######## design 1 ########
Figure 1. Routed metal, one color a layer (design 1).
Bar = 50 um. Two of the layers only.
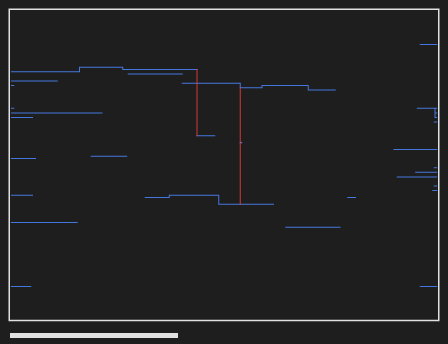

**config.mk**
```make
export PLATFORM = sky130hd
export DESIGN_NAME = codec_cfg_sched
export DESIGN_NICKNAME = d
export VERILOG_FILES = /design/src/rtl/codec_cfg_sched.sv
export SDC_FILE = /design/constraint.sdc
export NUM_CORES = 1
export LEC_CHECK = 0
export CAP_MARGIN = 20
export CORE_ASPECT_RATIO = 0.7
export CORE_MARGIN = 5
export CORE_UTILIZATION = 30
export DETAILED_ROUTE_END_ITERATION = 8
export DONT_BUFFER_PORTS = 1
export PLACE_DENSITY = 0.5
export SETUP_SLACK_MARGIN = 0.5
export SLEW_MARGIN = 20
export SYNTH_ARGS = -nofsm -noshare
export SYNTH_HDL_FRONTEND = slang
export SYNTH_SLANG_ARGS = --single-unit
```
**constraint.sdc**
```tcl
create_clock -name clk -period 3.91 [get_ports clk]
set_input_delay 0.782 -clock clk [delete_from_list [all_inputs] [get_ports clk]]
set_output_delay 0.782 -clock clk [all_outputs]
set_load 0.02 [all_outputs]
```
**src/rtl/codec_cfg_sched.sv**
```systemverilog
// Audio codec configuration scheduler: plays the power-up register table and
// then runtime mute/volume updates as 24-bit words to an I2C bit engine.
`timescale 1ns/1ps
module codec_cfg_sched #(
  parameter int RETRY_MAX = 3,
  parameter int GAP_CYC   = 64
) (
  input  logic        clk,
  input  logic        reset,
  input  logic        start,
  input  logic        vol_req,
  input  logic [6:0]  vol_val,
  input  logic        mute_req,
  input  logic        mute_val,
  output logic        tx_valid,
  output logic [23:0] tx_word,
  input  logic        tx_ready,
  input  logic        tx_done,
  input  logic        tx_nack,
  output logic        busy,
  output logic        init_done,
  output logic        error,
  output logic        vol_ack,
  output logic        mute_ack
);

  localparam int             RW       = $clog2(RETRY_MAX + 2);
  localparam logic [7:0]     GAP_LAST = 8'(GAP_CYC - 1);
  localparam logic [RW-1:0]  RETRY_LIM = RW'(RETRY_MAX);

  typedef enum logic [2:0] {S_IDLE, S_SELECT, S_ISSUE, S_WAIT, S_GAP} state_t;
  typedef enum logic [1:0] {JOB_INIT, JOB_MUTE, JOB_VOL} job_t;

  function automatic logic [15:0] init_entry(input logic [2:0] idx);
    logic [15:0] e;
    case (idx)
      3'd0:    e = {7'h0F, 9'h000};
      3'd1:    e = {7'h06, 9'h000};
      3'd2:    e = {7'h02, 9'h179};
      3'd3:    e = {7'h04, 9'h012};
      3'd4:    e = {7'h05, 9'h000};
      3'd5:    e = {7'h07, 9'h042};
      3'd6:    e = {7'h08, 9'h000};
      3'd7:    e = {7'h09, 9'h001};
      default: e = {7'h00, 9'h000};
    endcase
    return e;
  endfunction

  function automatic logic [23:0] mk_word(input logic [15:0] reg_data);
    return {8'h34, reg_data};
  endfunction

  state_t         state_q, state_d;
  job_t           job_q, job_d;
  logic [2:0]     idx_q, idx_d;
  logic [RW-1:0]  retry_q, retry_d, retry_inc;
  logic [7:0]     gap_q, gap_d;
  logic           init_active_q, init_active_d;
  logic           retry_pend_q, retry_pend_d;
  logic           start_p_q, start_p_d;
  logic           mute_p_q, mute_p_d;
  logic           vol_p_q, vol_p_d;
  logic           mute_new_q, mute_new_d;
  logic           vol_new_q, vol_new_d;
  logic           mute_val_q, mute_val_d;
  logic [6:0]     vol_val_q, vol_val_d;
  logic           start_prev_q, mute_prev_q, vol_prev_q;
  logic           tx_valid_q, tx_valid_d;
  logic [23:0]    tx_word_q, tx_word_d;
  logic           busy_q, busy_d;
  logic           init_done_q, init_done_d;
  logic           error_q, error_d;
  logic           vol_ack_q, vol_ack_d;
  logic           mute_ack_q, mute_ack_d;
  logic           start_rise, mute_rise, vol_rise, work_avail;

  assign start_rise = start & ~start_prev_q;
  assign mute_rise  = mute_req & ~mute_prev_q;
  assign vol_rise   = vol_req & ~vol_prev_q;
  // Runtime updates wait in their pending flags until the codec is initialised.
  assign work_avail = init_active_q | start_p_q | (init_done_q & (mute_p_q | vol_p_q));

  assign tx_valid  = tx_valid_q;
  assign tx_word   = tx_word_q;
  assign busy      = busy_q;
  assign init_done = init_done_q;
  assign error     = error_q;
  assign vol_ack   = vol_ack_q;
  assign mute_ack  = mute_ack_q;

  // Next-state, request bookkeeping and output decode.
  always_comb begin
    state_d       = state_q;
    job_d         = job_q;
    idx_d         = idx_q;
    retry_d       = retry_q;
    retry_inc     = retry_q + {{(RW-1){1'b0}}, 1'b1};
    gap_d         = gap_q;
    init_active_d = init_active_q;
    retry_pend_d  = retry_pend_q;
    start_p_d     = start_p_q | start_rise;
    mute_p_d      = mute_p_q | mute_rise;
    vol_p_d       = vol_p_q | vol_rise;
    mute_new_d    = mute_new_q | mute_rise;
    vol_new_d     = vol_new_q | vol_rise;
    mute_val_d    = mute_rise ? mute_val : mute_val_q;
    vol_val_d     = vol_rise ? vol_val : vol_val_q;
    tx_word_d     = tx_word_q;
    init_done_d   = init_done_q;
    error_d       = error_q;
    vol_ack_d     = 1'b0;
    mute_ack_d    = 1'b0;

    case (state_q)
      S_IDLE: begin
        if (work_avail) state_d = S_SELECT;
        else            state_d = S_IDLE;
      end
      S_SELECT: begin
        retry_d = {RW{1'b0}};
        if (init_active_q) begin
          job_d     = JOB_INIT;
          tx_word_d = mk_word(init_entry(idx_q));
          state_d   = S_ISSUE;
        end else if (start_p_q) begin
          start_p_d     = start_rise;
          init_done_d   = 1'b0;
          error_d       = 1'b0;
          idx_d         = 3'd0;
          init_active_d = 1'b1;
          job_d         = JOB_INIT;
          tx_word_d     = mk_word(init_entry(3'd0));
          state_d       = S_ISSUE;
        end else if (init_done_q && mute_p_q) begin
          mute_new_d = mute_rise;
          job_d      = JOB_MUTE;
          tx_word_d  = mk_word({7'h05, 5'b00000, mute_val_q, 3'b000});
          state_d    = S_ISSUE;
        end else if (init_done_q && vol_p_q) begin
          vol_new_d = vol_rise;
          job_d     = JOB_VOL;
          tx_word_d = mk_word({7'h02, 1'b1, 1'b0, vol_val_q});
          state_d   = S_ISSUE;
        end else begin
          state_d = S_IDLE;
        end
      end
      S_ISSUE: begin
        if (tx_ready) state_d = S_WAIT;
        else          state_d = S_ISSUE;
      end
      S_WAIT: begin
        if (tx_done) begin
          gap_d        = 8'd0;
          state_d      = S_GAP;
          retry_pend_d = 1'b0;
          // A start during init rewinds the table once the word in flight settles.
          if (init_active_q && start_p_q) begin
            start_p_d   = start_rise;
            idx_d       = 3'd0;
            retry_d     = {RW{1'b0}};
            init_done_d = 1'b0;
            error_d     = 1'b0;
          end else if (!tx_nack) begin
            retry_d = {RW{1'b0}};
            case (job_q)
              JOB_INIT: begin
                if (idx_q == 3'd7) begin
                  init_done_d   = 1'b1;
                  init_active_d = 1'b0;
                  idx_d         = 3'd0;
                end else begin
                  idx_d = idx_q + 3'd1;
                end
              end
              JOB_MUTE: begin
                mute_ack_d = 1'b1;
                mute_p_d   = mute_new_q | mute_rise;
              end
              JOB_VOL: begin
                vol_ack_d = 1'b1;
                vol_p_d   = vol_new_q | vol_rise;
              end
              default: idx_d = idx_q;
            endcase
          end else if (retry_inc <= RETRY_LIM) begin
            retry_d      = retry_inc;
            retry_pend_d = 1'b1;
          end else begin
            retry_d = {RW{1'b0}};
            error_d = 1'b1;
            case (job_q)
              JOB_INIT: init_active_d = 1'b0;
              JOB_MUTE: mute_p_d = mute_new_q | mute_rise;
              JOB_VOL:  vol_p_d  = vol_new_q | vol_rise;
              default:  init_active_d = 1'b0;
            endcase
          end
        end else begin
          state_d = S_WAIT;
        end
      end
      S_GAP: begin
        if (gap_q == GAP_LAST) begin
          if (retry_pend_q) begin
            retry_pend_d = 1'b0;
            state_d      = S_ISSUE;
          end else if (work_avail) begin
            state_d = S_SELECT;
          end else begin
            state_d = S_IDLE;
          end
        end else begin
          gap_d = gap_q + 8'd1;
        end
      end
      default: state_d = S_IDLE;
    endcase

    tx_valid_d = (state_d == S_ISSUE);
    busy_d     = (state_d != S_IDLE);
  end

  // State and output registers with synchronous reset.
  always_ff @(posedge clk) begin
    if (reset) begin
      state_q       <= S_IDLE;
      job_q         <= JOB_INIT;
      idx_q         <= 3'd0;
      retry_q       <= {RW{1'b0}};
      gap_q         <= 8'd0;
      init_active_q <= 1'b0;
      retry_pend_q  <= 1'b0;
      start_p_q     <= 1'b0;
      mute_p_q      <= 1'b0;
      vol_p_q       <= 1'b0;
      mute_new_q    <= 1'b0;
      vol_new_q     <= 1'b0;
      mute_val_q    <= 1'b0;
      vol_val_q     <= 7'd0;
      start_prev_q  <= 1'b0;
      mute_prev_q   <= 1'b0;
      vol_prev_q    <= 1'b0;
      tx_valid_q    <= 1'b0;
      tx_word_q     <= 24'd0;
      busy_q        <= 1'b0;
      init_done_q   <= 1'b0;
      error_q       <= 1'b0;
      vol_ack_q     <= 1'b0;
      mute_ack_q    <= 1'b0;
    end else begin
      state_q       <= state_d;
      job_q         <= job_d;
      idx_q         <= idx_d;
      retry_q       <= retry_d;
      gap_q         <= gap_d;
      init_active_q <= init_active_d;
      retry_pend_q  <= retry_pend_d;
      start_p_q     <= start_p_d;
      mute_p_q      <= mute_p_d;
      vol_p_q       <= vol_p_d;
      mute_new_q    <= mute_new_d;
      vol_new_q     <= vol_new_d;
      mute_val_q    <= mute_val_d;
      vol_val_q     <= vol_val_d;
      start_prev_q  <= start;
      mute_prev_q   <= mute_req;
      vol_prev_q    <= vol_req;
      tx_valid_q    <= tx_valid_d;
      tx_word_q     <= tx_word_d;
      busy_q        <= busy_d;
      init_done_q   <= init_done_d;
      error_q       <= error_d;
      vol_ack_q     <= vol_ack_d;
      mute_ack_q    <= mute_ack_d;
    end
  end

endmodule

```
######## design 2 ########
### src/rtl/conv_output_feeder_pkg.sv
// Shared types, constants and the layer geometry check for the convolution output feeder.
package conv_output_feeder_pkg;

  localparam int unsigned DATA_WIDTH     = 64;
  localparam int unsigned BYTES_PER_BEAT = 8;

  typedef enum logic [1:0] {
    StIdle,
    StIssue,
    StDrain
  } state_e;

  // Channels must fill whole beats; every dimension must be non-empty.
  function automatic logic geom_ok(input logic [31:0] ch, input logic [31:0] col,
                                   input logic [31:0] row);
    return ((ch % BYTES_PER_BEAT) == 32'd0) && (ch != 32'd0) && (col != 32'd0) &&
           (row != 32'd0);
  endfunction

endpackage

### src/rtl/conv_output_feeder_if.sv
// Valid/ready beat stream carrying one 8-channel pixel slice per beat, with an end-of-layer flag.
interface conv_output_feeder_if #(
  parameter int unsigned DATA_WIDTH = conv_output_feeder_pkg::DATA_WIDTH
);
  logic [DATA_WIDTH-1:0] mData;
  logic                  mValid;
  logic                  mReady;
  logic                  mLast;

  modport master (output mData, output mValid, output mLast, input mReady);
  modport slave  (input mData, input mValid, input mLast, output mReady);
endinterface

### src/rtl/conv_feeder_skid_fifo.sv
// Two-entry FIFO absorbing the one-cycle buffer read latency; head is a register.
module conv_feeder_skid_fifo #(
  parameter int unsigned Width = 64
) (
  input  logic             clk_i,
  input  logic             rst_ni,
  input  logic             clear_i,
  input  logic             push_i,
  input  logic [Width-1:0] din_i,
  input  logic             pop_i,
  output logic [1:0]       count_o,
  output logic [Width-1:0] head_o
);

  logic [Width-1:0] mem0_q, mem0_d, mem1_q, mem1_d;
  logic [1:0]       cnt_q, cnt_d;

  always_comb begin
    mem0_d = mem0_q;
    mem1_d = mem1_q;
    cnt_d  = cnt_q;
    unique case ({push_i, pop_i})
      2'b10: begin
        if (cnt_q == 2'd0) mem0_d = din_i;
        else               mem1_d = din_i;
        cnt_d = cnt_q + 2'd1;
      end
      2'b01: begin
        mem0_d = mem1_q;
        cnt_d  = cnt_q - 2'd1;
      end
      2'b11: begin
        // Count is unchanged; when full the tail slides into the head.
        if (cnt_q == 2'd2) begin
          mem0_d = mem1_q;
          mem1_d = din_i;
        end else begin
          mem0_d = din_i;
        end
      end
      default: ;
    endcase
    if (clear_i) cnt_d = 2'd0;
  end

  always_ff @(posedge clk_i or negedge rst_ni) begin
    if (!rst_ni) begin
      mem0_q <= '0;
      mem1_q <= '0;
      cnt_q  <= 2'd0;
    end else begin
      mem0_q <= mem0_d;
      mem1_q <= mem1_d;
      cnt_q  <= cnt_d;
    end
  end

  assign count_o = cnt_q;
  assign head_o  = mem0_q;

endmodule

### src/rtl/conv_output_feeder.sv
// Walks a layer's result buffer pixel-major / channel-fastest and streams one beat per 8 channels.
module conv_output_feeder
  import conv_output_feeder_pkg::*;
#(
  parameter int unsigned ADDR_WIDTH = 20,
  parameter int unsigned CH_WIDTH   = 12,
  parameter int unsigned DIM_WIDTH  = 8
) (
  input  logic                  clk,
  input  logic                  reset,
  input  logic                  start,
  input  logic [ADDR_WIDTH-1:0] base_addr,
  input  logic [CH_WIDTH-1:0]   In_Channel,
  input  logic [DIM_WIDTH-1:0]  Matrix_Col,
  input  logic [DIM_WIDTH-1:0]  Matrix_Row,
  output logic                  rd_en,
  output logic [ADDR_WIDTH-1:0] rd_addr,
  input  logic [DATA_WIDTH-1:0] rd_data,
  conv_output_feeder_if.master  m_if,
  output logic                  busy,
  output logic                  done,
  output logic                  cfg_err
);

  localparam int unsigned GrpW = CH_WIDTH - 3;

  state_e                state_q, state_d;
  logic [ADDR_WIDTH-1:0] base_q, total_q, issue_cnt_q, pop_cnt_q;
  logic [GrpW-1:0]       grp_max_q, ch_grp_q;
  logic [DIM_WIDTH-1:0]  col_max_q, row_max_q, col_q, row_q;
  logic                  inflight_q, done_q, cfg_err_q;
  logic [1:0]            fifo_count;
  logic [2:0]            occupancy;
  logic                  pop, idle, start_ok, start_bad, last_issue, last_pop;

  assign idle      = (state_q == StIdle);
  assign start_ok  = start && idle && geom_ok(32'(In_Channel), 32'(Matrix_Col), 32'(Matrix_Row));
  assign start_bad = start && idle && !start_ok;

  assign pop        = m_if.mValid && m_if.mReady;
  assign m_if.mValid = (fifo_count != 2'd0);
  assign m_if.mLast  = m_if.mValid && (pop_cnt_q == total_q - ADDR_WIDTH'(1));
  assign last_pop    = pop && m_if.mLast;

  // Entries held plus the read in flight, less what leaves this cycle, must stay below 2.
  assign occupancy = 3'(fifo_count) + 3'(inflight_q) - 3'(pop);
  assign rd_en     = (state_q == StIssue) && (occupancy < 3'd2);
  assign rd_addr   = base_q + issue_cnt_q;

  assign last_issue = (ch_grp_q == grp_max_q) && (col_q == col_max_q) && (row_q == row_max_q);

  always_comb begin
    state_d = state_q;
    unique case (state_q)
      StIdle:  if (start_ok) state_d = StIssue;
      StIssue: if (rd_en && last_issue) state_d = StDrain;
      StDrain: if (last_pop) state_d = StIdle;
      default: state_d = StIdle;
    endcase
  end

  always_ff @(posedge clk or negedge reset) begin
    if (!reset) begin
      state_q     <= StIdle;
      base_q      <= '0;
      total_q     <= '0;
      issue_cnt_q <= '0;
      pop_cnt_q   <= '0;
      grp_max_q   <= '0;
      ch_grp_q    <= '0;
      col_max_q   <= '0;
      row_max_q   <= '0;
      col_q       <= '0;
      row_q       <= '0;
      inflight_q  <= 1'b0;
      done_q      <= 1'b0;
      cfg_err_q   <= 1'b0;
    end else begin
      state_q    <= state_d;
      inflight_q <= rd_en;
      done_q     <= (state_q == StDrain) && last_pop;
      cfg_err_q  <= start_bad;
      if (start_ok) begin
        base_q      <= base_addr;
        total_q     <= ADDR_WIDTH'(Matrix_Row) * ADDR_WIDTH'(Matrix_Col) *
                       ADDR_WIDTH'(In_Channel[CH_WIDTH-1:3]);
        grp_max_q   <= In_Channel[CH_WIDTH-1:3] - GrpW'(1);
        col_max_q   <= Matrix_Col - DIM_WIDTH'(1);
        row_max_q   <= Matrix_Row - DIM_WIDTH'(1);
        issue_cnt_q <= '0;
        pop_cnt_q   <= '0;
        ch_grp_q    <= '0;
        col_q       <= '0;
        row_q       <= '0;
      end else begin
        if (rd_en) begin
          issue_cnt_q <= issue_cnt_q + ADDR_WIDTH'(1);
          if (ch_grp_q == grp_max_q) begin
            ch_grp_q <= '0;
            if (col_q == col_max_q) begin
              col_q <= '0;
              row_q <= row_q + DIM_WIDTH'(1);
            end else begin
              col_q <= col_q + DIM_WIDTH'(1);
            end
          end else begin
            ch_grp_q <= ch_grp_q + GrpW'(1);
          end
        end
        if (pop) pop_cnt_q <= pop_cnt_q + ADDR_WIDTH'(1);
      end
    end
  end

  conv_feeder_skid_fifo #(
    .Width(DATA_WIDTH)
  ) u_fifo (
    .clk_i  (clk),
    .rst_ni (reset),
    .clear_i(start_ok),
    .push_i (inflight_q),
    .din_i  (rd_data),
    .pop_i  (pop),
    .count_o(fifo_count),
    .head_o (m_if.mData)
  );

  assign busy    = !idle;
  assign done    = done_q;
  assign cfg_err = cfg_err_q;

endmodule
### src/flat_wrapper.sv
// flat-port wrapper written by rule: the top's interface ports become plain ports
module conv_output_feeder_flat import conv_output_feeder_pkg::*;
#(
  parameter int unsigned ADDR_WIDTH = 20,
  parameter int unsigned CH_WIDTH   = 12,
  parameter int unsigned DIM_WIDTH  = 8
)
  (clk, reset, start, base_addr, In_Channel, Matrix_Col, Matrix_Row, rd_en, rd_addr, rd_data, busy, done, cfg_err, m_if_mData, m_if_mValid, m_if_mLast, m_if_mReady);
  conv_output_feeder_if m_if_i ();
  input  logic clk;
  input  logic reset;
  input  logic start;
  input  logic [ADDR_WIDTH-1:0] base_addr;
  input  logic [CH_WIDTH-1:0] In_Channel;
  input  logic [DIM_WIDTH-1:0] Matrix_Col;
  input  logic [DIM_WIDTH-1:0] Matrix_Row;
  output logic rd_en;
  output logic [ADDR_WIDTH-1:0] rd_addr;
  input  logic [DATA_WIDTH-1:0] rd_data;
  output logic busy;
  output logic done;
  output logic cfg_err;
  output wire logic [$bits(m_if_i.mData)-1:0] m_if_mData;
  output wire logic [$bits(m_if_i.mValid)-1:0] m_if_mValid;
  output wire logic [$bits(m_if_i.mLast)-1:0] m_if_mLast;
  input wire logic [$bits(m_if_i.mReady)-1:0] m_if_mReady;
  assign m_if_mData = m_if_i.mData;
  assign m_if_mValid = m_if_i.mValid;
  assign m_if_mLast = m_if_i.mLast;
  assign m_if_i.mReady = m_if_mReady;
  conv_output_feeder #(.ADDR_WIDTH(ADDR_WIDTH), .CH_WIDTH(CH_WIDTH), .DIM_WIDTH(DIM_WIDTH)) u_core (.clk(clk), .reset(reset), .start(start), .base_addr(base_addr), .In_Channel(In_Channel), .Matrix_Col(Matrix_Col), .Matrix_Row(Matrix_Row), .rd_en(rd_en), .rd_addr(rd_addr), .rd_data(rd_data), .m_if(m_if_i), .busy(busy), .done(done), .cfg_err(cfg_err));
endmodule
### config.mk
export PLATFORM = sky130hd
export DESIGN_NAME = conv_output_feeder_flat
export DESIGN_NICKNAME = d
export VERILOG_FILES = /design/src/rtl/conv_output_feeder_pkg.sv /design/src/rtl/conv_output_feeder_if.sv /design/src/rtl/conv_feeder_skid_fifo.sv /design/src/rtl/conv_output_feeder.sv /design/src/flat_wrapper.sv
export SDC_FILE = /design/constraint.sdc
export NUM_CORES = 1
export LEC_CHECK = 0
export ABC_AREA = 1
export CAP_MARGIN = 20
export CORE_ASPECT_RATIO = 0.7
export CORE_MARGIN = 2
export CORE_UTILIZATION = 50
export DETAILED_ROUTE_END_ITERATION = 8
export PLACE_DENSITY = 0.68
export SETUP_SLACK_MARGIN = 0.5
export SLEW_MARGIN = 20
export SYNTH_ARGS = -nofsm -noshare
export SYNTH_HDL_FRONTEND = slang
export SYNTH_SLANG_ARGS = --single-unit
### constraint.sdc
create_clock -name clk -period 3.5 [get_ports clk]
set_input_delay 0.35 -clock clk [delete_from_list [all_inputs] [get_ports clk]]
set_output_delay 0.35 -clock clk [all_outputs]
set_load 0.03 [all_outputs]
Figure 2. Gate-type map (design 2).
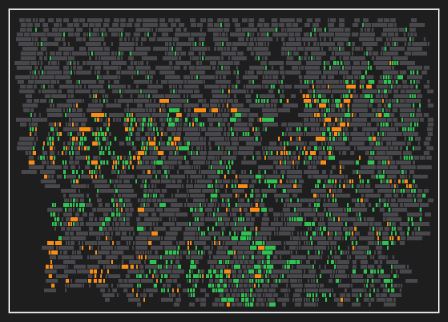
[green] NAND gates | cells: 714 | most used: nand2_1 | where: spread over the die
[orange] NOR gates | cells: 229 | most used: nor2_1

==> impl_metrics.tcl, design 2 <==
# place-and-route summary
set metrics [dict create \
    status "finished, violations left" \
    violations "setup timing" \
    crit_family "adder cells" \
    drv_cap 0 \
    syn_avg_cell_area_um2 7.91 \
    setup_ws_ns -3.52 \
    rr_startpoint "u_core.u_fifo.count_o[0]$_DFFE_PN0P_" \
    comb_area_frac 0.472 \
    finalSetupViolations 16 \
    logic_gate_count 1679 \
    reg2reg_slack_ns 0.49 \
    nClkBuffers 38 \
    fmax_mhz 143 \
    min_period_ns 7.02 \
    syn-num-nets 2930 \
]
-- design 2: routing by layer --
metal  global-route usage  vias up  wire length, um
met3               0.0338       91             2700
met5                    0        -                0
met2                0.436      485            27600
li1                     -     8807                -
met4               0.0419        0             1040
met1                0.391     8936            26500
-- design 2: through the flow --
stage	utilization	setup WS (ns)	setup TNS, ns
finish	0.687	-3.52	-47.29
CTS	0.661	-3.31	-45.13
global placement	0.614	-4.30	-61.63
floorplan	-	-3.43	-44.82
detailed placement	0.614	-4.39	-62.81
global route	0.687	-3.73	-50.48
-- design 2: flip-flops by register name, summed over array words and instances (netlist names) --
name                   cells
u_core.done                1
u_core.col_q               8
u_core.u_fifo.count_o      2
u_core.u_fifo.mem1_q      64
u_core.inflight_q          1
u_core.ch_grp_q            9
u_core.grp_max_q           9
u_core.row_q               8
u_core.row_max_q           8
u_core.col_max_q           8
u_core.total_q            20
u_core.base_q             20
u_core.pop_cnt_q          20
u_core.state_q             2
u_core.u_fifo.head_o      64
u_core.cfg_err             1
u_core.issue_cnt_q        20
Figure 3. Routing congestion (design 1).
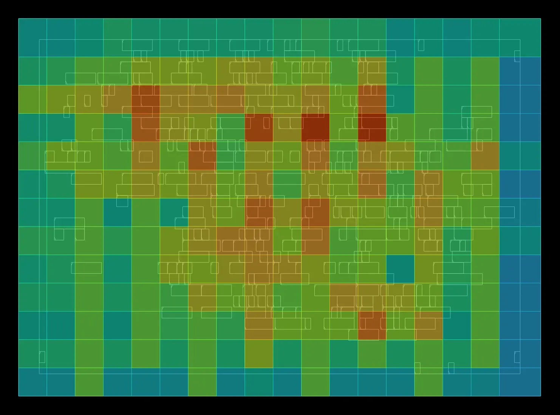
met2 Use GR: 0.153
WL per Instance: 14.1 um

About Figure 1:
[blue] met3 | wire length: 338 um
[red] met4 | wire length: 54.4 um

==> impl_metrics.tcl, design 1 <==
# place-and-route summary
set metrics [dict create \
    post-route-period-util 0.560 \
    comb_area_frac 0.445 \
    firstDrtPassIters 4 \
    max_stage_delay_ns 0.56 \
    fin_skew_ns 0.00436 \
    stdcell_count 448 \
    buffer_area_frac 0 \
    whs_path_depth 2 \
    path_cells "nand4b_1 -> a21oi_1 -> nand4_1 -> a211oi_1" \
    grt_pass1_vias 1996 \
    sh_seq_area 0.403 \
    syn_to_final_growth_pct 11.5 \
    syn_avg_cell_area_um2 9.02 \
    antenna_found_initial 0 \
    place_congestion 0.795 \
    clock_sink_count 65 \
    synth_area_um2 2890 \
    fin_setup_tns_ns 0 \
    rr_worst_depth 4 \
    fillers 990 \
    grtUsageTotal 0.117 \
    adder_share 0.0346 \
    status "finished clean" \
    logic_gate_count 230 \
    setup_ws_ns 1.72 \
    post_cts_buffers 0 \
    fmax_mhz 457 \
]
==> design 1: routing by layer <==
| layer | vias to the layer above | GRT usage | routed length [um] |
|---|---|---|---|
| li1 | 1098 | - | - |
| met1 | 972 | 0.163 | 3430 |
| met2 | 35 | 0.153 | 2500 |
| met3 | 5 | 0.0634 | 338 |
| met4 | 0 | 0.0313 | 54 |
| met5 | - | 0 | 0 |
==> design 1: critical path, delay by kind of cell, from the launching register on <==
family	cells	cell delay, ns
AND-OR/OR-AND	2	0.78
flip-flops	1	0.56
AND/OR/NAND/NOR	2	0.75
==> design 1: synthesized netlist by cell type, types with 6 or more instances <==
cell | count | area (um2)
nor2_1 | 33 | 124
nand2b_1 | 8 | 50.1
dfxtp_1 | 65 | 1300
ha_1 | 8 | 100
nor2b_1 | 7 | 43.8
inv_1 | 8 | 30.0
nand2_1 | 39 | 146
mux2i_1 | 6 | 60.1
xnor2_1 | 8 | 70.1
a21oi_1 | 34 | 170
a211oi_1 | 7 | 52.6
buf_4 | 13 | 97.6
o21ai_0 | 8 | 40.0
==> design 1: kinds of logic after synthesis <==
logic type,after synthesis
mux,6
simple gates,120
xor+xnor,8
buf+inv,34
flops,65
other cells,1
fa+ha+maj,8
compound gates,79

######## design 3 ########
Figure 4. Routed metal, one color a layer (design 3).
Bar = 20 um. Two of the layers only.
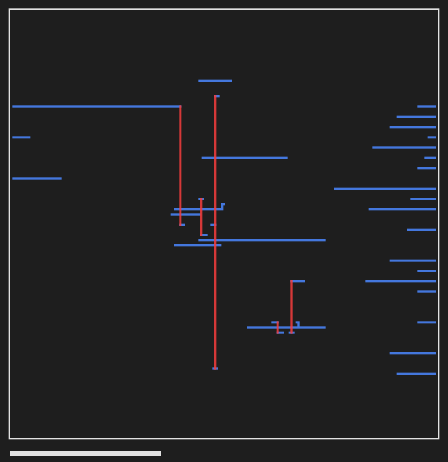

$ cat src/rtl/ctrl_seq_unit.sv
// ctrl_seq_unit: registered WISC-S15 decoder that sequences LW/SW memory waits and two-phase CALL/RET
//   clk, rst_n                      clock, asynchronous active-low reset
//   instr_valid, opcode, branch_cond instruction from IF/ID
//   hold, flush                     stall (freeze everything), squash (clear bundle, back to DECODE)
//   instr_ready                     fetch back-pressure
//   ex_valid .. reg_write           registered ID/EX control bundle, all zero when ex_valid=0
//   halt                            sticky ERR halt, cleared only by reset
module ctrl_seq_unit #(
  parameter int OP_W    = 4,
  parameter int COND_W  = 3,
  parameter int ALUOP_W = 3,
  parameter int MEM_LAT = 2
) (
  input  logic               clk,
  input  logic               rst_n,
  input  logic               instr_valid,
  input  logic [OP_W-1:0]    opcode,
  input  logic [COND_W-1:0]  branch_cond,
  input  logic               hold,
  input  logic               flush,
  output logic               instr_ready,
  output logic               ex_valid,
  output logic               data_reg,
  output logic               call,
  output logic               ret,
  output logic [COND_W:0]    branch,
  output logic               mem_to_reg,
  output logic               reg_to_mem,
  output logic [ALUOP_W-1:0] alu_op,
  output logic               alu_src,
  output logic               sign_ext,
  output logic               reg_write,
  output logic               halt
);
  localparam logic [2:0] DECODE = 3'd0, MEM_WAIT = 3'd1, CALL2 = 3'd2, RET2 = 3'd3, HALT = 3'd4;
  typedef struct packed {
    logic               ex_valid;
    logic               data_reg;
    logic               call;
    logic               ret;
    logic [COND_W:0]    branch;
    logic               mem_to_reg;
    logic               reg_to_mem;
    logic [ALUOP_W-1:0] alu_op;
    logic               alu_src;
    logic               sign_ext;
    logic               reg_write;
  } bnd_t;
  logic [2:0] state_q, state_d;
  logic [3:0] mem_cnt_q, mem_cnt_d;
  bnd_t       bnd_q, bnd_d, dec, ph2;
  logic       halt_q, halt_d;
  logic [3:0] op4;
  logic       is_err, is_mem;
  assign op4    = opcode[3:0];
  // opcode bits above the 4-bit map make the instruction illegal
  assign is_err = (op4 == 4'hF) || ((opcode >> 4) != '0);
  assign is_mem = (op4 == 4'h8) || (op4 == 4'h9);
  always_comb begin
    dec = '0;
    dec.ex_valid = 1'b1;
    case (op4)
      4'h0, 4'h1, 4'h2, 4'h3, 4'h5, 4'h6, 4'h7: begin
        dec.alu_op    = ALUOP_W'(op4[2:0]);
        dec.reg_write = 1'b1;
      end
      4'h4: begin
        dec.alu_op    = ALUOP_W'(op4[2:0]);
        dec.alu_src   = 1'b1;
        dec.sign_ext  = 1'b1;
        dec.reg_write = 1'b1;
      end
      4'h8, 4'h9: begin
        dec.data_reg   = 1'b1;
        dec.mem_to_reg = (op4 == 4'h8);
        dec.reg_to_mem = (op4 == 4'h9);
        dec.reg_write  = (op4 == 4'h8);
        dec.alu_src    = 1'b1;
        dec.sign_ext   = 1'b1;
      end
      4'hA, 4'hB: begin
        dec.alu_op    = ALUOP_W'(op4[2:0]);
        dec.alu_src   = 1'b1;
        dec.reg_write = 1'b1;
      end
      4'hC: begin
        dec.branch   = {1'b1, branch_cond};
        dec.alu_src  = 1'b1;
        dec.sign_ext = 1'b1;
      end
      4'hD: begin
        dec.call       = 1'b1;
        dec.reg_to_mem = 1'b1;
        dec.alu_op     = ALUOP_W'(1);
      end
      4'hE: begin
        dec.call       = 1'b1;
        dec.ret        = 1'b1;
        dec.mem_to_reg = 1'b1;
      end
      default: dec.ex_valid = 1'b0;
    endcase
  end
  // second CALL/RET cycle: unconditional jump, SP still selected for CALL
  always_comb begin
    ph2 = '0;
    ph2.ex_valid = 1'b1;
    ph2.branch   = '1;
    ph2.call     = (state_q == CALL2);
    ph2.ret      = (state_q == RET2);
  end
  assign instr_ready = (state_q == DECODE) && !hold && !halt_q;
  always_comb begin
    state_d   = state_q;
    mem_cnt_d = mem_cnt_q;
    bnd_d     = bnd_q;
    halt_d    = halt_q;
    if (state_q != HALT && flush) begin
      state_d   = DECODE;
      mem_cnt_d = '0;
      bnd_d     = '0;
    end else if (state_q != HALT && !hold) begin
      case (state_q)
        MEM_WAIT: begin
          mem_cnt_d = mem_cnt_q - 4'd1;
          state_d   = (mem_cnt_q == 4'd1) ? DECODE : MEM_WAIT;
        end
        CALL2, RET2: begin
          bnd_d   = ph2;
          state_d = DECODE;
        end
        default: begin
          bnd_d = '0;
          if (instr_valid && is_err) begin
            halt_d  = 1'b1;
            state_d = HALT;
          end else if (instr_valid) begin
            bnd_d     = dec;
            mem_cnt_d = is_mem ? 4'(MEM_LAT - 1) : '0;
            state_d   = (op4 == 4'hD) ? CALL2 :
                        (op4 == 4'hE) ? RET2 :
                        (is_mem && MEM_LAT > 1) ? MEM_WAIT : DECODE;
          end
        end
      endcase
    end
  end
  always_ff @(posedge clk or negedge rst_n) begin
    if (!rst_n) begin
      state_q   <= DECODE;
      mem_cnt_q <= '0;
      bnd_q     <= '0;
      halt_q    <= 1'b0;
    end else begin
      state_q   <= state_d;
      mem_cnt_q <= mem_cnt_d;
      bnd_q     <= bnd_d;
      halt_q    <= halt_d;
    end
  end
  assign {ex_valid, data_reg, call, ret, branch, mem_to_reg, reg_to_mem,
          alu_op, alu_src, sign_ext, reg_write} = bnd_q;
  assign halt = halt_q;
endmodule

$ cat config.mk
export PLATFORM = sky130hd
export DESIGN_NAME = ctrl_seq_unit
export DESIGN_NICKNAME = d
export VERILOG_FILES = /design/src/rtl/ctrl_seq_unit.sv
export SDC_FILE = /design/constraint.sdc
export NUM_CORES = 1
export LEC_CHECK = 0
export CAP_MARGIN = 10
export CORE_MARGIN = 2
export CORE_UTILIZATION = 50
export CTS_CLUSTER_DIAMETER = 50
export DETAILED_ROUTE_END_ITERATION = 8
export GPL_TIMING_DRIVEN = 0
export PLACE_DENSITY = 0.84
export RECOVER_POWER = 100
export SLEW_MARGIN = 30
export SYNTH_ARGS = -nofsm -noshare
export SYNTH_HDL_FRONTEND = slang
export SYNTH_SLANG_ARGS = --single-unit
$ cat constraint.sdc
create_clock -name clk -period 1.75 [get_ports clk]
set_input_delay 0.35 -clock clk [delete_from_list [all_inputs] [get_ports clk]]
set_output_delay 0.35 -clock clk [all_outputs]
set_load 0.02 [all_outputs]
######## design 4 ########
File: src/rtl/amba3_apb_slave_regs.sv
// amba3_apb_slave_regs: AMBA 3 APB completer exposing a register bank
// with a read-only ID register, wait-state insertion and error/abort handling.
module amba3_apb_slave_regs #(
    parameter int ADDR_SIZE = 32,
    parameter int DATA_SIZE = 32,
    parameter int NUM_REGS = 16,
    parameter logic [ADDR_SIZE-1:0] BASE_ADDR = '0,
    parameter int WAIT_CYCLES = 0,
    parameter logic [31:0] ID_VALUE = 32'hA3B0_0001
) (
    input  logic                 pclk,
    input  logic                 preset_n,
    input  logic                 psel,
    input  logic                 penable,
    input  logic [ADDR_SIZE-1:0] paddr,
    input  logic                 pwrite,
    input  logic [DATA_SIZE-1:0] pwdata,
    output logic                 pready,
    output logic [DATA_SIZE-1:0] prdata,
    output logic                 pslverr,
    output logic                 wr_strobe,
    output logic [7:0]           wr_index,
    output logic                 prot_err
);
    localparam int BSHIFT = $clog2(DATA_SIZE / 8);
    localparam logic [ADDR_SIZE-1:0] ALIGN_MASK = ADDR_SIZE'((1 << BSHIFT) - 1);
    localparam logic [63:0] ID_EXT = {32'h0, ID_VALUE};
    localparam logic [DATA_SIZE-1:0] ID_WORD = ID_EXT[DATA_SIZE-1:0];
    localparam logic [3:0] CNT_INIT = (WAIT_CYCLES == 0) ? 4'd0 : 4'(WAIT_CYCLES - 1);

    typedef enum logic [1:0] {S_IDLE, S_WAIT, S_RESP} state_t;

    state_t state_q, state_d;
    logic [3:0] cnt_q, cnt_d;
    logic [7:0] idx_q;
    logic wr_q, err_q;
    logic [DATA_SIZE-1:0] wdata_q;
    logic [DATA_SIZE-1:0] regs [1:NUM_REGS-1];

    logic [ADDR_SIZE:0] diff;
    logic [ADDR_SIZE-1:0] off, idx_full;
    logic [7:0] idx_dec, rd_idx;
    logic err_dec, rd_err, rd_wr;
    logic [DATA_SIZE-1:0] rd_val;
    logic latch, commit, resp_d, prot_d;
    logic pready_d, pslverr_d;
    logic [DATA_SIZE-1:0] prdata_d;

    // Address decode of the current bus; the borrow flags addresses below the bank
    always_comb begin
        diff = {1'b0, paddr} - {1'b0, BASE_ADDR};
        off = diff[ADDR_SIZE-1:0];
        idx_full = off >> BSHIFT;
        idx_dec = idx_full[7:0];
        err_dec = diff[ADDR_SIZE]
                | ((off & ALIGN_MASK) != '0)
                | (idx_full >= ADDR_SIZE'(NUM_REGS))
                | (pwrite & (idx_full == '0));
    end

    // Entering RESP straight from IDLE uses the live decode, otherwise the latch
    always_comb begin
        if (state_q == S_IDLE) begin
            rd_idx = idx_dec;
            rd_err = err_dec;
            rd_wr = pwrite;
        end else begin
            rd_idx = idx_q;
            rd_err = err_q;
            rd_wr = wr_q;
        end
    end

    // Register read mux; index 0 is the constant ID word
    always_comb begin
        rd_val = ID_WORD;
        for (int i = 1; i < NUM_REGS; i++) begin
            if (rd_idx == 8'(i)) rd_val = regs[i];
        end
    end

    // Next-state, protocol checking and next registered outputs
    always_comb begin
        state_d = state_q;
        cnt_d = cnt_q;
        latch = 1'b0;
        commit = 1'b0;
        resp_d = 1'b0;
        prot_d = prot_err;
        pready_d = 1'b0;
        pslverr_d = 1'b0;
        prdata_d = '0;
        unique case (state_q)
            S_IDLE: begin
                if (psel & ~penable) begin
                    latch = 1'b1;
                    if (WAIT_CYCLES == 0) begin
                        state_d = S_RESP;
                        resp_d = 1'b1;
                    end else begin
                        cnt_d = CNT_INIT;
                        state_d = S_WAIT;
                    end
                end else if (psel & penable) begin
                    prot_d = 1'b1;
                end
            end
            S_WAIT: begin
                if (~psel | ~penable) begin
                    state_d = S_IDLE;
                    prot_d = 1'b1;
                end else if (cnt_q == 4'd0) begin
                    state_d = S_RESP;
                    resp_d = 1'b1;
                end else begin
                    cnt_d = cnt_q - 4'd1;
                end
            end
            S_RESP: begin
                state_d = S_IDLE;
                if (psel & penable) commit = wr_q & ~err_q;
                else prot_d = 1'b1;
            end
            default: state_d = S_IDLE;
        endcase
        if (resp_d) begin
            pready_d = 1'b1;
            pslverr_d = rd_err;
            prdata_d = (rd_wr | rd_err) ? '0 : rd_val;
        end
    end

    // FSM state, setup-phase latch and registered bus outputs
    always_ff @(posedge pclk or negedge preset_n) begin
        if (!preset_n) begin
            state_q <= S_IDLE;
            cnt_q <= 4'd0;
            idx_q <= 8'd0;
            wr_q <= 1'b0;
            err_q <= 1'b0;
            wdata_q <= '0;
            pready <= 1'b0;
            prdata <= '0;
            pslverr <= 1'b0;
            wr_strobe <= 1'b0;
            wr_index <= 8'd0;
            prot_err <= 1'b0;
        end else begin
            state_q <= state_d;
            cnt_q <= cnt_d;
            if (latch) begin
                idx_q <= idx_dec;
                wr_q <= pwrite;
                err_q <= err_dec;
                wdata_q <= pwdata;
            end
            pready <= pready_d;
            prdata <= prdata_d;
            pslverr <= pslverr_d;
            wr_strobe <= commit;
            if (commit) wr_index <= idx_q;
            prot_err <= prot_d;
        end
    end

    // Register bank; only error-free completed writes land here
    always_ff @(posedge pclk or negedge preset_n) begin
        if (!preset_n) begin
            for (int i = 1; i < NUM_REGS; i++) regs[i] <= '0;
        end else if (commit) begin
            for (int i = 1; i < NUM_REGS; i++) begin
                if (idx_q == 8'(i)) regs[i] <= wdata_q;
            end
        end
    end
endmodule
File: config.mk
export PLATFORM = sky130hd
export DESIGN_NAME = amba3_apb_slave_regs
export DESIGN_NICKNAME = d
export VERILOG_FILES = /design/src/rtl/amba3_apb_slave_regs.sv
export SDC_FILE = /design/constraint.sdc
export NUM_CORES = 1
export LEC_CHECK = 0
export CAP_MARGIN = 20
export CORE_UTILIZATION = 55
export CTS_BUF_LIST = sky130_fd_sc_hd__clkbuf_8
export DETAILED_ROUTE_END_ITERATION = 8
export GPL_TIMING_DRIVEN = 0
export PLACE_DENSITY_LB_ADDON = 0.15
export SYNTH_ARGS = -nofsm -noshare
export SYNTH_HDL_FRONTEND = slang
export SYNTH_SLANG_ARGS = --single-unit
File: constraint.sdc
create_clock -name pclk -period 2.6 [get_ports pclk]
set_input_delay 0.39 -clock pclk [delete_from_list [all_inputs] [get_ports pclk]]
set_output_delay 0.39 -clock pclk [all_outputs]
set_load 0.02 [all_outputs]
######## design 5 ########
$ cat config.mk
export PLATFORM = sky130hd
export DESIGN_NAME = bf_program_loader
export DESIGN_NICKNAME = d
export VERILOG_FILES = /design/src/rtl/bf_program_loader.sv
export SDC_FILE = /design/constraint.sdc
export NUM_CORES = 1
export LEC_CHECK = 0
export ABC_CLOCK_PERIOD_IN_PS = 2900
export CAP_MARGIN = 20
export CORE_ASPECT_RATIO = 2
export CORE_UTILIZATION = 45
export DETAILED_ROUTE_END_ITERATION = 8
export GPL_ROUTABILITY_DRIVEN = 0
export HOLD_SLACK_MARGIN = 0.08
export PLACE_DENSITY_LB_ADDON = 0.25
export SLEW_MARGIN = 20
export SYNTH_ARGS = -nofsm -noshare
export SYNTH_HDL_FRONTEND = slang
export SYNTH_SLANG_ARGS = --single-unit
$ cat constraint.sdc
create_clock -name i_clock -period 2.9 [get_ports i_clock]
set_clock_uncertainty 0.2 [all_clocks]
set_input_delay 0.435 -clock i_clock [delete_from_list [all_inputs] [get_ports i_clock]]
set_output_delay 0.435 -clock i_clock [all_outputs]
set_load 0.03 [all_outputs]
$ cat src/rtl/bf_program_loader.sv
// bf_program_loader: encodes a Brainfuck byte stream into 3-bit opcodes, writes them to
// program memory from address 0, checks bracket balance/capacity and NOP-fills the remainder.
module bf_program_loader #(
  parameter int INSTR_WIDTH       = 3,
  parameter int PRGMEM_ADDR_WIDTH = 8,
  parameter int STACK_ADDR_WIDTH  = 4
) (
  input  logic                         i_clock,
  input  logic                         i_reset_n,
  input  logic                         i_start,
  input  logic                         i_char_valid,
  input  logic [7:0]                   i_char,
  input  logic                         i_char_last,
  output logic                         o_char_ready,
  output logic                         o_prgmem_in,
  output logic [PRGMEM_ADDR_WIDTH-1:0] o_prgmem_addr,
  output logic [INSTR_WIDTH-1:0]       o_prgmem_data,
  output logic [PRGMEM_ADDR_WIDTH:0]   o_length,
  output logic                         o_busy,
  output logic                         o_done,
  output logic                         o_core_run,
  output logic                         o_error,
  output logic [1:0]                   o_error_code
);

  localparam int AW = PRGMEM_ADDR_WIDTH;
  localparam int LW = PRGMEM_ADDR_WIDTH + 1;
  localparam int DW = STACK_ADDR_WIDTH;
  localparam int IW = INSTR_WIDTH;

  localparam logic [LW-1:0] MEM_SIZE  = {1'b1, {AW{1'b0}}};
  localparam logic [DW-1:0] MAX_DEPTH = {DW{1'b1}};
  localparam logic [DW-1:0] ZERO_DEPTH = {DW{1'b0}};

  localparam logic [IW-1:0] OP_NOP   = 3'b000;
  localparam logic [IW-1:0] OP_INC   = 3'b010;
  localparam logic [IW-1:0] OP_DEC   = 3'b011;
  localparam logic [IW-1:0] OP_RIGHT = 3'b100;
  localparam logic [IW-1:0] OP_LEFT  = 3'b101;
  localparam logic [IW-1:0] OP_OPEN  = 3'b110;
  localparam logic [IW-1:0] OP_CLOSE = 3'b111;

  localparam logic [1:0] ERR_NONE     = 2'b00;
  localparam logic [1:0] ERR_CLOSE    = 2'b01;
  localparam logic [1:0] ERR_OPEN     = 2'b10;
  localparam logic [1:0] ERR_CAPACITY = 2'b11;

  typedef enum logic [2:0] {
    ST_IDLE  = 3'd0,
    ST_LOAD  = 3'd1,
    ST_CLEAR = 3'd2,
    ST_DONE  = 3'd3,
    ST_ERROR = 3'd4
  } state_t;

  // MSB flags a command character; low bits carry its opcode.
  function automatic logic [IW:0] encode_char(input logic [7:0] c);
    case (c)
      8'h2B:   return {1'b1, OP_INC};
      8'h2D:   return {1'b1, OP_DEC};
      8'h3E:   return {1'b1, OP_RIGHT};
      8'h3C:   return {1'b1, OP_LEFT};
      8'h5B:   return {1'b1, OP_OPEN};
      8'h5D:   return {1'b1, OP_CLOSE};
      default: return {1'b0, OP_NOP};
    endcase
  endfunction

  state_t        state_q, state_d;
  logic [LW-1:0] length_q, length_d;
  logic [LW-1:0] clr_q, clr_d;
  logic [DW-1:0] depth_q, depth_d;
  logic [1:0]    err_q, err_d;
  logic          wr_en_q, wr_en_d;
  logic [AW-1:0] wr_addr_q, wr_addr_d;
  logic [IW-1:0] wr_data_q, wr_data_d;

  logic [IW:0]   enc_s;
  logic          is_cmd_s;
  logic [IW-1:0] op_s;
  logic [LW-1:0] len_upd_s;
  logic [DW-1:0] depth_upd_s;

  assign enc_s     = encode_char(i_char);
  assign is_cmd_s  = enc_s[IW];
  assign op_s      = enc_s[IW-1:0];
  assign len_upd_s = is_cmd_s ? (length_q + LW'(1)) : length_q;

  // Loop depth after the current byte, assuming it is accepted without error.
  always_comb begin
    depth_upd_s = depth_q;
    if (is_cmd_s && (op_s == OP_OPEN)) begin
      depth_upd_s = depth_q + DW'(1);
    end else if (is_cmd_s && (op_s == OP_CLOSE)) begin
      depth_upd_s = depth_q - DW'(1);
    end else begin
      depth_upd_s = depth_q;
    end
  end

  always_comb begin
    state_d   = state_q;
    length_d  = length_q;
    clr_d     = clr_q;
    depth_d   = depth_q;
    err_d     = err_q;
    wr_en_d   = 1'b0;
    wr_addr_d = wr_addr_q;
    wr_data_d = wr_data_q;
    case (state_q)
      ST_IDLE, ST_DONE, ST_ERROR: begin
        if (i_start) begin
          state_d  = ST_LOAD;
          length_d = {LW{1'b0}};
          depth_d  = ZERO_DEPTH;
          err_d    = ERR_NONE;
        end else begin
          state_d = state_q;
        end
      end
      ST_LOAD: begin
        if (!i_char_valid) begin
          state_d = ST_LOAD;
        end else if (is_cmd_s && (length_q == MEM_SIZE)) begin
          state_d = ST_ERROR;
          err_d   = ERR_CAPACITY;
        end else if (is_cmd_s && (op_s == OP_CLOSE) && (depth_q == ZERO_DEPTH)) begin
          state_d = ST_ERROR;
          err_d   = ERR_CLOSE;
        end else if (is_cmd_s && (op_s == OP_OPEN) && (depth_q == MAX_DEPTH)) begin
          state_d = ST_ERROR;
          err_d   = ERR_CAPACITY;
        end else begin
          if (is_cmd_s) begin
            wr_en_d   = 1'b1;
            wr_addr_d = length_q[AW-1:0];
            wr_data_d = op_s;
          end else begin
            wr_en_d = 1'b0;
          end
          length_d = len_upd_s;
          depth_d  = depth_upd_s;
          // The final byte is committed first, then the whole program is judged.
          if (!i_char_last) begin
            state_d = ST_LOAD;
          end else if (depth_upd_s != ZERO_DEPTH) begin
            state_d = ST_ERROR;
            err_d   = ERR_OPEN;
          end else if (len_upd_s == MEM_SIZE) begin
            state_d = ST_DONE;
          end else begin
            state_d = ST_CLEAR;
            clr_d   = len_upd_s;
          end
        end
      end
      ST_CLEAR: begin
        if (clr_q == MEM_SIZE) begin
          state_d = ST_DONE;
        end else begin
          wr_en_d   = 1'b1;
          wr_addr_d = clr_q[AW-1:0];
          wr_data_d = OP_NOP;
          clr_d     = clr_q + LW'(1);
        end
      end
      default: begin
        state_d = ST_IDLE;
      end
    endcase
  end

  // State and write-port registers with synchronous active-low reset.
  always_ff @(posedge i_clock) begin
    if (!i_reset_n) begin
      state_q   <= ST_IDLE;
      length_q  <= {LW{1'b0}};
      clr_q     <= {LW{1'b0}};
      depth_q   <= ZERO_DEPTH;
      err_q     <= ERR_NONE;
      wr_en_q   <= 1'b0;
      wr_addr_q <= {AW{1'b0}};
      wr_data_q <= OP_NOP;
    end else begin
      state_q   <= state_d;
      length_q  <= length_d;
      clr_q     <= clr_d;
      depth_q   <= depth_d;
      err_q     <= err_d;
      wr_en_q   <= wr_en_d;
      wr_addr_q <= wr_addr_d;
      wr_data_q <= wr_data_d;
    end
  end

  assign o_char_ready  = (state_q == ST_LOAD);
  assign o_prgmem_in   = wr_en_q;
  assign o_prgmem_addr = wr_addr_q;
  assign o_prgmem_data = wr_data_q;
  assign o_length      = length_q;
  assign o_busy        = (state_q == ST_LOAD) || (state_q == ST_CLEAR);
  assign o_done        = (state_q == ST_DONE);
  assign o_core_run    = (state_q == ST_DONE);
  assign o_error       = (state_q == ST_ERROR);
  assign o_error_code  = err_q;

endmodule
Figure 5. Sequential cells colored by netlist name (design 3).
Bar = 20 um. Other sequential cells in the stronger gray, the rest of the logic in the fainter gray.
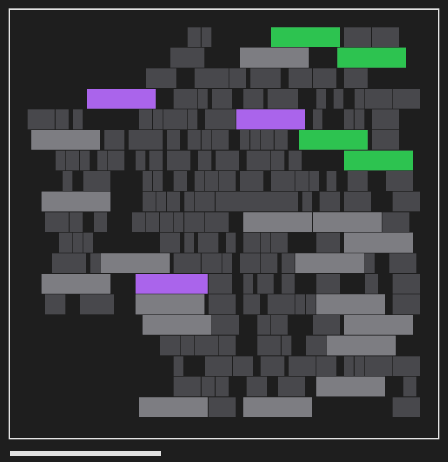
[green] `branch` | flops: 4 | where: north-east
[purple] `state_q` | flops: 3

About Figure 4:
[red] met4 | wire length: 64.6 um
[blue] met3 | wire length: 181 um

==> impl_metrics.tcl, design 3 <==
# place-and-route summary
set metrics [dict create \
    path_class "flop to output port" \
    finalHoldViolations 0 \
    initialDrtViolationCount 45 \
    finalSetupViolations 1 \
    rr_startpoint "state_q[2]$_DFFE_PN0P_" \
    grt_max_degree 25 \
    switching_power_uw 460 \
    relSlewSlack 0.589 \
    syn_avg_cell_area_um2 9.17 \
    drive_gt1_frac 0.137 \
    status "finished, violations left" \
    aoi_share 0.257 \
    die-area_um2 3210 \
    violations "setup timing" \
    placed_cell_area_um2 1670 \
    adder_share 0.0181 \
    ir_drop_mv 0.483 \
    warning_count 29 \
    num_vias 1246 \
    port_buffers 25 \
    swShare 0.314 \
    setup_ws_ns -0.0484 \
    fin_skew_ns 0.00505 \
    post_cts_buffers 1 \
]
-- design 3: cell type report --
cell class / instances / area share
clock inverter: 1 / 0.0174
inverter: 7 / 0.0152
tap: 31 / 0.0224
timing repair buffer: 27 / 0.145
buffer: 11 / 0.0434
sequential: 24 / 0.348
multi-input combinational: 109 / 0.395
clock buffer: 3 / 0.0130
-- design 3: power by group through the flow --
stage	combinational [uW]	sequential, uW	clock [uW]
CTS	436	633	419
finish	418	632	415
global placement	410	641	0
detailed placement	427	643	0
floorplan	267	662	0
global route	466	639	438
-- design 3: metrics by stage --
step	hold WS [ns]	setup TNS, ns	power [uW]
final	0.320	-0.0484	1470
after global routing	0.331	-0.404	1540
after CTS	0.304	-0.0668	1490
after detailed placement	0.364	-3.12	1070
after global placement	0.459	-2.32	1050
after floorplan	0.0544	0	929
-- design 3: cells in the final DEF (no fill, tap or decap), drive strengths merged, types with 3 or more instances in the layout --
master and instances:
a21o 3, o21ai 13, nand2b 4, a21oi 9, nor2 13, nand2 22, a22o 6, inv 7
xnor2 4, a32o 4, clkdlybuf4s50 22, clkbuf 9, buf 9, nor3b 3, dfrtp 24, o31ai 3
Figure 6. Cell classes on the final placement (design 4).
Bar = 50 um.
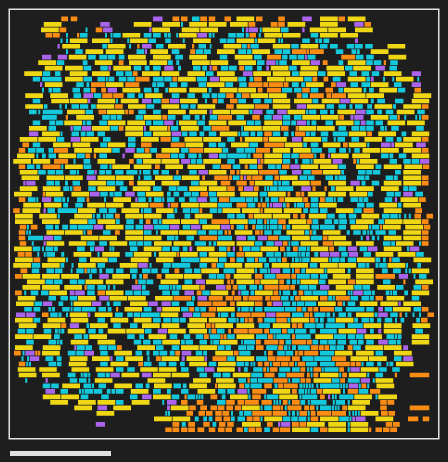
[purple] clock drivers and dummy loads | cells: 172 | share of their area: 5.9%
[orange] other buffers and delay cells | cells: 454 | share of their area: 15%
[cyan] all other logic | cells: 1173 | share of their area: 34%
[yellow] flip-flops | cells: 567 | share of their area: 45%

==> impl_metrics.tcl, design 4 <==
# place-and-route summary
set metrics [dict create \
    status "finished, violations left" \
    violations "DRC, setup timing" \
    topCombFamilyByArea "multiplexers" \
    clockPowerShare 0.423 \
    top_register "regs" \
    path_class "flop to flop" \
    grt_max_degree 127 \
    drive_gt1_frac 0.472 \
    seq_power_share 0.494 \
    reg.largest.list "regs x480, prdata x32, wdata_q x32" \
    drc 7 \
    yosys_warnings 0 \
    switching_power_uw 5040 \
    n_tap_cell 585 \
    setup_ws_ns -0.420 \
    logic_gate_count 1168 \
    fp.dieW_um 212 \
    rr_startpoint "idx_q[6]$_DFFE_PN0P_" \
    relSlewSlack 0.307 \
    p_leak_uw 0.0159 \
    place_congestion 0.961 \
    max_stage_delay_ns 0.54 \
    min_period_ns 3.02 \
    cp-endpoint "prdata[26]$_DFF_PN0_" \
    finalSetupViolations 441 \
]
## design 4: per-stage QoR
step / total power (uW) / setup TNS, ns / util / std cells
2_1_floorplan: 9780 / -0.477 / - / 1885
3_3_place_gp: 10400 / - / 0.605 / 2581
3_5_place_dp: 10500 / -568.39 / 0.610 / 2591
4_1_cts: 18400 / -3.65 / 0.713 / 2869
5_1_grt: 19200 / -23.16 / 0.746 / 2951
6_report: 18700 / -40.34 / 0.746 / 2954
## design 4: repair_timing
action,in CTS,in global routing
pin swaps,101,108
endpoints found under the setup margin,528,467
hold buffers,1,0
setup buffers,113,82
hold endpoints to repair,41,0
gates cloned,1,5
resized,434,179
## design 4: synthesized netlist by cell type (9+ instances only)
master	count	area [um2]
buf_2	15	75.1
a221o_1	11	110
dfrtp_1	567	14200
a22o_1	11	96.3
nor4_1	29	181
a221oi_1	16	140
nand3_1	26	130
o21ai_0	23	115
a31oi_1	9	56.3
a21oi_1	47	235
clkbuf_1	79	297
buf_1	36	135
nand2_1	195	732
nor2_1	57	214
o221ai_1	15	131
o22ai_1	62	388
a222oi_1	19	190
a22oi_1	58	435
mux2_2	480	5410
Figure 7. Routed metal, one color a layer (design 5).
Bar = 20 um. Two of the layers only.
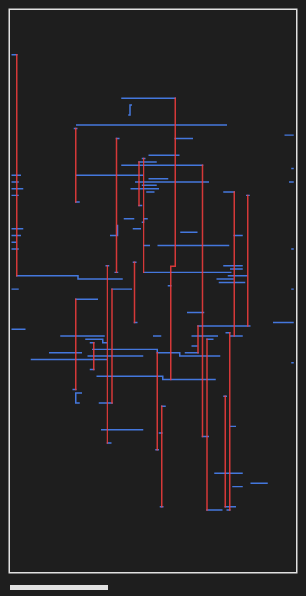
[red] met4 | wire length: 522 um
[blue] met3 | wire length: 399 um

==> impl_metrics.tcl, design 5 <==
# place-and-route summary
set metrics [dict create \
    grt.overflow.total 0 \
    initCoreUtil 0.467 \
    fin_nets 473 \
    lay_top_cells "65 x buf_4, 45 x nand2_1, 39 x dfxtp_1, 36 x nor2_1, 30 x clkdlybuf4s50_1" \
    post-route-period-util 0.986 \
    wl_per_cell_um 18.1 \
    critPathCaptureType "flop" \
    nClkBuffers 7 \
    clockBufferDepth 2 \
    path_buffers 2 \
    logic_gate_count 287 \
    sh_seq_area 0.192 \
    ant_nets 0 \
    whs_ns 0.284 \
    rsz0062_at_grt "yes" \
    status "finished clean" \
]
==> design 5: where the power goes <==
part / leakage (uW) / total, uW / switching, uW / internal [uW]
sequential: 0.000316 / 565 / 12.0 / 553
combinational: 0.00125 / 328 / 195 / 133
clock: 0.0000679 / 539 / 220 / 318
total: 0.00163 / 1430 / 427 / 1000
==> design 5: Yosys cell counts, drive strengths merged, types with 5 or more instances <==
library cell / n
o21ai: 16
o31ai: 7
nor4: 7
nor2: 36
nand3: 10
a21oi: 23
clkbuf: 18
o22ai: 6
inv: 12
xnor2: 11
nand2: 45
or3: 5
dfxtp: 39
and3: 11
nor3: 8
nor4b: 5
o41ai: 6
ha: 7
a311oi: 8
o211ai: 9
mux2i: 7
==> design 5: metal layers <==
metal  GRT usage  vias to the layer above  share of wire
li1            -                     1532              -
met1       0.304                     1581           0.35
met2       0.550                      137           0.55
met3      0.0395                       45          0.041
met4       0.186                        0          0.054
met5           0                        -              0
==> design 5: flip-flops by register name (all words and copies together) (netlist names) <==
signal / cells
depth_q: 4
state_q: 3
o_prgmem_data: 3
o_prgmem_in: 1
o_prgmem_addr: 8
o_length: 9
o_error_code: 2
clr_q: 9

## Gallery

Routing congestion.
panel A
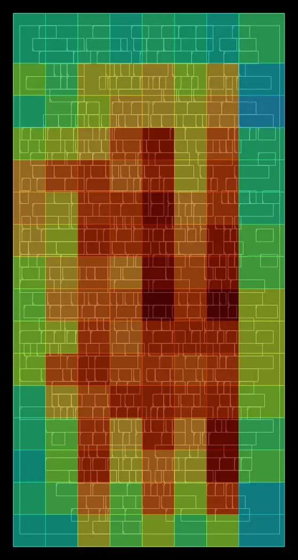
panel B
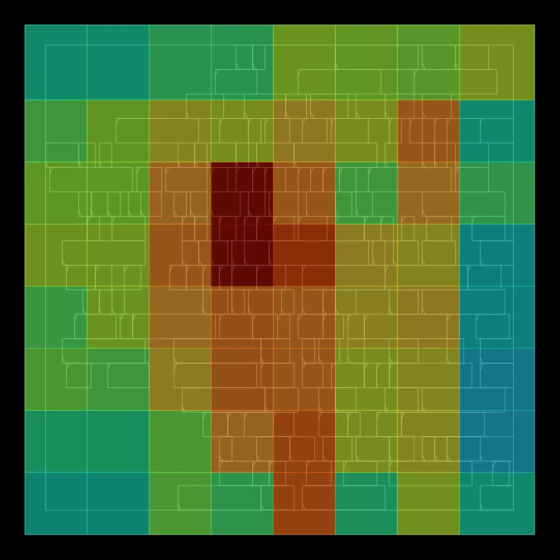
panel C
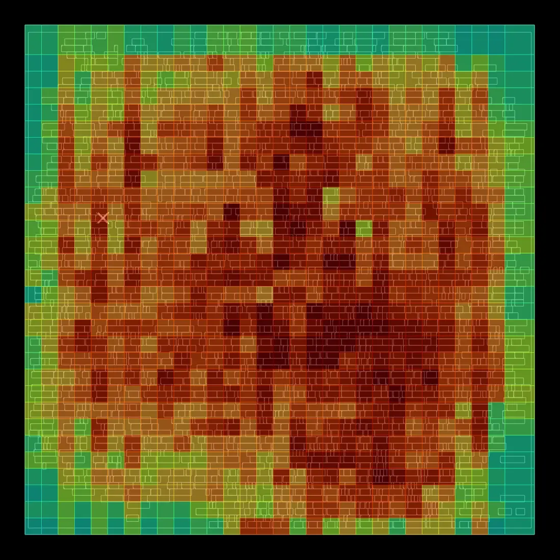
| picture | from |
|---|---|
| panel A | design 5 |
| panel B | design 3 |
| panel C | design 4 |
- lowest track usage: panel B
- highest track usage: panel C


######## design 6 ########
Figure 8. Cell classes on the final placement (design 6).
Bar = 50 um.
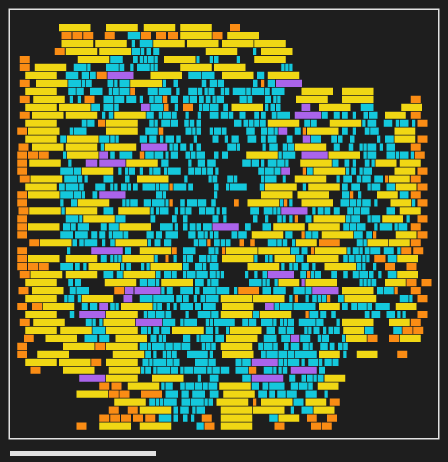

File: src/rtl/fp_div_iter.sv
// fp_div_iter: multi-cycle IEEE754 single-precision divider (result = A / B).
// Radix-2 restoring mantissa division, one quotient bit per clock, with
// round-to-nearest-even and flush-to-zero on denormal inputs and outputs.
// Optional macro FP_DIV_FLAGS_EN adds the flags output
// {invalid, div_by_zero, overflow, underflow, inexact}.
module fp_div_iter #(
  parameter int XLEN  = 32,
  parameter int QBITS = 26
) (
  input  logic            clk,
  input  logic            rst_n,
  input  logic            start,
  input  logic [XLEN-1:0] A,
  input  logic [XLEN-1:0] B,
  output logic            busy,
  output logic            done,
`ifdef FP_DIV_FLAGS_EN
  output logic [4:0]      flags,
`endif
  output logic [XLEN-1:0] result
);

  localparam logic [31:0] QNAN = 32'h7FC0_0000;

  typedef enum logic [2:0] {IDLE, LOAD, DIV, ROUND, DONE} state_t;

  state_t state, state_nxt;

  logic [XLEN-1:0]  a_q, b_q;
  logic             sign_q;
  logic signed [9:0] exp_q;
  logic [25:0]      rem_q;
  logic [23:0]      dvs_q;
  logic [QBITS-1:0] quo_q;
  logic [4:0]       cnt_q;
  logic             special_q;
  logic [31:0]      special_val_q;

  logic [7:0]  ea, eb;
  logic [22:0] fa, fb;
  logic        a_zero, b_zero, a_inf, b_inf, a_nan, b_nan;
  logic [23:0] ma, mb;
  logic        shift;
  logic        sign_ld;
  logic signed [9:0] exp_ld;
  logic [25:0] rem_ld;
  logic        sp_ld;
  logic [31:0] sp_val_ld;

  logic [26:0] trial;
  logic        no_borrow;
  logic [25:0] rem_base, rem_step;

  logic        guard, rnd, sticky, rup;
  logic [24:0] mant_r;
  logic [22:0] frac_r;
  logic signed [9:0] exp_r;
  logic        ovf, unf;
  logic [31:0] res_nxt;

`ifdef FP_DIV_FLAGS_EN
  logic       invalid_q, dbz_q;
  logic       invalid_ld, dbz_ld;
  logic [4:0] flags_nxt;
`endif

  assign ea = a_q[30:23];
  assign eb = b_q[30:23];
  assign fa = a_q[22:0];
  assign fb = b_q[22:0];

  // State register; reset discards any in-flight division.
  always_ff @(posedge clk) begin
    if (!rst_n) state <= IDLE;
    else        state <= state_nxt;
  end

  // Next-state sequencing and handshake outputs.
  always_comb begin
    state_nxt = state;
    busy      = 1'b1;
    done      = 1'b0;
    case (state)
      IDLE: begin
        busy = 1'b0;
        if (start) state_nxt = LOAD;
      end
      LOAD:  state_nxt = DIV;
      DIV:   if (cnt_q == 5'd0) state_nxt = ROUND;
      ROUND: state_nxt = DONE;
      DONE: begin
        done      = 1'b1;
        state_nxt = IDLE;
      end
      default: state_nxt = IDLE;
    endcase
  end

  // Unpack operands, classify special cases and pre-align the dividend.
  always_comb begin
    sign_ld   = a_q[31] ^ b_q[31];
    a_zero    = (ea == 8'd0);
    b_zero    = (eb == 8'd0);
    a_inf     = (ea == 8'hFF) && (fa == 23'd0);
    b_inf     = (eb == 8'hFF) && (fb == 23'd0);
    a_nan     = (ea == 8'hFF) && (fa != 23'd0);
    b_nan     = (eb == 8'hFF) && (fb != 23'd0);
    ma        = {1'b1, fa};
    mb        = {1'b1, fb};
    shift     = (ma < mb);
    exp_ld    = $signed({2'b00, ea}) - $signed({2'b00, eb}) + 10'sd127
              - $signed({9'd0, shift});
    rem_ld    = shift ? {1'b0, ma, 1'b0} : {2'b00, ma};
    sp_ld     = 1'b1;
    sp_val_ld = 32'd0;
    if (a_nan || b_nan)                        sp_val_ld = QNAN;
    else if ((a_zero && b_zero) || (a_inf && b_inf)) sp_val_ld = QNAN;
    else if (a_inf || b_zero)                  sp_val_ld = {sign_ld, 8'hFF, 23'd0};
    else if (a_zero || b_inf)                  sp_val_ld = {sign_ld, 31'd0};
    else                                       sp_ld = 1'b0;
`ifdef FP_DIV_FLAGS_EN
    dbz_ld     = b_zero && !a_zero && !a_inf && !a_nan;
    invalid_ld = (a_zero && b_zero) || (a_inf && b_inf)
               || (a_nan && !fa[22]) || (b_nan && !fb[22]);
`endif
  end

  // One restoring-division step: trial subtract, restore on borrow, shift.
  always_comb begin
    trial     = {1'b0, rem_q} - {3'b000, dvs_q};
    no_borrow = ~trial[26];
    rem_base  = no_borrow ? trial[25:0] : rem_q;
    rem_step  = rem_base << 1;
  end

  // Round-to-nearest-even, renormalise on carry, then range checks.
  always_comb begin
    guard   = quo_q[1];
    rnd     = quo_q[0];
    sticky  = |rem_q;
    rup     = guard & (rnd | sticky | quo_q[2]);
    mant_r  = {1'b0, quo_q[25:2]} + {24'd0, rup};
    frac_r  = mant_r[24] ? mant_r[23:1] : mant_r[22:0];
    exp_r   = exp_q + $signed({9'd0, mant_r[24]});
    ovf     = (exp_r >= 10'sd255);
    unf     = (exp_r <= 10'sd0);
    if (special_q) res_nxt = special_val_q;
    else if (ovf)  res_nxt = {sign_q, 8'hFF, 23'd0};
    else if (unf)  res_nxt = {sign_q, 31'd0};
    else           res_nxt = {sign_q, exp_r[7:0], frac_r};
`ifdef FP_DIV_FLAGS_EN
    if (special_q) flags_nxt = {invalid_q, dbz_q, 3'b000};
    else           flags_nxt = {2'b00, ovf, unf, guard | rnd | sticky | ovf | unf};
`endif
  end

  // Operand capture and iterative datapath; no reset needed, state gates it.
  always_ff @(posedge clk) begin
    case (state)
      IDLE: begin
        if (start) begin
          a_q <= A;
          b_q <= B;
        end
      end
      LOAD: begin
        sign_q        <= sign_ld;
        exp_q         <= exp_ld;
        rem_q         <= rem_ld;
        dvs_q         <= mb;
        quo_q         <= '0;
        cnt_q         <= 5'd25;
        special_q     <= sp_ld;
        special_val_q <= sp_val_ld;
`ifdef FP_DIV_FLAGS_EN
        invalid_q     <= invalid_ld;
        dbz_q         <= dbz_ld;
`endif
      end
      DIV: begin
        rem_q <= rem_step;
        quo_q <= {quo_q[QBITS-2:0], no_borrow};
        cnt_q <= cnt_q - 5'd1;
      end
      default: ;
    endcase
  end

  // Result register, written on the edge that enters DONE.
  always_ff @(posedge clk) begin
    if (!rst_n) begin
      result <= '0;
`ifdef FP_DIV_FLAGS_EN
      flags  <= '0;
`endif
    end else if (state == ROUND) begin
      result <= res_nxt;
`ifdef FP_DIV_FLAGS_EN
      flags  <= flags_nxt;
`endif
    end
  end

endmodule

File: config.mk
export PLATFORM = sky130hd
export DESIGN_NAME = fp_div_iter
export DESIGN_NICKNAME = d
export VERILOG_FILES = /design/src/rtl/fp_div_iter.sv
export SDC_FILE = /design/constraint.sdc
export NUM_CORES = 1
export LEC_CHECK = 0
export ABC_CLOCK_PERIOD_IN_PS = 5650
export CORE_MARGIN = 2
export CORE_UTILIZATION = 53
export DETAILED_ROUTE_END_ITERATION = 16
export GPL_TIMING_DRIVEN = 0
export HOLD_SLACK_MARGIN = 0.06
export PLACE_DENSITY = 0.82
export SYNTH_ARGS = -nofsm -noshare
export SYNTH_HDL_FRONTEND = slang
export SYNTH_SLANG_ARGS = --single-unit
File: constraint.sdc
create_clock -name clk -period 5.65 [get_ports clk]
set_clock_uncertainty 0.05 [all_clocks]
set_input_delay 1.13 -clock clk [delete_from_list [all_inputs] [get_ports clk]]
set_output_delay 1.13 -clock clk [all_outputs]
set_load 0.01 [all_outputs]
######## design 7 ########
==> src/rtl/bgpu_eu_dispatcher.sv <==
// Instruction dispatcher: routes decoded instructions into per-EU FIFOs,
// drops illegal encodings and keeps a saturating count of them.
module bgpu_eu_dispatcher #(
  parameter int unsigned NumEu        = 4,
  parameter int unsigned EuIdxWidth   = (NumEu > 2) ? $clog2(NumEu) : 1,
  parameter int unsigned SubtypeWidth = 6,
  parameter int unsigned PayloadWidth = 64,
  parameter int unsigned FifoDepth    = 2,
  parameter logic [NumEu*SubtypeWidth-1:0] EuMaxSubtype = {6'h06, 6'h03, 6'h05, 6'h0E}
) (
  input  logic                             clk_i,
  input  logic                             rst_i,
  input  logic                             flush_i,
  input  logic                             inst_valid_i,
  output logic                             inst_ready_o,
  input  logic [EuIdxWidth-1:0]            inst_eu_i,
  input  logic [SubtypeWidth-1:0]          inst_subtype_i,
  input  logic [PayloadWidth-1:0]          inst_payload_i,
  output logic [NumEu-1:0]                 eu_valid_o,
  input  logic [NumEu-1:0]                 eu_ready_i,
  output logic [NumEu*SubtypeWidth-1:0]    eu_subtype_o,
  output logic [NumEu*PayloadWidth-1:0]    eu_payload_o,
  output logic                             illegal_o,
  output logic [15:0]                      illegal_count_o,
  output logic [NumEu-1:0]                 eu_empty_o
);

  localparam int unsigned PtrW = (FifoDepth > 1) ? $clog2(FifoDepth) : 1;
  localparam int unsigned CntW = $clog2(FifoDepth + 1);

  logic [SubtypeWidth-1:0] sub_mem [NumEu][FifoDepth];
  logic [PayloadWidth-1:0] pay_mem [NumEu][FifoDepth];
  logic [PtrW-1:0]         rd_ptr_q [NumEu];
  logic [PtrW-1:0]         wr_ptr_q [NumEu];
  logic [CntW-1:0]         cnt_q    [NumEu];

  logic        illegal_q;
  logic [15:0] illegal_count_q;

  logic             sel_legal;
  logic             sel_full;
  logic             accept;
  logic [NumEu-1:0] push;
  logic [NumEu-1:0] pop;

  // Wrap at FifoDepth rather than 2**PtrW so non-power-of-two depths work.
  function automatic logic [PtrW-1:0] ptr_inc(input logic [PtrW-1:0] p);
    return (p == PtrW'(FifoDepth - 1)) ? '0 : p + 1'b1;
  endfunction

  // An index with no matching EU leaves sel_legal low, covering eu >= NumEu.
  always_comb begin
    sel_legal = 1'b0;
    sel_full  = 1'b0;
    for (int unsigned k = 0; k < NumEu; k++) begin
      if (inst_eu_i == EuIdxWidth'(k)) begin
        sel_legal = (inst_subtype_i <= EuMaxSubtype[k*SubtypeWidth +: SubtypeWidth]);
        sel_full  = (cnt_q[k] == CntW'(FifoDepth));
      end
    end
  end

  assign inst_ready_o = !flush_i && (!sel_legal || !sel_full);
  assign accept       = inst_valid_i && inst_ready_o;

  always_comb begin
    push         = '0;
    pop          = '0;
    eu_valid_o   = '0;
    eu_empty_o   = '0;
    eu_subtype_o = '0;
    eu_payload_o = '0;
    for (int unsigned k = 0; k < NumEu; k++) begin
      push[k]       = accept && sel_legal && (inst_eu_i == EuIdxWidth'(k));
      eu_valid_o[k] = (cnt_q[k] != '0);
      eu_empty_o[k] = (cnt_q[k] == '0);
      pop[k]        = eu_valid_o[k] && eu_ready_i[k];
      eu_subtype_o[k*SubtypeWidth +: SubtypeWidth] = sub_mem[k][rd_ptr_q[k]];
      eu_payload_o[k*PayloadWidth +: PayloadWidth] = pay_mem[k][rd_ptr_q[k]];
    end
  end

  always_ff @(posedge clk_i) begin
    for (int unsigned k = 0; k < NumEu; k++) begin
      if (push[k]) begin
        sub_mem[k][wr_ptr_q[k]] <= inst_subtype_i;
        pay_mem[k][wr_ptr_q[k]] <= inst_payload_i;
      end
    end
  end

  always_ff @(posedge clk_i) begin
    for (int unsigned k = 0; k < NumEu; k++) begin
      if (rst_i || flush_i) begin
        rd_ptr_q[k] <= '0;
        wr_ptr_q[k] <= '0;
        cnt_q[k]    <= '0;
      end else begin
        if (push[k]) wr_ptr_q[k] <= ptr_inc(wr_ptr_q[k]);
        if (pop[k])  rd_ptr_q[k] <= ptr_inc(rd_ptr_q[k]);
        if (push[k] && !pop[k])      cnt_q[k] <= cnt_q[k] + 1'b1;
        else if (pop[k] && !push[k]) cnt_q[k] <= cnt_q[k] - 1'b1;
      end
    end
  end

  always_ff @(posedge clk_i) begin
    if (rst_i) begin
      illegal_q       <= 1'b0;
      illegal_count_q <= '0;
    end else begin
      illegal_q <= accept && !sel_legal;
      if (accept && !sel_legal && (illegal_count_q != '1))
        illegal_count_q <= illegal_count_q + 1'b1;
    end
  end

  assign illegal_o       = illegal_q;
  assign illegal_count_o = illegal_count_q;

  a_inst_stable: assert property (@(posedge clk_i) disable iff (rst_i)
    (inst_valid_i && !inst_ready_o) |=>
      ($stable(inst_eu_i) && $stable(inst_subtype_i) && $stable(inst_payload_i)));

endmodule

==> config.mk <==
export PLATFORM = sky130hd
export DESIGN_NAME = bgpu_eu_dispatcher
export DESIGN_NICKNAME = d
export VERILOG_FILES = /design/src/rtl/bgpu_eu_dispatcher.sv
export SDC_FILE = /design/constraint.sdc
export NUM_CORES = 1
export LEC_CHECK = 0
export CORE_MARGIN = 2
export CORE_UTILIZATION = 50
export CTS_CLUSTER_SIZE = 40
export DETAILED_ROUTE_END_ITERATION = 16
export PLACE_DENSITY = 0.76
export REMOVE_ABC_BUFFERS = 1
export SYNTH_ARGS = -nofsm -noshare
export SYNTH_HDL_FRONTEND = slang
export SYNTH_SLANG_ARGS = --single-unit
==> constraint.sdc <==
create_clock -name clk_i -period 8.5 [get_ports clk_i]
set_input_delay 2.125 -clock clk_i [delete_from_list [all_inputs] [get_ports clk_i]]
set_output_delay 2.125 -clock clk_i [all_outputs]
set_load 0.01 [all_outputs]
######## design 8 ########
--- src/rtl/q3c_state_sequencer.sv ---
// Registered state sequencer for the Q3c five-state FSM with z-entry tracking.
// Optional state injection port (load_en/load_state) enabled by Q3C_STATE_INJECT_EN.
module q3c_state_sequencer #(
    parameter int CNT_W = 8
) (
    input  logic             clk,
    input  logic             rst_n,
    input  logic             x_valid,
    input  logic             x,
    input  logic             clear,
`ifdef Q3C_STATE_INJECT_EN
    input  logic             load_en,
    input  logic [2:0]       load_state,
`endif
    output logic [2:0]       y,
    output logic             z,
    output logic             z_rise,
    output logic [CNT_W-1:0] z_count,
    output logic             illegal_err
);

    localparam logic [2:0] ST_A = 3'd0;
    localparam logic [2:0] ST_B = 3'd1;
    localparam logic [2:0] ST_C = 3'd2;
    localparam logic [2:0] ST_D = 3'd3;
    localparam logic [2:0] ST_E = 3'd4;
    localparam logic [CNT_W-1:0] CNT_MAX = {CNT_W{1'b1}};

    logic [2:0]       state_r;
    logic [2:0]       y_next_s;
    logic             z_s;
    logic             z_entry_s;
    logic             illegal_s;
    logic             z_rise_r;
    logic [CNT_W-1:0] z_count_r;
    logic             illegal_err_r;

    function automatic logic in_de(input logic [2:0] s);
        return (s == ST_D) || (s == ST_E);
    endfunction

    // Unencoded values 5..7 fall through to A so recovery takes one qualified sample.
    function automatic logic [2:0] q3c_next(input logic [2:0] s, input logic xi);
        logic [2:0] n;
        case (s)
            ST_A:    n = xi ? ST_B : ST_A;
            ST_B:    n = xi ? ST_E : ST_B;
            ST_C:    n = xi ? ST_B : ST_C;
            ST_D:    n = xi ? ST_C : ST_B;
            ST_E:    n = xi ? ST_E : ST_D;
            default: n = ST_A;
        endcase
        return n;
    endfunction

    // State, pulse, counter and sticky error registers.
    always_ff @(posedge clk or negedge rst_n) begin
        if (!rst_n) begin
            state_r       <= ST_A;
            z_rise_r      <= 1'b0;
            z_count_r     <= '0;
            illegal_err_r <= 1'b0;
        end else begin
            state_r  <= y_next_s;
            z_rise_r <= z_entry_s;
            if (clear) begin
                z_count_r <= '0;
            end else if (z_entry_s && (z_count_r != CNT_MAX)) begin
                z_count_r <= z_count_r + CNT_W'(1);
            end else begin
                z_count_r <= z_count_r;
            end
            if (clear) begin
                illegal_err_r <= 1'b0;
            end else if (illegal_s) begin
                illegal_err_r <= 1'b1;
            end else begin
                illegal_err_r <= illegal_err_r;
            end
        end
    end

    // Next-state selection: injection beats a qualified sample, otherwise hold.
    always_comb begin
        y_next_s = state_r;
`ifdef Q3C_STATE_INJECT_EN
        if (load_en) begin
            y_next_s = load_state;
        end else if (x_valid) begin
            y_next_s = q3c_next(state_r, x);
        end else begin
            y_next_s = state_r;
        end
`else
        if (x_valid) begin
            y_next_s = q3c_next(state_r, x);
        end else begin
            y_next_s = state_r;
        end
`endif
    end

    // Moore output and per-edge event decode from the current state.
    always_comb begin
        z_s       = in_de(state_r);
        z_entry_s = in_de(y_next_s) && !in_de(state_r);
        illegal_s = (state_r > ST_E);
    end

    assign y           = state_r;
    assign z           = z_s;
    assign z_rise      = z_rise_r;
    assign z_count     = z_count_r;
    assign illegal_err = illegal_err_r;

endmodule

--- config.mk ---
export PLATFORM = sky130hd
export DESIGN_NAME = q3c_state_sequencer
export DESIGN_NICKNAME = d
export VERILOG_FILES = /design/src/rtl/q3c_state_sequencer.sv
export SDC_FILE = /design/constraint.sdc
export NUM_CORES = 1
export LEC_CHECK = 0
export ABC_CLOCK_PERIOD_IN_PS = 1520
export CORE_ASPECT_RATIO = 1.25
export CORE_MARGIN = 5
export CORE_UTILIZATION = 41
export CTS_CLUSTER_SIZE = 20
export DETAILED_ROUTE_END_ITERATION = 7
export HOLD_SLACK_MARGIN = 0.05
export PLACE_DENSITY_LB_ADDON = 0.3
export SLEW_MARGIN = 20
export SYNTH_ARGS = -nofsm -noshare
export SYNTH_HDL_FRONTEND = slang
export SYNTH_SLANG_ARGS = --single-unit
--- constraint.sdc ---
create_clock -name clk -period 1.52 [get_ports clk]
set_input_delay 0.304 -clock clk [delete_from_list [all_inputs] [get_ports clk]]
set_output_delay 0.304 -clock clk [all_outputs]
set_load 0.005 [all_outputs]
Figure 9. Routing congestion (design 6).
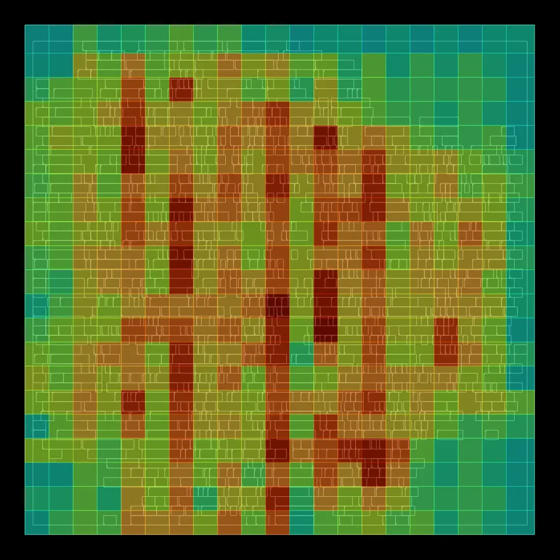
met2 Use GR: 0.405
GR peak layer: met2
met3 GRT Util: 0.0331
Layout Utilization: 0.647
Overall Global Routing Usage: 0.234

Figure 10. Gate-type map (design 6).
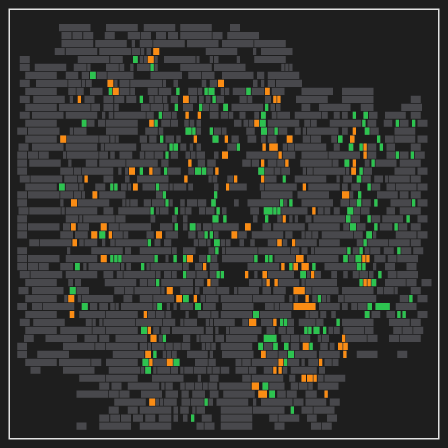
[green] NAND gates | cells: 161 | most used: nand2_1
[orange] NOR gates | cells: 106 | most used: nor2_1

## Picture notes: Figure 8
[cyan] all other logic | cells: 775 | share of their area: 41%
[orange] other buffers and delay cells | cells: 136 | share of their area: 9.8%
[purple] clock drivers and dummy loads | cells: 32 | share of their area: 4.8%
[yellow] flip-flops | cells: 194 | share of their area: 44%

==> impl_metrics.tcl, design 6 <==
# place-and-route summary
set metrics [dict create \
    area_leaders "edfxtp_1 45%, ha_1 7.6%, dfxtp_1 6.5%" \
    status "finished clean" \
    p_comb_frac 0.247 \
    core_area_um2 19700 \
    rr_worst_depth 17 \
    topCombFamilyByArea "simple AND/OR/NAND/NOR gates" \
    simple_gate_area_frac 0.160 \
    yosys_warnings 0 \
    htreeDepth 4 \
    yosys.cell_count.top_type "edfxtp_1" \
    min_period_ns 4.20 \
    path_class "flop to flop" \
    netlist.area_leader.share 0.446 \
    routed_wl_mm 24.2 \
    postSynthCellCount 1002 \
    crit_slowest_cell "edfxtp_1" \
    clk-power_uw 1230 \
    synthArstFlopShare 0 \
    hpwl_mm 18.3 \
    pre_cts_slack_ns 1.48 \
    cts_resized 0 \
    reg2reg_slack_ns 1.45 \
    clockPowerShare 0.302 \
]
==> design 6: cell type report <==
type | count | area share
buffer | 33 | 0.0118
clock buffer | 17 | 0.0335
clock inverter | 15 | 0.0134
inverter | 82 | 0.0242
multi-input combinational | 693 | 0.377
sequential | 194 | 0.431
tap | 265 | 0.0261
timing repair buffer | 103 | 0.0835
==> design 6: cell families (layout without fill, tap and decap cells) <==
| kind of cell | count (synthesis) | after routing |
|---|---|---|
| DFF | 194 | 194 |
| buffers and inverters | 115 | 250 |
| xor gates and xnor gates | 57 | 57 |
| AOI/OAI and AO/OA | 216 | 216 |
| and+or+nand+nor | 333 | 333 |
| muxes | 19 | 19 |
| adders and majority gates | 68 | 68 |
==> design 6: tightest hold or removal path, stage by stage (launching register included) <==
cell     delay [ns]
dfxtp_1        0.33
nand2_1        0.06
o21ai_2        0.05
==> design 6: per-layer routing <==
layer,global-route usage,vias to the layer above
li1,-,3951
met1,0.301,3826
met2,0.405,279
met3,0.0331,43
met4,0.0830,0
met5,0,-
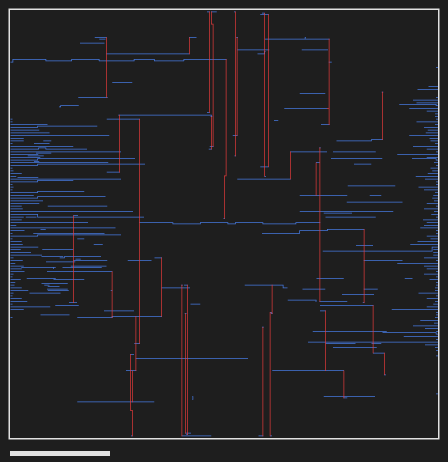
Figure 11: design 7, routed metal, one color a layer.
Bar = 50 um. Two of the layers only.
[red] met4 | wire length: 1480 um
[blue] met3 | wire length: 3590 um

==> impl_metrics.tcl, design 7 <==
# place-and-route summary
set metrics [dict create \
    status "finished clean" \
    drv_cap 0 \
    total_power_uw 6100 \
    worstPathRequired_ns 6.38 \
    crit_slowest_cell "clkdlybuf4s50_1" \
    clock_sink_count 593 \
    wl_per_cell_um 23.3 \
    die-area_um2 45800 \
    sh_seq_area 0.618 \
    syn_to_final_growth_pct 29.3 \
    whs_ns 0.532 \
    placed_cells 2046 \
    n_all_buffers 401 \
    crit_start "inst_subtype_i[3]" \
    rr_worst_depth 4 \
    grt_max_degree 71 \
    post_cts_buffers 0 \
    initCoreUtil 0.509 \
    final_common_cell "edfxtp_1" \
    n_tap_cell 585 \
    reg2reg_slack_ns 5.17 \
    htreeDepth 2 \
    swShare 0.202 \
    placed_cell_area_um2 26700 \
    pre_cts_slack_ns 2.33 \
]
[design 7: kinds of logic (layout without fill, tap and decap cells)]
| family | count (synthesis) | after routing | share of synthesized area |
|---|---|---|---|
| AND-OR/OR-AND | 35 | 35 | 0.0108 |
| adder cells (fa/ha/maj) | 7 | 7 | 0.00397 |
| XOR/XNOR | 4 | 4 | 0.00159 |
| other | 0 | 1 | 0 |
| AND/OR/NAND/NOR | 117 | 117 | 0.0287 |
| multiplexers | 285 | 285 | 0.145 |
| buffers and inverters | 61 | 525 | 0.0105 |
| flip-flops | 593 | 593 | 0.799 |
[design 7: layer usage]
layer | wire length [um] | vias to the layer above | share of wire | global-route usage
li1 | - | 5181 | - | -
met1 | 20400 | 5880 | 0.41 | 0.272
met2 | 24800 | 398 | 0.49 | 0.359
met3 | 3590 | 79 | 0.071 | 0.0557
met4 | 1480 | 0 | 0.030 | 0.0759
met5 | 0 | - | 0 | 0
[design 7: state kept, by name, summed over array words and instances, names as in the netlist]
register,flops
pay_mem,512
illegal_count_o,16
illegal_o,1
rd_ptr_q,4
wr_ptr_q,4
cnt_q,8
sub_mem,48
Figure 12. Routing congestion (design 8).
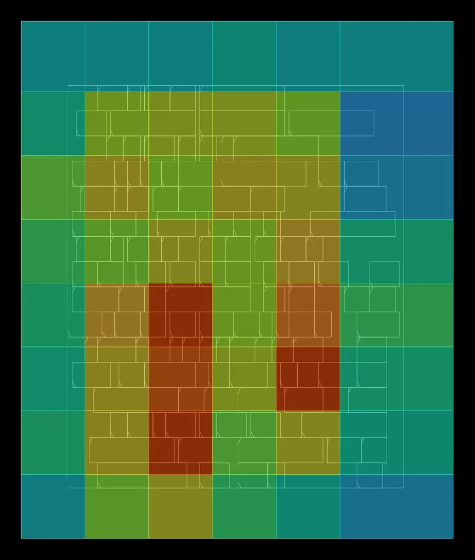
met2 Use GR: 0.270
WL per Instance: 14.1 um

Figure 13. Cell classes on the final placement (design 8).
Bar = 10 um.
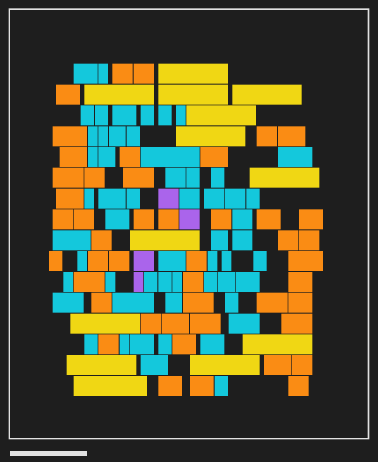
[cyan] all other logic | cells: 56 | share of their area: 33%
[yellow] flip-flops | cells: 13 | share of their area: 29%
[orange] other buffers and delay cells | cells: 46 | share of their area: 36%
[purple] clock drivers and dummy loads | cells: 4 | share of their area: 2.3%

==> impl_metrics.tcl, design 8 <==
# place-and-route summary
set metrics [dict create \
    status "finished, violations left" \
    violations "setup timing" \
    setup_ws_ns -0.102 \
    fin_nets 126 \
    reg2reg_slack_ns -0.10 \
    place_congestion 0.762 \
    cts_resized 19 \
    path_cells "buf_6 -> and3b_2 -> o211ai_4 -> or4_4 -> a21oi_2" \
    ant_nets 0 \
    crit_family "simple AND/OR/NAND/NOR gates" \
    postSynthSeqShare 0.470 \
    syn_to_final_growth_pct 67.3 \
    drive_gt1_frac 0.395 \
    grt.overflow.total 0 \
    synth_cell_types 24 \
    rsz0062_at_grt "yes" \
    htreeDepth 1 \
    firstDrtPassIters 4 \
    cp-endpoint "z_count[5]$_DFFE_PN0P_" \
    netlist.area_leader.share 0.470 \
    hpwl_mm 1.35 \
    cts_tree "yes" \
    worstMarginPinSlew_ns 0.383 \
    finalSetupViolations 6 \
]
==> design 8: routing by layer <==
metal,vias to the layer above,track usage,share of wire
li1,353,-,-
met1,331,0.174,0.36
met2,21,0.270,0.55
met3,6,0.0259,0.058
met4,0,0.0593,0.030
met5,-,0,0
==> design 8: registers in the layout, summed over array words and instances, names as in the netlist <==
name,cells
y,3
z_rise,1
z_count,8
illegal_err,1
==> design 8: cell type report <==
cell class | count | area [um2]
fillers | 130 | 424
repair buffers | 46 | 404
multi-input cells | 52 | 363
flip-flops and latches | 13 | 327
clock buffers | 4 | 26.3
well taps | 18 | 22.5
inverters | 4 | 15.0
==> design 8: power breakdown <==
group / internal, uW / switching (uW) / total, uW
Clock: 101 / 109 / 210
Sequential: 403 / 51.3 / 455
Combinational: 428 / 268 / 696
==> design 8: kinds of logic (layout without fill, tap and decap cells) <==
kind of cell	count (synthesis)	after routing	synth area share
DFF	13	13	0.470
xor gates and xnor gates	1	1	0.0127
adders and majority gates	1	1	0.0181
buffers and inverters	6	54	0.0434
AOI/OAI and AO/OA	22	22	0.203
muxes	2	2	0.0307
and+or+nand+nor	26	26	0.222

######## design 9 ########
Figure 14. Gate-type map (design 9).
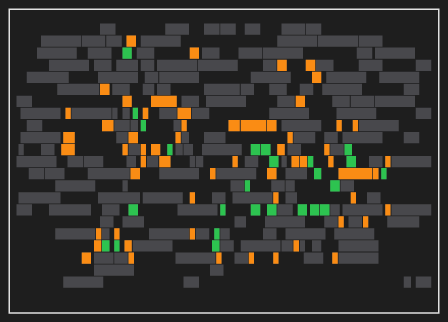

### config.mk
export PLATFORM = sky130hd
export DESIGN_NAME = ps2_rx
export DESIGN_NICKNAME = d
export VERILOG_FILES = /design/src/rtl/ps2_rx.sv
export SDC_FILE = /design/constraint.sdc
export NUM_CORES = 1
export LEC_CHECK = 0
export ABC_CLOCK_PERIOD_IN_PS = 2550
export CORE_ASPECT_RATIO = 0.7
export CORE_MARGIN = 1
export CORE_UTILIZATION = 41
export CTS_CLUSTER_DIAMETER = 120
export DETAILED_ROUTE_END_ITERATION = 8
export GPL_TIMING_DRIVEN = 0
export PLACE_DENSITY = 0.6
export SETUP_SLACK_MARGIN = 0.2
export SYNTH_ARGS = -nofsm -noshare
export SYNTH_HDL_FRONTEND = slang
export SYNTH_SLANG_ARGS = --single-unit
export TNS_END_PERCENT = 10
### constraint.sdc
create_clock -name clk_sys -period 2.55 [get_ports clk_sys]
set_input_delay 0.255 -clock clk_sys [delete_from_list [all_inputs] [get_ports clk_sys]]
set_output_delay 0.255 -clock clk_sys [all_outputs]
set_load 0.05 [all_outputs]
### src/rtl/ps2_rx.sv
// ps2_rx: host-side PS/2 receiver.
// It samples frames that a PS/2 device clocks onto PS2_CLK/PS2_DATA. Each
// frame is start(0), 8 data bits LSB first, odd parity, then stop(1). Every
// byte that passes all checks is delivered with a one-cycle rd_valid strobe.
// The block only samples the two lines and never drives either of them.
//
// Ports:
//   clk_sys     - system clock
//   rst_n       - asynchronous active-low reset
//   PS2_CLK     - PS/2 clock line (sampled only)
//   PS2_DATA    - PS/2 data line (sampled only)
//   rx_en       - receive enable; low forces IDLE and drops any partial frame
//   rd_valid    - one-cycle strobe: rd_data holds a new valid byte
//   rd_data     - last good byte received; held between frames and on errors
//   err_parity  - one-cycle strobe: parity check failed
//   err_frame   - one-cycle strobe: bad start bit or bad stop bit
//   err_timeout - one-cycle strobe: frame stalled between clock edges
//   busy        - high while a frame is in progress (state != IDLE)
module ps2_rx #(
  parameter int FILTER_LEN  = 8,
  parameter int TIMEOUT_CYC = 100000
) (
  input  logic       clk_sys,
  input  logic       rst_n,
  input  logic       PS2_CLK,
  input  logic       PS2_DATA,
  input  logic       rx_en,
  output logic       rd_valid,
  output logic [7:0] rd_data,
  output logic       err_parity,
  output logic       err_frame,
  output logic       err_timeout,
  output logic       busy
);

  localparam int FCW = $clog2(FILTER_LEN) + 1;
  localparam int TCW = $clog2(TIMEOUT_CYC) + 1;
  localparam logic [FCW-1:0] FILT_MAX = FCW'(FILTER_LEN - 1);
  localparam logic [TCW-1:0] TMO_MAX  = TCW'(TIMEOUT_CYC - 1);

  typedef enum logic [1:0] {
    ST_IDLE   = 2'd0,
    ST_DATA   = 2'd1,
    ST_PARITY = 2'd2,
    ST_STOP   = 2'd3
  } state_t;

  // Odd parity holds when the data byte plus its parity bit carry an odd
  // number of ones.
  function automatic logic odd_parity_ok(input logic [7:0] data, input logic par);
    return ^{data, par};
  endfunction

  // Input conditioning
  logic           clk_meta_r, clk_sync_r;
  logic           data_meta_r, data_sync_r;
  logic [FCW-1:0] filt_cnt_r;
  logic           clk_filt_r, clk_filt_prev_r;
  logic           fall_s;

  // Receiver state
  state_t         state_r, state_s;
  logic [2:0]     bit_cnt_r, bit_cnt_s;
  logic [7:0]     shift_r, shift_s;
  logic           parity_r, parity_s;
  logic [TCW-1:0] tmo_cnt_r, tmo_cnt_s;
  logic [7:0]     rd_data_r, rd_data_s;
  logic           rd_valid_r, rd_valid_s;
  logic           err_parity_r, err_parity_s;
  logic           err_frame_r, err_frame_s;
  logic           err_timeout_r, err_timeout_s;
  logic           busy_r;

  // Two-flop synchronizers for both PS/2 lines; idle bus level is high.
  always_ff @(posedge clk_sys or negedge rst_n) begin
    if (!rst_n) begin
      clk_meta_r  <= 1'b1;
      clk_sync_r  <= 1'b1;
      data_meta_r <= 1'b1;
      data_sync_r <= 1'b1;
    end else begin
      clk_meta_r  <= PS2_CLK;
      clk_sync_r  <= clk_meta_r;
      data_meta_r <= PS2_DATA;
      data_sync_r <= data_meta_r;
    end
  end

  // Glitch filter: the filtered clock follows the synchronized clock only
  // after it has held a new level for FILTER_LEN consecutive cycles.
  always_ff @(posedge clk_sys or negedge rst_n) begin
    if (!rst_n) begin
      filt_cnt_r      <= {FCW{1'b0}};
      clk_filt_r      <= 1'b1;
      clk_filt_prev_r <= 1'b1;
    end else begin
      clk_filt_prev_r <= clk_filt_r;
      if (clk_sync_r != clk_filt_r) begin
        if (filt_cnt_r == FILT_MAX) begin
          clk_filt_r <= clk_sync_r;
          filt_cnt_r <= {FCW{1'b0}};
        end else begin
          filt_cnt_r <= filt_cnt_r + FCW'(1);
        end
      end else begin
        filt_cnt_r <= {FCW{1'b0}};
      end
    end
  end

  assign fall_s = clk_filt_prev_r & ~clk_filt_r;

  // Next-state and strobe logic. rx_en dominates, then the stall timeout,
  // then any falling edge of the filtered clock.
  always_comb begin
    state_s       = state_r;
    bit_cnt_s     = bit_cnt_r;
    shift_s       = shift_r;
    parity_s      = parity_r;
    tmo_cnt_s     = tmo_cnt_r;
    rd_data_s     = rd_data_r;
    rd_valid_s    = 1'b0;
    err_parity_s  = 1'b0;
    err_frame_s   = 1'b0;
    err_timeout_s = 1'b0;

    if (!rx_en) begin
      state_s   = ST_IDLE;
      bit_cnt_s = 3'd0;
      tmo_cnt_s = {TCW{1'b0}};
    end else if ((state_r != ST_IDLE) && (tmo_cnt_r == TMO_MAX)) begin
      // Stalled frame: drop whatever was collected.
      err_timeout_s = 1'b1;
      state_s       = ST_IDLE;
      bit_cnt_s     = 3'd0;
      shift_s       = 8'h00;
      tmo_cnt_s     = {TCW{1'b0}};
    end else begin
      if (state_r == ST_IDLE) begin
        tmo_cnt_s = {TCW{1'b0}};
      end else if (fall_s) begin
        tmo_cnt_s = {TCW{1'b0}};
      end else begin
        tmo_cnt_s = tmo_cnt_r + TCW'(1);
      end

      if (fall_s) begin
        case (state_r)
          ST_IDLE: begin
            if (!data_sync_r) begin
              state_s   = ST_DATA;
              bit_cnt_s = 3'd0;
            end else begin
              err_frame_s = 1'b1;
            end
          end
          ST_DATA: begin
            // LSB arrives first, so shift right and insert at the top.
            shift_s   = {data_sync_r, shift_r[7:1]};
            bit_cnt_s = bit_cnt_r + 3'd1;
            if (bit_cnt_r == 3'd7) begin
              state_s = ST_PARITY;
            end else begin
              state_s = ST_DATA;
            end
          end
          ST_PARITY: begin
            parity_s = data_sync_r;
            state_s  = ST_STOP;
          end
          ST_STOP: begin
            state_s = ST_IDLE;
            // A bad stop bit outranks a parity error.
            if (!data_sync_r) begin
              err_frame_s = 1'b1;
            end else if (odd_parity_ok(shift_r, parity_r)) begin
              rd_data_s  = shift_r;
              rd_valid_s = 1'b1;
            end else begin
              err_parity_s = 1'b1;
            end
          end
          default: begin
            state_s = ST_IDLE;
          end
        endcase
      end else begin
        state_s = state_r;
      end
    end
  end

  // Receiver state and registered outputs.
  always_ff @(posedge clk_sys or negedge rst_n) begin
    if (!rst_n) begin
      state_r       <= ST_IDLE;
      bit_cnt_r     <= 3'd0;
      shift_r       <= 8'h00;
      parity_r      <= 1'b0;
      tmo_cnt_r     <= {TCW{1'b0}};
      rd_data_r     <= 8'h00;
      rd_valid_r    <= 1'b0;
      err_parity_r  <= 1'b0;
      err_frame_r   <= 1'b0;
      err_timeout_r <= 1'b0;
      busy_r        <= 1'b0;
    end else begin
      state_r       <= state_s;
      bit_cnt_r     <= bit_cnt_s;
      shift_r       <= shift_s;
      parity_r      <= parity_s;
      tmo_cnt_r     <= tmo_cnt_s;
      rd_data_r     <= rd_data_s;
      rd_valid_r    <= rd_valid_s;
      err_parity_r  <= err_parity_s;
      err_frame_r   <= err_frame_s;
      err_timeout_r <= err_timeout_s;
      busy_r        <= (state_s != ST_IDLE);
    end
  end

  assign rd_valid    = rd_valid_r;
  assign rd_data     = rd_data_r;
  assign err_parity  = err_parity_r;
  assign err_frame   = err_frame_r;
  assign err_timeout = err_timeout_r;
  assign busy        = busy_r;

endmodule

######## design 10 ########
===== src/rtl/stream_mux_nx1_pkg.sv =====
// Shared types and helpers for the N-input streaming multiplexer.
package stream_mux_nx1_pkg;

  typedef enum logic {
    ST_IDLE   = 1'b0,
    ST_LOCKED = 1'b1
  } state_t;

  function automatic int unsigned sel_width(input int unsigned n);
    return (n > 1) ? $clog2(n) : 1;
  endfunction

  function automatic int unsigned wrap_inc(input int unsigned idx, input int unsigned n);
    return (idx + 1 >= n) ? 0 : idx + 1;
  endfunction

endpackage


===== src/rtl/stream_mux_nx1_if.sv =====
// Producer/consumer handshake bundle for stream_mux_nx1; slave is the mux view.
interface stream_mux_nx1_if #(
  parameter int N = 4,
  parameter int W = 8
);
  import stream_mux_nx1_pkg::*;

  localparam int SW = sel_width(N);

  logic [N-1:0]   in_valid;
  logic [N-1:0]   in_ready;
  logic [N*W-1:0] in_data;
  logic [N-1:0]   in_last;
  logic           out_valid;
  logic           out_ready;
  logic [W-1:0]   out_data;
  logic           out_last;
  logic [SW-1:0]  out_sel;
  logic           busy;

  modport slave (
    input  in_valid, in_data, in_last, out_ready,
    output in_ready, out_valid, out_data, out_last, out_sel, busy
  );

  modport master (
    output in_valid, in_data, in_last, out_ready,
    input  in_ready, out_valid, out_data, out_last, out_sel, busy
  );

endinterface


===== src/rtl/stream_mux_nx1_rr_arbiter.sv =====
// Combinational channel picker: round-robin from ptr, or fixed lowest-index
// priority when STREAM_MUX_FIXED_PRIO_EN is defined.
module rr_arbiter
  import stream_mux_nx1_pkg::*;
#(
  parameter  int N  = 4,
  localparam int SW = sel_width(N)
) (
  input  logic [N-1:0]  req,
  input  logic [SW-1:0] ptr,
  output logic [SW-1:0] gnt_idx,
  output logic          gnt_any
);

`ifdef STREAM_MUX_FIXED_PRIO_EN
  logic w_unused_ptr;
  assign w_unused_ptr = ^ptr;

  always_comb begin
    gnt_idx = '0;
    gnt_any = 1'b0;
    for (int unsigned i = 0; i < N; i++) begin
      if (!gnt_any && req[i]) begin
        gnt_any = 1'b1;
        gnt_idx = SW'(i);
      end
    end
  end
`else
  logic [2*N-1:0] w_dbl;
  logic [2*N-1:0] w_rot;

  // Rotating a doubled request vector puts req[(ptr+k) mod N] at bit k.
  assign w_dbl = {req, req};
  assign w_rot = w_dbl >> ptr;

  always_comb begin
    gnt_idx = '0;
    gnt_any = 1'b0;
    for (int unsigned k = 0; k < N; k++) begin
      if (!gnt_any && w_rot[k]) begin
        gnt_any = 1'b1;
        gnt_idx = SW'((32'(ptr) + k) % N);
      end
    end
  end
`endif

endmodule


===== src/rtl/stream_mux_nx1.sv =====
// N-input packet-locking stream mux with one registered output stage.
// Optional macro STREAM_MUX_FIXED_PRIO_EN selects fixed-priority arbitration.
module stream_mux_nx1
  import stream_mux_nx1_pkg::*;
#(
  parameter  int N  = 4,
  parameter  int W  = 8,
  localparam int SW = sel_width(N)
) (
  input  logic              clk,
  input  logic              rst_n,
  stream_mux_nx1_if.slave   bus
);

  state_t        r_state;
  state_t        w_state_nxt;
  logic [SW-1:0] r_gnt;
  logic [SW-1:0] w_ptr;
  logic [SW-1:0] w_arb_idx;
  logic          w_arb_any;
  logic [SW-1:0] w_idx;
  logic          w_grant_ok;
  logic          w_slot_free;
  logic          w_sel_valid;
  logic          w_sel_last;
  logic [W-1:0]  w_sel_data;
  logic          w_xfer;
  logic [N-1:0]  w_in_ready;
  logic          w_busy;

  logic          r_out_valid;
  logic [W-1:0]  r_out_data;
  logic          r_out_last;
  logic [SW-1:0] r_out_sel;

`ifdef STREAM_MUX_FIXED_PRIO_EN
  assign w_ptr = '0;
`else
  logic [SW-1:0] r_ptr;
  assign w_ptr = r_ptr;
`endif

  rr_arbiter #(.N(N)) u_arb (
    .req     (bus.in_valid),
    .ptr     (w_ptr),
    .gnt_idx (w_arb_idx),
    .gnt_any (w_arb_any)
  );

  assign w_slot_free = ~r_out_valid | bus.out_ready;
  assign w_idx       = (r_state == ST_LOCKED) ? r_gnt : w_arb_idx;
  assign w_grant_ok  = (r_state == ST_LOCKED) | w_arb_any;

  always_comb begin
    w_sel_valid = 1'b0;
    w_sel_last  = 1'b0;
    w_sel_data  = '0;
    for (int unsigned i = 0; i < N; i++) begin
      if (SW'(i) == w_idx) begin
        w_sel_valid = bus.in_valid[i];
        w_sel_last  = bus.in_last[i];
        w_sel_data  = bus.in_data[i*W +: W];
      end
    end
  end

  assign w_xfer = rst_n & w_grant_ok & w_slot_free & w_sel_valid;

  always_ff @(posedge clk) begin
    if (!rst_n) r_state <= ST_IDLE;
    else        r_state <= w_state_nxt;
  end

  always_comb begin
    w_state_nxt = r_state;
    case (r_state)
      ST_IDLE:   if (w_xfer && !w_sel_last) w_state_nxt = ST_LOCKED;
      ST_LOCKED: if (w_xfer &&  w_sel_last) w_state_nxt = ST_IDLE;
      default:   w_state_nxt = ST_IDLE;
    endcase
  end

  always_comb begin
    w_in_ready = '0;
    w_busy     = (r_state == ST_LOCKED);
    if (rst_n && w_slot_free && w_grant_ok) begin
      for (int unsigned i = 0; i < N; i++) begin
        w_in_ready[i] = (SW'(i) == w_idx);
      end
    end
  end

  // A new beat overrides the output-transfer clear, so out_valid stays high.
  always_ff @(posedge clk) begin
    if (!rst_n) begin
      r_gnt       <= '0;
      r_out_valid <= 1'b0;
      r_out_data  <= '0;
      r_out_last  <= 1'b0;
      r_out_sel   <= '0;
    end else if (w_xfer) begin
      r_out_valid <= 1'b1;
      r_out_data  <= w_sel_data;
      r_out_last  <= w_sel_last;
      r_out_sel   <= w_idx;
      if (r_state == ST_IDLE && !w_sel_last) r_gnt <= w_idx;
    end else if (r_out_valid && bus.out_ready) begin
      r_out_valid <= 1'b0;
    end
  end

`ifndef STREAM_MUX_FIXED_PRIO_EN
  always_ff @(posedge clk) begin
    if (!rst_n)                   r_ptr <= '0;
    else if (w_xfer && w_sel_last) r_ptr <= SW'(wrap_inc(32'(w_idx), N));
  end
`endif

  assign bus.in_ready  = w_in_ready;
  assign bus.out_valid = r_out_valid;
  assign bus.out_data  = r_out_data;
  assign bus.out_last  = r_out_last;
  assign bus.out_sel   = r_out_sel;
  assign bus.busy      = w_busy;

endmodule


===== src/flat_wrapper.sv =====
// flat-port wrapper written by rule: the top's interface ports become plain ports
module stream_mux_nx1_flat import stream_mux_nx1_pkg::*;
#(
  parameter  int N  = 4,
  parameter  int W  = 8,
  localparam int SW = sel_width(N)
)
  (clk, rst_n, bus_in_valid, bus_in_data, bus_in_last, bus_out_ready, bus_in_ready, bus_out_valid, bus_out_data, bus_out_last, bus_out_sel, bus_busy);
  stream_mux_nx1_if #(.N(N), .W(W)) bus_i ();
  input  logic clk;
  input  logic rst_n;
  input wire logic [$bits(bus_i.in_valid)-1:0] bus_in_valid;
  input wire logic [$bits(bus_i.in_data)-1:0] bus_in_data;
  input wire logic [$bits(bus_i.in_last)-1:0] bus_in_last;
  input wire logic [$bits(bus_i.out_ready)-1:0] bus_out_ready;
  output wire logic [$bits(bus_i.in_ready)-1:0] bus_in_ready;
  output wire logic [$bits(bus_i.out_valid)-1:0] bus_out_valid;
  output wire logic [$bits(bus_i.out_data)-1:0] bus_out_data;
  output wire logic [$bits(bus_i.out_last)-1:0] bus_out_last;
  output wire logic [$bits(bus_i.out_sel)-1:0] bus_out_sel;
  output wire logic [$bits(bus_i.busy)-1:0] bus_busy;
  assign bus_i.in_valid = bus_in_valid;
  assign bus_i.in_data = bus_in_data;
  assign bus_i.in_last = bus_in_last;
  assign bus_i.out_ready = bus_out_ready;
  assign bus_in_ready = bus_i.in_ready;
  assign bus_out_valid = bus_i.out_valid;
  assign bus_out_data = bus_i.out_data;
  assign bus_out_last = bus_i.out_last;
  assign bus_out_sel = bus_i.out_sel;
  assign bus_busy = bus_i.busy;
  stream_mux_nx1 #(.N(N), .W(W)) u_core (.clk(clk), .rst_n(rst_n), .bus(bus_i));
endmodule

===== config.mk =====
export PLATFORM = sky130hd
export DESIGN_NAME = stream_mux_nx1_flat
export DESIGN_NICKNAME = d
export VERILOG_FILES = /design/src/rtl/stream_mux_nx1_pkg.sv /design/src/rtl/stream_mux_nx1_if.sv /design/src/rtl/stream_mux_nx1_rr_arbiter.sv /design/src/rtl/stream_mux_nx1.sv /design/src/flat_wrapper.sv
export SDC_FILE = /design/constraint.sdc
export NUM_CORES = 1
export LEC_CHECK = 0
export CAP_MARGIN = 20
export CORE_MARGIN = 1.5
export CORE_UTILIZATION = 42
export DETAILED_ROUTE_END_ITERATION = 10
export PLACE_DENSITY_LB_ADDON = 0.15
export SETUP_SLACK_MARGIN = 0.1
export SLEW_MARGIN = 30
export SYNTH_ARGS = -nofsm -noshare
export SYNTH_HDL_FRONTEND = slang
export SYNTH_SLANG_ARGS = --single-unit

===== constraint.sdc =====
create_clock -name clk -period 4.9 [get_ports clk]
set_input_delay 0.49 -clock clk [delete_from_list [all_inputs] [get_ports clk]]
set_output_delay 0.49 -clock clk [all_outputs]
set_load 0.02 [all_outputs]

Figure 15. Cell classes on the final placement (design 10).
Bar = 20 um.
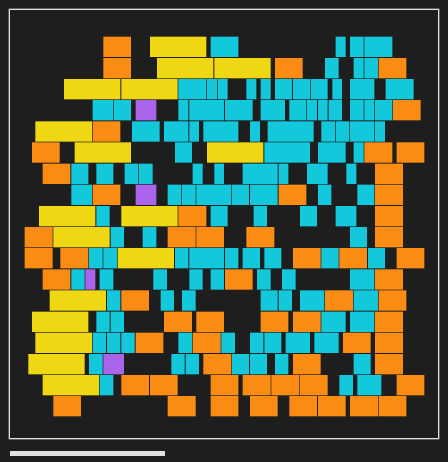
[orange] other buffers and delay cells | cells: 59 | share of their area: 35%
[yellow] flip-flops | cells: 17 | share of their area: 20%
[purple] clock drivers and dummy loads | cells: 4 | share of their area: 1.5%
[cyan] all other logic | cells: 118 | share of their area: 44%

==> impl_metrics.tcl, design 10 <==
# place-and-route summary
set metrics [dict create \
    status "finished clean" \
    die_y_um 55.1 \
    critPathMaxFanout 21 \
    comb_area_frac 0.422 \
    place_congestion 0.756 \
    grtUsageTotal 0.234 \
    initialDrtViolationCount 24 \
    comb_area_um2 736 \
    largest_reg_flops 8 \
    path_class "input pin to output port" \
    worstPathRequired_ns 4.41 \
    cp-endpoint "bus_in_ready[3]" \
    synth_cell_types 32 \
    viasPerCell 5.44 \
    hpwl_mm 2.60 \
    clock.latency.late_pin_ns 0.29 \
    antenna_found_initial 0 \
    inverters 4 \
    p_leak_uw 0.000648 \
    syn-num-nets 193 \
    fin_setup_tns_ns 0 \
    fp.dieW_um 55.1 \
    wl_met1_mm 1.54 \
    design.seq.count 17 \
]
[design 10: worst max-delay path, cell delays in order]
cell	delay (ns)
clkdlybuf4s50_1	0.58
nor2b_1	0.09
and2_1	0.18
o41ai_2	0.47
ha_1	0.70
and2_1	0.22
clkdlybuf4s50_1	0.60
[design 10: logic make-up after synthesis]
logic type | share of synthesized area
AND-OR/OR-AND | 0.309
adder cells (fa/ha/maj) | 0.0440
flip-flops | 0.299
buffers and inverters | 0.0549
multiplexers | 0.0527
AND/OR/NAND/NOR | 0.241
[design 10: cell usage after synthesis, types with 2 or more instances]
| cell type | instances |
|---|---|
| o21ai_1 | 8 |
| clkbuf_1 | 8 |
| nand2_1 | 10 |
| nor3_1 | 9 |
| a21oi_1 | 24 |
| a221oi_1 | 9 |
| dfxtp_1 | 17 |
| buf_2 | 2 |
| mux2i_1 | 6 |
| nor2_1 | 5 |
| nand2b_1 | 4 |
| ha_1 | 4 |
| o21ai_0 | 4 |
| nor2b_1 | 11 |
| and2_1 | 5 |
| inv_1 | 4 |
[design 10: power by group]
part	internal [uW]	total, uW	leakage [uW]	switching [uW]
registers	196	243	0.000139	46.8
clock network	31.7	73.9	0.0000150	42.2
logic	297	643	0.000494	347
total	524	960	0.000648	436
Figure 16. Sequential cells colored by netlist name (design 9).
Bar = 20 um. Other sequential cells in the stronger gray, the rest of the logic in the fainter gray.
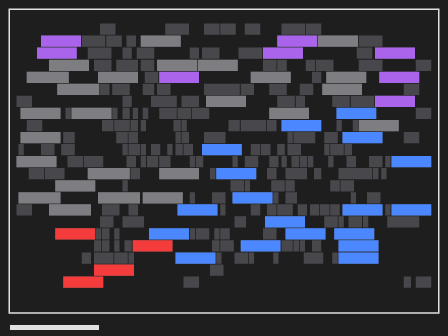
[blue] `tmo_cnt_r` | flops: 18
[red] `filt_cnt_r` | flops: 4 | where: south-west
[purple] `rd_data` | flops: 8
not colored: 25

## Picture notes: Figure 14
[orange] NOR gates | cells: 59 | most used: nor2_1
[green] NAND gates | cells: 25

==> impl_metrics.tcl, design 9 <==
# place-and-route summary
set metrics [dict create \
    status "finished clean" \
    grtUsageTotal 0.148 \
    fillers 533 \
    rsz0062_at_grt "yes" \
    yosys_warnings 0 \
    power_leader "sequential cells" \
    rr_worst_depth 8 \
    io_pins 18 \
    stdcell_count 318 \
    crit_family "simple AND/OR/NAND/NOR gates" \
    antenna_found_initial 0 \
    crit_slowest_cell "dfrtp_1" \
    die-area_um2 6590 \
    place_congestion 0.789 \
    highest_layer "met4" \
    synth_cell_types 44 \
    swShare 0.264 \
]
## design 9: logic make-up after synthesis
kind of cell               count (synthesis)  share of synthesized area
AOI/OAI and AO/OA                         14                     0.0404
xor gates and xnor gates                  25                     0.0906
adders and majority gates                  4                     0.0195
buffers and inverters                      9                     0.0195
DFF                                       55                      0.538
muxes                                     18                     0.0906
and+or+nand+nor                           92                      0.201
## design 9: cells in the mapped netlist, drive strengths merged (6+ instances only)
cell | n | area [um2]
dfrtp | 49 | 1230
dfstp | 6 | 158
mux2 | 18 | 233
nand2 | 10 | 40.0
nand4 | 9 | 56.3
nor2 | 32 | 123
nor2b | 11 | 68.8
nor3 | 6 | 41.3
xnor2 | 12 | 105
xor2 | 12 | 105
## design 9: final cells by class
type | count | area, um2 | share of cell area
clock inverters | 2 | 12.5 | 0.00426
plain buffers | 7 | 42.5 | 0.0145
flip-flops and latches | 55 | 1380 | 0.472
multi-input cells | 153 | 1140 | 0.387
repair buffers | 18 | 185 | 0.0631
clock buffers | 6 | 72.6 | 0.0247
inverters | 2 | 7.51 | 0.00256
well taps | 75 | 93.8 | 0.0320

## Gallery

Routing congestion.
image #1
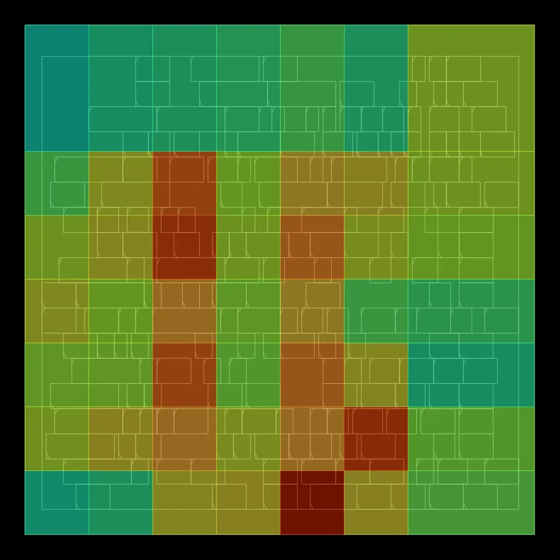
image #2
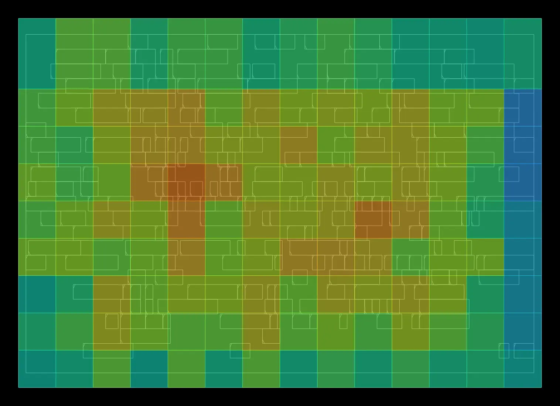
Of these, highest track usage: image #1
- design 10 = image #1
- design 9 = image #2


######## design 11 ########
Figure 17. Routed metal, one color a layer (design 11).
Bar = 50 um. Two of the layers only.
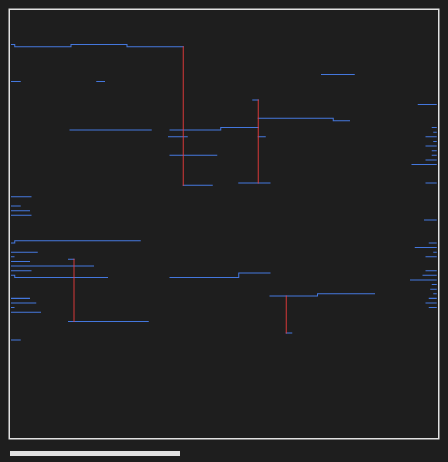

--- src/rtl/usfft_pkg.sv ---
// Shared types and width helpers for the unary stochastic FFT collector.
package usfft_pkg;

   typedef enum logic [1:0] {IDLE, COUNT, VALID} state_t;

   localparam int L_CREAL0 = 0;
   localparam int L_CIMG0  = 1;
   localparam int L_CREAL1 = 2;
   localparam int L_CIMG1  = 3;
   localparam int L_DREAL0 = 4;
   localparam int L_DIMG0  = 5;
   localparam int L_DREAL1 = 6;
   localparam int L_DIMG1  = 7;

   function automatic int ow_of(input int bw);
      return bw + 2;
   endfunction

   function automatic int cw_of(input int bw);
      return bw + 1;
   endfunction

endpackage

--- src/rtl/usfft_lane_counter.sv ---
// Single-lane ones counter; result is the window total including this cycle's bit.
// USFFT_BIPOLAR_EN selects the signed 2*count-N decode.
module usfft_lane_counter
   import usfft_pkg::*;
#(
   parameter int BITWIDTH = 8
) (
   input  logic                         clk,
   input  logic                         clr,
   input  logic                         en,
   input  logic                         stream,
   output logic [ow_of(BITWIDTH)-1:0]   result
);

   localparam int CW = cw_of(BITWIDTH);
   localparam int OW = ow_of(BITWIDTH);

   logic [CW-1:0] cnt;
   logic [CW-1:0] sum;

   assign sum = cnt + CW'(stream);

   always_ff @(posedge clk) begin
      if (clr)
         cnt <= '0;
      else if (en)
         cnt <= sum;
   end

`ifdef USFFT_BIPOLAR_EN
   localparam logic [OW-1:0] N_OW = OW'(1) << BITWIDTH;
   assign result = {sum, 1'b0} - N_OW;
`else
   assign result = {1'b0, sum};
`endif

endmodule

--- src/rtl/usfft_stream_collector.sv ---
// Counts ones on the 8 FFT output streams over a 2^BITWIDTH window.
// Build with USFFT_BIPOLAR_EN for signed lane results.
module usfft_stream_collector
   import usfft_pkg::*;
#(
   parameter int BITWIDTH = 8,
   parameter int NLANE    = 8
) (
   input  logic                            iClk,
   input  logic                            iRst,
   input  logic                            iClr,
   input  logic                            iStart,
   input  logic [NLANE-1:0]                iBits,
   input  logic                            iReady,
   output logic                            oBusy,
   output logic                            oValid,
   output logic [NLANE*(BITWIDTH+2)-1:0]   oData
);

   localparam int CW = cw_of(BITWIDTH);
   localparam int OW = ow_of(BITWIDTH);
   localparam int N  = 1 << BITWIDTH;

   state_t            state;
   logic [CW-1:0]     wcnt;
   logic              last;
   logic              start_go;
   logic              lane_clr;
   logic              lane_en;
   logic [NLANE*OW-1:0] lane_res;

   assign last     = (wcnt == CW'(N - 1));
   assign start_go = iStart &&
                     ((state == IDLE) ||
                      (state == VALID && iReady));
   assign lane_clr = iRst || iClr || start_go;
   assign lane_en  = (state == COUNT);

   for (genvar k = 0; k < NLANE; k++) begin : g_lane
      usfft_lane_counter #(
         .BITWIDTH (BITWIDTH)
      ) u_lane (
         .clk    (iClk),
         .clr    (lane_clr),
         .en     (lane_en),
         .stream (iBits[k]),
         .result (lane_res[k*OW +: OW])
      );
   end

   always_ff @(posedge iClk) begin
      if (iRst || iClr) begin
         state  <= IDLE;
         oBusy  <= 1'b0;
         oValid <= 1'b0;
         oData  <= '0;
         wcnt   <= '0;
      end else begin
         unique case (state)
            IDLE: begin
               if (iStart) begin
                  state <= COUNT;
                  oBusy <= 1'b1;
                  wcnt  <= '0;
               end
            end
            COUNT: begin
               wcnt <= wcnt + 1'b1;
               if (last) begin
                  state  <= VALID;
                  oBusy  <= 1'b0;
                  oValid <= 1'b1;
                  oData  <= lane_res;
               end
            end
            VALID: begin
               if (iReady) begin
                  oValid <= 1'b0;
                  // accept and restart in one cycle for back-to-back windows
                  if (iStart) begin
                     state <= COUNT;
                     oBusy <= 1'b1;
                     wcnt  <= '0;
                  end else begin
                     state <= IDLE;
                  end
               end
            end
            default: begin
               state <= IDLE;
            end
         endcase
      end
   end

endmodule

--- config.mk ---
export PLATFORM = sky130hd
export DESIGN_NAME = usfft_stream_collector
export DESIGN_NICKNAME = d
export VERILOG_FILES = /design/src/rtl/usfft_pkg.sv /design/src/rtl/usfft_lane_counter.sv /design/src/rtl/usfft_stream_collector.sv
export SDC_FILE = /design/constraint.sdc
export NUM_CORES = 1
export LEC_CHECK = 0
export CORE_MARGIN = 2
export CORE_UTILIZATION = 50
export DETAILED_ROUTE_END_ITERATION = 12
export PLACE_DENSITY_LB_ADDON = 0.08
export SLEW_MARGIN = 5
export SYNTH_ARGS = -nofsm -noshare
export SYNTH_HDL_FRONTEND = slang
export SYNTH_HIERARCHICAL = 1
export SYNTH_SLANG_ARGS = --single-unit
--- constraint.sdc ---
create_clock -name iClk -period 2.7 [get_ports iClk]
set_input_delay 0.54 -clock iClk [delete_from_list [all_inputs] [get_ports iClk]]
set_output_delay 0.54 -clock iClk [all_outputs]
set_load 0.01 [all_outputs]
######## design 12 ########
$ cat src/rtl/ysyx_22041207_ifu_pkg.sv
// Shared definitions for the ysyx_22041207 instruction fetch unit:
// FSM state encodings, the nop encoding, the reset PC and the FIFO entry layout.
package ysyx_22041207_ifu_pkg;

    localparam logic [63:0] IFU_RESET_PC = 64'h0000_0000_8000_0000;
    localparam logic [31:0] INST_NOP     = 32'h0000_0013;

    typedef enum logic [1:0] {
        ST_BOOT   = 2'd0,
        ST_RUN    = 2'd1,
        ST_HALTED = 2'd2
    } ifu_state_e;

    // One buffered fetch: instruction word, the PC it was fetched from, access fault.
    typedef struct packed {
        logic [31:0] inst;
        logic [63:0] pc;
        logic        err;
    } fetch_entry_t;

    localparam int ENTRY_W = $bits(fetch_entry_t);

    // Fetch addresses are always word aligned; the low two bits are forced to zero.
    function automatic logic [63:0] align_pc(input logic [63:0] pc);
        return pc & ~64'h3;
    endfunction

endpackage

$ cat src/rtl/ysyx_22041207_ifu_fifo.sv
// Small synchronous FIFO holding fetched instructions between memory and decoder.
// Flush empties it in one cycle and wins over a same-cycle push or pop.
module ysyx_22041207_ifu_fifo #(
    parameter int DEPTH = 2,
    parameter int WIDTH = 97
) (
    input  logic                     clk,
    input  logic                     rst_n,
    input  logic                     push,
    input  logic [WIDTH-1:0]         push_data,
    input  logic                     pop,
    input  logic                     flush,
    output logic [WIDTH-1:0]         head_data,
    output logic [$clog2(DEPTH):0]   count,
    output logic                     empty
);

    localparam int AW = $clog2(DEPTH);

    logic [WIDTH-1:0] mem_q [DEPTH];
    logic [AW-1:0]    wr_ptr_q;
    logic [AW-1:0]    rd_ptr_q;
    logic [AW:0]      count_q;
    logic             full;
    logic             push_ok;
    logic             pop_ok;

    assign empty     = (count_q == '0);
    assign full      = (count_q == (AW+1)'(DEPTH));
    // A pop frees the slot the push lands in, so push on full is fine alongside a pop.
    assign pop_ok    = pop & ~empty & ~flush;
    assign push_ok   = push & (~full | pop_ok) & ~flush;
    assign head_data = mem_q[rd_ptr_q];
    assign count     = count_q;

    // Storage write; contents need no reset because empty gates the head.
    always_ff @(posedge clk) begin
        if (push_ok) begin
            mem_q[wr_ptr_q] <= push_data;
        end
    end

    // Pointer and occupancy bookkeeping.
    always_ff @(posedge clk or negedge rst_n) begin
        if (!rst_n) begin
            wr_ptr_q <= '0;
            rd_ptr_q <= '0;
            count_q  <= '0;
        end else if (flush) begin
            wr_ptr_q <= '0;
            rd_ptr_q <= '0;
            count_q  <= '0;
        end else begin
            if (push_ok) begin
                wr_ptr_q <= wr_ptr_q + AW'(1);
            end
            if (pop_ok) begin
                rd_ptr_q <= rd_ptr_q + AW'(1);
            end
            count_q <= count_q + (AW+1)'(push_ok) - (AW+1)'(pop_ok);
        end
    end

endmodule

$ cat src/rtl/ysyx_22041207_ifu.sv
// Instruction fetch unit: owns the PC, issues in-order fetches under a credit
// limit of DEPTH, buffers responses and hands them to the decoder.
//
// state     | meaning
// ----------+---------------------------------------------------------------
// ST_BOOT   | one cycle after reset release, no fetches issued
// ST_RUN    | fetching: issue while credits allow
// ST_HALTED | halt seen; no new fetches, in-flight ones still drained
module ysyx_22041207_ifu
    import ysyx_22041207_ifu_pkg::*;
#(
    parameter logic [63:0] RESET_PC = IFU_RESET_PC,
    parameter int          DEPTH    = 2
) (
    input  logic        clk,
    input  logic        rst_n,
    output logic        ireq_valid,
    input  logic        ireq_ready,
    output logic [63:0] ireq_addr,
    input  logic        iresp_valid,
    input  logic [31:0] iresp_data,
    input  logic        iresp_err,
    input  logic        redirect_valid,
    input  logic [63:0] redirect_pc,
    input  logic        halt,
    output logic        inst_valid,
    input  logic        inst_ready,
    output logic [31:0] inst,
    output logic [63:0] inst_pc,
    output logic        inst_err
);

    localparam int CNT_W = $clog2(DEPTH) + 1;

    ifu_state_e        state_q;
    ifu_state_e        state_d;
    logic [63:0]       pc_q;
    logic [63:0]       req_addr_q;
    logic [63:0]       resp_pc_q;
    logic              pend_q;
    logic [CNT_W-1:0]  outstanding_q;
    logic [CNT_W-1:0]  drop_cnt_q;
    logic [CNT_W-1:0]  out_nxt;
    logic [CNT_W-1:0]  drop_nxt;
    logic [CNT_W-1:0]  fifo_count;
    logic [CNT_W:0]    in_use;
    logic [CNT_W:0]    credit_lim;
    logic [ENTRY_W-1:0] fifo_head;
    fetch_entry_t      head;
    fetch_entry_t      push_entry;
    logic              fifo_empty;
    logic              pop;
    logic              push;
    logic              issue_new;
    logic              accept;
    logic              pend_nxt;
    logic [63:0]       redirect_aligned;

    assign redirect_aligned = align_pc(redirect_pc);

    // A handshake in a redirect cycle is void: the head is being killed.
    assign pop        = inst_valid & inst_ready & ~redirect_valid;
    // Buffered plus in-flight fetches may not exceed DEPTH, counting a slot freed this cycle.
    assign in_use     = {1'b0, fifo_count} + {1'b0, outstanding_q};
    assign credit_lim = (CNT_W+1)'(DEPTH) + {{CNT_W{1'b0}}, pop};
    // pc_q advances as soon as a request is first presented; a held request keeps its own address.
    assign issue_new  = (state_q == ST_RUN) & ~pend_q & (in_use < credit_lim);
    assign ireq_valid = pend_q | issue_new;
    assign ireq_addr  = pend_q ? req_addr_q : pc_q;
    assign accept     = ireq_valid & ireq_ready;
    assign pend_nxt   = ireq_valid & ~ireq_ready;
    assign push       = iresp_valid & (drop_cnt_q == '0) & ~redirect_valid;
    assign out_nxt    = outstanding_q + CNT_W'(accept) - CNT_W'(iresp_valid);

    assign push_entry.inst = iresp_data;
    assign push_entry.pc   = resp_pc_q;
    assign push_entry.err  = iresp_err;

    // Next-state decode; halt is sticky because HALTED only leaves through reset.
    always_comb begin
        state_d = state_q;
        case (state_q)
            ST_BOOT:   state_d = ST_RUN;
            ST_RUN:    if (halt) state_d = ST_HALTED;
            ST_HALTED: state_d = ST_HALTED;
            default:   state_d = ST_BOOT;
        endcase
    end

    // Responses still in flight at a redirect (including a held request) belong to the old path.
    always_comb begin
        drop_nxt = drop_cnt_q;
        if (redirect_valid) begin
            drop_nxt = out_nxt + CNT_W'(pend_nxt);
        end else if (iresp_valid && drop_cnt_q != '0) begin
            drop_nxt = drop_cnt_q - CNT_W'(1);
        end
    end

    // FSM state register.
    always_ff @(posedge clk or negedge rst_n) begin
        if (!rst_n) begin
            state_q <= ST_BOOT;
        end else begin
            state_q <= state_d;
        end
    end

    // Fetch PC, held request, in-flight/drop counters and the PC tag of the next kept response.
    always_ff @(posedge clk or negedge rst_n) begin
        if (!rst_n) begin
            pc_q          <= RESET_PC;
            req_addr_q    <= '0;
            resp_pc_q     <= RESET_PC;
            pend_q        <= 1'b0;
            outstanding_q <= '0;
            drop_cnt_q    <= '0;
        end else begin
            pend_q        <= pend_nxt;
            outstanding_q <= out_nxt;
            drop_cnt_q    <= drop_nxt;
            if (issue_new) begin
                req_addr_q <= pc_q;
            end
            if (redirect_valid) begin
                pc_q      <= redirect_aligned;
                resp_pc_q <= redirect_aligned;
            end else begin
                if (issue_new) begin
                    pc_q <= pc_q + 64'd4;
                end
                if (push) begin
                    resp_pc_q <= resp_pc_q + 64'd4;
                end
            end
        end
    end

    ysyx_22041207_ifu_fifo #(
        .DEPTH (DEPTH),
        .WIDTH (ENTRY_W)
    ) u_fifo (
        .clk       (clk),
        .rst_n     (rst_n),
        .push      (push),
        .push_data (push_entry),
        .pop       (pop),
        .flush     (redirect_valid),
        .head_data (fifo_head),
        .count     (fifo_count),
        .empty     (fifo_empty)
    );

    assign head       = fifo_head;
    assign inst_valid = ~fifo_empty;
    assign inst       = fifo_empty ? INST_NOP : head.inst;
    assign inst_pc    = fifo_empty ? 64'd0    : head.pc;
    assign inst_err   = fifo_empty ? 1'b0     : head.err;

endmodule

$ cat config.mk
export PLATFORM = sky130hd
export DESIGN_NAME = ysyx_22041207_ifu
export DESIGN_NICKNAME = d
export VERILOG_FILES = /design/src/rtl/ysyx_22041207_ifu_pkg.sv /design/src/rtl/ysyx_22041207_ifu_fifo.sv /design/src/rtl/ysyx_22041207_ifu.sv
export SDC_FILE = /design/constraint.sdc
export NUM_CORES = 1
export LEC_CHECK = 0
export CORE_MARGIN = 2
export CORE_UTILIZATION = 40
export DETAILED_ROUTE_END_ITERATION = 10
export PLACE_DENSITY = 0.67
export SETUP_SLACK_MARGIN = 0.3
export SYNTH_ARGS = -nofsm -noshare
export SYNTH_HDL_FRONTEND = slang
export SYNTH_SLANG_ARGS = --single-unit
$ cat constraint.sdc
create_clock -name clk -period 16.16 [get_ports clk]
set_clock_uncertainty 0.05 [all_clocks]
set_input_delay 1.616 -clock clk [delete_from_list [all_inputs] [get_ports clk]]
set_output_delay 1.616 -clock clk [all_outputs]
set_load 0.02 [all_outputs]
######## design 13 ########
### src/rtl/register_bank_param.sv
// Two-read/one-write register file with write bypass, optional zero r0,
// pending-write scoreboard and sticky out-of-range address flag.
module register_bank_param #(
  parameter int WIDTH      = 16,
  parameter int DEPTH      = 16,
  parameter int ADDR_W     = 5,
  parameter int MEM_OFFSET = 512,
  parameter int ZERO_REG   = 0,
  parameter int BYPASS     = 1
) (
  input  logic              clk,
  input  logic              reset,
  input  logic              read_1EN,
  input  logic [ADDR_W-1:0] read_1,
  input  logic              read_2EN,
  input  logic [ADDR_W-1:0] read_2,
  input  logic              writeEN,
  input  logic [ADDR_W-1:0] write_reg_address,
  input  logic [WIDTH-1:0]  write_val,
  input  logic              reserveEN,
  input  logic [ADDR_W-1:0] reserve_addr,
  input  logic              clear_err,
  output logic [WIDTH-1:0]  line_a,
  output logic [WIDTH-1:0]  line_b,
  output logic              busy_a,
  output logic              busy_b,
  output logic              addr_err
);

  localparam int IDX_W = (DEPTH > 1) ? $clog2(DEPTH) : 1;
  localparam logic [ADDR_W:0] LIM = (ADDR_W + 1)'(DEPTH);

  logic [WIDTH-1:0] r_regs [DEPTH];
  logic [DEPTH-1:0] r_pend;
  logic [WIDTH-1:0] r_line_a;
  logic [WIDTH-1:0] r_line_b;
  logic             r_busy_a;
  logic             r_busy_b;
  logic             r_err;

  logic w_va, w_vb, w_vw, w_vr;
  logic w_za, w_zb, w_zw, w_zr;
  logic w_wr_ok, w_rs_ok, w_err_set;
  logic [IDX_W-1:0] w_ia, w_ib, w_iw, w_ir;
  logic [WIDTH-1:0] w_line_a, w_line_b;
  logic             w_busy_a, w_busy_b;

  assign w_va = {1'b0, read_1} < LIM;
  assign w_vb = {1'b0, read_2} < LIM;
  assign w_vw = {1'b0, write_reg_address} < LIM;
  assign w_vr = {1'b0, reserve_addr} < LIM;

  assign w_za = (ZERO_REG != 0) && (read_1 == '0);
  assign w_zb = (ZERO_REG != 0) && (read_2 == '0);
  assign w_zw = (ZERO_REG != 0) && (write_reg_address == '0);
  assign w_zr = (ZERO_REG != 0) && (reserve_addr == '0);

  assign w_ia = read_1[IDX_W-1:0];
  assign w_ib = read_2[IDX_W-1:0];
  assign w_iw = write_reg_address[IDX_W-1:0];
  assign w_ir = reserve_addr[IDX_W-1:0];

  assign w_wr_ok = writeEN && w_vw && !w_zw;
  assign w_rs_ok = reserveEN && w_vr && !w_zr;

  assign w_err_set = (read_1EN && !w_va) || (read_2EN && !w_vb)
                  || (writeEN && !w_vw) || (reserveEN && !w_vr);

  // busy uses the pre-edge pending bit; a same-edge reserve is invisible
  always_comb begin
    w_line_a = '0;
    w_busy_a = 1'b0;
    if (w_va && !w_za) begin
      if ((BYPASS != 0) && w_wr_ok && (read_1 == write_reg_address)) begin
        w_line_a = write_val;
      end else begin
        w_line_a = r_regs[w_ia];
        w_busy_a = r_pend[w_ia];
      end
    end
  end

  always_comb begin
    w_line_b = '0;
    w_busy_b = 1'b0;
    if (w_vb && !w_zb) begin
      if ((BYPASS != 0) && w_wr_ok && (read_2 == write_reg_address)) begin
        w_line_b = write_val;
      end else begin
        w_line_b = r_regs[w_ib];
        w_busy_b = r_pend[w_ib];
      end
    end
  end

  always_ff @(posedge clk) begin
    if (!reset) begin
      for (int i = 0; i < DEPTH; i++) begin
        r_regs[i] <= (i == 1) ? WIDTH'(MEM_OFFSET) : '0;
      end
      r_pend   <= '0;
      r_line_a <= '0;
      r_line_b <= '0;
      r_busy_a <= 1'b0;
      r_busy_b <= 1'b0;
      r_err    <= 1'b0;
    end else begin
      if (w_wr_ok) begin
        r_regs[w_iw] <= write_val;
      end
      // a reserve beats a write to the same register: new producer wins
      for (int i = 0; i < DEPTH; i++) begin
        if (w_rs_ok && (w_ir == IDX_W'(i))) begin
          r_pend[i] <= 1'b1;
        end else if (w_wr_ok && (w_iw == IDX_W'(i))) begin
          r_pend[i] <= 1'b0;
        end
      end
      if (read_1EN) begin
        r_line_a <= w_line_a;
        r_busy_a <= w_busy_a;
      end
      if (read_2EN) begin
        r_line_b <= w_line_b;
        r_busy_b <= w_busy_b;
      end
      r_err <= w_err_set | (r_err & ~clear_err);
    end
  end

  assign line_a   = r_line_a;
  assign line_b   = r_line_b;
  assign busy_a   = r_busy_a;
  assign busy_b   = r_busy_b;
  assign addr_err = r_err;

endmodule
### config.mk
export PLATFORM = sky130hd
export DESIGN_NAME = register_bank_param
export DESIGN_NICKNAME = d
export VERILOG_FILES = /design/src/rtl/register_bank_param.sv
export SDC_FILE = /design/constraint.sdc
export NUM_CORES = 1
export LEC_CHECK = 0
export CORE_ASPECT_RATIO = 1.5
export CORE_MARGIN = 4
export CORE_UTILIZATION = 47
export DETAILED_ROUTE_END_ITERATION = 12
export PLACE_DENSITY_LB_ADDON = 0.08
export SYNTH_ARGS = -nofsm -noshare
export SYNTH_HDL_FRONTEND = slang
export SYNTH_SLANG_ARGS = --single-unit
### constraint.sdc
create_clock -name clk -period 3 [get_ports clk]
set_clock_uncertainty 0.05 [all_clocks]
set_input_delay 0.75 -clock clk [delete_from_list [all_inputs] [get_ports clk]]
set_output_delay 0.75 -clock clk [all_outputs]
set_load 0.05 [all_outputs]
Figure 18. Sequential cells colored by netlist name (design 11).
Bar = 50 um. Other sequential cells in the stronger gray, the rest of the logic in the fainter gray.
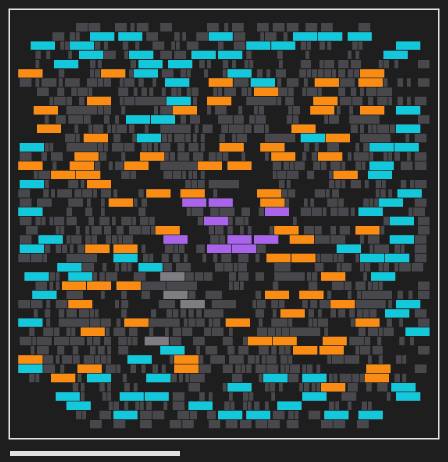
[cyan] `oData` | flops: 80 | where: spread over the die
[purple] `wcnt` | flops: 9 | where: center
[orange] `g_lane.u_lane/cnt` | flops: 72 | where: spread over the die

About Figure 17:
[red] met4 | wire length: 94.5 um
[blue] met3 | wire length: 499 um

==> impl_metrics.tcl, design 11 <==
# place-and-route summary
set metrics [dict create \
    p_seq_uw 2440 \
    sh_seq_area 0.368 \
    drive_gt1_frac 0.0560 \
    fin_nets 1002 \
    p_comb_frac 0.027 \
    clock_sink_count 165 \
    met3WireLength_um 499 \
    dr_wl_met2_mm 6.88 \
    clk_pin_slew_ns 0.06 \
    use_met3 0.0561 \
    swShare 0.201 \
    crit_arrival_ns 2.37 \
    cts-hold-fix-buffers 0 \
    status "finished clean" \
    min_path_type "flop to flop" \
    crit_family "simple AND/OR/NAND/NOR gates" \
    nClkBuffers 27 \
    cts_tree "yes" \
]
## design 11: state kept, by name, summed over array words and instances, names as in the netlist
name / count
g_lane.u_lane/cnt: 72
wcnt: 9
oValid: 1
state: 2
oBusy: 1
oData: 80
## design 11: tightest hold or removal path: stages, from the launching register on
cell and delay [ns]:
dfxtp_1 0.30, nand2_1 0.05, a21oi_1 0.05
## design 11: how the worst max path moves through the flow
stage                              start                                   end  slack (ns)  cells past startpoint
floorplan                           iClr                  wcnt[4]$_SDFFE_PP0P_        0.94                      6
global placement                iBits[1]  g_lane[1].u_lane/cnt[8]$_SDFFE_PP0P_        0.40                      6
global route        wcnt[3]$_SDFFE_PP0P_                oData[14]$_SDFFE_PP0P_        0.50                      8
CTS                 wcnt[3]$_SDFFE_PP0P_                oData[35]$_SDFFE_PP0P_        0.67                      8
finish              wcnt[3]$_SDFFE_PP0P_                oData[35]$_SDFFE_PP0P_        0.66                      8
detailed placement              iBits[0]  g_lane[0].u_lane/cnt[6]$_SDFFE_PP0P_        0.41                      6
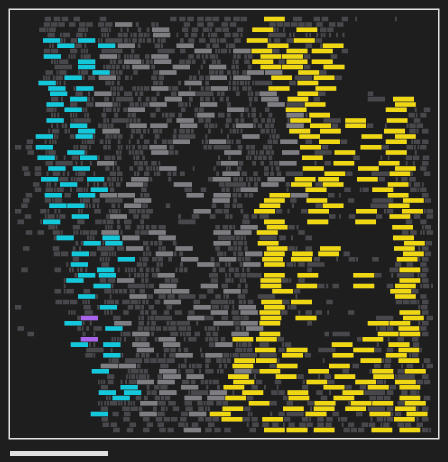
Figure 19: design 12, sequential cells colored by netlist name.
Bar = 50 um. Other sequential cells in the stronger gray, the rest of the logic in the fainter gray.
[yellow] `u_fifo.mem_q` | flops: 190
[cyan] `req_addr_q` | flops: 62 | where: a column on the left
[purple] `state_q` | flops: 2
not colored: 133

Figure 20. Routed metal, one color a layer (design 12).
Bar = 50 um. Two of the layers only.
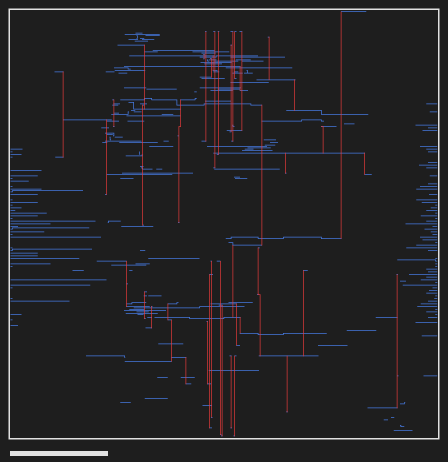
[red] met4 | wire length: 1680 um
[blue] met3 | wire length: 2940 um

==> impl_metrics.tcl, design 12 <==
# place-and-route summary
set metrics [dict create \
    status "finished clean" \
    ant_nets 0 \
    cts_tree "yes" \
    p_seq_uw 1310 \
    antenna_found_initial 3 \
    yosys_warnings 0 \
    finalSetupViolations 0 \
    n_antenna_cell 3 \
    critPathMaxFanout 69 \
    comb_area_um2 7230 \
    utilization 0.504 \
    cp-start-kind "input pin" \
    ys_cells 1648 \
    num_rows 78 \
    whs_path_depth 2 \
    wl_per_cell_um 20.2 \
    cts_buffers 42 \
    path_cells "clkdlybuf4s50_1 -> o21ai_0 -> o31ai_2 -> buf_4 -> nand2_2 -> buf_4 -> nand2b_1 -> clkdlybuf4s50_1" \
    ys_sh_mux 0.108 \
    n_tap_cell 600 \
    syn_avg_cell_area_um2 11.1 \
    place_congestion 0.911 \
    ir_drop_mv 0.0678 \
    initCoreUtil 0.405 \
    fin_nets 1979 \
    p_comb_frac 0.285 \
    switching_power_uw 1030 \
    relSlewSlack 0.258 \
]
==> design 12: metal layers <==
metal,global-route usage,part of all wire
met4,0.0762,0.033
met2,0.324,0.45
met5,0,0
met3,0.0406,0.058
met1,0.301,0.46
==> design 12: cells by family after synthesis <==
logic type,Yosys count
xor+xnor,52
other cells,1
compound gates,175
simple gates,704
mux,187
buf+inv,130
fa+ha+maj,12
flops,387
==> design 12: cell usage in the layout (no fill, tap or decap), types with 10 or more instances in the layout <==
cell type / n
a211oi_1: 20
a21oi_1: 17
a311oi_1: 14
a31oi_1: 35
and3_1: 18
and4_1: 24
buf_4: 14
clkbuf_1: 10
clkbuf_16: 43
clkdlybuf4s50_1: 258
dfrtp_1: 193
edfxtp_1: 190
ha_1: 11
inv_1: 23
mux2_2: 89
mux2i_1: 98
nand2_1: 253
nand2b_1: 13
nand3_1: 44
nand4_1: 37
nor2_1: 161
nor2b_1: 10
nor3_1: 43
nor4_1: 33
o21ai_0: 30
o31a_1: 14
o31ai_1: 24
or3_1: 19
or4_1: 24
xnor2_1: 38
xor2_1: 14
==> design 12: worst min-delay path, stage by stage, from the launching register on <==
cell	delay, ns
dfrtp_1	0.34
nand2_1	0.05
nand2_1	0.06
Figure 21. Sequential cells colored by netlist name (design 13).
Bar = 50 um. Other sequential cells in the stronger gray, the rest of the logic in the fainter gray.
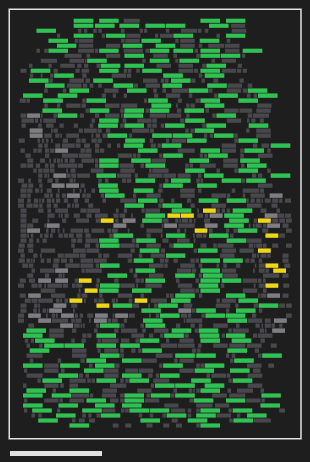
[green] `r_regs` | flops: 256 | where: spread over the die
[yellow] `line_b` | flops: 16
not colored: 35

==> impl_metrics.tcl, design 13 <==
# place-and-route summary
set metrics [dict create \
    simple_gate_area_frac 0.144 \
    path_cells "clkdlybuf4s50_1" \
    num_vias 10230 \
    cp-endpoint "busy_a" \
    n_antenna_cell 0 \
    firstDrtPassIters 5 \
    drive_gt1_frac 0.250 \
    max_stage_delay_ns 0.86 \
    dr_wl_met2_mm 25.9 \
    cts-hold-fix-buffers 0 \
    clockBufferDepth 3 \
    synth-seq-cells 307 \
    finalHoldViolations 0 \
    syn_to_final_growth_pct 18.9 \
    min_period_ns 2.69 \
    initialDrtViolationCount 793 \
    postSynthSeqShare 0.549 \
    yosys-top-cells-count "289 x and2_1, 256 x edfxtp_1, 128 x mux4_2" \
    setup_ws_ns 0.309 \
    wl_per_cell_um 29.7 \
    busiest_layer "met2" \
    netlist.area_leader.share 0.485 \
    cts_tree "yes" \
    status "finished clean" \
    final_common_cell "and2_1" \
]
==> design 13: final cells by class <==
cell class	instances	area (um2)	share of cell area
sequential	307	8710	0.462
multi-input combinational	670	6650	0.353
timing repair buffer	172	1840	0.0974
clock buffer	44	950	0.0504
tap	420	526	0.0279
clock inverter	14	124	0.00657
inverter	17	63.8	0.00338
==> design 13: logic make-up (layout without fill, tap and decap cells) <==
kind of cell | count (synthesis) | count (layout)
AOI/OAI and AO/OA | 137 | 137
DFF | 307 | 307
xor gates and xnor gates | 8 | 8
and+or+nand+nor | 383 | 383
buffers and inverters | 112 | 247
muxes | 142 | 142
==> design 13: power breakdown <==
group | switching (uW) | total, uW | leakage [uW] | internal (uW)
Clock | 1680 | 4050 | 0.000535 | 2370
Combinational | 711 | 1310 | 0.00326 | 594
Sequential | 116 | 4950 | 0.00286 | 4840
Total | 2510 | 10300 | 0.00665 | 7800
==> design 13: tightest hold or removal path, delay by kind of cell, from the launching register on <==
family,cells,cell delay [ns]
flops,1,0.32
compound gates,1,0.07
buf+inv,1,0.05
==> design 13: registers in the layout, summed over array words and instances, names as in the netlist <==
register,cells
busy_a,1
r_pend,16
line_b,16
addr_err,1
r_regs,256
line_a,16
busy_b,1

==> layout pictures side by side <==
Cell classes on the final placement.
Bar = 50 um.
Plate I
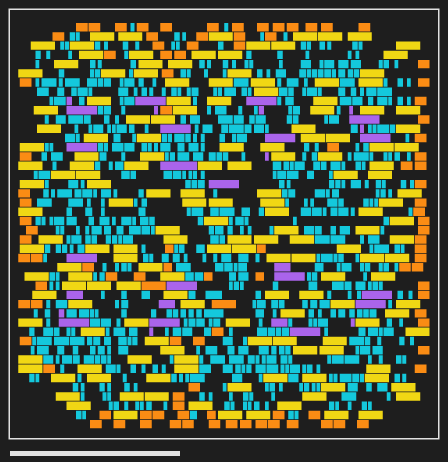
Plate II
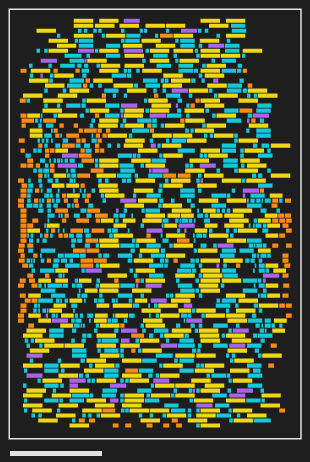
Plate III
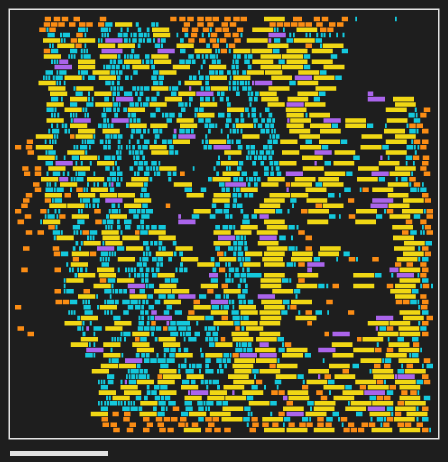
| picture | from |
|---|---|
| Plate III | design 12 |
| Plate II | design 13 |
| Plate I | design 11 |

Key to Plate II:
[orange] other buffers and delay cells | cells: 172 | share of their area: 10%
[cyan] all other logic | cells: 687 | share of their area: 37%
[purple] clock drivers and dummy loads | cells: 58 | share of their area: 5.9%
[yellow] flip-flops | cells: 307 | share of their area: 47%


######## design 14 ########
Figure 22. Routing congestion (design 14).
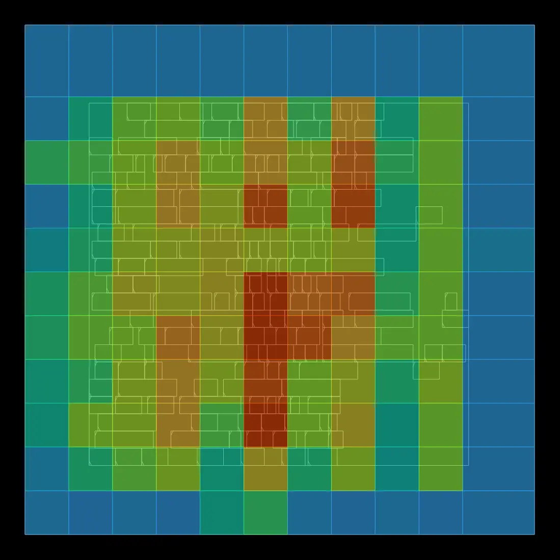

File: config.mk
export PLATFORM = sky130hd
export DESIGN_NAME = cpld_uart_ctrl
export DESIGN_NICKNAME = d
export VERILOG_FILES = /design/src/rtl/cpld_uart_pkg.sv /design/src/rtl/cpld_uart_ctrl_fifo.sv /design/src/rtl/cpld_uart_ctrl.sv
export SDC_FILE = /design/constraint.sdc
export NUM_CORES = 1
export LEC_CHECK = 0
export CAP_MARGIN = 5
export CORE_MARGIN = 10
export CORE_UTILIZATION = 41
export DETAILED_ROUTE_END_ITERATION = 6
export GPL_TIMING_DRIVEN = 0
export HOLD_SLACK_MARGIN = 0.06
export PLACE_DENSITY = 0.82
export SLEW_MARGIN = 20
export SYNTH_ARGS = -nofsm -noshare
export SYNTH_HDL_FRONTEND = slang
export SYNTH_SLANG_ARGS = --single-unit
File: constraint.sdc
create_clock -name clk -period 1.72 [get_ports clk]
set_input_delay 0.344 -clock clk [delete_from_list [all_inputs] [get_ports clk]]
set_output_delay 0.344 -clock clk [all_outputs]
set_load 0.1 [all_outputs]
File: src/rtl/cpld_uart_pkg.sv
// cpld_uart_pkg: shared encodings for the CPLD UART bus-cycle controller.
// Used by cpld_uart_ctrl and, when CPLD_UART_RXBUF_EN is defined, by uart_rx_fifo.
package cpld_uart_pkg;

    typedef enum logic [3:0] {
        ST_IDLE      = 4'd0,
        ST_STAT      = 4'd1,
        ST_RD_LOW    = 4'd2,
        ST_WR_SETUP  = 4'd3,
        ST_WR_LOW    = 4'd4,
        ST_WR_HOLD   = 4'd5,
        ST_WAIT_TBRE = 4'd6,
        ST_WAIT_TSRE = 4'd7,
        ST_DONE      = 4'd8
    } state_t;

    localparam logic ADDR_DATA = 1'b0;
    localparam logic ADDR_STAT = 1'b1;

    localparam int STAT_WRITABLE = 0;
    localparam int STAT_READABLE = 1;

    localparam int RXFIFO_DEPTH = 4;

    function automatic logic [7:0] status_byte(input logic readable, input logic writable);
        logic [7:0] v;
        v                = 8'h00;
        v[STAT_READABLE] = readable;
        v[STAT_WRITABLE] = writable;
        return v;
    endfunction

endpackage

File: src/rtl/cpld_uart_ctrl_fifo.sv
// uart_rx_fifo: small receive FIFO with wrap-bit pointers, asynchronous active-high reset.
// Only compiled when CPLD_UART_RXBUF_EN is defined.
`ifdef CPLD_UART_RXBUF_EN
module uart_rx_fifo #(
    parameter int DEPTH = 4
) (
    input  logic       clk,
    input  logic       rst,
    input  logic       i_push,
    input  logic [7:0] i_din,
    input  logic       i_pop,
    output logic [7:0] o_dout,
    output logic       o_full,
    output logic       o_empty
);
    localparam int AW = $clog2(DEPTH);

    logic [7:0]  r_mem [DEPTH];
    logic [AW:0] r_wr_ptr;
    logic [AW:0] r_rd_ptr;

    assign o_full  = (r_wr_ptr[AW] != r_rd_ptr[AW]) && (r_wr_ptr[AW-1:0] == r_rd_ptr[AW-1:0]);
    assign o_empty = (r_wr_ptr == r_rd_ptr);
    assign o_dout  = r_mem[r_rd_ptr[AW-1:0]];

    // storage array
    always_ff @(posedge clk) begin
        if (i_push && !o_full) begin
            r_mem[r_wr_ptr[AW-1:0]] <= i_din;
        end
    end

    // read/write pointers
    always_ff @(posedge clk or posedge rst) begin
        if (rst) begin
            r_wr_ptr <= '0;
            r_rd_ptr <= '0;
        end else begin
            if (i_push && !o_full) begin
                r_wr_ptr <= r_wr_ptr + 1'b1;
            end
            if (i_pop && !o_empty) begin
                r_rd_ptr <= r_rd_ptr + 1'b1;
            end
        end
    end
endmodule
`endif

File: src/rtl/cpld_uart_ctrl.sv
// cpld_uart_ctrl: request/ack bus-cycle controller for the CPLD UART sharing BaseRAM data[7:0].
// Define CPLD_UART_RXBUF_EN to add a 4-entry receive FIFO filled by autonomous reads.
module cpld_uart_ctrl
    import cpld_uart_pkg::*;
#(
    parameter int RD_LOW_CYCLES = 2,
    parameter int WR_LOW_CYCLES = 2
) (
    input  logic       clk,
    input  logic       rst,
    input  logic       req,
    input  logic       we,
    input  logic       addr_sel,
    input  logic [7:0] wdata,
    output logic [7:0] rdata,
    output logic       ack,
    output logic       busy,
    output logic       ram_inhibit,
    input  logic [7:0] bus_in,
    output logic [7:0] bus_out,
    output logic       bus_oe,
    output logic       uart_rdn,
    output logic       uart_wrn,
    input  logic       uart_dataready,
    input  logic       uart_tbre,
    input  logic       uart_tsre
);
    localparam logic [2:0] RD_RELOAD = 3'(RD_LOW_CYCLES - 1);
    localparam logic [2:0] WR_RELOAD = 3'(WR_LOW_CYCLES - 1);

    state_t     r_state;
    state_t     w_next;
    logic [2:0] r_cnt;
    logic [1:0] r_dr_sync, r_tbre_sync, r_tsre_sync;
    logic       w_dr_s, w_tbre_s, w_tsre_s;
    logic       w_accept, w_rd_last, w_auto_go;
    logic [7:0] w_stat_rdata;
    logic [7:0] r_rdata, r_bus_out;
    logic       r_ack, r_busy, r_ram_inhibit, r_bus_oe, r_uart_rdn, r_uart_wrn;

    assign w_dr_s    = r_dr_sync[1];
    assign w_tbre_s  = r_tbre_sync[1];
    assign w_tsre_s  = r_tsre_sync[1];
    assign w_accept  = (r_state == ST_IDLE) && req;
    assign w_rd_last = (r_state == ST_RD_LOW) && (r_cnt == 3'd0);

`ifdef CPLD_UART_RXBUF_EN
    // Data reads are served from the FIFO; RD_LOW only ever refills it.
    localparam state_t DATA_RD_STATE = ST_STAT;
    localparam state_t RD_EXIT_STATE = ST_IDLE;

    logic       r_pop;
    logic [1:0] r_holdoff;
    logic       w_fifo_full, w_fifo_empty, w_fifo_pop;
    logic [7:0] w_fifo_dout;

    assign w_fifo_pop   = (r_state == ST_STAT) && r_pop;
    assign w_auto_go    = w_dr_s && !w_fifo_full && (r_holdoff == 2'd0);
    assign w_stat_rdata = r_pop ? (w_fifo_empty ? 8'h00 : w_fifo_dout)
                                : status_byte(!w_fifo_empty, w_tbre_s & w_tsre_s);

    uart_rx_fifo #(.DEPTH(RXFIFO_DEPTH)) u_rx_fifo (
        .clk     (clk),
        .rst     (rst),
        .i_push  (w_rd_last),
        .i_din   (bus_in),
        .i_pop   (w_fifo_pop),
        .o_dout  (w_fifo_dout),
        .o_full  (w_fifo_full),
        .o_empty (w_fifo_empty)
    );

    // The holdoff covers the synchronizer lag so a stale dr_s cannot trigger a duplicate read.
    always_ff @(posedge clk or posedge rst) begin
        if (rst) begin
            r_pop     <= 1'b0;
            r_holdoff <= 2'd0;
        end else begin
            if (w_accept) begin
                r_pop <= (addr_sel == ADDR_DATA) && !we;
            end
            if (w_rd_last) begin
                r_holdoff <= 2'd2;
            end else if ((r_state == ST_IDLE) && (r_holdoff != 2'd0)) begin
                r_holdoff <= r_holdoff - 2'd1;
            end
        end
    end
`else
    localparam state_t DATA_RD_STATE = ST_RD_LOW;
    localparam state_t RD_EXIT_STATE = ST_DONE;

    assign w_auto_go    = 1'b0;
    assign w_stat_rdata = status_byte(w_dr_s, w_tbre_s & w_tsre_s);
`endif

    // two-flop synchronizers for the asynchronous CPLD status lines
    always_ff @(posedge clk or posedge rst) begin
        if (rst) begin
            r_dr_sync   <= 2'b00;
            r_tbre_sync <= 2'b00;
            r_tsre_sync <= 2'b00;
        end else begin
            r_dr_sync   <= {r_dr_sync[0], uart_dataready};
            r_tbre_sync <= {r_tbre_sync[0], uart_tbre};
            r_tsre_sync <= {r_tsre_sync[0], uart_tsre};
        end
    end

    // next-state logic
    always_comb begin
        w_next = r_state;
        case (r_state)
            ST_IDLE: begin
                if (req) begin
                    if (addr_sel == ADDR_STAT) begin
                        w_next = ST_STAT;
                    end else if (we) begin
                        w_next = ST_WR_SETUP;
                    end else begin
                        w_next = DATA_RD_STATE;
                    end
                end else if (w_auto_go) begin
                    w_next = ST_RD_LOW;
                end else begin
                    w_next = ST_IDLE;
                end
            end
            ST_STAT:      w_next = ST_IDLE;
            ST_RD_LOW:    w_next = (r_cnt == 3'd0) ? RD_EXIT_STATE : ST_RD_LOW;
            ST_WR_SETUP:  w_next = ST_WR_LOW;
            ST_WR_LOW:    w_next = (r_cnt == 3'd0) ? ST_WR_HOLD : ST_WR_LOW;
            ST_WR_HOLD:   w_next = ST_WAIT_TBRE;
            ST_WAIT_TBRE: w_next = w_tbre_s ? ST_WAIT_TSRE : ST_WAIT_TBRE;
            ST_WAIT_TSRE: w_next = w_tsre_s ? ST_DONE : ST_WAIT_TSRE;
            ST_DONE:      w_next = ST_IDLE;
            default:      w_next = ST_IDLE;
        endcase
    end

    // state register, strobe-width counter and registered outputs decoded from the next state
    always_ff @(posedge clk or posedge rst) begin
        if (rst) begin
            r_state       <= ST_IDLE;
            r_cnt         <= 3'd0;
            r_rdata       <= 8'h00;
            r_bus_out     <= 8'h00;
            r_ack         <= 1'b0;
            r_busy        <= 1'b0;
            r_ram_inhibit <= 1'b0;
            r_bus_oe      <= 1'b0;
            r_uart_rdn    <= 1'b1;
            r_uart_wrn    <= 1'b1;
        end else begin
            r_state       <= w_next;
            r_busy        <= (w_next != ST_IDLE);
            r_ram_inhibit <= (w_next != ST_IDLE);
            r_uart_rdn    <= (w_next != ST_RD_LOW);
            r_uart_wrn    <= (w_next != ST_WR_LOW);
            r_bus_oe      <= (w_next == ST_WR_SETUP) || (w_next == ST_WR_LOW) || (w_next == ST_WR_HOLD);
            r_ack         <= (r_state == ST_STAT) || (r_state == ST_DONE);

            if ((w_next == ST_RD_LOW) && (r_state != ST_RD_LOW)) begin
                r_cnt <= RD_RELOAD;
            end else if ((w_next == ST_WR_LOW) && (r_state != ST_WR_LOW)) begin
                r_cnt <= WR_RELOAD;
            end else if (r_cnt != 3'd0) begin
                r_cnt <= r_cnt - 3'd1;
            end

            if (w_accept && we) begin
                r_bus_out <= wdata;
            end

            if (r_state == ST_STAT) begin
                r_rdata <= w_stat_rdata;
            end else if (w_rd_last) begin
                r_rdata <= bus_in;
            end
        end
    end

    assign rdata       = r_rdata;
    assign ack         = r_ack;
    assign busy        = r_busy;
    assign ram_inhibit = r_ram_inhibit;
    assign bus_out     = r_bus_out;
    assign bus_oe      = r_bus_oe;
    assign uart_rdn    = r_uart_rdn;
    assign uart_wrn    = r_uart_wrn;

endmodule

######## design 15 ########
--- src/rtl/halloween_pkg.sv ---
// Shared opcode map, output encodings and FSM state type for the Halloween
// show sequencer.
package halloween_pkg;

   localparam logic [3:0] OP_ON     = 4'b0000;
   localparam logic [3:0] OP_RESET  = 4'b0001;
   localparam logic [3:0] OP_GREEN  = 4'b0100;
   localparam logic [3:0] OP_PURPLE = 4'b0101;
   localparam logic [3:0] OP_ORANGE = 4'b0110;
   localparam logic [3:0] OP_SCREAM = 4'b1000;
   localparam logic [3:0] OP_CACKLE = 4'b1001;
   localparam logic [3:0] OP_BOO    = 4'b1010;
   localparam logic [3:0] OP_WAVE   = 4'b1100;
   localparam logic [3:0] OP_JAW    = 4'b1101;
   localparam logic [3:0] OP_FOG    = 4'b1110;

   localparam logic [1:0] COL_GREEN  = 2'b00;
   localparam logic [1:0] COL_PURPLE = 2'b01;
   localparam logic [1:0] COL_ORANGE = 2'b10;

   localparam logic [1:0] SND_SCREAM = 2'b00;
   localparam logic [1:0] SND_CACKLE = 2'b01;
   localparam logic [1:0] SND_BOO    = 2'b10;

   localparam logic [2:0] EFF_NONE = 3'b000;
   localparam logic [2:0] EFF_WAVE = 3'b001;
   localparam logic [2:0] EFF_JAW  = 3'b010;
   localparam logic [2:0] EFF_FOG  = 3'b100;

   typedef enum logic {IDLE, RUN} state_t;

   function automatic logic is_legal(input logic [3:0] op);
      case (op)
         OP_ON, OP_RESET,
         OP_GREEN, OP_PURPLE, OP_ORANGE,
         OP_SCREAM, OP_CACKLE, OP_BOO,
         OP_WAVE, OP_JAW, OP_FOG: return 1'b1;
         default:                 return 1'b0;
      endcase
   endfunction

endpackage

--- src/rtl/halloween_op_decode.sv ---
// Combinational opcode decoder: splits one slot opcode into colour, sound,
// effect, reset and illegal indications.
module halloween_op_decode
   import halloween_pkg::*;
(
   input  logic [3:0] op,
   output logic       color_we,
   output logic [1:0] color,
   output logic       sound_v,
   output logic [1:0] sound_id,
   output logic [2:0] effect,
   output logic       is_reset,
   output logic       illegal
);

   always_comb begin
      color_we = 1'b0;
      color    = COL_GREEN;
      sound_v  = 1'b0;
      sound_id = SND_SCREAM;
      effect   = EFF_NONE;
      is_reset = 1'b0;
      illegal  = !is_legal(op);
      case (op)
         OP_RESET:  is_reset = 1'b1;
         OP_GREEN:  begin color_we = 1'b1; color = COL_GREEN;  end
         OP_PURPLE: begin color_we = 1'b1; color = COL_PURPLE; end
         OP_ORANGE: begin color_we = 1'b1; color = COL_ORANGE; end
         OP_SCREAM: begin sound_v = 1'b1; sound_id = SND_SCREAM; end
         OP_CACKLE: begin sound_v = 1'b1; sound_id = SND_CACKLE; end
         OP_BOO:    begin sound_v = 1'b1; sound_id = SND_BOO;    end
         OP_WAVE:   effect = EFF_WAVE;
         OP_JAW:    effect = EFF_JAW;
         OP_FOG:    effect = EFF_FOG;
         default:   ;
      endcase
   end

endmodule

--- src/rtl/halloween_sequencer.sv ---
// Slot sequencer: walks NUM_SLOTS opcode slots with a programmable dwell and
// drives registered lamp, speaker and actuator outputs.
module halloween_sequencer
   import halloween_pkg::*;
#(
   parameter  int NUM_SLOTS = 4,
   parameter  int DWELL_W   = 8,
   localparam int IDX_W     = $clog2(NUM_SLOTS)
) (
   input  logic                   clk,
   input  logic                   rst_n,
   input  logic                   enable,
   input  logic [4*NUM_SLOTS-1:0] prog,
   input  logic [DWELL_W-1:0]     dwell,
   output logic                   running,
   output logic [IDX_W-1:0]       step_idx,
   output logic [3:0]             opcode,
   output logic [1:0]             color,
   output logic                   color_valid,
   output logic                   sound_pulse,
   output logic [1:0]             sound_id,
   output logic [2:0]             effect,
   output logic                   err
);

   state_t                 state;
   logic [4*NUM_SLOTS-1:0] snapshot;
   logic [DWELL_W-1:0]     dwell_cnt;
   logic                   reset_step;

   logic                   wrap;
   logic                   enter_step;
   logic                   do_reset;
   logic [IDX_W-1:0]       next_idx;
   logic [3:0]             next_op;

   logic                   dec_color_we;
   logic [1:0]             dec_color;
   logic                   dec_sound_v;
   logic [1:0]             dec_sound_id;
   logic [2:0]             dec_effect;
   logic                   dec_is_reset;
   logic                   dec_illegal;

   assign wrap       = (step_idx == IDX_W'(NUM_SLOTS - 1));
   assign enter_step = (state == IDLE) || (dwell_cnt == '0);

   // Slot 0 on start and wrap comes straight from prog because the snapshot
   // is reloaded on that same edge; after a RESET step it was already reloaded.
   always_comb begin
      next_idx = '0;
      next_op  = prog[3:0];
      if (state == RUN && !reset_step && !wrap) begin
         next_idx = step_idx + IDX_W'(1);
         next_op  = '0;
         for (int i = 0; i < NUM_SLOTS; i++) begin
            if (IDX_W'(i) == next_idx) next_op = snapshot[4*i +: 4];
         end
      end else if (state == RUN && reset_step) begin
         next_op = snapshot[3:0];
      end
   end

   halloween_op_decode u_dec (
      .op       (next_op),
      .color_we (dec_color_we),
      .color    (dec_color),
      .sound_v  (dec_sound_v),
      .sound_id (dec_sound_id),
      .effect   (dec_effect),
      .is_reset (dec_is_reset),
      .illegal  (dec_illegal)
   );

   // A RESET in slot 0 would jump straight back to itself, so it runs as ON.
   assign do_reset = dec_is_reset && (next_idx != '0);

   always_ff @(posedge clk or negedge rst_n) begin
      if (!rst_n) begin
         state       <= IDLE;
         snapshot    <= '0;
         dwell_cnt   <= '0;
         reset_step  <= 1'b0;
         running     <= 1'b0;
         step_idx    <= '0;
         opcode      <= '0;
         color       <= '0;
         color_valid <= 1'b0;
         sound_pulse <= 1'b0;
         sound_id    <= '0;
         effect      <= '0;
         err         <= 1'b0;
      end else if (!enable) begin
         state       <= IDLE;
         dwell_cnt   <= '0;
         reset_step  <= 1'b0;
         running     <= 1'b0;
         step_idx    <= '0;
         sound_pulse <= 1'b0;
         effect      <= '0;
      end else if (enter_step) begin
         state       <= RUN;
         running     <= 1'b1;
         step_idx    <= next_idx;
         opcode      <= next_op;
         sound_pulse <= dec_sound_v;
         effect      <= dec_effect;
         reset_step  <= do_reset;
         dwell_cnt   <= do_reset ? '0 : dwell;
         if (dec_color_we) begin
            color       <= dec_color;
            color_valid <= 1'b1;
         end
         if (dec_sound_v) sound_id <= dec_sound_id;
         if (dec_illegal) err <= 1'b1;
         if (do_reset) begin
            color       <= COL_GREEN;
            color_valid <= 1'b0;
            snapshot    <= prog;
         end else if (next_idx == '0 && !reset_step) begin
            snapshot <= prog;
         end
      end else begin
         dwell_cnt   <= dwell_cnt - DWELL_W'(1);
         sound_pulse <= 1'b0;
      end
   end

endmodule

--- config.mk ---
export PLATFORM = sky130hd
export DESIGN_NAME = halloween_sequencer
export DESIGN_NICKNAME = d
export VERILOG_FILES = /design/src/rtl/halloween_pkg.sv /design/src/rtl/halloween_op_decode.sv /design/src/rtl/halloween_sequencer.sv
export SDC_FILE = /design/constraint.sdc
export NUM_CORES = 1
export LEC_CHECK = 0
export ABC_AREA = 1
export CAP_MARGIN = 30
export CORE_ASPECT_RATIO = 1.25
export CORE_UTILIZATION = 45
export CTS_CLUSTER_SIZE = 8
export DETAILED_ROUTE_END_ITERATION = 10
export PLACE_DENSITY_LB_ADDON = 0.08
export SETUP_SLACK_MARGIN = 0.02
export SKIP_LAST_GASP = 1
export SLEW_MARGIN = 20
export SYNTH_ARGS = -nofsm -noshare
export SYNTH_HDL_FRONTEND = slang
export SYNTH_HIERARCHICAL = 1
export SYNTH_SLANG_ARGS = --single-unit
--- constraint.sdc ---
create_clock -name clk -period 2.9 [get_ports clk]
set_clock_uncertainty 0.15 [all_clocks]
set_input_delay 0.58 -clock clk [delete_from_list [all_inputs] [get_ports clk]]
set_output_delay 0.58 -clock clk [all_outputs]
set_load 0.03 [all_outputs]

==> layout pictures side by side <==
Gate-type map.
(a)
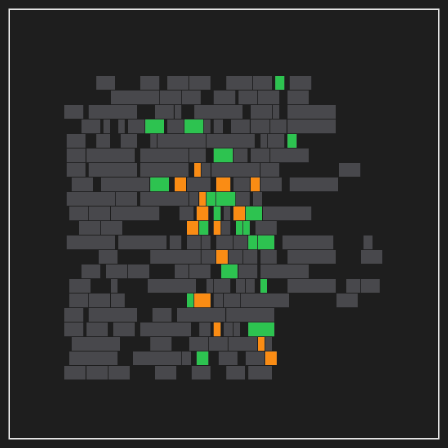
(b)
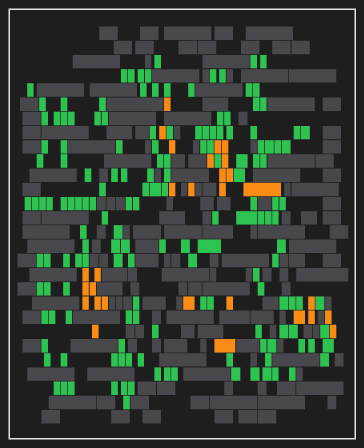
- most cells: (b)
(a): design 14
(b): design 15

Key to (a):
[green] NAND gates | cells: 20 | where: center
[orange] NOR gates | cells: 14 | most used: nor2_1 | where: center

Figure 23. Routed metal, one color a layer (design 14).
Bar = 20 um. Two of the layers only.
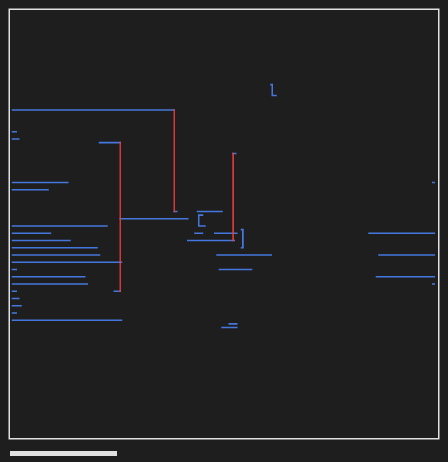
[blue] met3 | wire length: 292 um
[red] met4 | wire length: 63.2 um

Figure 24. Cell classes on the final placement (design 14).
Bar = 20 um.
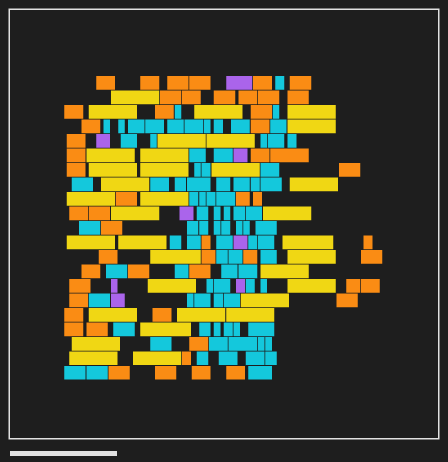
[yellow] flip-flops | cells: 34 | share of their area: 41%
[purple] clock drivers and dummy loads | cells: 8 | share of their area: 2.9%
[cyan] all other logic | cells: 87 | share of their area: 31%
[orange] other buffers and delay cells | cells: 53 | share of their area: 26%

Notes on Figure 22 above:
met2 Use GR: 0.182
Overall Global Routing Usage: 0.111
GR peak layer: met2
WL per Instance: 15.3 um
Layout Utilization: 0.628

==> impl_metrics.tcl, design 14 <==
# place-and-route summary
set metrics [dict create \
    crit_arrival_ns 1.30 \
    io_pins 46 \
    ys_cells 128 \
    seqCellArea_um2 855 \
    critPathMaxFanout 2 \
    path_cells "buf_4 -> clkdlybuf4s18_2" \
    critPathCaptureType "output port" \
    worstReg2RegEnd "rdata[7]$_DFFE_PP0P_" \
    clk_pin_slew_ns 0.09 \
    core_area_um2 3420 \
    synth-edff-count 0 \
    die-area_um2 6450 \
    rsz0062_at_grt "no" \
    clockRootBuffer "clkbuf_4" \
    hpwl_mm 2.61 \
    syn_avg_cell_area_um2 11.7 \
    ys_dominant_reg_cell "dfrtp_1" \
    postSynthCellCount 128 \
    clock.latency.late_pin_ns 0.34 \
    die_y_um 80.3 \
    stdcell_area_um2 2150 \
    comb_area_um2 597 \
    pre_cts_slack_ns -0.250 \
    simple_gate_area_frac 0.143 \
    num_rows 21 \
    status "finished clean" \
    fin_nets 207 \
    htreeDepth 2 \
]
==> design 14: worst register-to-register path: cells and delay by family (launching register included) <==
| kind | cells | cell delay, ns |
|---|---|---|
| flip-flops | 1 | 0.42 |
| AND-OR/OR-AND | 1 | 0.06 |
| AND/OR/NAND/NOR | 3 | 0.87 |
| buffers and inverters | 1 | 0.17 |
==> design 14: layout make-up <==
cell class | count | area share
sequential | 34 | 0.398
buffer | 5 | 0.0227
timing repair buffer | 48 | 0.227
clock inverter | 1 | 0.00233
tap | 46 | 0.0268
multi-input combinational | 76 | 0.278
clock buffer | 7 | 0.0257
inverter | 11 | 0.0192
==> design 14: per-layer routing <==
layer,routed length [um],share of wire,track usage
met1,1350,0.39,0.121
met5,0,0,0
met3,292,0.084,0.0512
met4,63,0.018,0.0475
met2,1780,0.51,0.182
==> design 14: flip-flops by register name, indices dropped and copies added, names as in the netlist <==
name	cells
uart_wrn	1
r_cnt	3
bus_out	8
r_state	4
r_dr_sync	2
rdata	8
ack	1
bus_oe	1
r_tbre_sync	2
ram_inhibit	1
r_tsre_sync	2
uart_rdn	1
Figure 25. Sequential cells colored by netlist name (design 15).
Bar = 20 um. Other sequential cells in the stronger gray, the rest of the logic in the fainter gray.
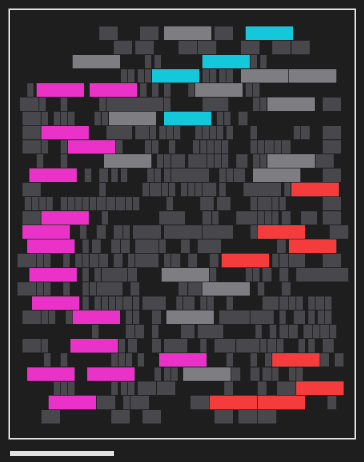
[magenta] `snapshot` | flops: 16
[cyan] `opcode` | flops: 4 | where: north
[red] `dwell_cnt` | flops: 8

==> impl_metrics.tcl, design 15 <==
# place-and-route summary
set metrics [dict create \
    status "finished clean" \
    fillers 451 \
    num_rows 28 \
    num_vias 2059 \
    grt_pass1_wl_mm 8.92 \
    aoi_share 0.0891 \
    fin_nets 395 \
    fp.dieW_um 66.0 \
    postSynthSeqShare 0.457 \
    io_pins 44 \
    min_period_ns 2.62 \
    cts-hold-fix-buffers 0 \
    grtUsageTotal 0.219 \
    clk_pin_slew_ns 0.08 \
    setup_ws_ns 0.281 \
    rr_worst_depth 16 \
]
## design 15: worst reg2reg max path: stages (launching register included)
cell,delay (ns)
dfrtp_1,0.38
inv_1,0.18
ha_2,0.26
inv_1,0.08
nand3_1,0.07
a21oi_1,0.05
o21ai_0,0.19
nand2_1,0.16
nor2_1,0.18
inv_1,0.05
nor2_1,0.11
inv_1,0.07
o211ai_1,0.12
nand4_2,0.14
buf_12,0.18
nand2_1,0.07
nand2_1,0.05
## design 15: state kept, by name (all words and copies together), names as in the netlist
signal       count
snapshot        16
dwell_cnt        8
opcode           4
effect           3
color            2
sound_id         2
step_idx         2
color_valid      1
err              1
reset_step       1
sound_pulse      1
state            1
## design 15: cell type report
type / count / area, um2 / share of cell area
flip-flops and latches: 42 / 1050 / 0.352
multi-input cells: 232 / 1100 / 0.370
clock buffers: 6 / 82.6 / 0.0277
well taps: 60 / 75.1 / 0.0252
inverters: 29 / 109 / 0.0365
clock inverters: 1 / 30.0 / 0.0101
repair buffers: 51 / 531 / 0.178

######## design 16 ########
Figure 26. Gate-type map (design 16).
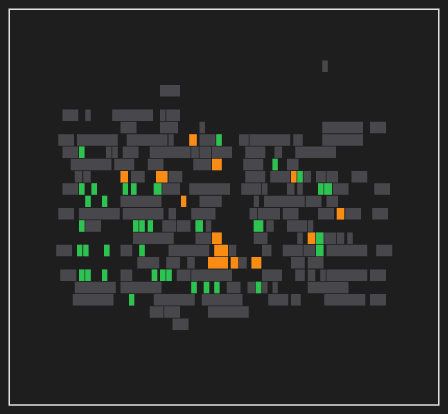

## src/rtl/seq_pattern_pkg.sv

```systemverilog
// seq_pattern_pkg
//   Shared definitions for the serial pattern transmitter:
//   - FSM state encoding constants and the state_t enum built on them
//   - PAT_1011: the default 4-bit pattern matched by the companion detector
package seq_pattern_pkg;

  localparam logic [1:0] ST_IDLE_ENC  = 2'b00;
  localparam logic [1:0] ST_SHIFT_ENC = 2'b01;
  localparam logic [1:0] ST_PAR_ENC   = 2'b10;
  localparam logic [1:0] ST_GAP_ENC   = 2'b11;

  typedef enum logic [1:0] {
    IDLE  = ST_IDLE_ENC,
    SHIFT = ST_SHIFT_ENC,
    PAR   = ST_PAR_ENC,
    GAP   = ST_GAP_ENC
  } state_t;

  localparam logic [3:0] PAT_1011 = 4'b1011;

endpackage

```

## src/rtl/seq_shift_reg.sv

```systemverilog
// seq_shift_reg
//   Loadable MSB-first shifter. The register MSB is the serial output bit,
//   so the bit on o_bit comes straight from a flop. Loading all-zeros is
//   how the parent blanks the line between frames.
//   Ports:
//     clk, rst_n   clock, asynchronous active-high reset
//     i_load       load i_data (takes priority over i_shift)
//     i_shift      shift left by one, zero fill
//     i_data       PAT_W-bit load value
//     o_bit        current MSB
//     o_idx        index of the bit on o_bit (PAT_W-1 down to 0)
//     o_last       o_idx == 0
module seq_shift_reg
  import seq_pattern_pkg::*;
#(
  parameter int PAT_W = 4
) (
  input  logic                     clk,
  input  logic                     rst_n,
  input  logic                     i_load,
  input  logic                     i_shift,
  input  logic [PAT_W-1:0]         i_data,
  output logic                     o_bit,
  output logic [$clog2(PAT_W)-1:0] o_idx,
  output logic                     o_last
);

  localparam int IDX_W = $clog2(PAT_W);

  logic [PAT_W-1:0] r_shift;
  logic [IDX_W-1:0] r_idx;

  always_ff @(posedge clk or posedge rst_n) begin
    if (rst_n) begin
      r_shift <= '0;
      r_idx   <= '0;
    end else if (i_load) begin
      r_shift <= i_data;
      r_idx   <= IDX_W'(PAT_W - 1);
    end else if (i_shift) begin
      r_shift <= {r_shift[PAT_W-2:0], 1'b0};
      r_idx   <= r_idx - IDX_W'(1);
    end
  end

  assign o_bit  = r_shift[PAT_W-1];
  assign o_idx  = r_idx;
  assign o_last = (r_idx == '0);

endmodule

```

## src/rtl/seq_pattern_tx.sv

```systemverilog
// seq_pattern_tx
//   Serial pattern transmitter. Accepts a pattern over valid/ready, shifts
//   it out MSB-first, repeats it max(rep_cnt,1) times with gap idle cycles
//   between repetitions.
//   Build option: define SEQ_PATTERN_TX_PARITY_EN to append an even-parity
//   bit (ser_par=1) after every repetition; otherwise ser_par is tied 0.
//   Ports:
//     clk, rst_n   clock, asynchronous active-high reset
//     pat_data     pattern, MSB sent first
//     rep_cnt      repetitions (0 behaves as 1)
//     gap          idle cycles between repetitions
//     pat_valid    request strobe; pat_ready: accepting (state IDLE)
//     ser_out      serial data (0 whenever ser_en=0)
//     ser_en       ser_out carries a bit
//     ser_par      current bit is the parity bit
//     busy         request in progress
//     done         pulse with the final bit of the final repetition
//
//   All outputs are registered from next-state decisions, so the bit chosen
//   on an edge is visible in the cycle that follows it. The FSM state always
//   names what is currently on the line: done is visible while the state is
//   still non-IDLE and pat_ready returns one cycle later.
module seq_pattern_tx
  import seq_pattern_pkg::*;
#(
  parameter int PAT_W = 4,
  parameter int CNT_W = 4,
  parameter int GAP_W = 4
) (
  input  logic             clk,
  input  logic             rst_n,
  input  logic [PAT_W-1:0] pat_data,
  input  logic [CNT_W-1:0] rep_cnt,
  input  logic [GAP_W-1:0] gap,
  input  logic             pat_valid,
  output logic             pat_ready,
  output logic             ser_out,
  output logic             ser_en,
  output logic             ser_par,
  output logic             busy,
  output logic             done
);

  localparam int IDX_W = $clog2(PAT_W);

`ifdef SEQ_PATTERN_TX_PARITY_EN
  localparam bit PARITY_EN = 1'b1;
`else
  localparam bit PARITY_EN = 1'b0;
`endif

  state_t           r_state,    w_state_next;
  logic [CNT_W-1:0] r_rep_left, w_rep_left_next;
  logic [GAP_W-1:0] r_gap,      w_gap_next;
  logic [GAP_W-1:0] r_gap_cnt,  w_gap_cnt_next;
  logic [PAT_W-1:0] r_pat,      w_pat_next;
  logic             r_ser_en,   w_ser_en_next;
  logic             r_done,     w_done_next;
  logic             r_busy;
`ifdef SEQ_PATTERN_TX_PARITY_EN
  logic             r_ser_par,  w_ser_par_next;
`endif

  logic             w_sh_load;
  logic             w_sh_shift;
  logic [PAT_W-1:0] w_sh_data;
  logic             w_sh_bit;
  logic [IDX_W-1:0] w_sh_idx;
  logic             w_sh_last;
  logic             w_eor;       // end of a repetition reached this cycle
  logic             w_last_rep;

  seq_shift_reg #(.PAT_W(PAT_W)) u_shift (
    .clk     (clk),
    .rst_n   (rst_n),
    .i_load  (w_sh_load),
    .i_shift (w_sh_shift),
    .i_data  (w_sh_data),
    .o_bit   (w_sh_bit),
    .o_idx   (w_sh_idx),
    .o_last  (w_sh_last)
  );

  // Remaining-repetition counter counts down to 1 and stops there, so an
  // all-ones rep_cnt runs in full and no wrap can end a request early.
  assign w_last_rep = (r_rep_left == CNT_W'(1));

  always_comb begin
    w_state_next    = r_state;
    w_rep_left_next = r_rep_left;
    w_gap_next      = r_gap;
    w_gap_cnt_next  = r_gap_cnt;
    w_pat_next      = r_pat;
    w_ser_en_next   = 1'b0;
    w_done_next     = 1'b0;
`ifdef SEQ_PATTERN_TX_PARITY_EN
    w_ser_par_next  = 1'b0;
`endif
    w_sh_load       = 1'b0;
    w_sh_shift      = 1'b0;
    w_sh_data       = '0;
    w_eor           = 1'b0;

    case (r_state)
      IDLE: begin
        if (pat_valid) begin
          w_state_next    = SHIFT;
          w_pat_next      = pat_data;
          w_gap_next      = gap;
          w_rep_left_next = (rep_cnt == '0) ? CNT_W'(1) : rep_cnt;
          w_sh_load       = 1'b1;
          w_sh_data       = pat_data;
          w_ser_en_next   = 1'b1;
        end
      end

      SHIFT: begin
        if (!w_sh_last) begin
          w_sh_shift    = 1'b1;
          w_ser_en_next = 1'b1;
          // Next visible bit is bit 0 of the final repetition.
          w_done_next   = !PARITY_EN && w_last_rep && (w_sh_idx == IDX_W'(1));
        end else begin
`ifdef SEQ_PATTERN_TX_PARITY_EN
          w_state_next   = PAR;
          w_sh_load      = 1'b1;
          w_sh_data      = {^r_pat, {(PAT_W-1){1'b0}}};
          w_ser_en_next  = 1'b1;
          w_ser_par_next = 1'b1;
          w_done_next    = w_last_rep;
`else
          w_eor = 1'b1;
`endif
        end
      end

`ifdef SEQ_PATTERN_TX_PARITY_EN
      PAR: begin
        w_eor = 1'b1;
      end
`endif

      GAP: begin
        if (r_gap_cnt == '0) begin
          w_state_next  = SHIFT;
          w_sh_load     = 1'b1;
          w_sh_data     = r_pat;
          w_ser_en_next = 1'b1;
        end else begin
          w_gap_cnt_next = r_gap_cnt - GAP_W'(1);
        end
      end

      default: begin
        w_state_next = IDLE;
        w_sh_load    = 1'b1;
      end
    endcase

    // End-of-repetition decision shared by SHIFT (no parity) and PAR.
    // Loading zeros blanks ser_out for GAP/IDLE.
    if (w_eor) begin
      w_sh_load = 1'b1;
      if (!w_last_rep) begin
        w_rep_left_next = r_rep_left - CNT_W'(1);
        if (r_gap != '0) begin
          w_state_next   = GAP;
          w_gap_cnt_next = r_gap - GAP_W'(1);
        end else begin
          w_state_next  = SHIFT;
          w_sh_data     = r_pat;
          w_ser_en_next = 1'b1;
        end
      end else begin
        w_state_next = IDLE;
      end
    end
  end

  always_ff @(posedge clk or posedge rst_n) begin
    if (rst_n) begin
      r_state    <= IDLE;
      r_rep_left <= '0;
      r_gap      <= '0;
      r_gap_cnt  <= '0;
      r_pat      <= '0;
      r_ser_en   <= 1'b0;
      r_done     <= 1'b0;
      r_busy     <= 1'b0;
    end else begin
      r_state    <= w_state_next;
      r_rep_left <= w_rep_left_next;
      r_gap      <= w_gap_next;
      r_gap_cnt  <= w_gap_cnt_next;
      r_pat      <= w_pat_next;
      r_ser_en   <= w_ser_en_next;
      r_done     <= w_done_next;
      r_busy     <= (w_state_next != IDLE);
    end
  end

`ifdef SEQ_PATTERN_TX_PARITY_EN
  always_ff @(posedge clk or posedge rst_n) begin
    if (rst_n) r_ser_par <= 1'b0;
    else       r_ser_par <= w_ser_par_next;
  end
  assign ser_par = r_ser_par;
`else
  assign ser_par = 1'b0;
`endif

  assign pat_ready = (r_state == IDLE);
  assign ser_out   = w_sh_bit;
  assign ser_en    = r_ser_en;
  assign busy      = r_busy;
  assign done      = r_done;

endmodule

```

## config.mk

```make
export PLATFORM = sky130hd
export DESIGN_NAME = seq_pattern_tx
export DESIGN_NICKNAME = d
export VERILOG_FILES = /design/src/rtl/seq_pattern_pkg.sv /design/src/rtl/seq_shift_reg.sv /design/src/rtl/seq_pattern_tx.sv
export SDC_FILE = /design/constraint.sdc
export NUM_CORES = 1
export LEC_CHECK = 0
export CORE_ASPECT_RATIO = 0.9
export CORE_MARGIN = 10
export CORE_UTILIZATION = 31
export DETAILED_ROUTE_END_ITERATION = 10
export PLACE_DENSITY = 0.62
export SETUP_SLACK_MARGIN = 0.3
export SYNTH_ARGS = -nofsm -noshare
export SYNTH_HDL_FRONTEND = slang
export SYNTH_SLANG_ARGS = --single-unit
```

## constraint.sdc

```tcl
create_clock -name clk -period 5.5 [get_ports clk]
set_clock_uncertainty 0.2 [all_clocks]
set_input_delay 0.825 -clock clk [delete_from_list [all_inputs] [get_ports clk]]
set_output_delay 0.825 -clock clk [all_outputs]
set_load 0.01 [all_outputs]
```

######## design 17 ########
**config.mk**
```make
export PLATFORM = sky130hd
export DESIGN_NAME = nqueen_stack_solver
export DESIGN_NICKNAME = d
export VERILOG_FILES = /design/src/rtl/nqueen_stack_solver.sv
export SDC_FILE = /design/constraint.sdc
export NUM_CORES = 1
export LEC_CHECK = 0
export CORE_MARGIN = 2
export CORE_UTILIZATION = 45
export DETAILED_ROUTE_END_ITERATION = 10
export SLEW_MARGIN = 20
export SYNTH_ARGS = -nofsm -noshare
export SYNTH_HDL_FRONTEND = slang
export SYNTH_SLANG_ARGS = --single-unit
```
**constraint.sdc**
```tcl
create_clock -name clk -period 11.2 [get_ports clk]
set_clock_uncertainty 0.05 [all_clocks]
set_input_delay 1.12 -clock clk [delete_from_list [all_inputs] [get_ports clk]]
set_output_delay 1.12 -clock clk [all_outputs]
set_load 0.01 [all_outputs]
```
**src/rtl/nqueen_stack_solver.sv**
```systemverilog
// ---------------------------------------------------------------------------
// nqueen_stack_solver
//
// Backtracking N-queens solver. The FSM and the column stack live together in
// this block. The stack stk[r] holds the queen column placed in row r, and
// r_row is the current stack depth. The search either stops at the first
// solution or enumerates every solution (find_all). Each solution leaves the
// block as a valid/ready stream with one beat per row.
//
// Parameters
//   N      board size, 1..16
//   CNT_W  width of the saturating solution counter
//
// Ports
//   clk         rising-edge clock
//   user_reset  synchronous active-high reset
//   start       begin a solve (only looked at while idle)
//   find_all    0 = stop after the first solution, 1 = enumerate all
//   ready       high while idle
//   busy        high in every non-idle state
//   done        1-cycle pulse: finished with at least one solution
//   no_answer   1-cycle pulse: finished with zero solutions
//   sol_valid   solution beat valid
//   sol_ready   consumer accepts the beat
//   sol_row     row index of the beat
//   sol_col     queen column in that row
//   sol_last    beat is the final row
//   sol_count   solutions emitted since the last start
// ---------------------------------------------------------------------------
module nqueen_stack_solver #(
    parameter  int N     = 8,
    parameter  int CNT_W = 16,
    localparam int POS_W = $clog2(N + 1)
) (
    input  logic             clk,
    input  logic             user_reset,
    input  logic             start,
    input  logic             find_all,
    output logic             ready,
    output logic             busy,
    output logic             done,
    output logic             no_answer,
    output logic             sol_valid,
    input  logic             sol_ready,
    output logic [POS_W-1:0] sol_row,
    output logic [POS_W-1:0] sol_col,
    output logic             sol_last,
    output logic [CNT_W-1:0] sol_count
);

    typedef enum logic [3:0] {
        S_IDLE      = 4'd0,
        S_INIT      = 4'd1,
        S_TEST      = 4'd2,
        S_CHECK     = 4'd3,
        S_PLACE     = 4'd4,
        S_BACKTRACK = 4'd5,
        S_EMIT      = 4'd6,
        S_DONE      = 4'd7,
        S_NO_ANSWER = 4'd8
    } state_t;

    localparam logic [POS_W-1:0] P_N    = POS_W'(N);
    localparam logic [POS_W-1:0] P_LAST = POS_W'(N - 1);
    localparam logic [CNT_W-1:0] P_CMAX = {CNT_W{1'b1}};

    // Registered state
    state_t             r_state;
    logic [POS_W-1:0]   r_row;
    logic [POS_W-1:0]   r_col;
    logic [POS_W-1:0]   r_k;
    logic [POS_W-1:0]   r_i;
    logic [CNT_W-1:0]   r_sol_count;
    logic               r_find_all;
    logic [POS_W-1:0]   r_stk [N];

    // Next-state values
    state_t             w_state_next;
    logic [POS_W-1:0]   w_row_next;
    logic [POS_W-1:0]   w_col_next;
    logic [POS_W-1:0]   w_k_next;
    logic [POS_W-1:0]   w_i_next;
    logic [CNT_W-1:0]   w_cnt_next;
    logic               w_find_all_next;
    logic               w_push;

    // Stack read ports
    logic [POS_W-1:0]   w_stk_k;    // queen being compared in CHECK
    logic [POS_W-1:0]   w_stk_top;  // queen of row r_row-1, restored on backtrack
    logic [POS_W-1:0]   w_stk_i;    // queen of the row being emitted

    logic [POS_W-1:0]   w_diff;
    logic [POS_W-1:0]   w_dist;
    logic               w_conflict;

    // The stack is small (at most 16 entries), so it is read through plain
    // index-compare muxes. An index outside 0..N-1 reads as zero.
    always_comb begin
        w_stk_k   = '0;
        w_stk_top = '0;
        w_stk_i   = '0;
        for (int j = 0; j < N; j++) begin
            if (r_k == POS_W'(j))
                w_stk_k = r_stk[j];
            if (r_row == POS_W'(j + 1))
                w_stk_top = r_stk[j];
            if (r_i == POS_W'(j))
                w_stk_i = r_stk[j];
        end
    end

    // Absolute column distance is taken without wrap. Because k < row, the
    // row distance row-k is always positive.
    always_comb begin
        w_diff     = (w_stk_k > r_col) ? (w_stk_k - r_col) : (r_col - w_stk_k);
        w_dist     = r_row - r_k;
        w_conflict = (w_stk_k == r_col) || (w_diff == w_dist);
    end

    // Next-state and datapath control
    always_comb begin
        w_state_next    = r_state;
        w_row_next      = r_row;
        w_col_next      = r_col;
        w_k_next        = r_k;
        w_i_next        = r_i;
        w_cnt_next      = r_sol_count;
        w_find_all_next = r_find_all;
        w_push          = 1'b0;

        case (r_state)
            S_IDLE: begin
                if (start) begin
                    w_find_all_next = find_all;
                    w_state_next    = S_INIT;
                end
            end

            S_INIT: begin
                w_row_next   = '0;
                w_col_next   = '0;
                w_cnt_next   = '0;
                w_state_next = S_TEST;
            end

            S_TEST: begin
                if (r_row == P_N) begin
                    w_i_next     = '0;
                    w_state_next = S_EMIT;
                end else if (r_col == P_N) begin
                    w_state_next = S_BACKTRACK;
                end else if (r_row == '0) begin
                    w_state_next = S_PLACE;
                end else begin
                    w_k_next     = r_row - 1'b1;
                    w_state_next = S_CHECK;
                end
            end

            // Scan the placed queens from the nearest row down to row 0, one
            // queen per cycle. The first conflict found moves to the next column.
            S_CHECK: begin
                if (w_conflict) begin
                    w_col_next   = r_col + 1'b1;
                    w_state_next = S_TEST;
                end else if (r_k == '0) begin
                    w_state_next = S_PLACE;
                end else begin
                    w_k_next = r_k - 1'b1;
                end
            end

            S_PLACE: begin
                w_push       = 1'b1;
                w_row_next   = r_row + 1'b1;
                w_col_next   = '0;
                w_state_next = S_TEST;
            end

            S_BACKTRACK: begin
                if (r_row == '0) begin
                    w_state_next = (r_sol_count == '0) ? S_NO_ANSWER : S_DONE;
                end else begin
                    w_col_next   = w_stk_top + 1'b1;
                    w_row_next   = r_row - 1'b1;
                    w_state_next = S_TEST;
                end
            end

            // The search holds still here until every beat has been accepted.
            // In find-all mode it then backtracks from row N, which moves the
            // last queen one column on.
            S_EMIT: begin
                if (sol_ready) begin
                    w_i_next = r_i + 1'b1;
                    if (r_i == P_LAST) begin
                        if (r_sol_count != P_CMAX)
                            w_cnt_next = r_sol_count + 1'b1;
                        w_state_next = r_find_all ? S_BACKTRACK : S_DONE;
                    end
                end
            end

            S_DONE:      w_state_next = S_IDLE;
            S_NO_ANSWER: w_state_next = S_IDLE;
            default:     w_state_next = S_IDLE;
        endcase
    end

    // State registers
    always_ff @(posedge clk) begin
        if (user_reset) begin
            r_state     <= S_IDLE;
            r_row       <= '0;
            r_col       <= '0;
            r_k         <= '0;
            r_i         <= '0;
            r_sol_count <= '0;
            r_find_all  <= 1'b0;
        end else begin
            r_state     <= w_state_next;
            r_row       <= w_row_next;
            r_col       <= w_col_next;
            r_k         <= w_k_next;
            r_i         <= w_i_next;
            r_sol_count <= w_cnt_next;
            r_find_all  <= w_find_all_next;
        end
    end

    // Stack contents are only meaningful below r_row, so they are never
    // cleared.
    always_ff @(posedge clk) begin
        for (int j = 0; j < N; j++) begin
            if (w_push && (r_row == POS_W'(j)))
                r_stk[j] <= r_col;
        end
    end

    // Moore outputs. The pulses and sol_valid are also forced low while reset
    // is asserted, so a reset arriving mid-stream cannot leave a stale beat
    // or pulse visible.
    assign ready     = (r_state == S_IDLE);
    assign busy      = (r_state != S_IDLE);
    assign done      = (r_state == S_DONE)      && !user_reset;
    assign no_answer = (r_state == S_NO_ANSWER) && !user_reset;
    assign sol_valid = (r_state == S_EMIT)      && !user_reset;
    assign sol_row   = r_i;
    assign sol_col   = w_stk_i;
    assign sol_last  = (r_i == P_LAST);
    assign sol_count = r_sol_count;

endmodule

```
######## design 18 ########
<file path="config.mk">
export PLATFORM = sky130hd
export DESIGN_NAME = vga_timing_gen_flat
export DESIGN_NICKNAME = d
export VERILOG_FILES = /design/src/rtl/vga_timing_gen_if.sv /design/src/rtl/vga_timing_gen.sv /design/src/flat_wrapper.sv
export SDC_FILE = /design/constraint.sdc
export NUM_CORES = 1
export LEC_CHECK = 0
export CORE_MARGIN = 4
export CORE_UTILIZATION = 61
export DETAILED_ROUTE_END_ITERATION = 7
export DONT_BUFFER_PORTS = 1
export PLACE_DENSITY = 0.77
export SETUP_SLACK_MARGIN = 0.1
export SLEW_MARGIN = 20
export SYNTH_ARGS = -nofsm -noshare
export SYNTH_HDL_FRONTEND = slang
export SYNTH_SLANG_ARGS = --single-unit
</file>
<file path="constraint.sdc">
create_clock -name clk -period 2.4 [get_ports clk]
set_input_delay 0.72 -clock clk [delete_from_list [all_inputs] [get_ports clk]]
set_output_delay 0.72 -clock clk [all_outputs]
set_load 0.1 [all_outputs]
</file>
<file path="src/rtl/vga_timing_gen_if.sv">
// vga_timing_gen_if: raster bus from the timing generator to the renderers.
// master = generator (drives), slave = text/sprite drawing blocks (samples).
interface vga_timing_gen_if;
  logic        hsync;
  logic        vsync;
  logic        video_on;
  logic [10:0] pixel_x;
  logic [10:0] pixel_y;
  logic        p_tick;
  logic        frame_tick;
  logic        blink;

  modport master (
    output hsync, vsync, video_on,
    output pixel_x, pixel_y,
    output p_tick, frame_tick, blink
  );

  modport slave (
    input hsync, vsync, video_on,
    input pixel_x, pixel_y,
    input p_tick, frame_tick, blink
  );
endinterface

</file>
<file path="src/rtl/vga_timing_gen.sv">
// vga_timing_gen: 640x480@60 raster timing with pixel enable, frame tick, blink.
// Ports: clk, reset_n (async, low); bus (master): hsync, vsync, video_on,
// pixel_x, pixel_y, p_tick, frame_tick, blink. Macro VGA_BLINK_EN adds blink.
module vga_timing_gen #(
  parameter int CLK_DIV      = 4,
  parameter int H_DISPLAY    = 640,
  parameter int H_FP         = 16,
  parameter int H_SYNC       = 96,
  parameter int H_BP         = 48,
  parameter int V_DISPLAY    = 480,
  parameter int V_FP         = 10,
  parameter int V_SYNC       = 2,
  parameter int V_BP         = 33,
  parameter int BLINK_FRAMES = 30
) (
  input  logic                clk,
  input  logic                reset_n,
  vga_timing_gen_if.master    bus
);

  localparam int H_TOTAL = H_DISPLAY + H_FP + H_SYNC + H_BP;
  localparam int V_TOTAL = V_DISPLAY + V_FP + V_SYNC + V_BP;
  localparam int DW      = $clog2(CLK_DIV);

  localparam logic [DW-1:0] DIV_MAX = DW'(CLK_DIV - 1);
  localparam logic [10:0] H_MAX  = 11'(H_TOTAL - 1);
  localparam logic [10:0] V_MAX  = 11'(V_TOTAL - 1);
  localparam logic [10:0] H_VIS  = 11'(H_DISPLAY);
  localparam logic [10:0] V_VIS  = 11'(V_DISPLAY);
  localparam logic [10:0] HS_LO  = 11'(H_DISPLAY + H_FP);
  localparam logic [10:0] HS_HI  = 11'(H_DISPLAY + H_FP + H_SYNC - 1);
  localparam logic [10:0] VS_LO  = 11'(V_DISPLAY + V_FP);
  localparam logic [10:0] VS_HI  = 11'(V_DISPLAY + V_FP + V_SYNC - 1);

  logic [DW-1:0] r_div;
  logic [10:0]   r_h;
  logic [10:0]   r_v;
  logic          r_wrap;

  logic [10:0]   r_px;
  logic [10:0]   r_py;
  logic          r_vid;
  logic          r_hs;
  logic          r_vs;
  logic          r_pt;
  logic          r_ft;

  logic w_adv;
  logic w_h_end;
  logic w_v_end;
  logic w_vid;
  logic w_hs;
  logic w_vs;

  assign w_adv   = (r_div == DIV_MAX);
  assign w_h_end = (r_h == H_MAX);
  assign w_v_end = (r_v == V_MAX);

  assign w_vid = (r_h < H_VIS) && (r_v < V_VIS);
  assign w_hs  = !((r_h >= HS_LO) && (r_h <= HS_HI));
  assign w_vs  = !((r_v >= VS_LO) && (r_v <= VS_HI));

  // r_wrap marks that the counters just wrapped to (0,0); it becomes
  // frame_tick on the edge that presents (0,0), so reset never pulses it.
  always_ff @(posedge clk or negedge reset_n) begin
    if (!reset_n) begin
      r_div  <= '0;
      r_h    <= '0;
      r_v    <= '0;
      r_wrap <= 1'b0;
    end else begin
      r_div  <= w_adv ? '0 : r_div + DW'(1);
      r_wrap <= w_adv && w_h_end && w_v_end;
      if (w_adv) begin
        if (w_h_end) begin
          r_h <= '0;
          r_v <= w_v_end ? '0 : r_v + 11'd1;
        end else begin
          r_h <= r_h + 11'd1;
        end
      end
    end
  end

  always_ff @(posedge clk or negedge reset_n) begin
    if (!reset_n) begin
      r_px  <= '0;
      r_py  <= '0;
      r_vid <= 1'b0;
      r_hs  <= 1'b1;
      r_vs  <= 1'b1;
      r_pt  <= 1'b0;
      r_ft  <= 1'b0;
    end else begin
      r_px  <= r_h;
      r_py  <= r_v;
      r_vid <= w_vid;
      r_hs  <= w_hs;
      r_vs  <= w_vs;
      r_pt  <= (r_div == '0);
      r_ft  <= r_wrap;
    end
  end

  assign bus.pixel_x    = r_px;
  assign bus.pixel_y    = r_py;
  assign bus.video_on   = r_vid;
  assign bus.hsync      = r_hs;
  assign bus.vsync      = r_vs;
  assign bus.p_tick     = r_pt;
  assign bus.frame_tick = r_ft;

`ifdef VGA_BLINK_EN
  localparam int FW = (BLINK_FRAMES > 1) ? $clog2(BLINK_FRAMES) : 1;
  localparam logic [FW-1:0] FC_MAX = FW'(BLINK_FRAMES - 1);

  logic [FW-1:0] r_fc;
  logic          r_blink;

  // Advances on r_wrap so the toggle lands on the frame_tick edge.
  always_ff @(posedge clk or negedge reset_n) begin
    if (!reset_n) begin
      r_fc    <= '0;
      r_blink <= 1'b1;
    end else if (r_wrap) begin
      if (r_fc == FC_MAX) begin
        r_fc    <= '0;
        r_blink <= ~r_blink;
      end else begin
        r_fc <= r_fc + FW'(1);
      end
    end
  end

  assign bus.blink = r_blink;
`else
  logic w_unused_bf;
  assign w_unused_bf = (BLINK_FRAMES > 0);
  assign bus.blink   = 1'b1;
`endif

endmodule

</file>
<file path="src/flat_wrapper.sv">
// flat-port wrapper written by rule: the top's interface ports become plain ports
module vga_timing_gen_flat 
#(
  parameter int CLK_DIV      = 4,
  parameter int H_DISPLAY    = 640,
  parameter int H_FP         = 16,
  parameter int H_SYNC       = 96,
  parameter int H_BP         = 48,
  parameter int V_DISPLAY    = 480,
  parameter int V_FP         = 10,
  parameter int V_SYNC       = 2,
  parameter int V_BP         = 33,
  parameter int BLINK_FRAMES = 30
)
  (clk, reset_n, bus_hsync, bus_vsync, bus_video_on, bus_pixel_x, bus_pixel_y, bus_p_tick, bus_frame_tick, bus_blink);
  vga_timing_gen_if bus_i ();
  input  logic clk;
  input  logic reset_n;
  output wire logic [$bits(bus_i.hsync)-1:0] bus_hsync;
  output wire logic [$bits(bus_i.vsync)-1:0] bus_vsync;
  output wire logic [$bits(bus_i.video_on)-1:0] bus_video_on;
  output wire logic [$bits(bus_i.pixel_x)-1:0] bus_pixel_x;
  output wire logic [$bits(bus_i.pixel_y)-1:0] bus_pixel_y;
  output wire logic [$bits(bus_i.p_tick)-1:0] bus_p_tick;
  output wire logic [$bits(bus_i.frame_tick)-1:0] bus_frame_tick;
  output wire logic [$bits(bus_i.blink)-1:0] bus_blink;
  assign bus_hsync = bus_i.hsync;
  assign bus_vsync = bus_i.vsync;
  assign bus_video_on = bus_i.video_on;
  assign bus_pixel_x = bus_i.pixel_x;
  assign bus_pixel_y = bus_i.pixel_y;
  assign bus_p_tick = bus_i.p_tick;
  assign bus_frame_tick = bus_i.frame_tick;
  assign bus_blink = bus_i.blink;
  vga_timing_gen #(.CLK_DIV(CLK_DIV), .H_DISPLAY(H_DISPLAY), .H_FP(H_FP), .H_SYNC(H_SYNC), .H_BP(H_BP), .V_DISPLAY(V_DISPLAY), .V_FP(V_FP), .V_SYNC(V_SYNC), .V_BP(V_BP), .BLINK_FRAMES(BLINK_FRAMES)) u_core (.clk(clk), .reset_n(reset_n), .bus(bus_i));
endmodule
</file>
######## design 19 ########
$ cat src/rtl/pipe_run_ctrl.sv
// Run controller for the pipelined core: stretches the core reset, counts run cycles and
// retired instructions, then drains after halt and flags done, or flags timeout.
module pipe_run_ctrl #(
  parameter int RST_CYCLES   = 4,
  parameter int MAX_CYCLES   = 1000,
  parameter int DRAIN_CYCLES = 4,
  parameter int RET_CH       = 1,
  parameter int CNT_W        = 32
) (
  input  logic              clk,
  input  logic              rst,
  input  logic              start,
  input  logic [RET_CH-1:0] retire_valid,
  input  logic              halt,
  output logic              dut_rst_n,
  output logic              running,
  output logic              done,
  output logic              timeout,
  output logic [CNT_W-1:0]  cycle_count,
  output logic [CNT_W-1:0]  retire_count
);

  typedef enum logic [2:0] {
    S_IDLE, S_HOLD, S_RUN, S_DRAIN, S_DONE, S_TIMEOUT
  } state_t;

  localparam int HOLD_W  = $clog2(RST_CYCLES + 1);
  localparam int DRAIN_W = $clog2(DRAIN_CYCLES + 2);
  localparam int POP_W   = $clog2(RET_CH + 1);

  localparam logic [HOLD_W-1:0]  HOLD_LOAD  = HOLD_W'(RST_CYCLES - 1);
  localparam logic [DRAIN_W-1:0] DRAIN_LOAD = DRAIN_W'(DRAIN_CYCLES);
  localparam logic [CNT_W-1:0]   CYC_LAST   = CNT_W'(MAX_CYCLES - 1);

  state_t              state_q, state_d;
  logic [HOLD_W-1:0]   hold_q, hold_d;
  logic [DRAIN_W-1:0]  drain_q, drain_d;
  logic [CNT_W-1:0]    cyc_q, cyc_d;
  logic [CNT_W-1:0]    ret_q, ret_d;
  logic                dut_rst_n_q, dut_rst_n_d;
  logic                running_q, running_d;
  logic                done_q, done_d;
  logic                timeout_q, timeout_d;

  logic [POP_W-1:0]    pop;
  logic [CNT_W:0]      ret_sum;
  logic [CNT_W-1:0]    ret_sat;

  // Saturating accumulate of this cycle's retires; the carry bit flags overflow.
  always_comb begin
    pop = '0;
    for (int i = 0; i < RET_CH; i++) begin
      pop = pop + POP_W'(retire_valid[i]);
    end
    ret_sum = {1'b0, ret_q} + (CNT_W + 1)'(pop);
    ret_sat = ret_sum[CNT_W] ? {CNT_W{1'b1}} : ret_sum[CNT_W-1:0];
  end

  always_comb begin
    state_d     = state_q;
    hold_d      = hold_q;
    drain_d     = drain_q;
    cyc_d       = cyc_q;
    ret_d       = ret_q;
    dut_rst_n_d = dut_rst_n_q;
    running_d   = running_q;
    done_d      = done_q;
    timeout_d   = timeout_q;
    case (state_q)
      S_IDLE, S_DONE, S_TIMEOUT: begin
        if (start) begin
          state_d     = S_HOLD;
          hold_d      = HOLD_LOAD;
          cyc_d       = '0;
          ret_d       = '0;
          done_d      = 1'b0;
          timeout_d   = 1'b0;
          dut_rst_n_d = 1'b0;
          running_d   = 1'b0;
        end
      end
      S_HOLD: begin
        if (hold_q == '0) begin
          state_d     = S_RUN;
          dut_rst_n_d = 1'b1;
          running_d   = 1'b1;
        end else begin
          hold_d = hold_q - 1'b1;
        end
      end
      S_RUN: begin
        cyc_d = cyc_q + 1'b1;
        ret_d = ret_sat;
        // halt takes priority over budget expiry on the same edge
        if (halt) begin
          state_d = S_DRAIN;
          drain_d = DRAIN_LOAD;
        end else if (cyc_q == CYC_LAST) begin
          state_d   = S_TIMEOUT;
          timeout_d = 1'b1;
          running_d = 1'b0;
        end
      end
      S_DRAIN: begin
        if (drain_q == '0) begin
          state_d   = S_DONE;
          done_d    = 1'b1;
          running_d = 1'b0;
        end else begin
          ret_d   = ret_sat;
          drain_d = drain_q - 1'b1;
          if (drain_q == DRAIN_W'(1)) begin
            state_d   = S_DONE;
            done_d    = 1'b1;
            running_d = 1'b0;
          end
        end
      end
      default: state_d = S_IDLE;
    endcase
  end

  always_ff @(posedge clk or posedge rst) begin
    if (rst) begin
      state_q     <= S_IDLE;
      hold_q      <= '0;
      drain_q     <= '0;
      cyc_q       <= '0;
      ret_q       <= '0;
      dut_rst_n_q <= 1'b0;
      running_q   <= 1'b0;
      done_q      <= 1'b0;
      timeout_q   <= 1'b0;
    end else begin
      state_q     <= state_d;
      hold_q      <= hold_d;
      drain_q     <= drain_d;
      cyc_q       <= cyc_d;
      ret_q       <= ret_d;
      dut_rst_n_q <= dut_rst_n_d;
      running_q   <= running_d;
      done_q      <= done_d;
      timeout_q   <= timeout_d;
    end
  end

  assign dut_rst_n    = dut_rst_n_q;
  assign running      = running_q;
  assign done         = done_q;
  assign timeout      = timeout_q;
  assign cycle_count  = cyc_q;
  assign retire_count = ret_q;

endmodule
$ cat config.mk
export PLATFORM = sky130hd
export DESIGN_NAME = pipe_run_ctrl
export DESIGN_NICKNAME = d
export VERILOG_FILES = /design/src/rtl/pipe_run_ctrl.sv
export SDC_FILE = /design/constraint.sdc
export NUM_CORES = 1
export LEC_CHECK = 0
export CAP_MARGIN = 0
export CORE_MARGIN = 1
export CORE_UTILIZATION = 30
export CTS_BUF_LIST = sky130_fd_sc_hd__clkbuf_16
export CTS_CLUSTER_SIZE = 14
export DETAILED_ROUTE_END_ITERATION = 16
export PLACE_DENSITY_LB_ADDON = 0.1
export SYNTH_ARGS = -nofsm -noshare
export SYNTH_HDL_FRONTEND = slang
export SYNTH_SLANG_ARGS = --single-unit
$ cat constraint.sdc
create_clock -name clk -period 2.95 [get_ports clk]
set_input_delay 0.4425 -clock clk [delete_from_list [all_inputs] [get_ports clk]]
set_output_delay 0.4425 -clock clk [all_outputs]
set_load 0.005 [all_outputs]

==> layout pictures side by side <==
Sequential cells colored by netlist name.
Bar = 20 um. Other sequential cells in the stronger gray, the rest of the logic in the fainter gray.
picture 1
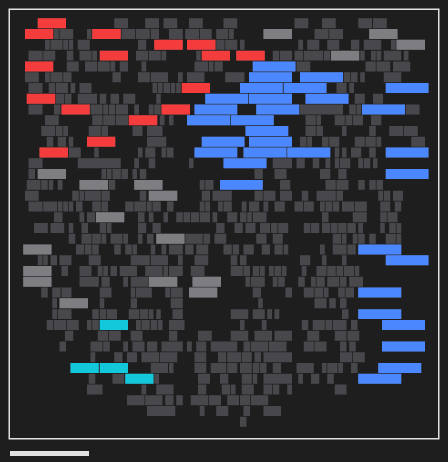
picture 2
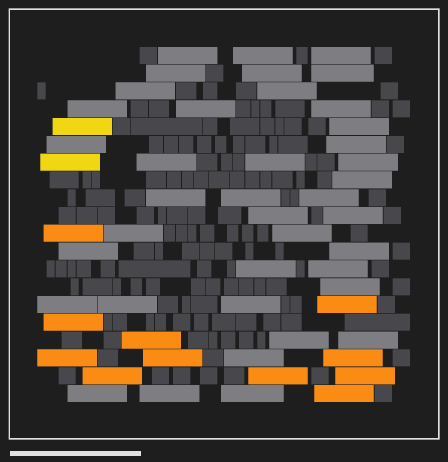
picture 3
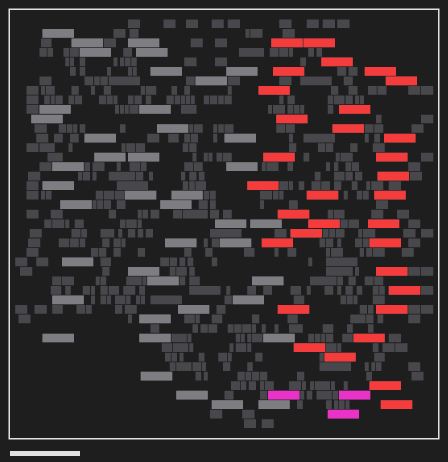
picture 3 -> design 19
picture 1 -> design 17
picture 2 -> design 18

Key to picture 1:
[cyan] `r_k` | flops: 4 | where: south-west
[blue] `r_stk` | flops: 32
[red] `sol_count` | flops: 16

Figure 27. Gate-type map (design 18).
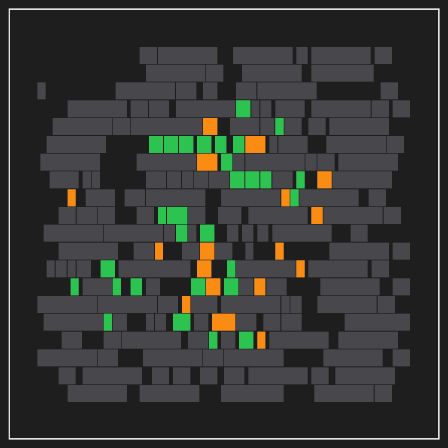
[green] NAND gates | cells: 29 | most used: nand4_1 | where: center
[orange] NOR gates | cells: 17 | most used: nor2_1

==> impl_metrics.tcl, design 18 <==
# place-and-route summary
set metrics [dict create \
    setup_ws_ns 0.298 \
    dominant_cells "registers" \
    placed_cell_area_um2 2240 \
    clock_sink_count 52 \
    n_all_buffers 28 \
    initCoreUtil 0.648 \
    grtUsageMet1 0.255 \
    design.seq.count 52 \
    n_antenna_cell 0 \
    antenna_found_initial 0 \
    htreeDepth 2 \
    pre_cts_slack_ns 0.336 \
    worstPathRequired_ns 2.68 \
    post-route-period-util 0.876 \
    status "finished clean" \
    area_leaders "dfrtp_1 62%, xnor2_1 3.9%, ha_1 3.7%" \
    n_tap_cell 44 \
    swShare 0.188 \
    ir_drop_mv 0.484 \
    fp.dieW_um 65.4 \
    ant_nets 0 \
    nClkBuffers 5 \
]
## design 18: layer usage
layer / vias up / part of all wire / routed length [um]
li1: 631 / - / -
met1: 656 / 0.42 / 1550
met2: 41 / 0.50 / 1830
met3: 6 / 0.064 / 233
met4: 0 / 0.016 / 57
met5: - / 0 / 0
## design 18: path summary, 6_finish.rpt
kind	start	to	slack, ns	cells after the start
worst max-delay path	u_core.r_h[7]$_DFFE_PN0P_	u_core.r_h[9]$_DFFE_PN0P_	0.30	4
worst min-delay path	reset_n	u_core.bus.hsync$_DFF_PN1_	0.16	0
worst min register to register	u_core.r_wrap$_DFF_PN0_	u_core.bus.frame_tick$_DFF_PN0_	0.38	0
min in group clk	u_core.r_wrap$_DFF_PN0_	u_core.bus.frame_tick$_DFF_PN0_	0.38	0
worst max register to register	u_core.r_h[7]$_DFFE_PN0P_	u_core.r_h[9]$_DFFE_PN0P_	0.30	4
max in group asynchronous	reset_n	u_core.r_v[6]$_DFFE_PN0P_	2.02	1
## design 18: worst max-delay path: stages, from the launching register on
cell	delay, ns
dfrtp_1	0.49
or3_4	0.43
or4_1	0.60
and3_1	0.22
a211o_1	0.26
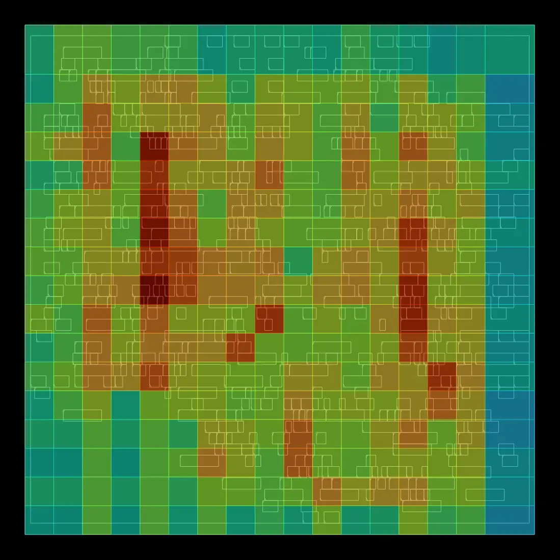
Figure 28: design 19, routing congestion.
Overall Global Routing Usage: 0.181
met2 Use GR: 0.278
met3 GRT Util: 0.0311
GR peak layer: met2
WL per Instance: 16.7 um

==> impl_metrics.tcl, design 19 <==
# place-and-route summary
set metrics [dict create \
    critPathCaptureType "flop" \
    core_area_um2 14000 \
    p_per_area_nw_per_um2 632 \
    fin_setup_tns_ns 0 \
    topCombFamilyByArea "simple AND/OR/NAND/NOR gates" \
    clock.latency.late_pin_ns 0.34 \
    ir_drop_mv 0.263 \
    dominant_cells "logic gates" \
    seq_power_share 0.374 \
    comb_area_um2 2270 \
    final_common_cell "dfrtp_1" \
    utilization 0.402 \
    die-area_um2 14900 \
    slew_viol_final 0 \
    path_class "input pin to flop" \
    grt_pass1_wl_mm 21.0 \
    postSynthCellCount 479 \
    comb_area_frac 0.404 \
    synthArstFlopShare 1.00 \
    post_cts_buffers 0 \
    path_buffers 2 \
    status "finished clean" \
    sh_seq_area 0.343 \
    nClkBuffers 9 \
    power_leader "sequential cells" \
    worstPathRequired_ns 3.16 \
    grt_max_degree 41 \
    clockPowerShare 0.279 \
]
design 19: worst max-delay path by stage:
stage	from	endpoint	slack [ns]	depth (start not counted)
2_1_floorplan	rst	cycle_count[0]$_DFFE_PP0P_	0.54	1
3_3_place_gp	retire_valid	retire_count[27]$_DFFE_PP0P_	0.12	9
3_5_place_dp	retire_valid	retire_count[22]$_DFFE_PP0P_	0.04	9
4_1_cts	retire_valid	retire_count[22]$_DFFE_PP0P_	0.38	9
5_1_grt	retire_valid	retire_count[22]$_DFFE_PP0P_	0.16	9
6_report	retire_valid	retire_count[27]$_DFFE_PP0P_	0.38	9
design 19: flip-flops by register name, indices dropped and copies added, names as in the netlist:
| signal | cells |
|---|---|
| cycle_count | 32 |
| retire_count | 32 |
| drain_q | 3 |
| hold_q | 3 |
| state_q | 3 |
| done | 1 |
| dut_rst_n | 1 |
| running | 1 |
| timeout | 1 |
design 19: metal layers:
| metal | wire length (um) | global-route usage |
|---|---|---|
| met1 | 5940 | 0.250 |
| met2 | 5660 | 0.278 |
| met3 | 587 | 0.0311 |
| met4 | 255 | 0.0732 |
| met5 | 0 | 0 |
Figure 29. Gate-type map (design 17).
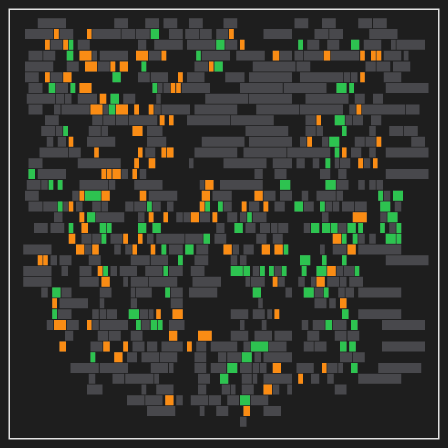
[orange] NOR gates | cells: 107 | most used: nor2_1 | where: spread over the die
[green] NAND gates | cells: 99 | most used: nand2_1

Figure 30. Routed metal, one color a layer (design 17).
Bar = 20 um. Two of the layers only.
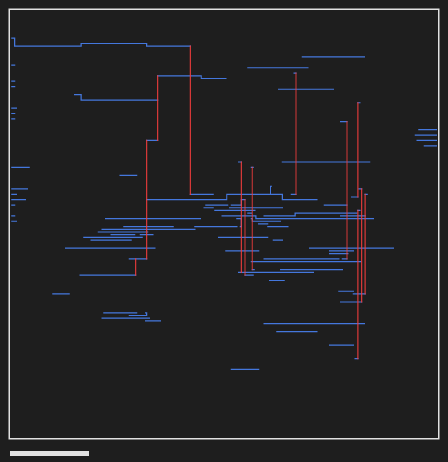
[red] met4 | wire length: 341 um
[blue] met3 | wire length: 786 um

==> impl_metrics.tcl, design 17 <==
# place-and-route summary
set metrics [dict create \
    status "finished clean" \
    drv_cap 0 \
    worstSetupPathDepth 17 \
    yosys.cell_count.top_type "nor2_1" \
    critPathCaptureType "flop" \
    syn_avg_cell_area_um2 8.43 \
    port_buffers 34 \
    ant_nets 0 \
    clk_pin_slew_ns 0.08 \
    whs_path_depth 2 \
    use_met3 0.0440 \
    synth-edff-count 32 \
    grt_pass1_vias 4248 \
    cp-start-kind "flop" \
    whs_ns 0.423 \
    fp.dieW_um 108 \
    drive_gt1_frac 0.0450 \
    cts_buffers 9 \
    postSynthCellCount 578 \
    clockRootBuffer "clkbuf_8" \
]
[design 17: final cells by class]
class	count	area, um2
Tap cell	140	175
Clock inverter	7	108
Clock buffer	9	124
Multi-Input combinational cell	451	2960
Inverter	29	109
Timing Repair Buffer	35	348
Sequential cell	69	1700
Fill cell	1037	5180
[design 17: cell usage in the layout (no fill, tap or decap), types with 6 or more instances in the layout]
cell / netlist / routed
nor2_1: 61 / 61
a21oi_1: 50 / 50
nand2_1: 47 / 47
dfxtp_1: 37 / 37
clkdlybuf4s50_1: 0 / 34
edfxtp_1: 32 / 32
o21ai_0: 30 / 30
inv_1: 29 / 29
ha_1: 26 / 26
nand3b_1: 16 / 16
a211oi_1: 15 / 15
nand3_1: 15 / 15
nor3_1: 13 / 13
xnor2_1: 12 / 12
nor2b_1: 11 / 11
nor4_1: 11 / 11
xor2_1: 11 / 11
nand2b_1: 10 / 10
clkbuf_8: 0 / 9
nand4_1: 8 / 8
and3_1: 7 / 7
nor4b_1: 7 / 7
o211ai_1: 6 / 6
or3_1: 6 / 6
[design 17: power breakdown]
part	internal (uW)	switching (uW)
clock	129	111
combinational	104	145
sequential	278	30.3
Figure 31. Wiring heat map (design 16).
Bar = 20 um. 19 x 17 tiles, from black (low) to pale yellow (high), scaled to the fullest tile. Values are wire area over tile area, all layers added.
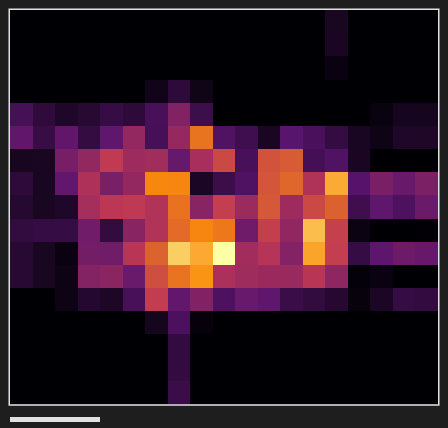
tiles over half the peak: 9.9%
mean over tiles: 0.062
fullest tile: 0.40
emptiest ninth of the die: north-east

Notes on Figure 26 above:
[orange] NOR gates | cells: 13 | most used: nor3_1 | where: center
[green] NAND gates | cells: 36 | most used: nand2_1

==> impl_metrics.tcl, design 16 <==
# place-and-route summary
set metrics [dict create \
    simple_gate_area_frac 0.194 \
    drc 0 \
    grt_pass1_wl_mm 5.46 \
    comb_area_frac 0.426 \
    routed_wl_mm 3.24 \
    ys_dominant_reg_cell "dfrtp_1" \
    critPathCaptureType "output port" \
    min_period_ns 2.64 \
    synth-edff-count 0 \
    n_all_buffers 19 \
    yosysChipArea_um2 1560 \
    inverters 16 \
    fin_setup_tns_ns 0 \
    clockBufferDepth 2 \
    n_tap_cell 65 \
    slew_viol_final 0 \
    cts_resized 0 \
    placed_cell_area_um2 1790 \
    synthArstFlopShare 1.00 \
    highest_layer "met4" \
    status "finished clean" \
    drv_cap 0 \
    worstPathRequired_ns 4.47 \
    syn_to_final_growth_pct 17.8 \
]
-- design 16: synth_stat cells (2+ instances only) --
cell type   n  share of area
nor2_1      2         0.0048
mux2i_1     7          0.045
a21oi_1     6          0.019
nor3_1      5          0.016
a32oi_1     4          0.023
buf_2       2         0.0064
and2_1      2         0.0080
and3_1      2         0.0080
inv_1      16          0.039
o31ai_1     3          0.014
mux2_2      2          0.014
ha_1       11          0.088
xnor2_1     3          0.017
a22oi_1     2         0.0096
nand2_1    30          0.072
dfrtp_1    27           0.43
o211ai_1    2         0.0096
nor2b_1     2         0.0080
o21ai_0     7          0.023
nand3_1     5          0.016
clkbuf_1    3         0.0072
-- design 16: where the power goes --
| group | switching, uW | total [uW] | leakage [uW] | internal, uW |
|---|---|---|---|---|
| Sequential | 67.3 | 356 | 0.000329 | 288 |
| Combinational | 238 | 438 | 0.000487 | 200 |
| Clock | 64.9 | 116 | 0.0000255 | 50.9 |
| Total | 371 | 910 | 0.000842 | 539 |
-- design 16: kinds of logic after synthesis --
kind of cell             Yosys count
XOR/XNOR                           3
AND-OR/OR-AND                     31
AND/OR/NAND/NOR                   59
multiplexers                       9
buffers and inverters             23
flip-flops                        27
other                              1
adder cells (fa/ha/maj)           11


==> screenshots <==
Routed metal, one color a layer.
shot_01.png
Bar = 20 um. Two of the layers only.
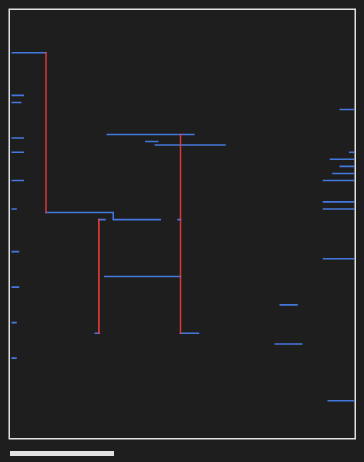
shot_02.png
Bar = 20 um. Two of the layers only.
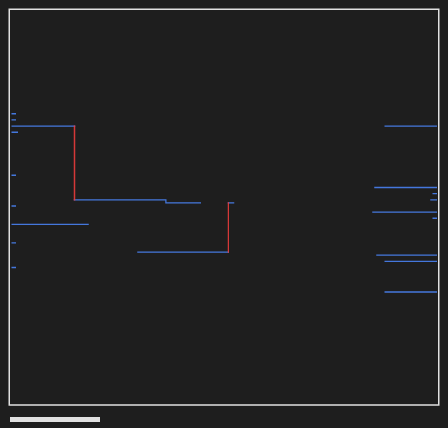
shot_03.png
Bar = 50 um. Two of the layers only.
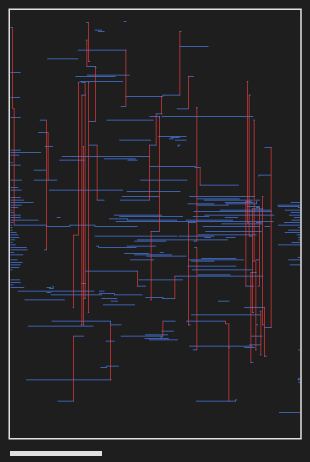
shot_04.png
Bar = 20 um. Two of the layers only.
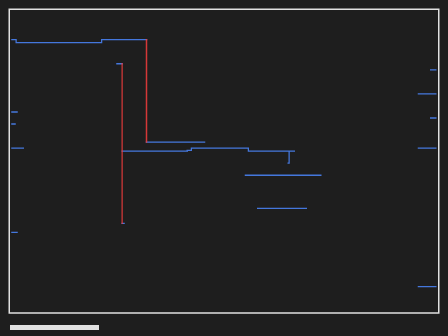
shot_05.png
Bar = 20 um. Two of the layers only.
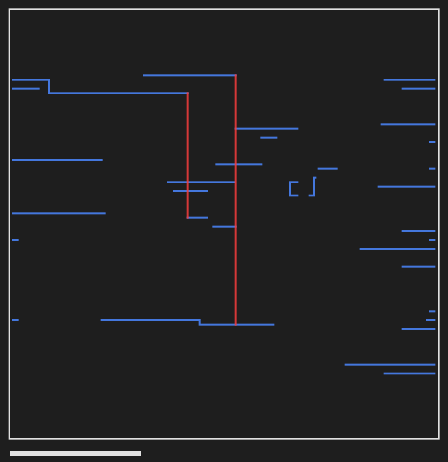
shot_06.png
Bar = 50 um. Two of the layers only.
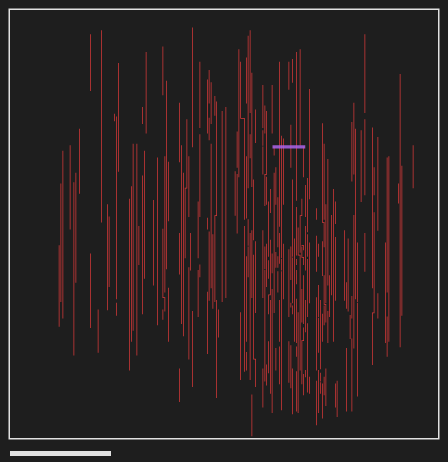
The one with the smallest die is shot_05.png.
The one with the most wire is shot_06.png.
shot_05.png comes from design 18.
shot_06.png comes from design 4.
shot_03.png comes from design 13.
shot_04.png comes from design 9.
shot_01.png comes from design 15.
shot_02.png comes from design 16.


==> gallery <==
Routed metal, one color a layer.
picture 1
Bar = 50 um. Two of the layers only.
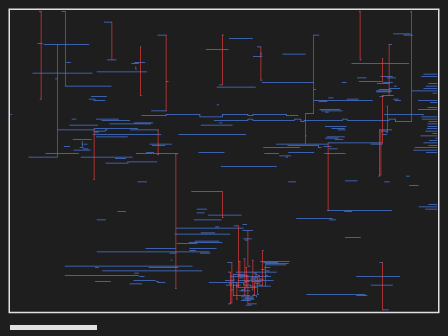
picture 2
Bar = 10 um. Two of the layers only.
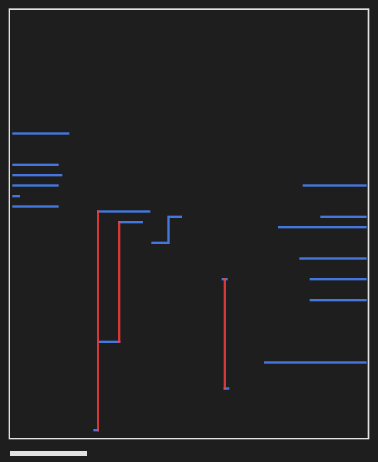
picture 3
Bar = 20 um. Two of the layers only.
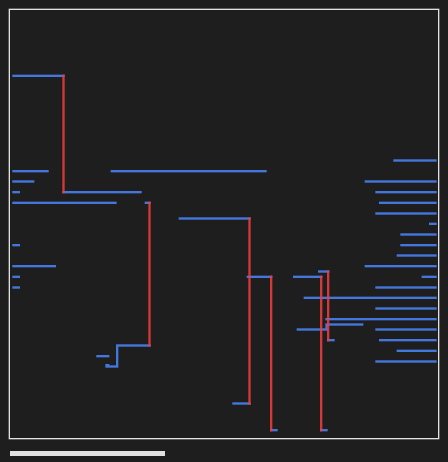
picture 4
Bar = 50 um. Two of the layers only.
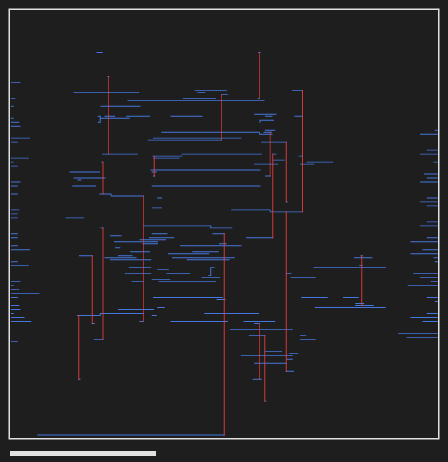
picture 5
Bar = 20 um. Two of the layers only.
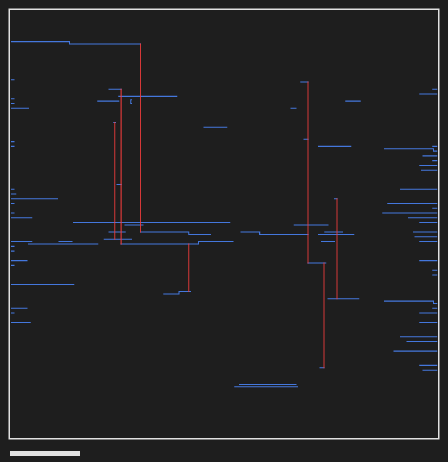
design 2 -> picture 1
design 19 -> picture 5
design 10 -> picture 3
design 6 -> picture 4
design 8 -> picture 2

Power and IR drop assume default switching activity.
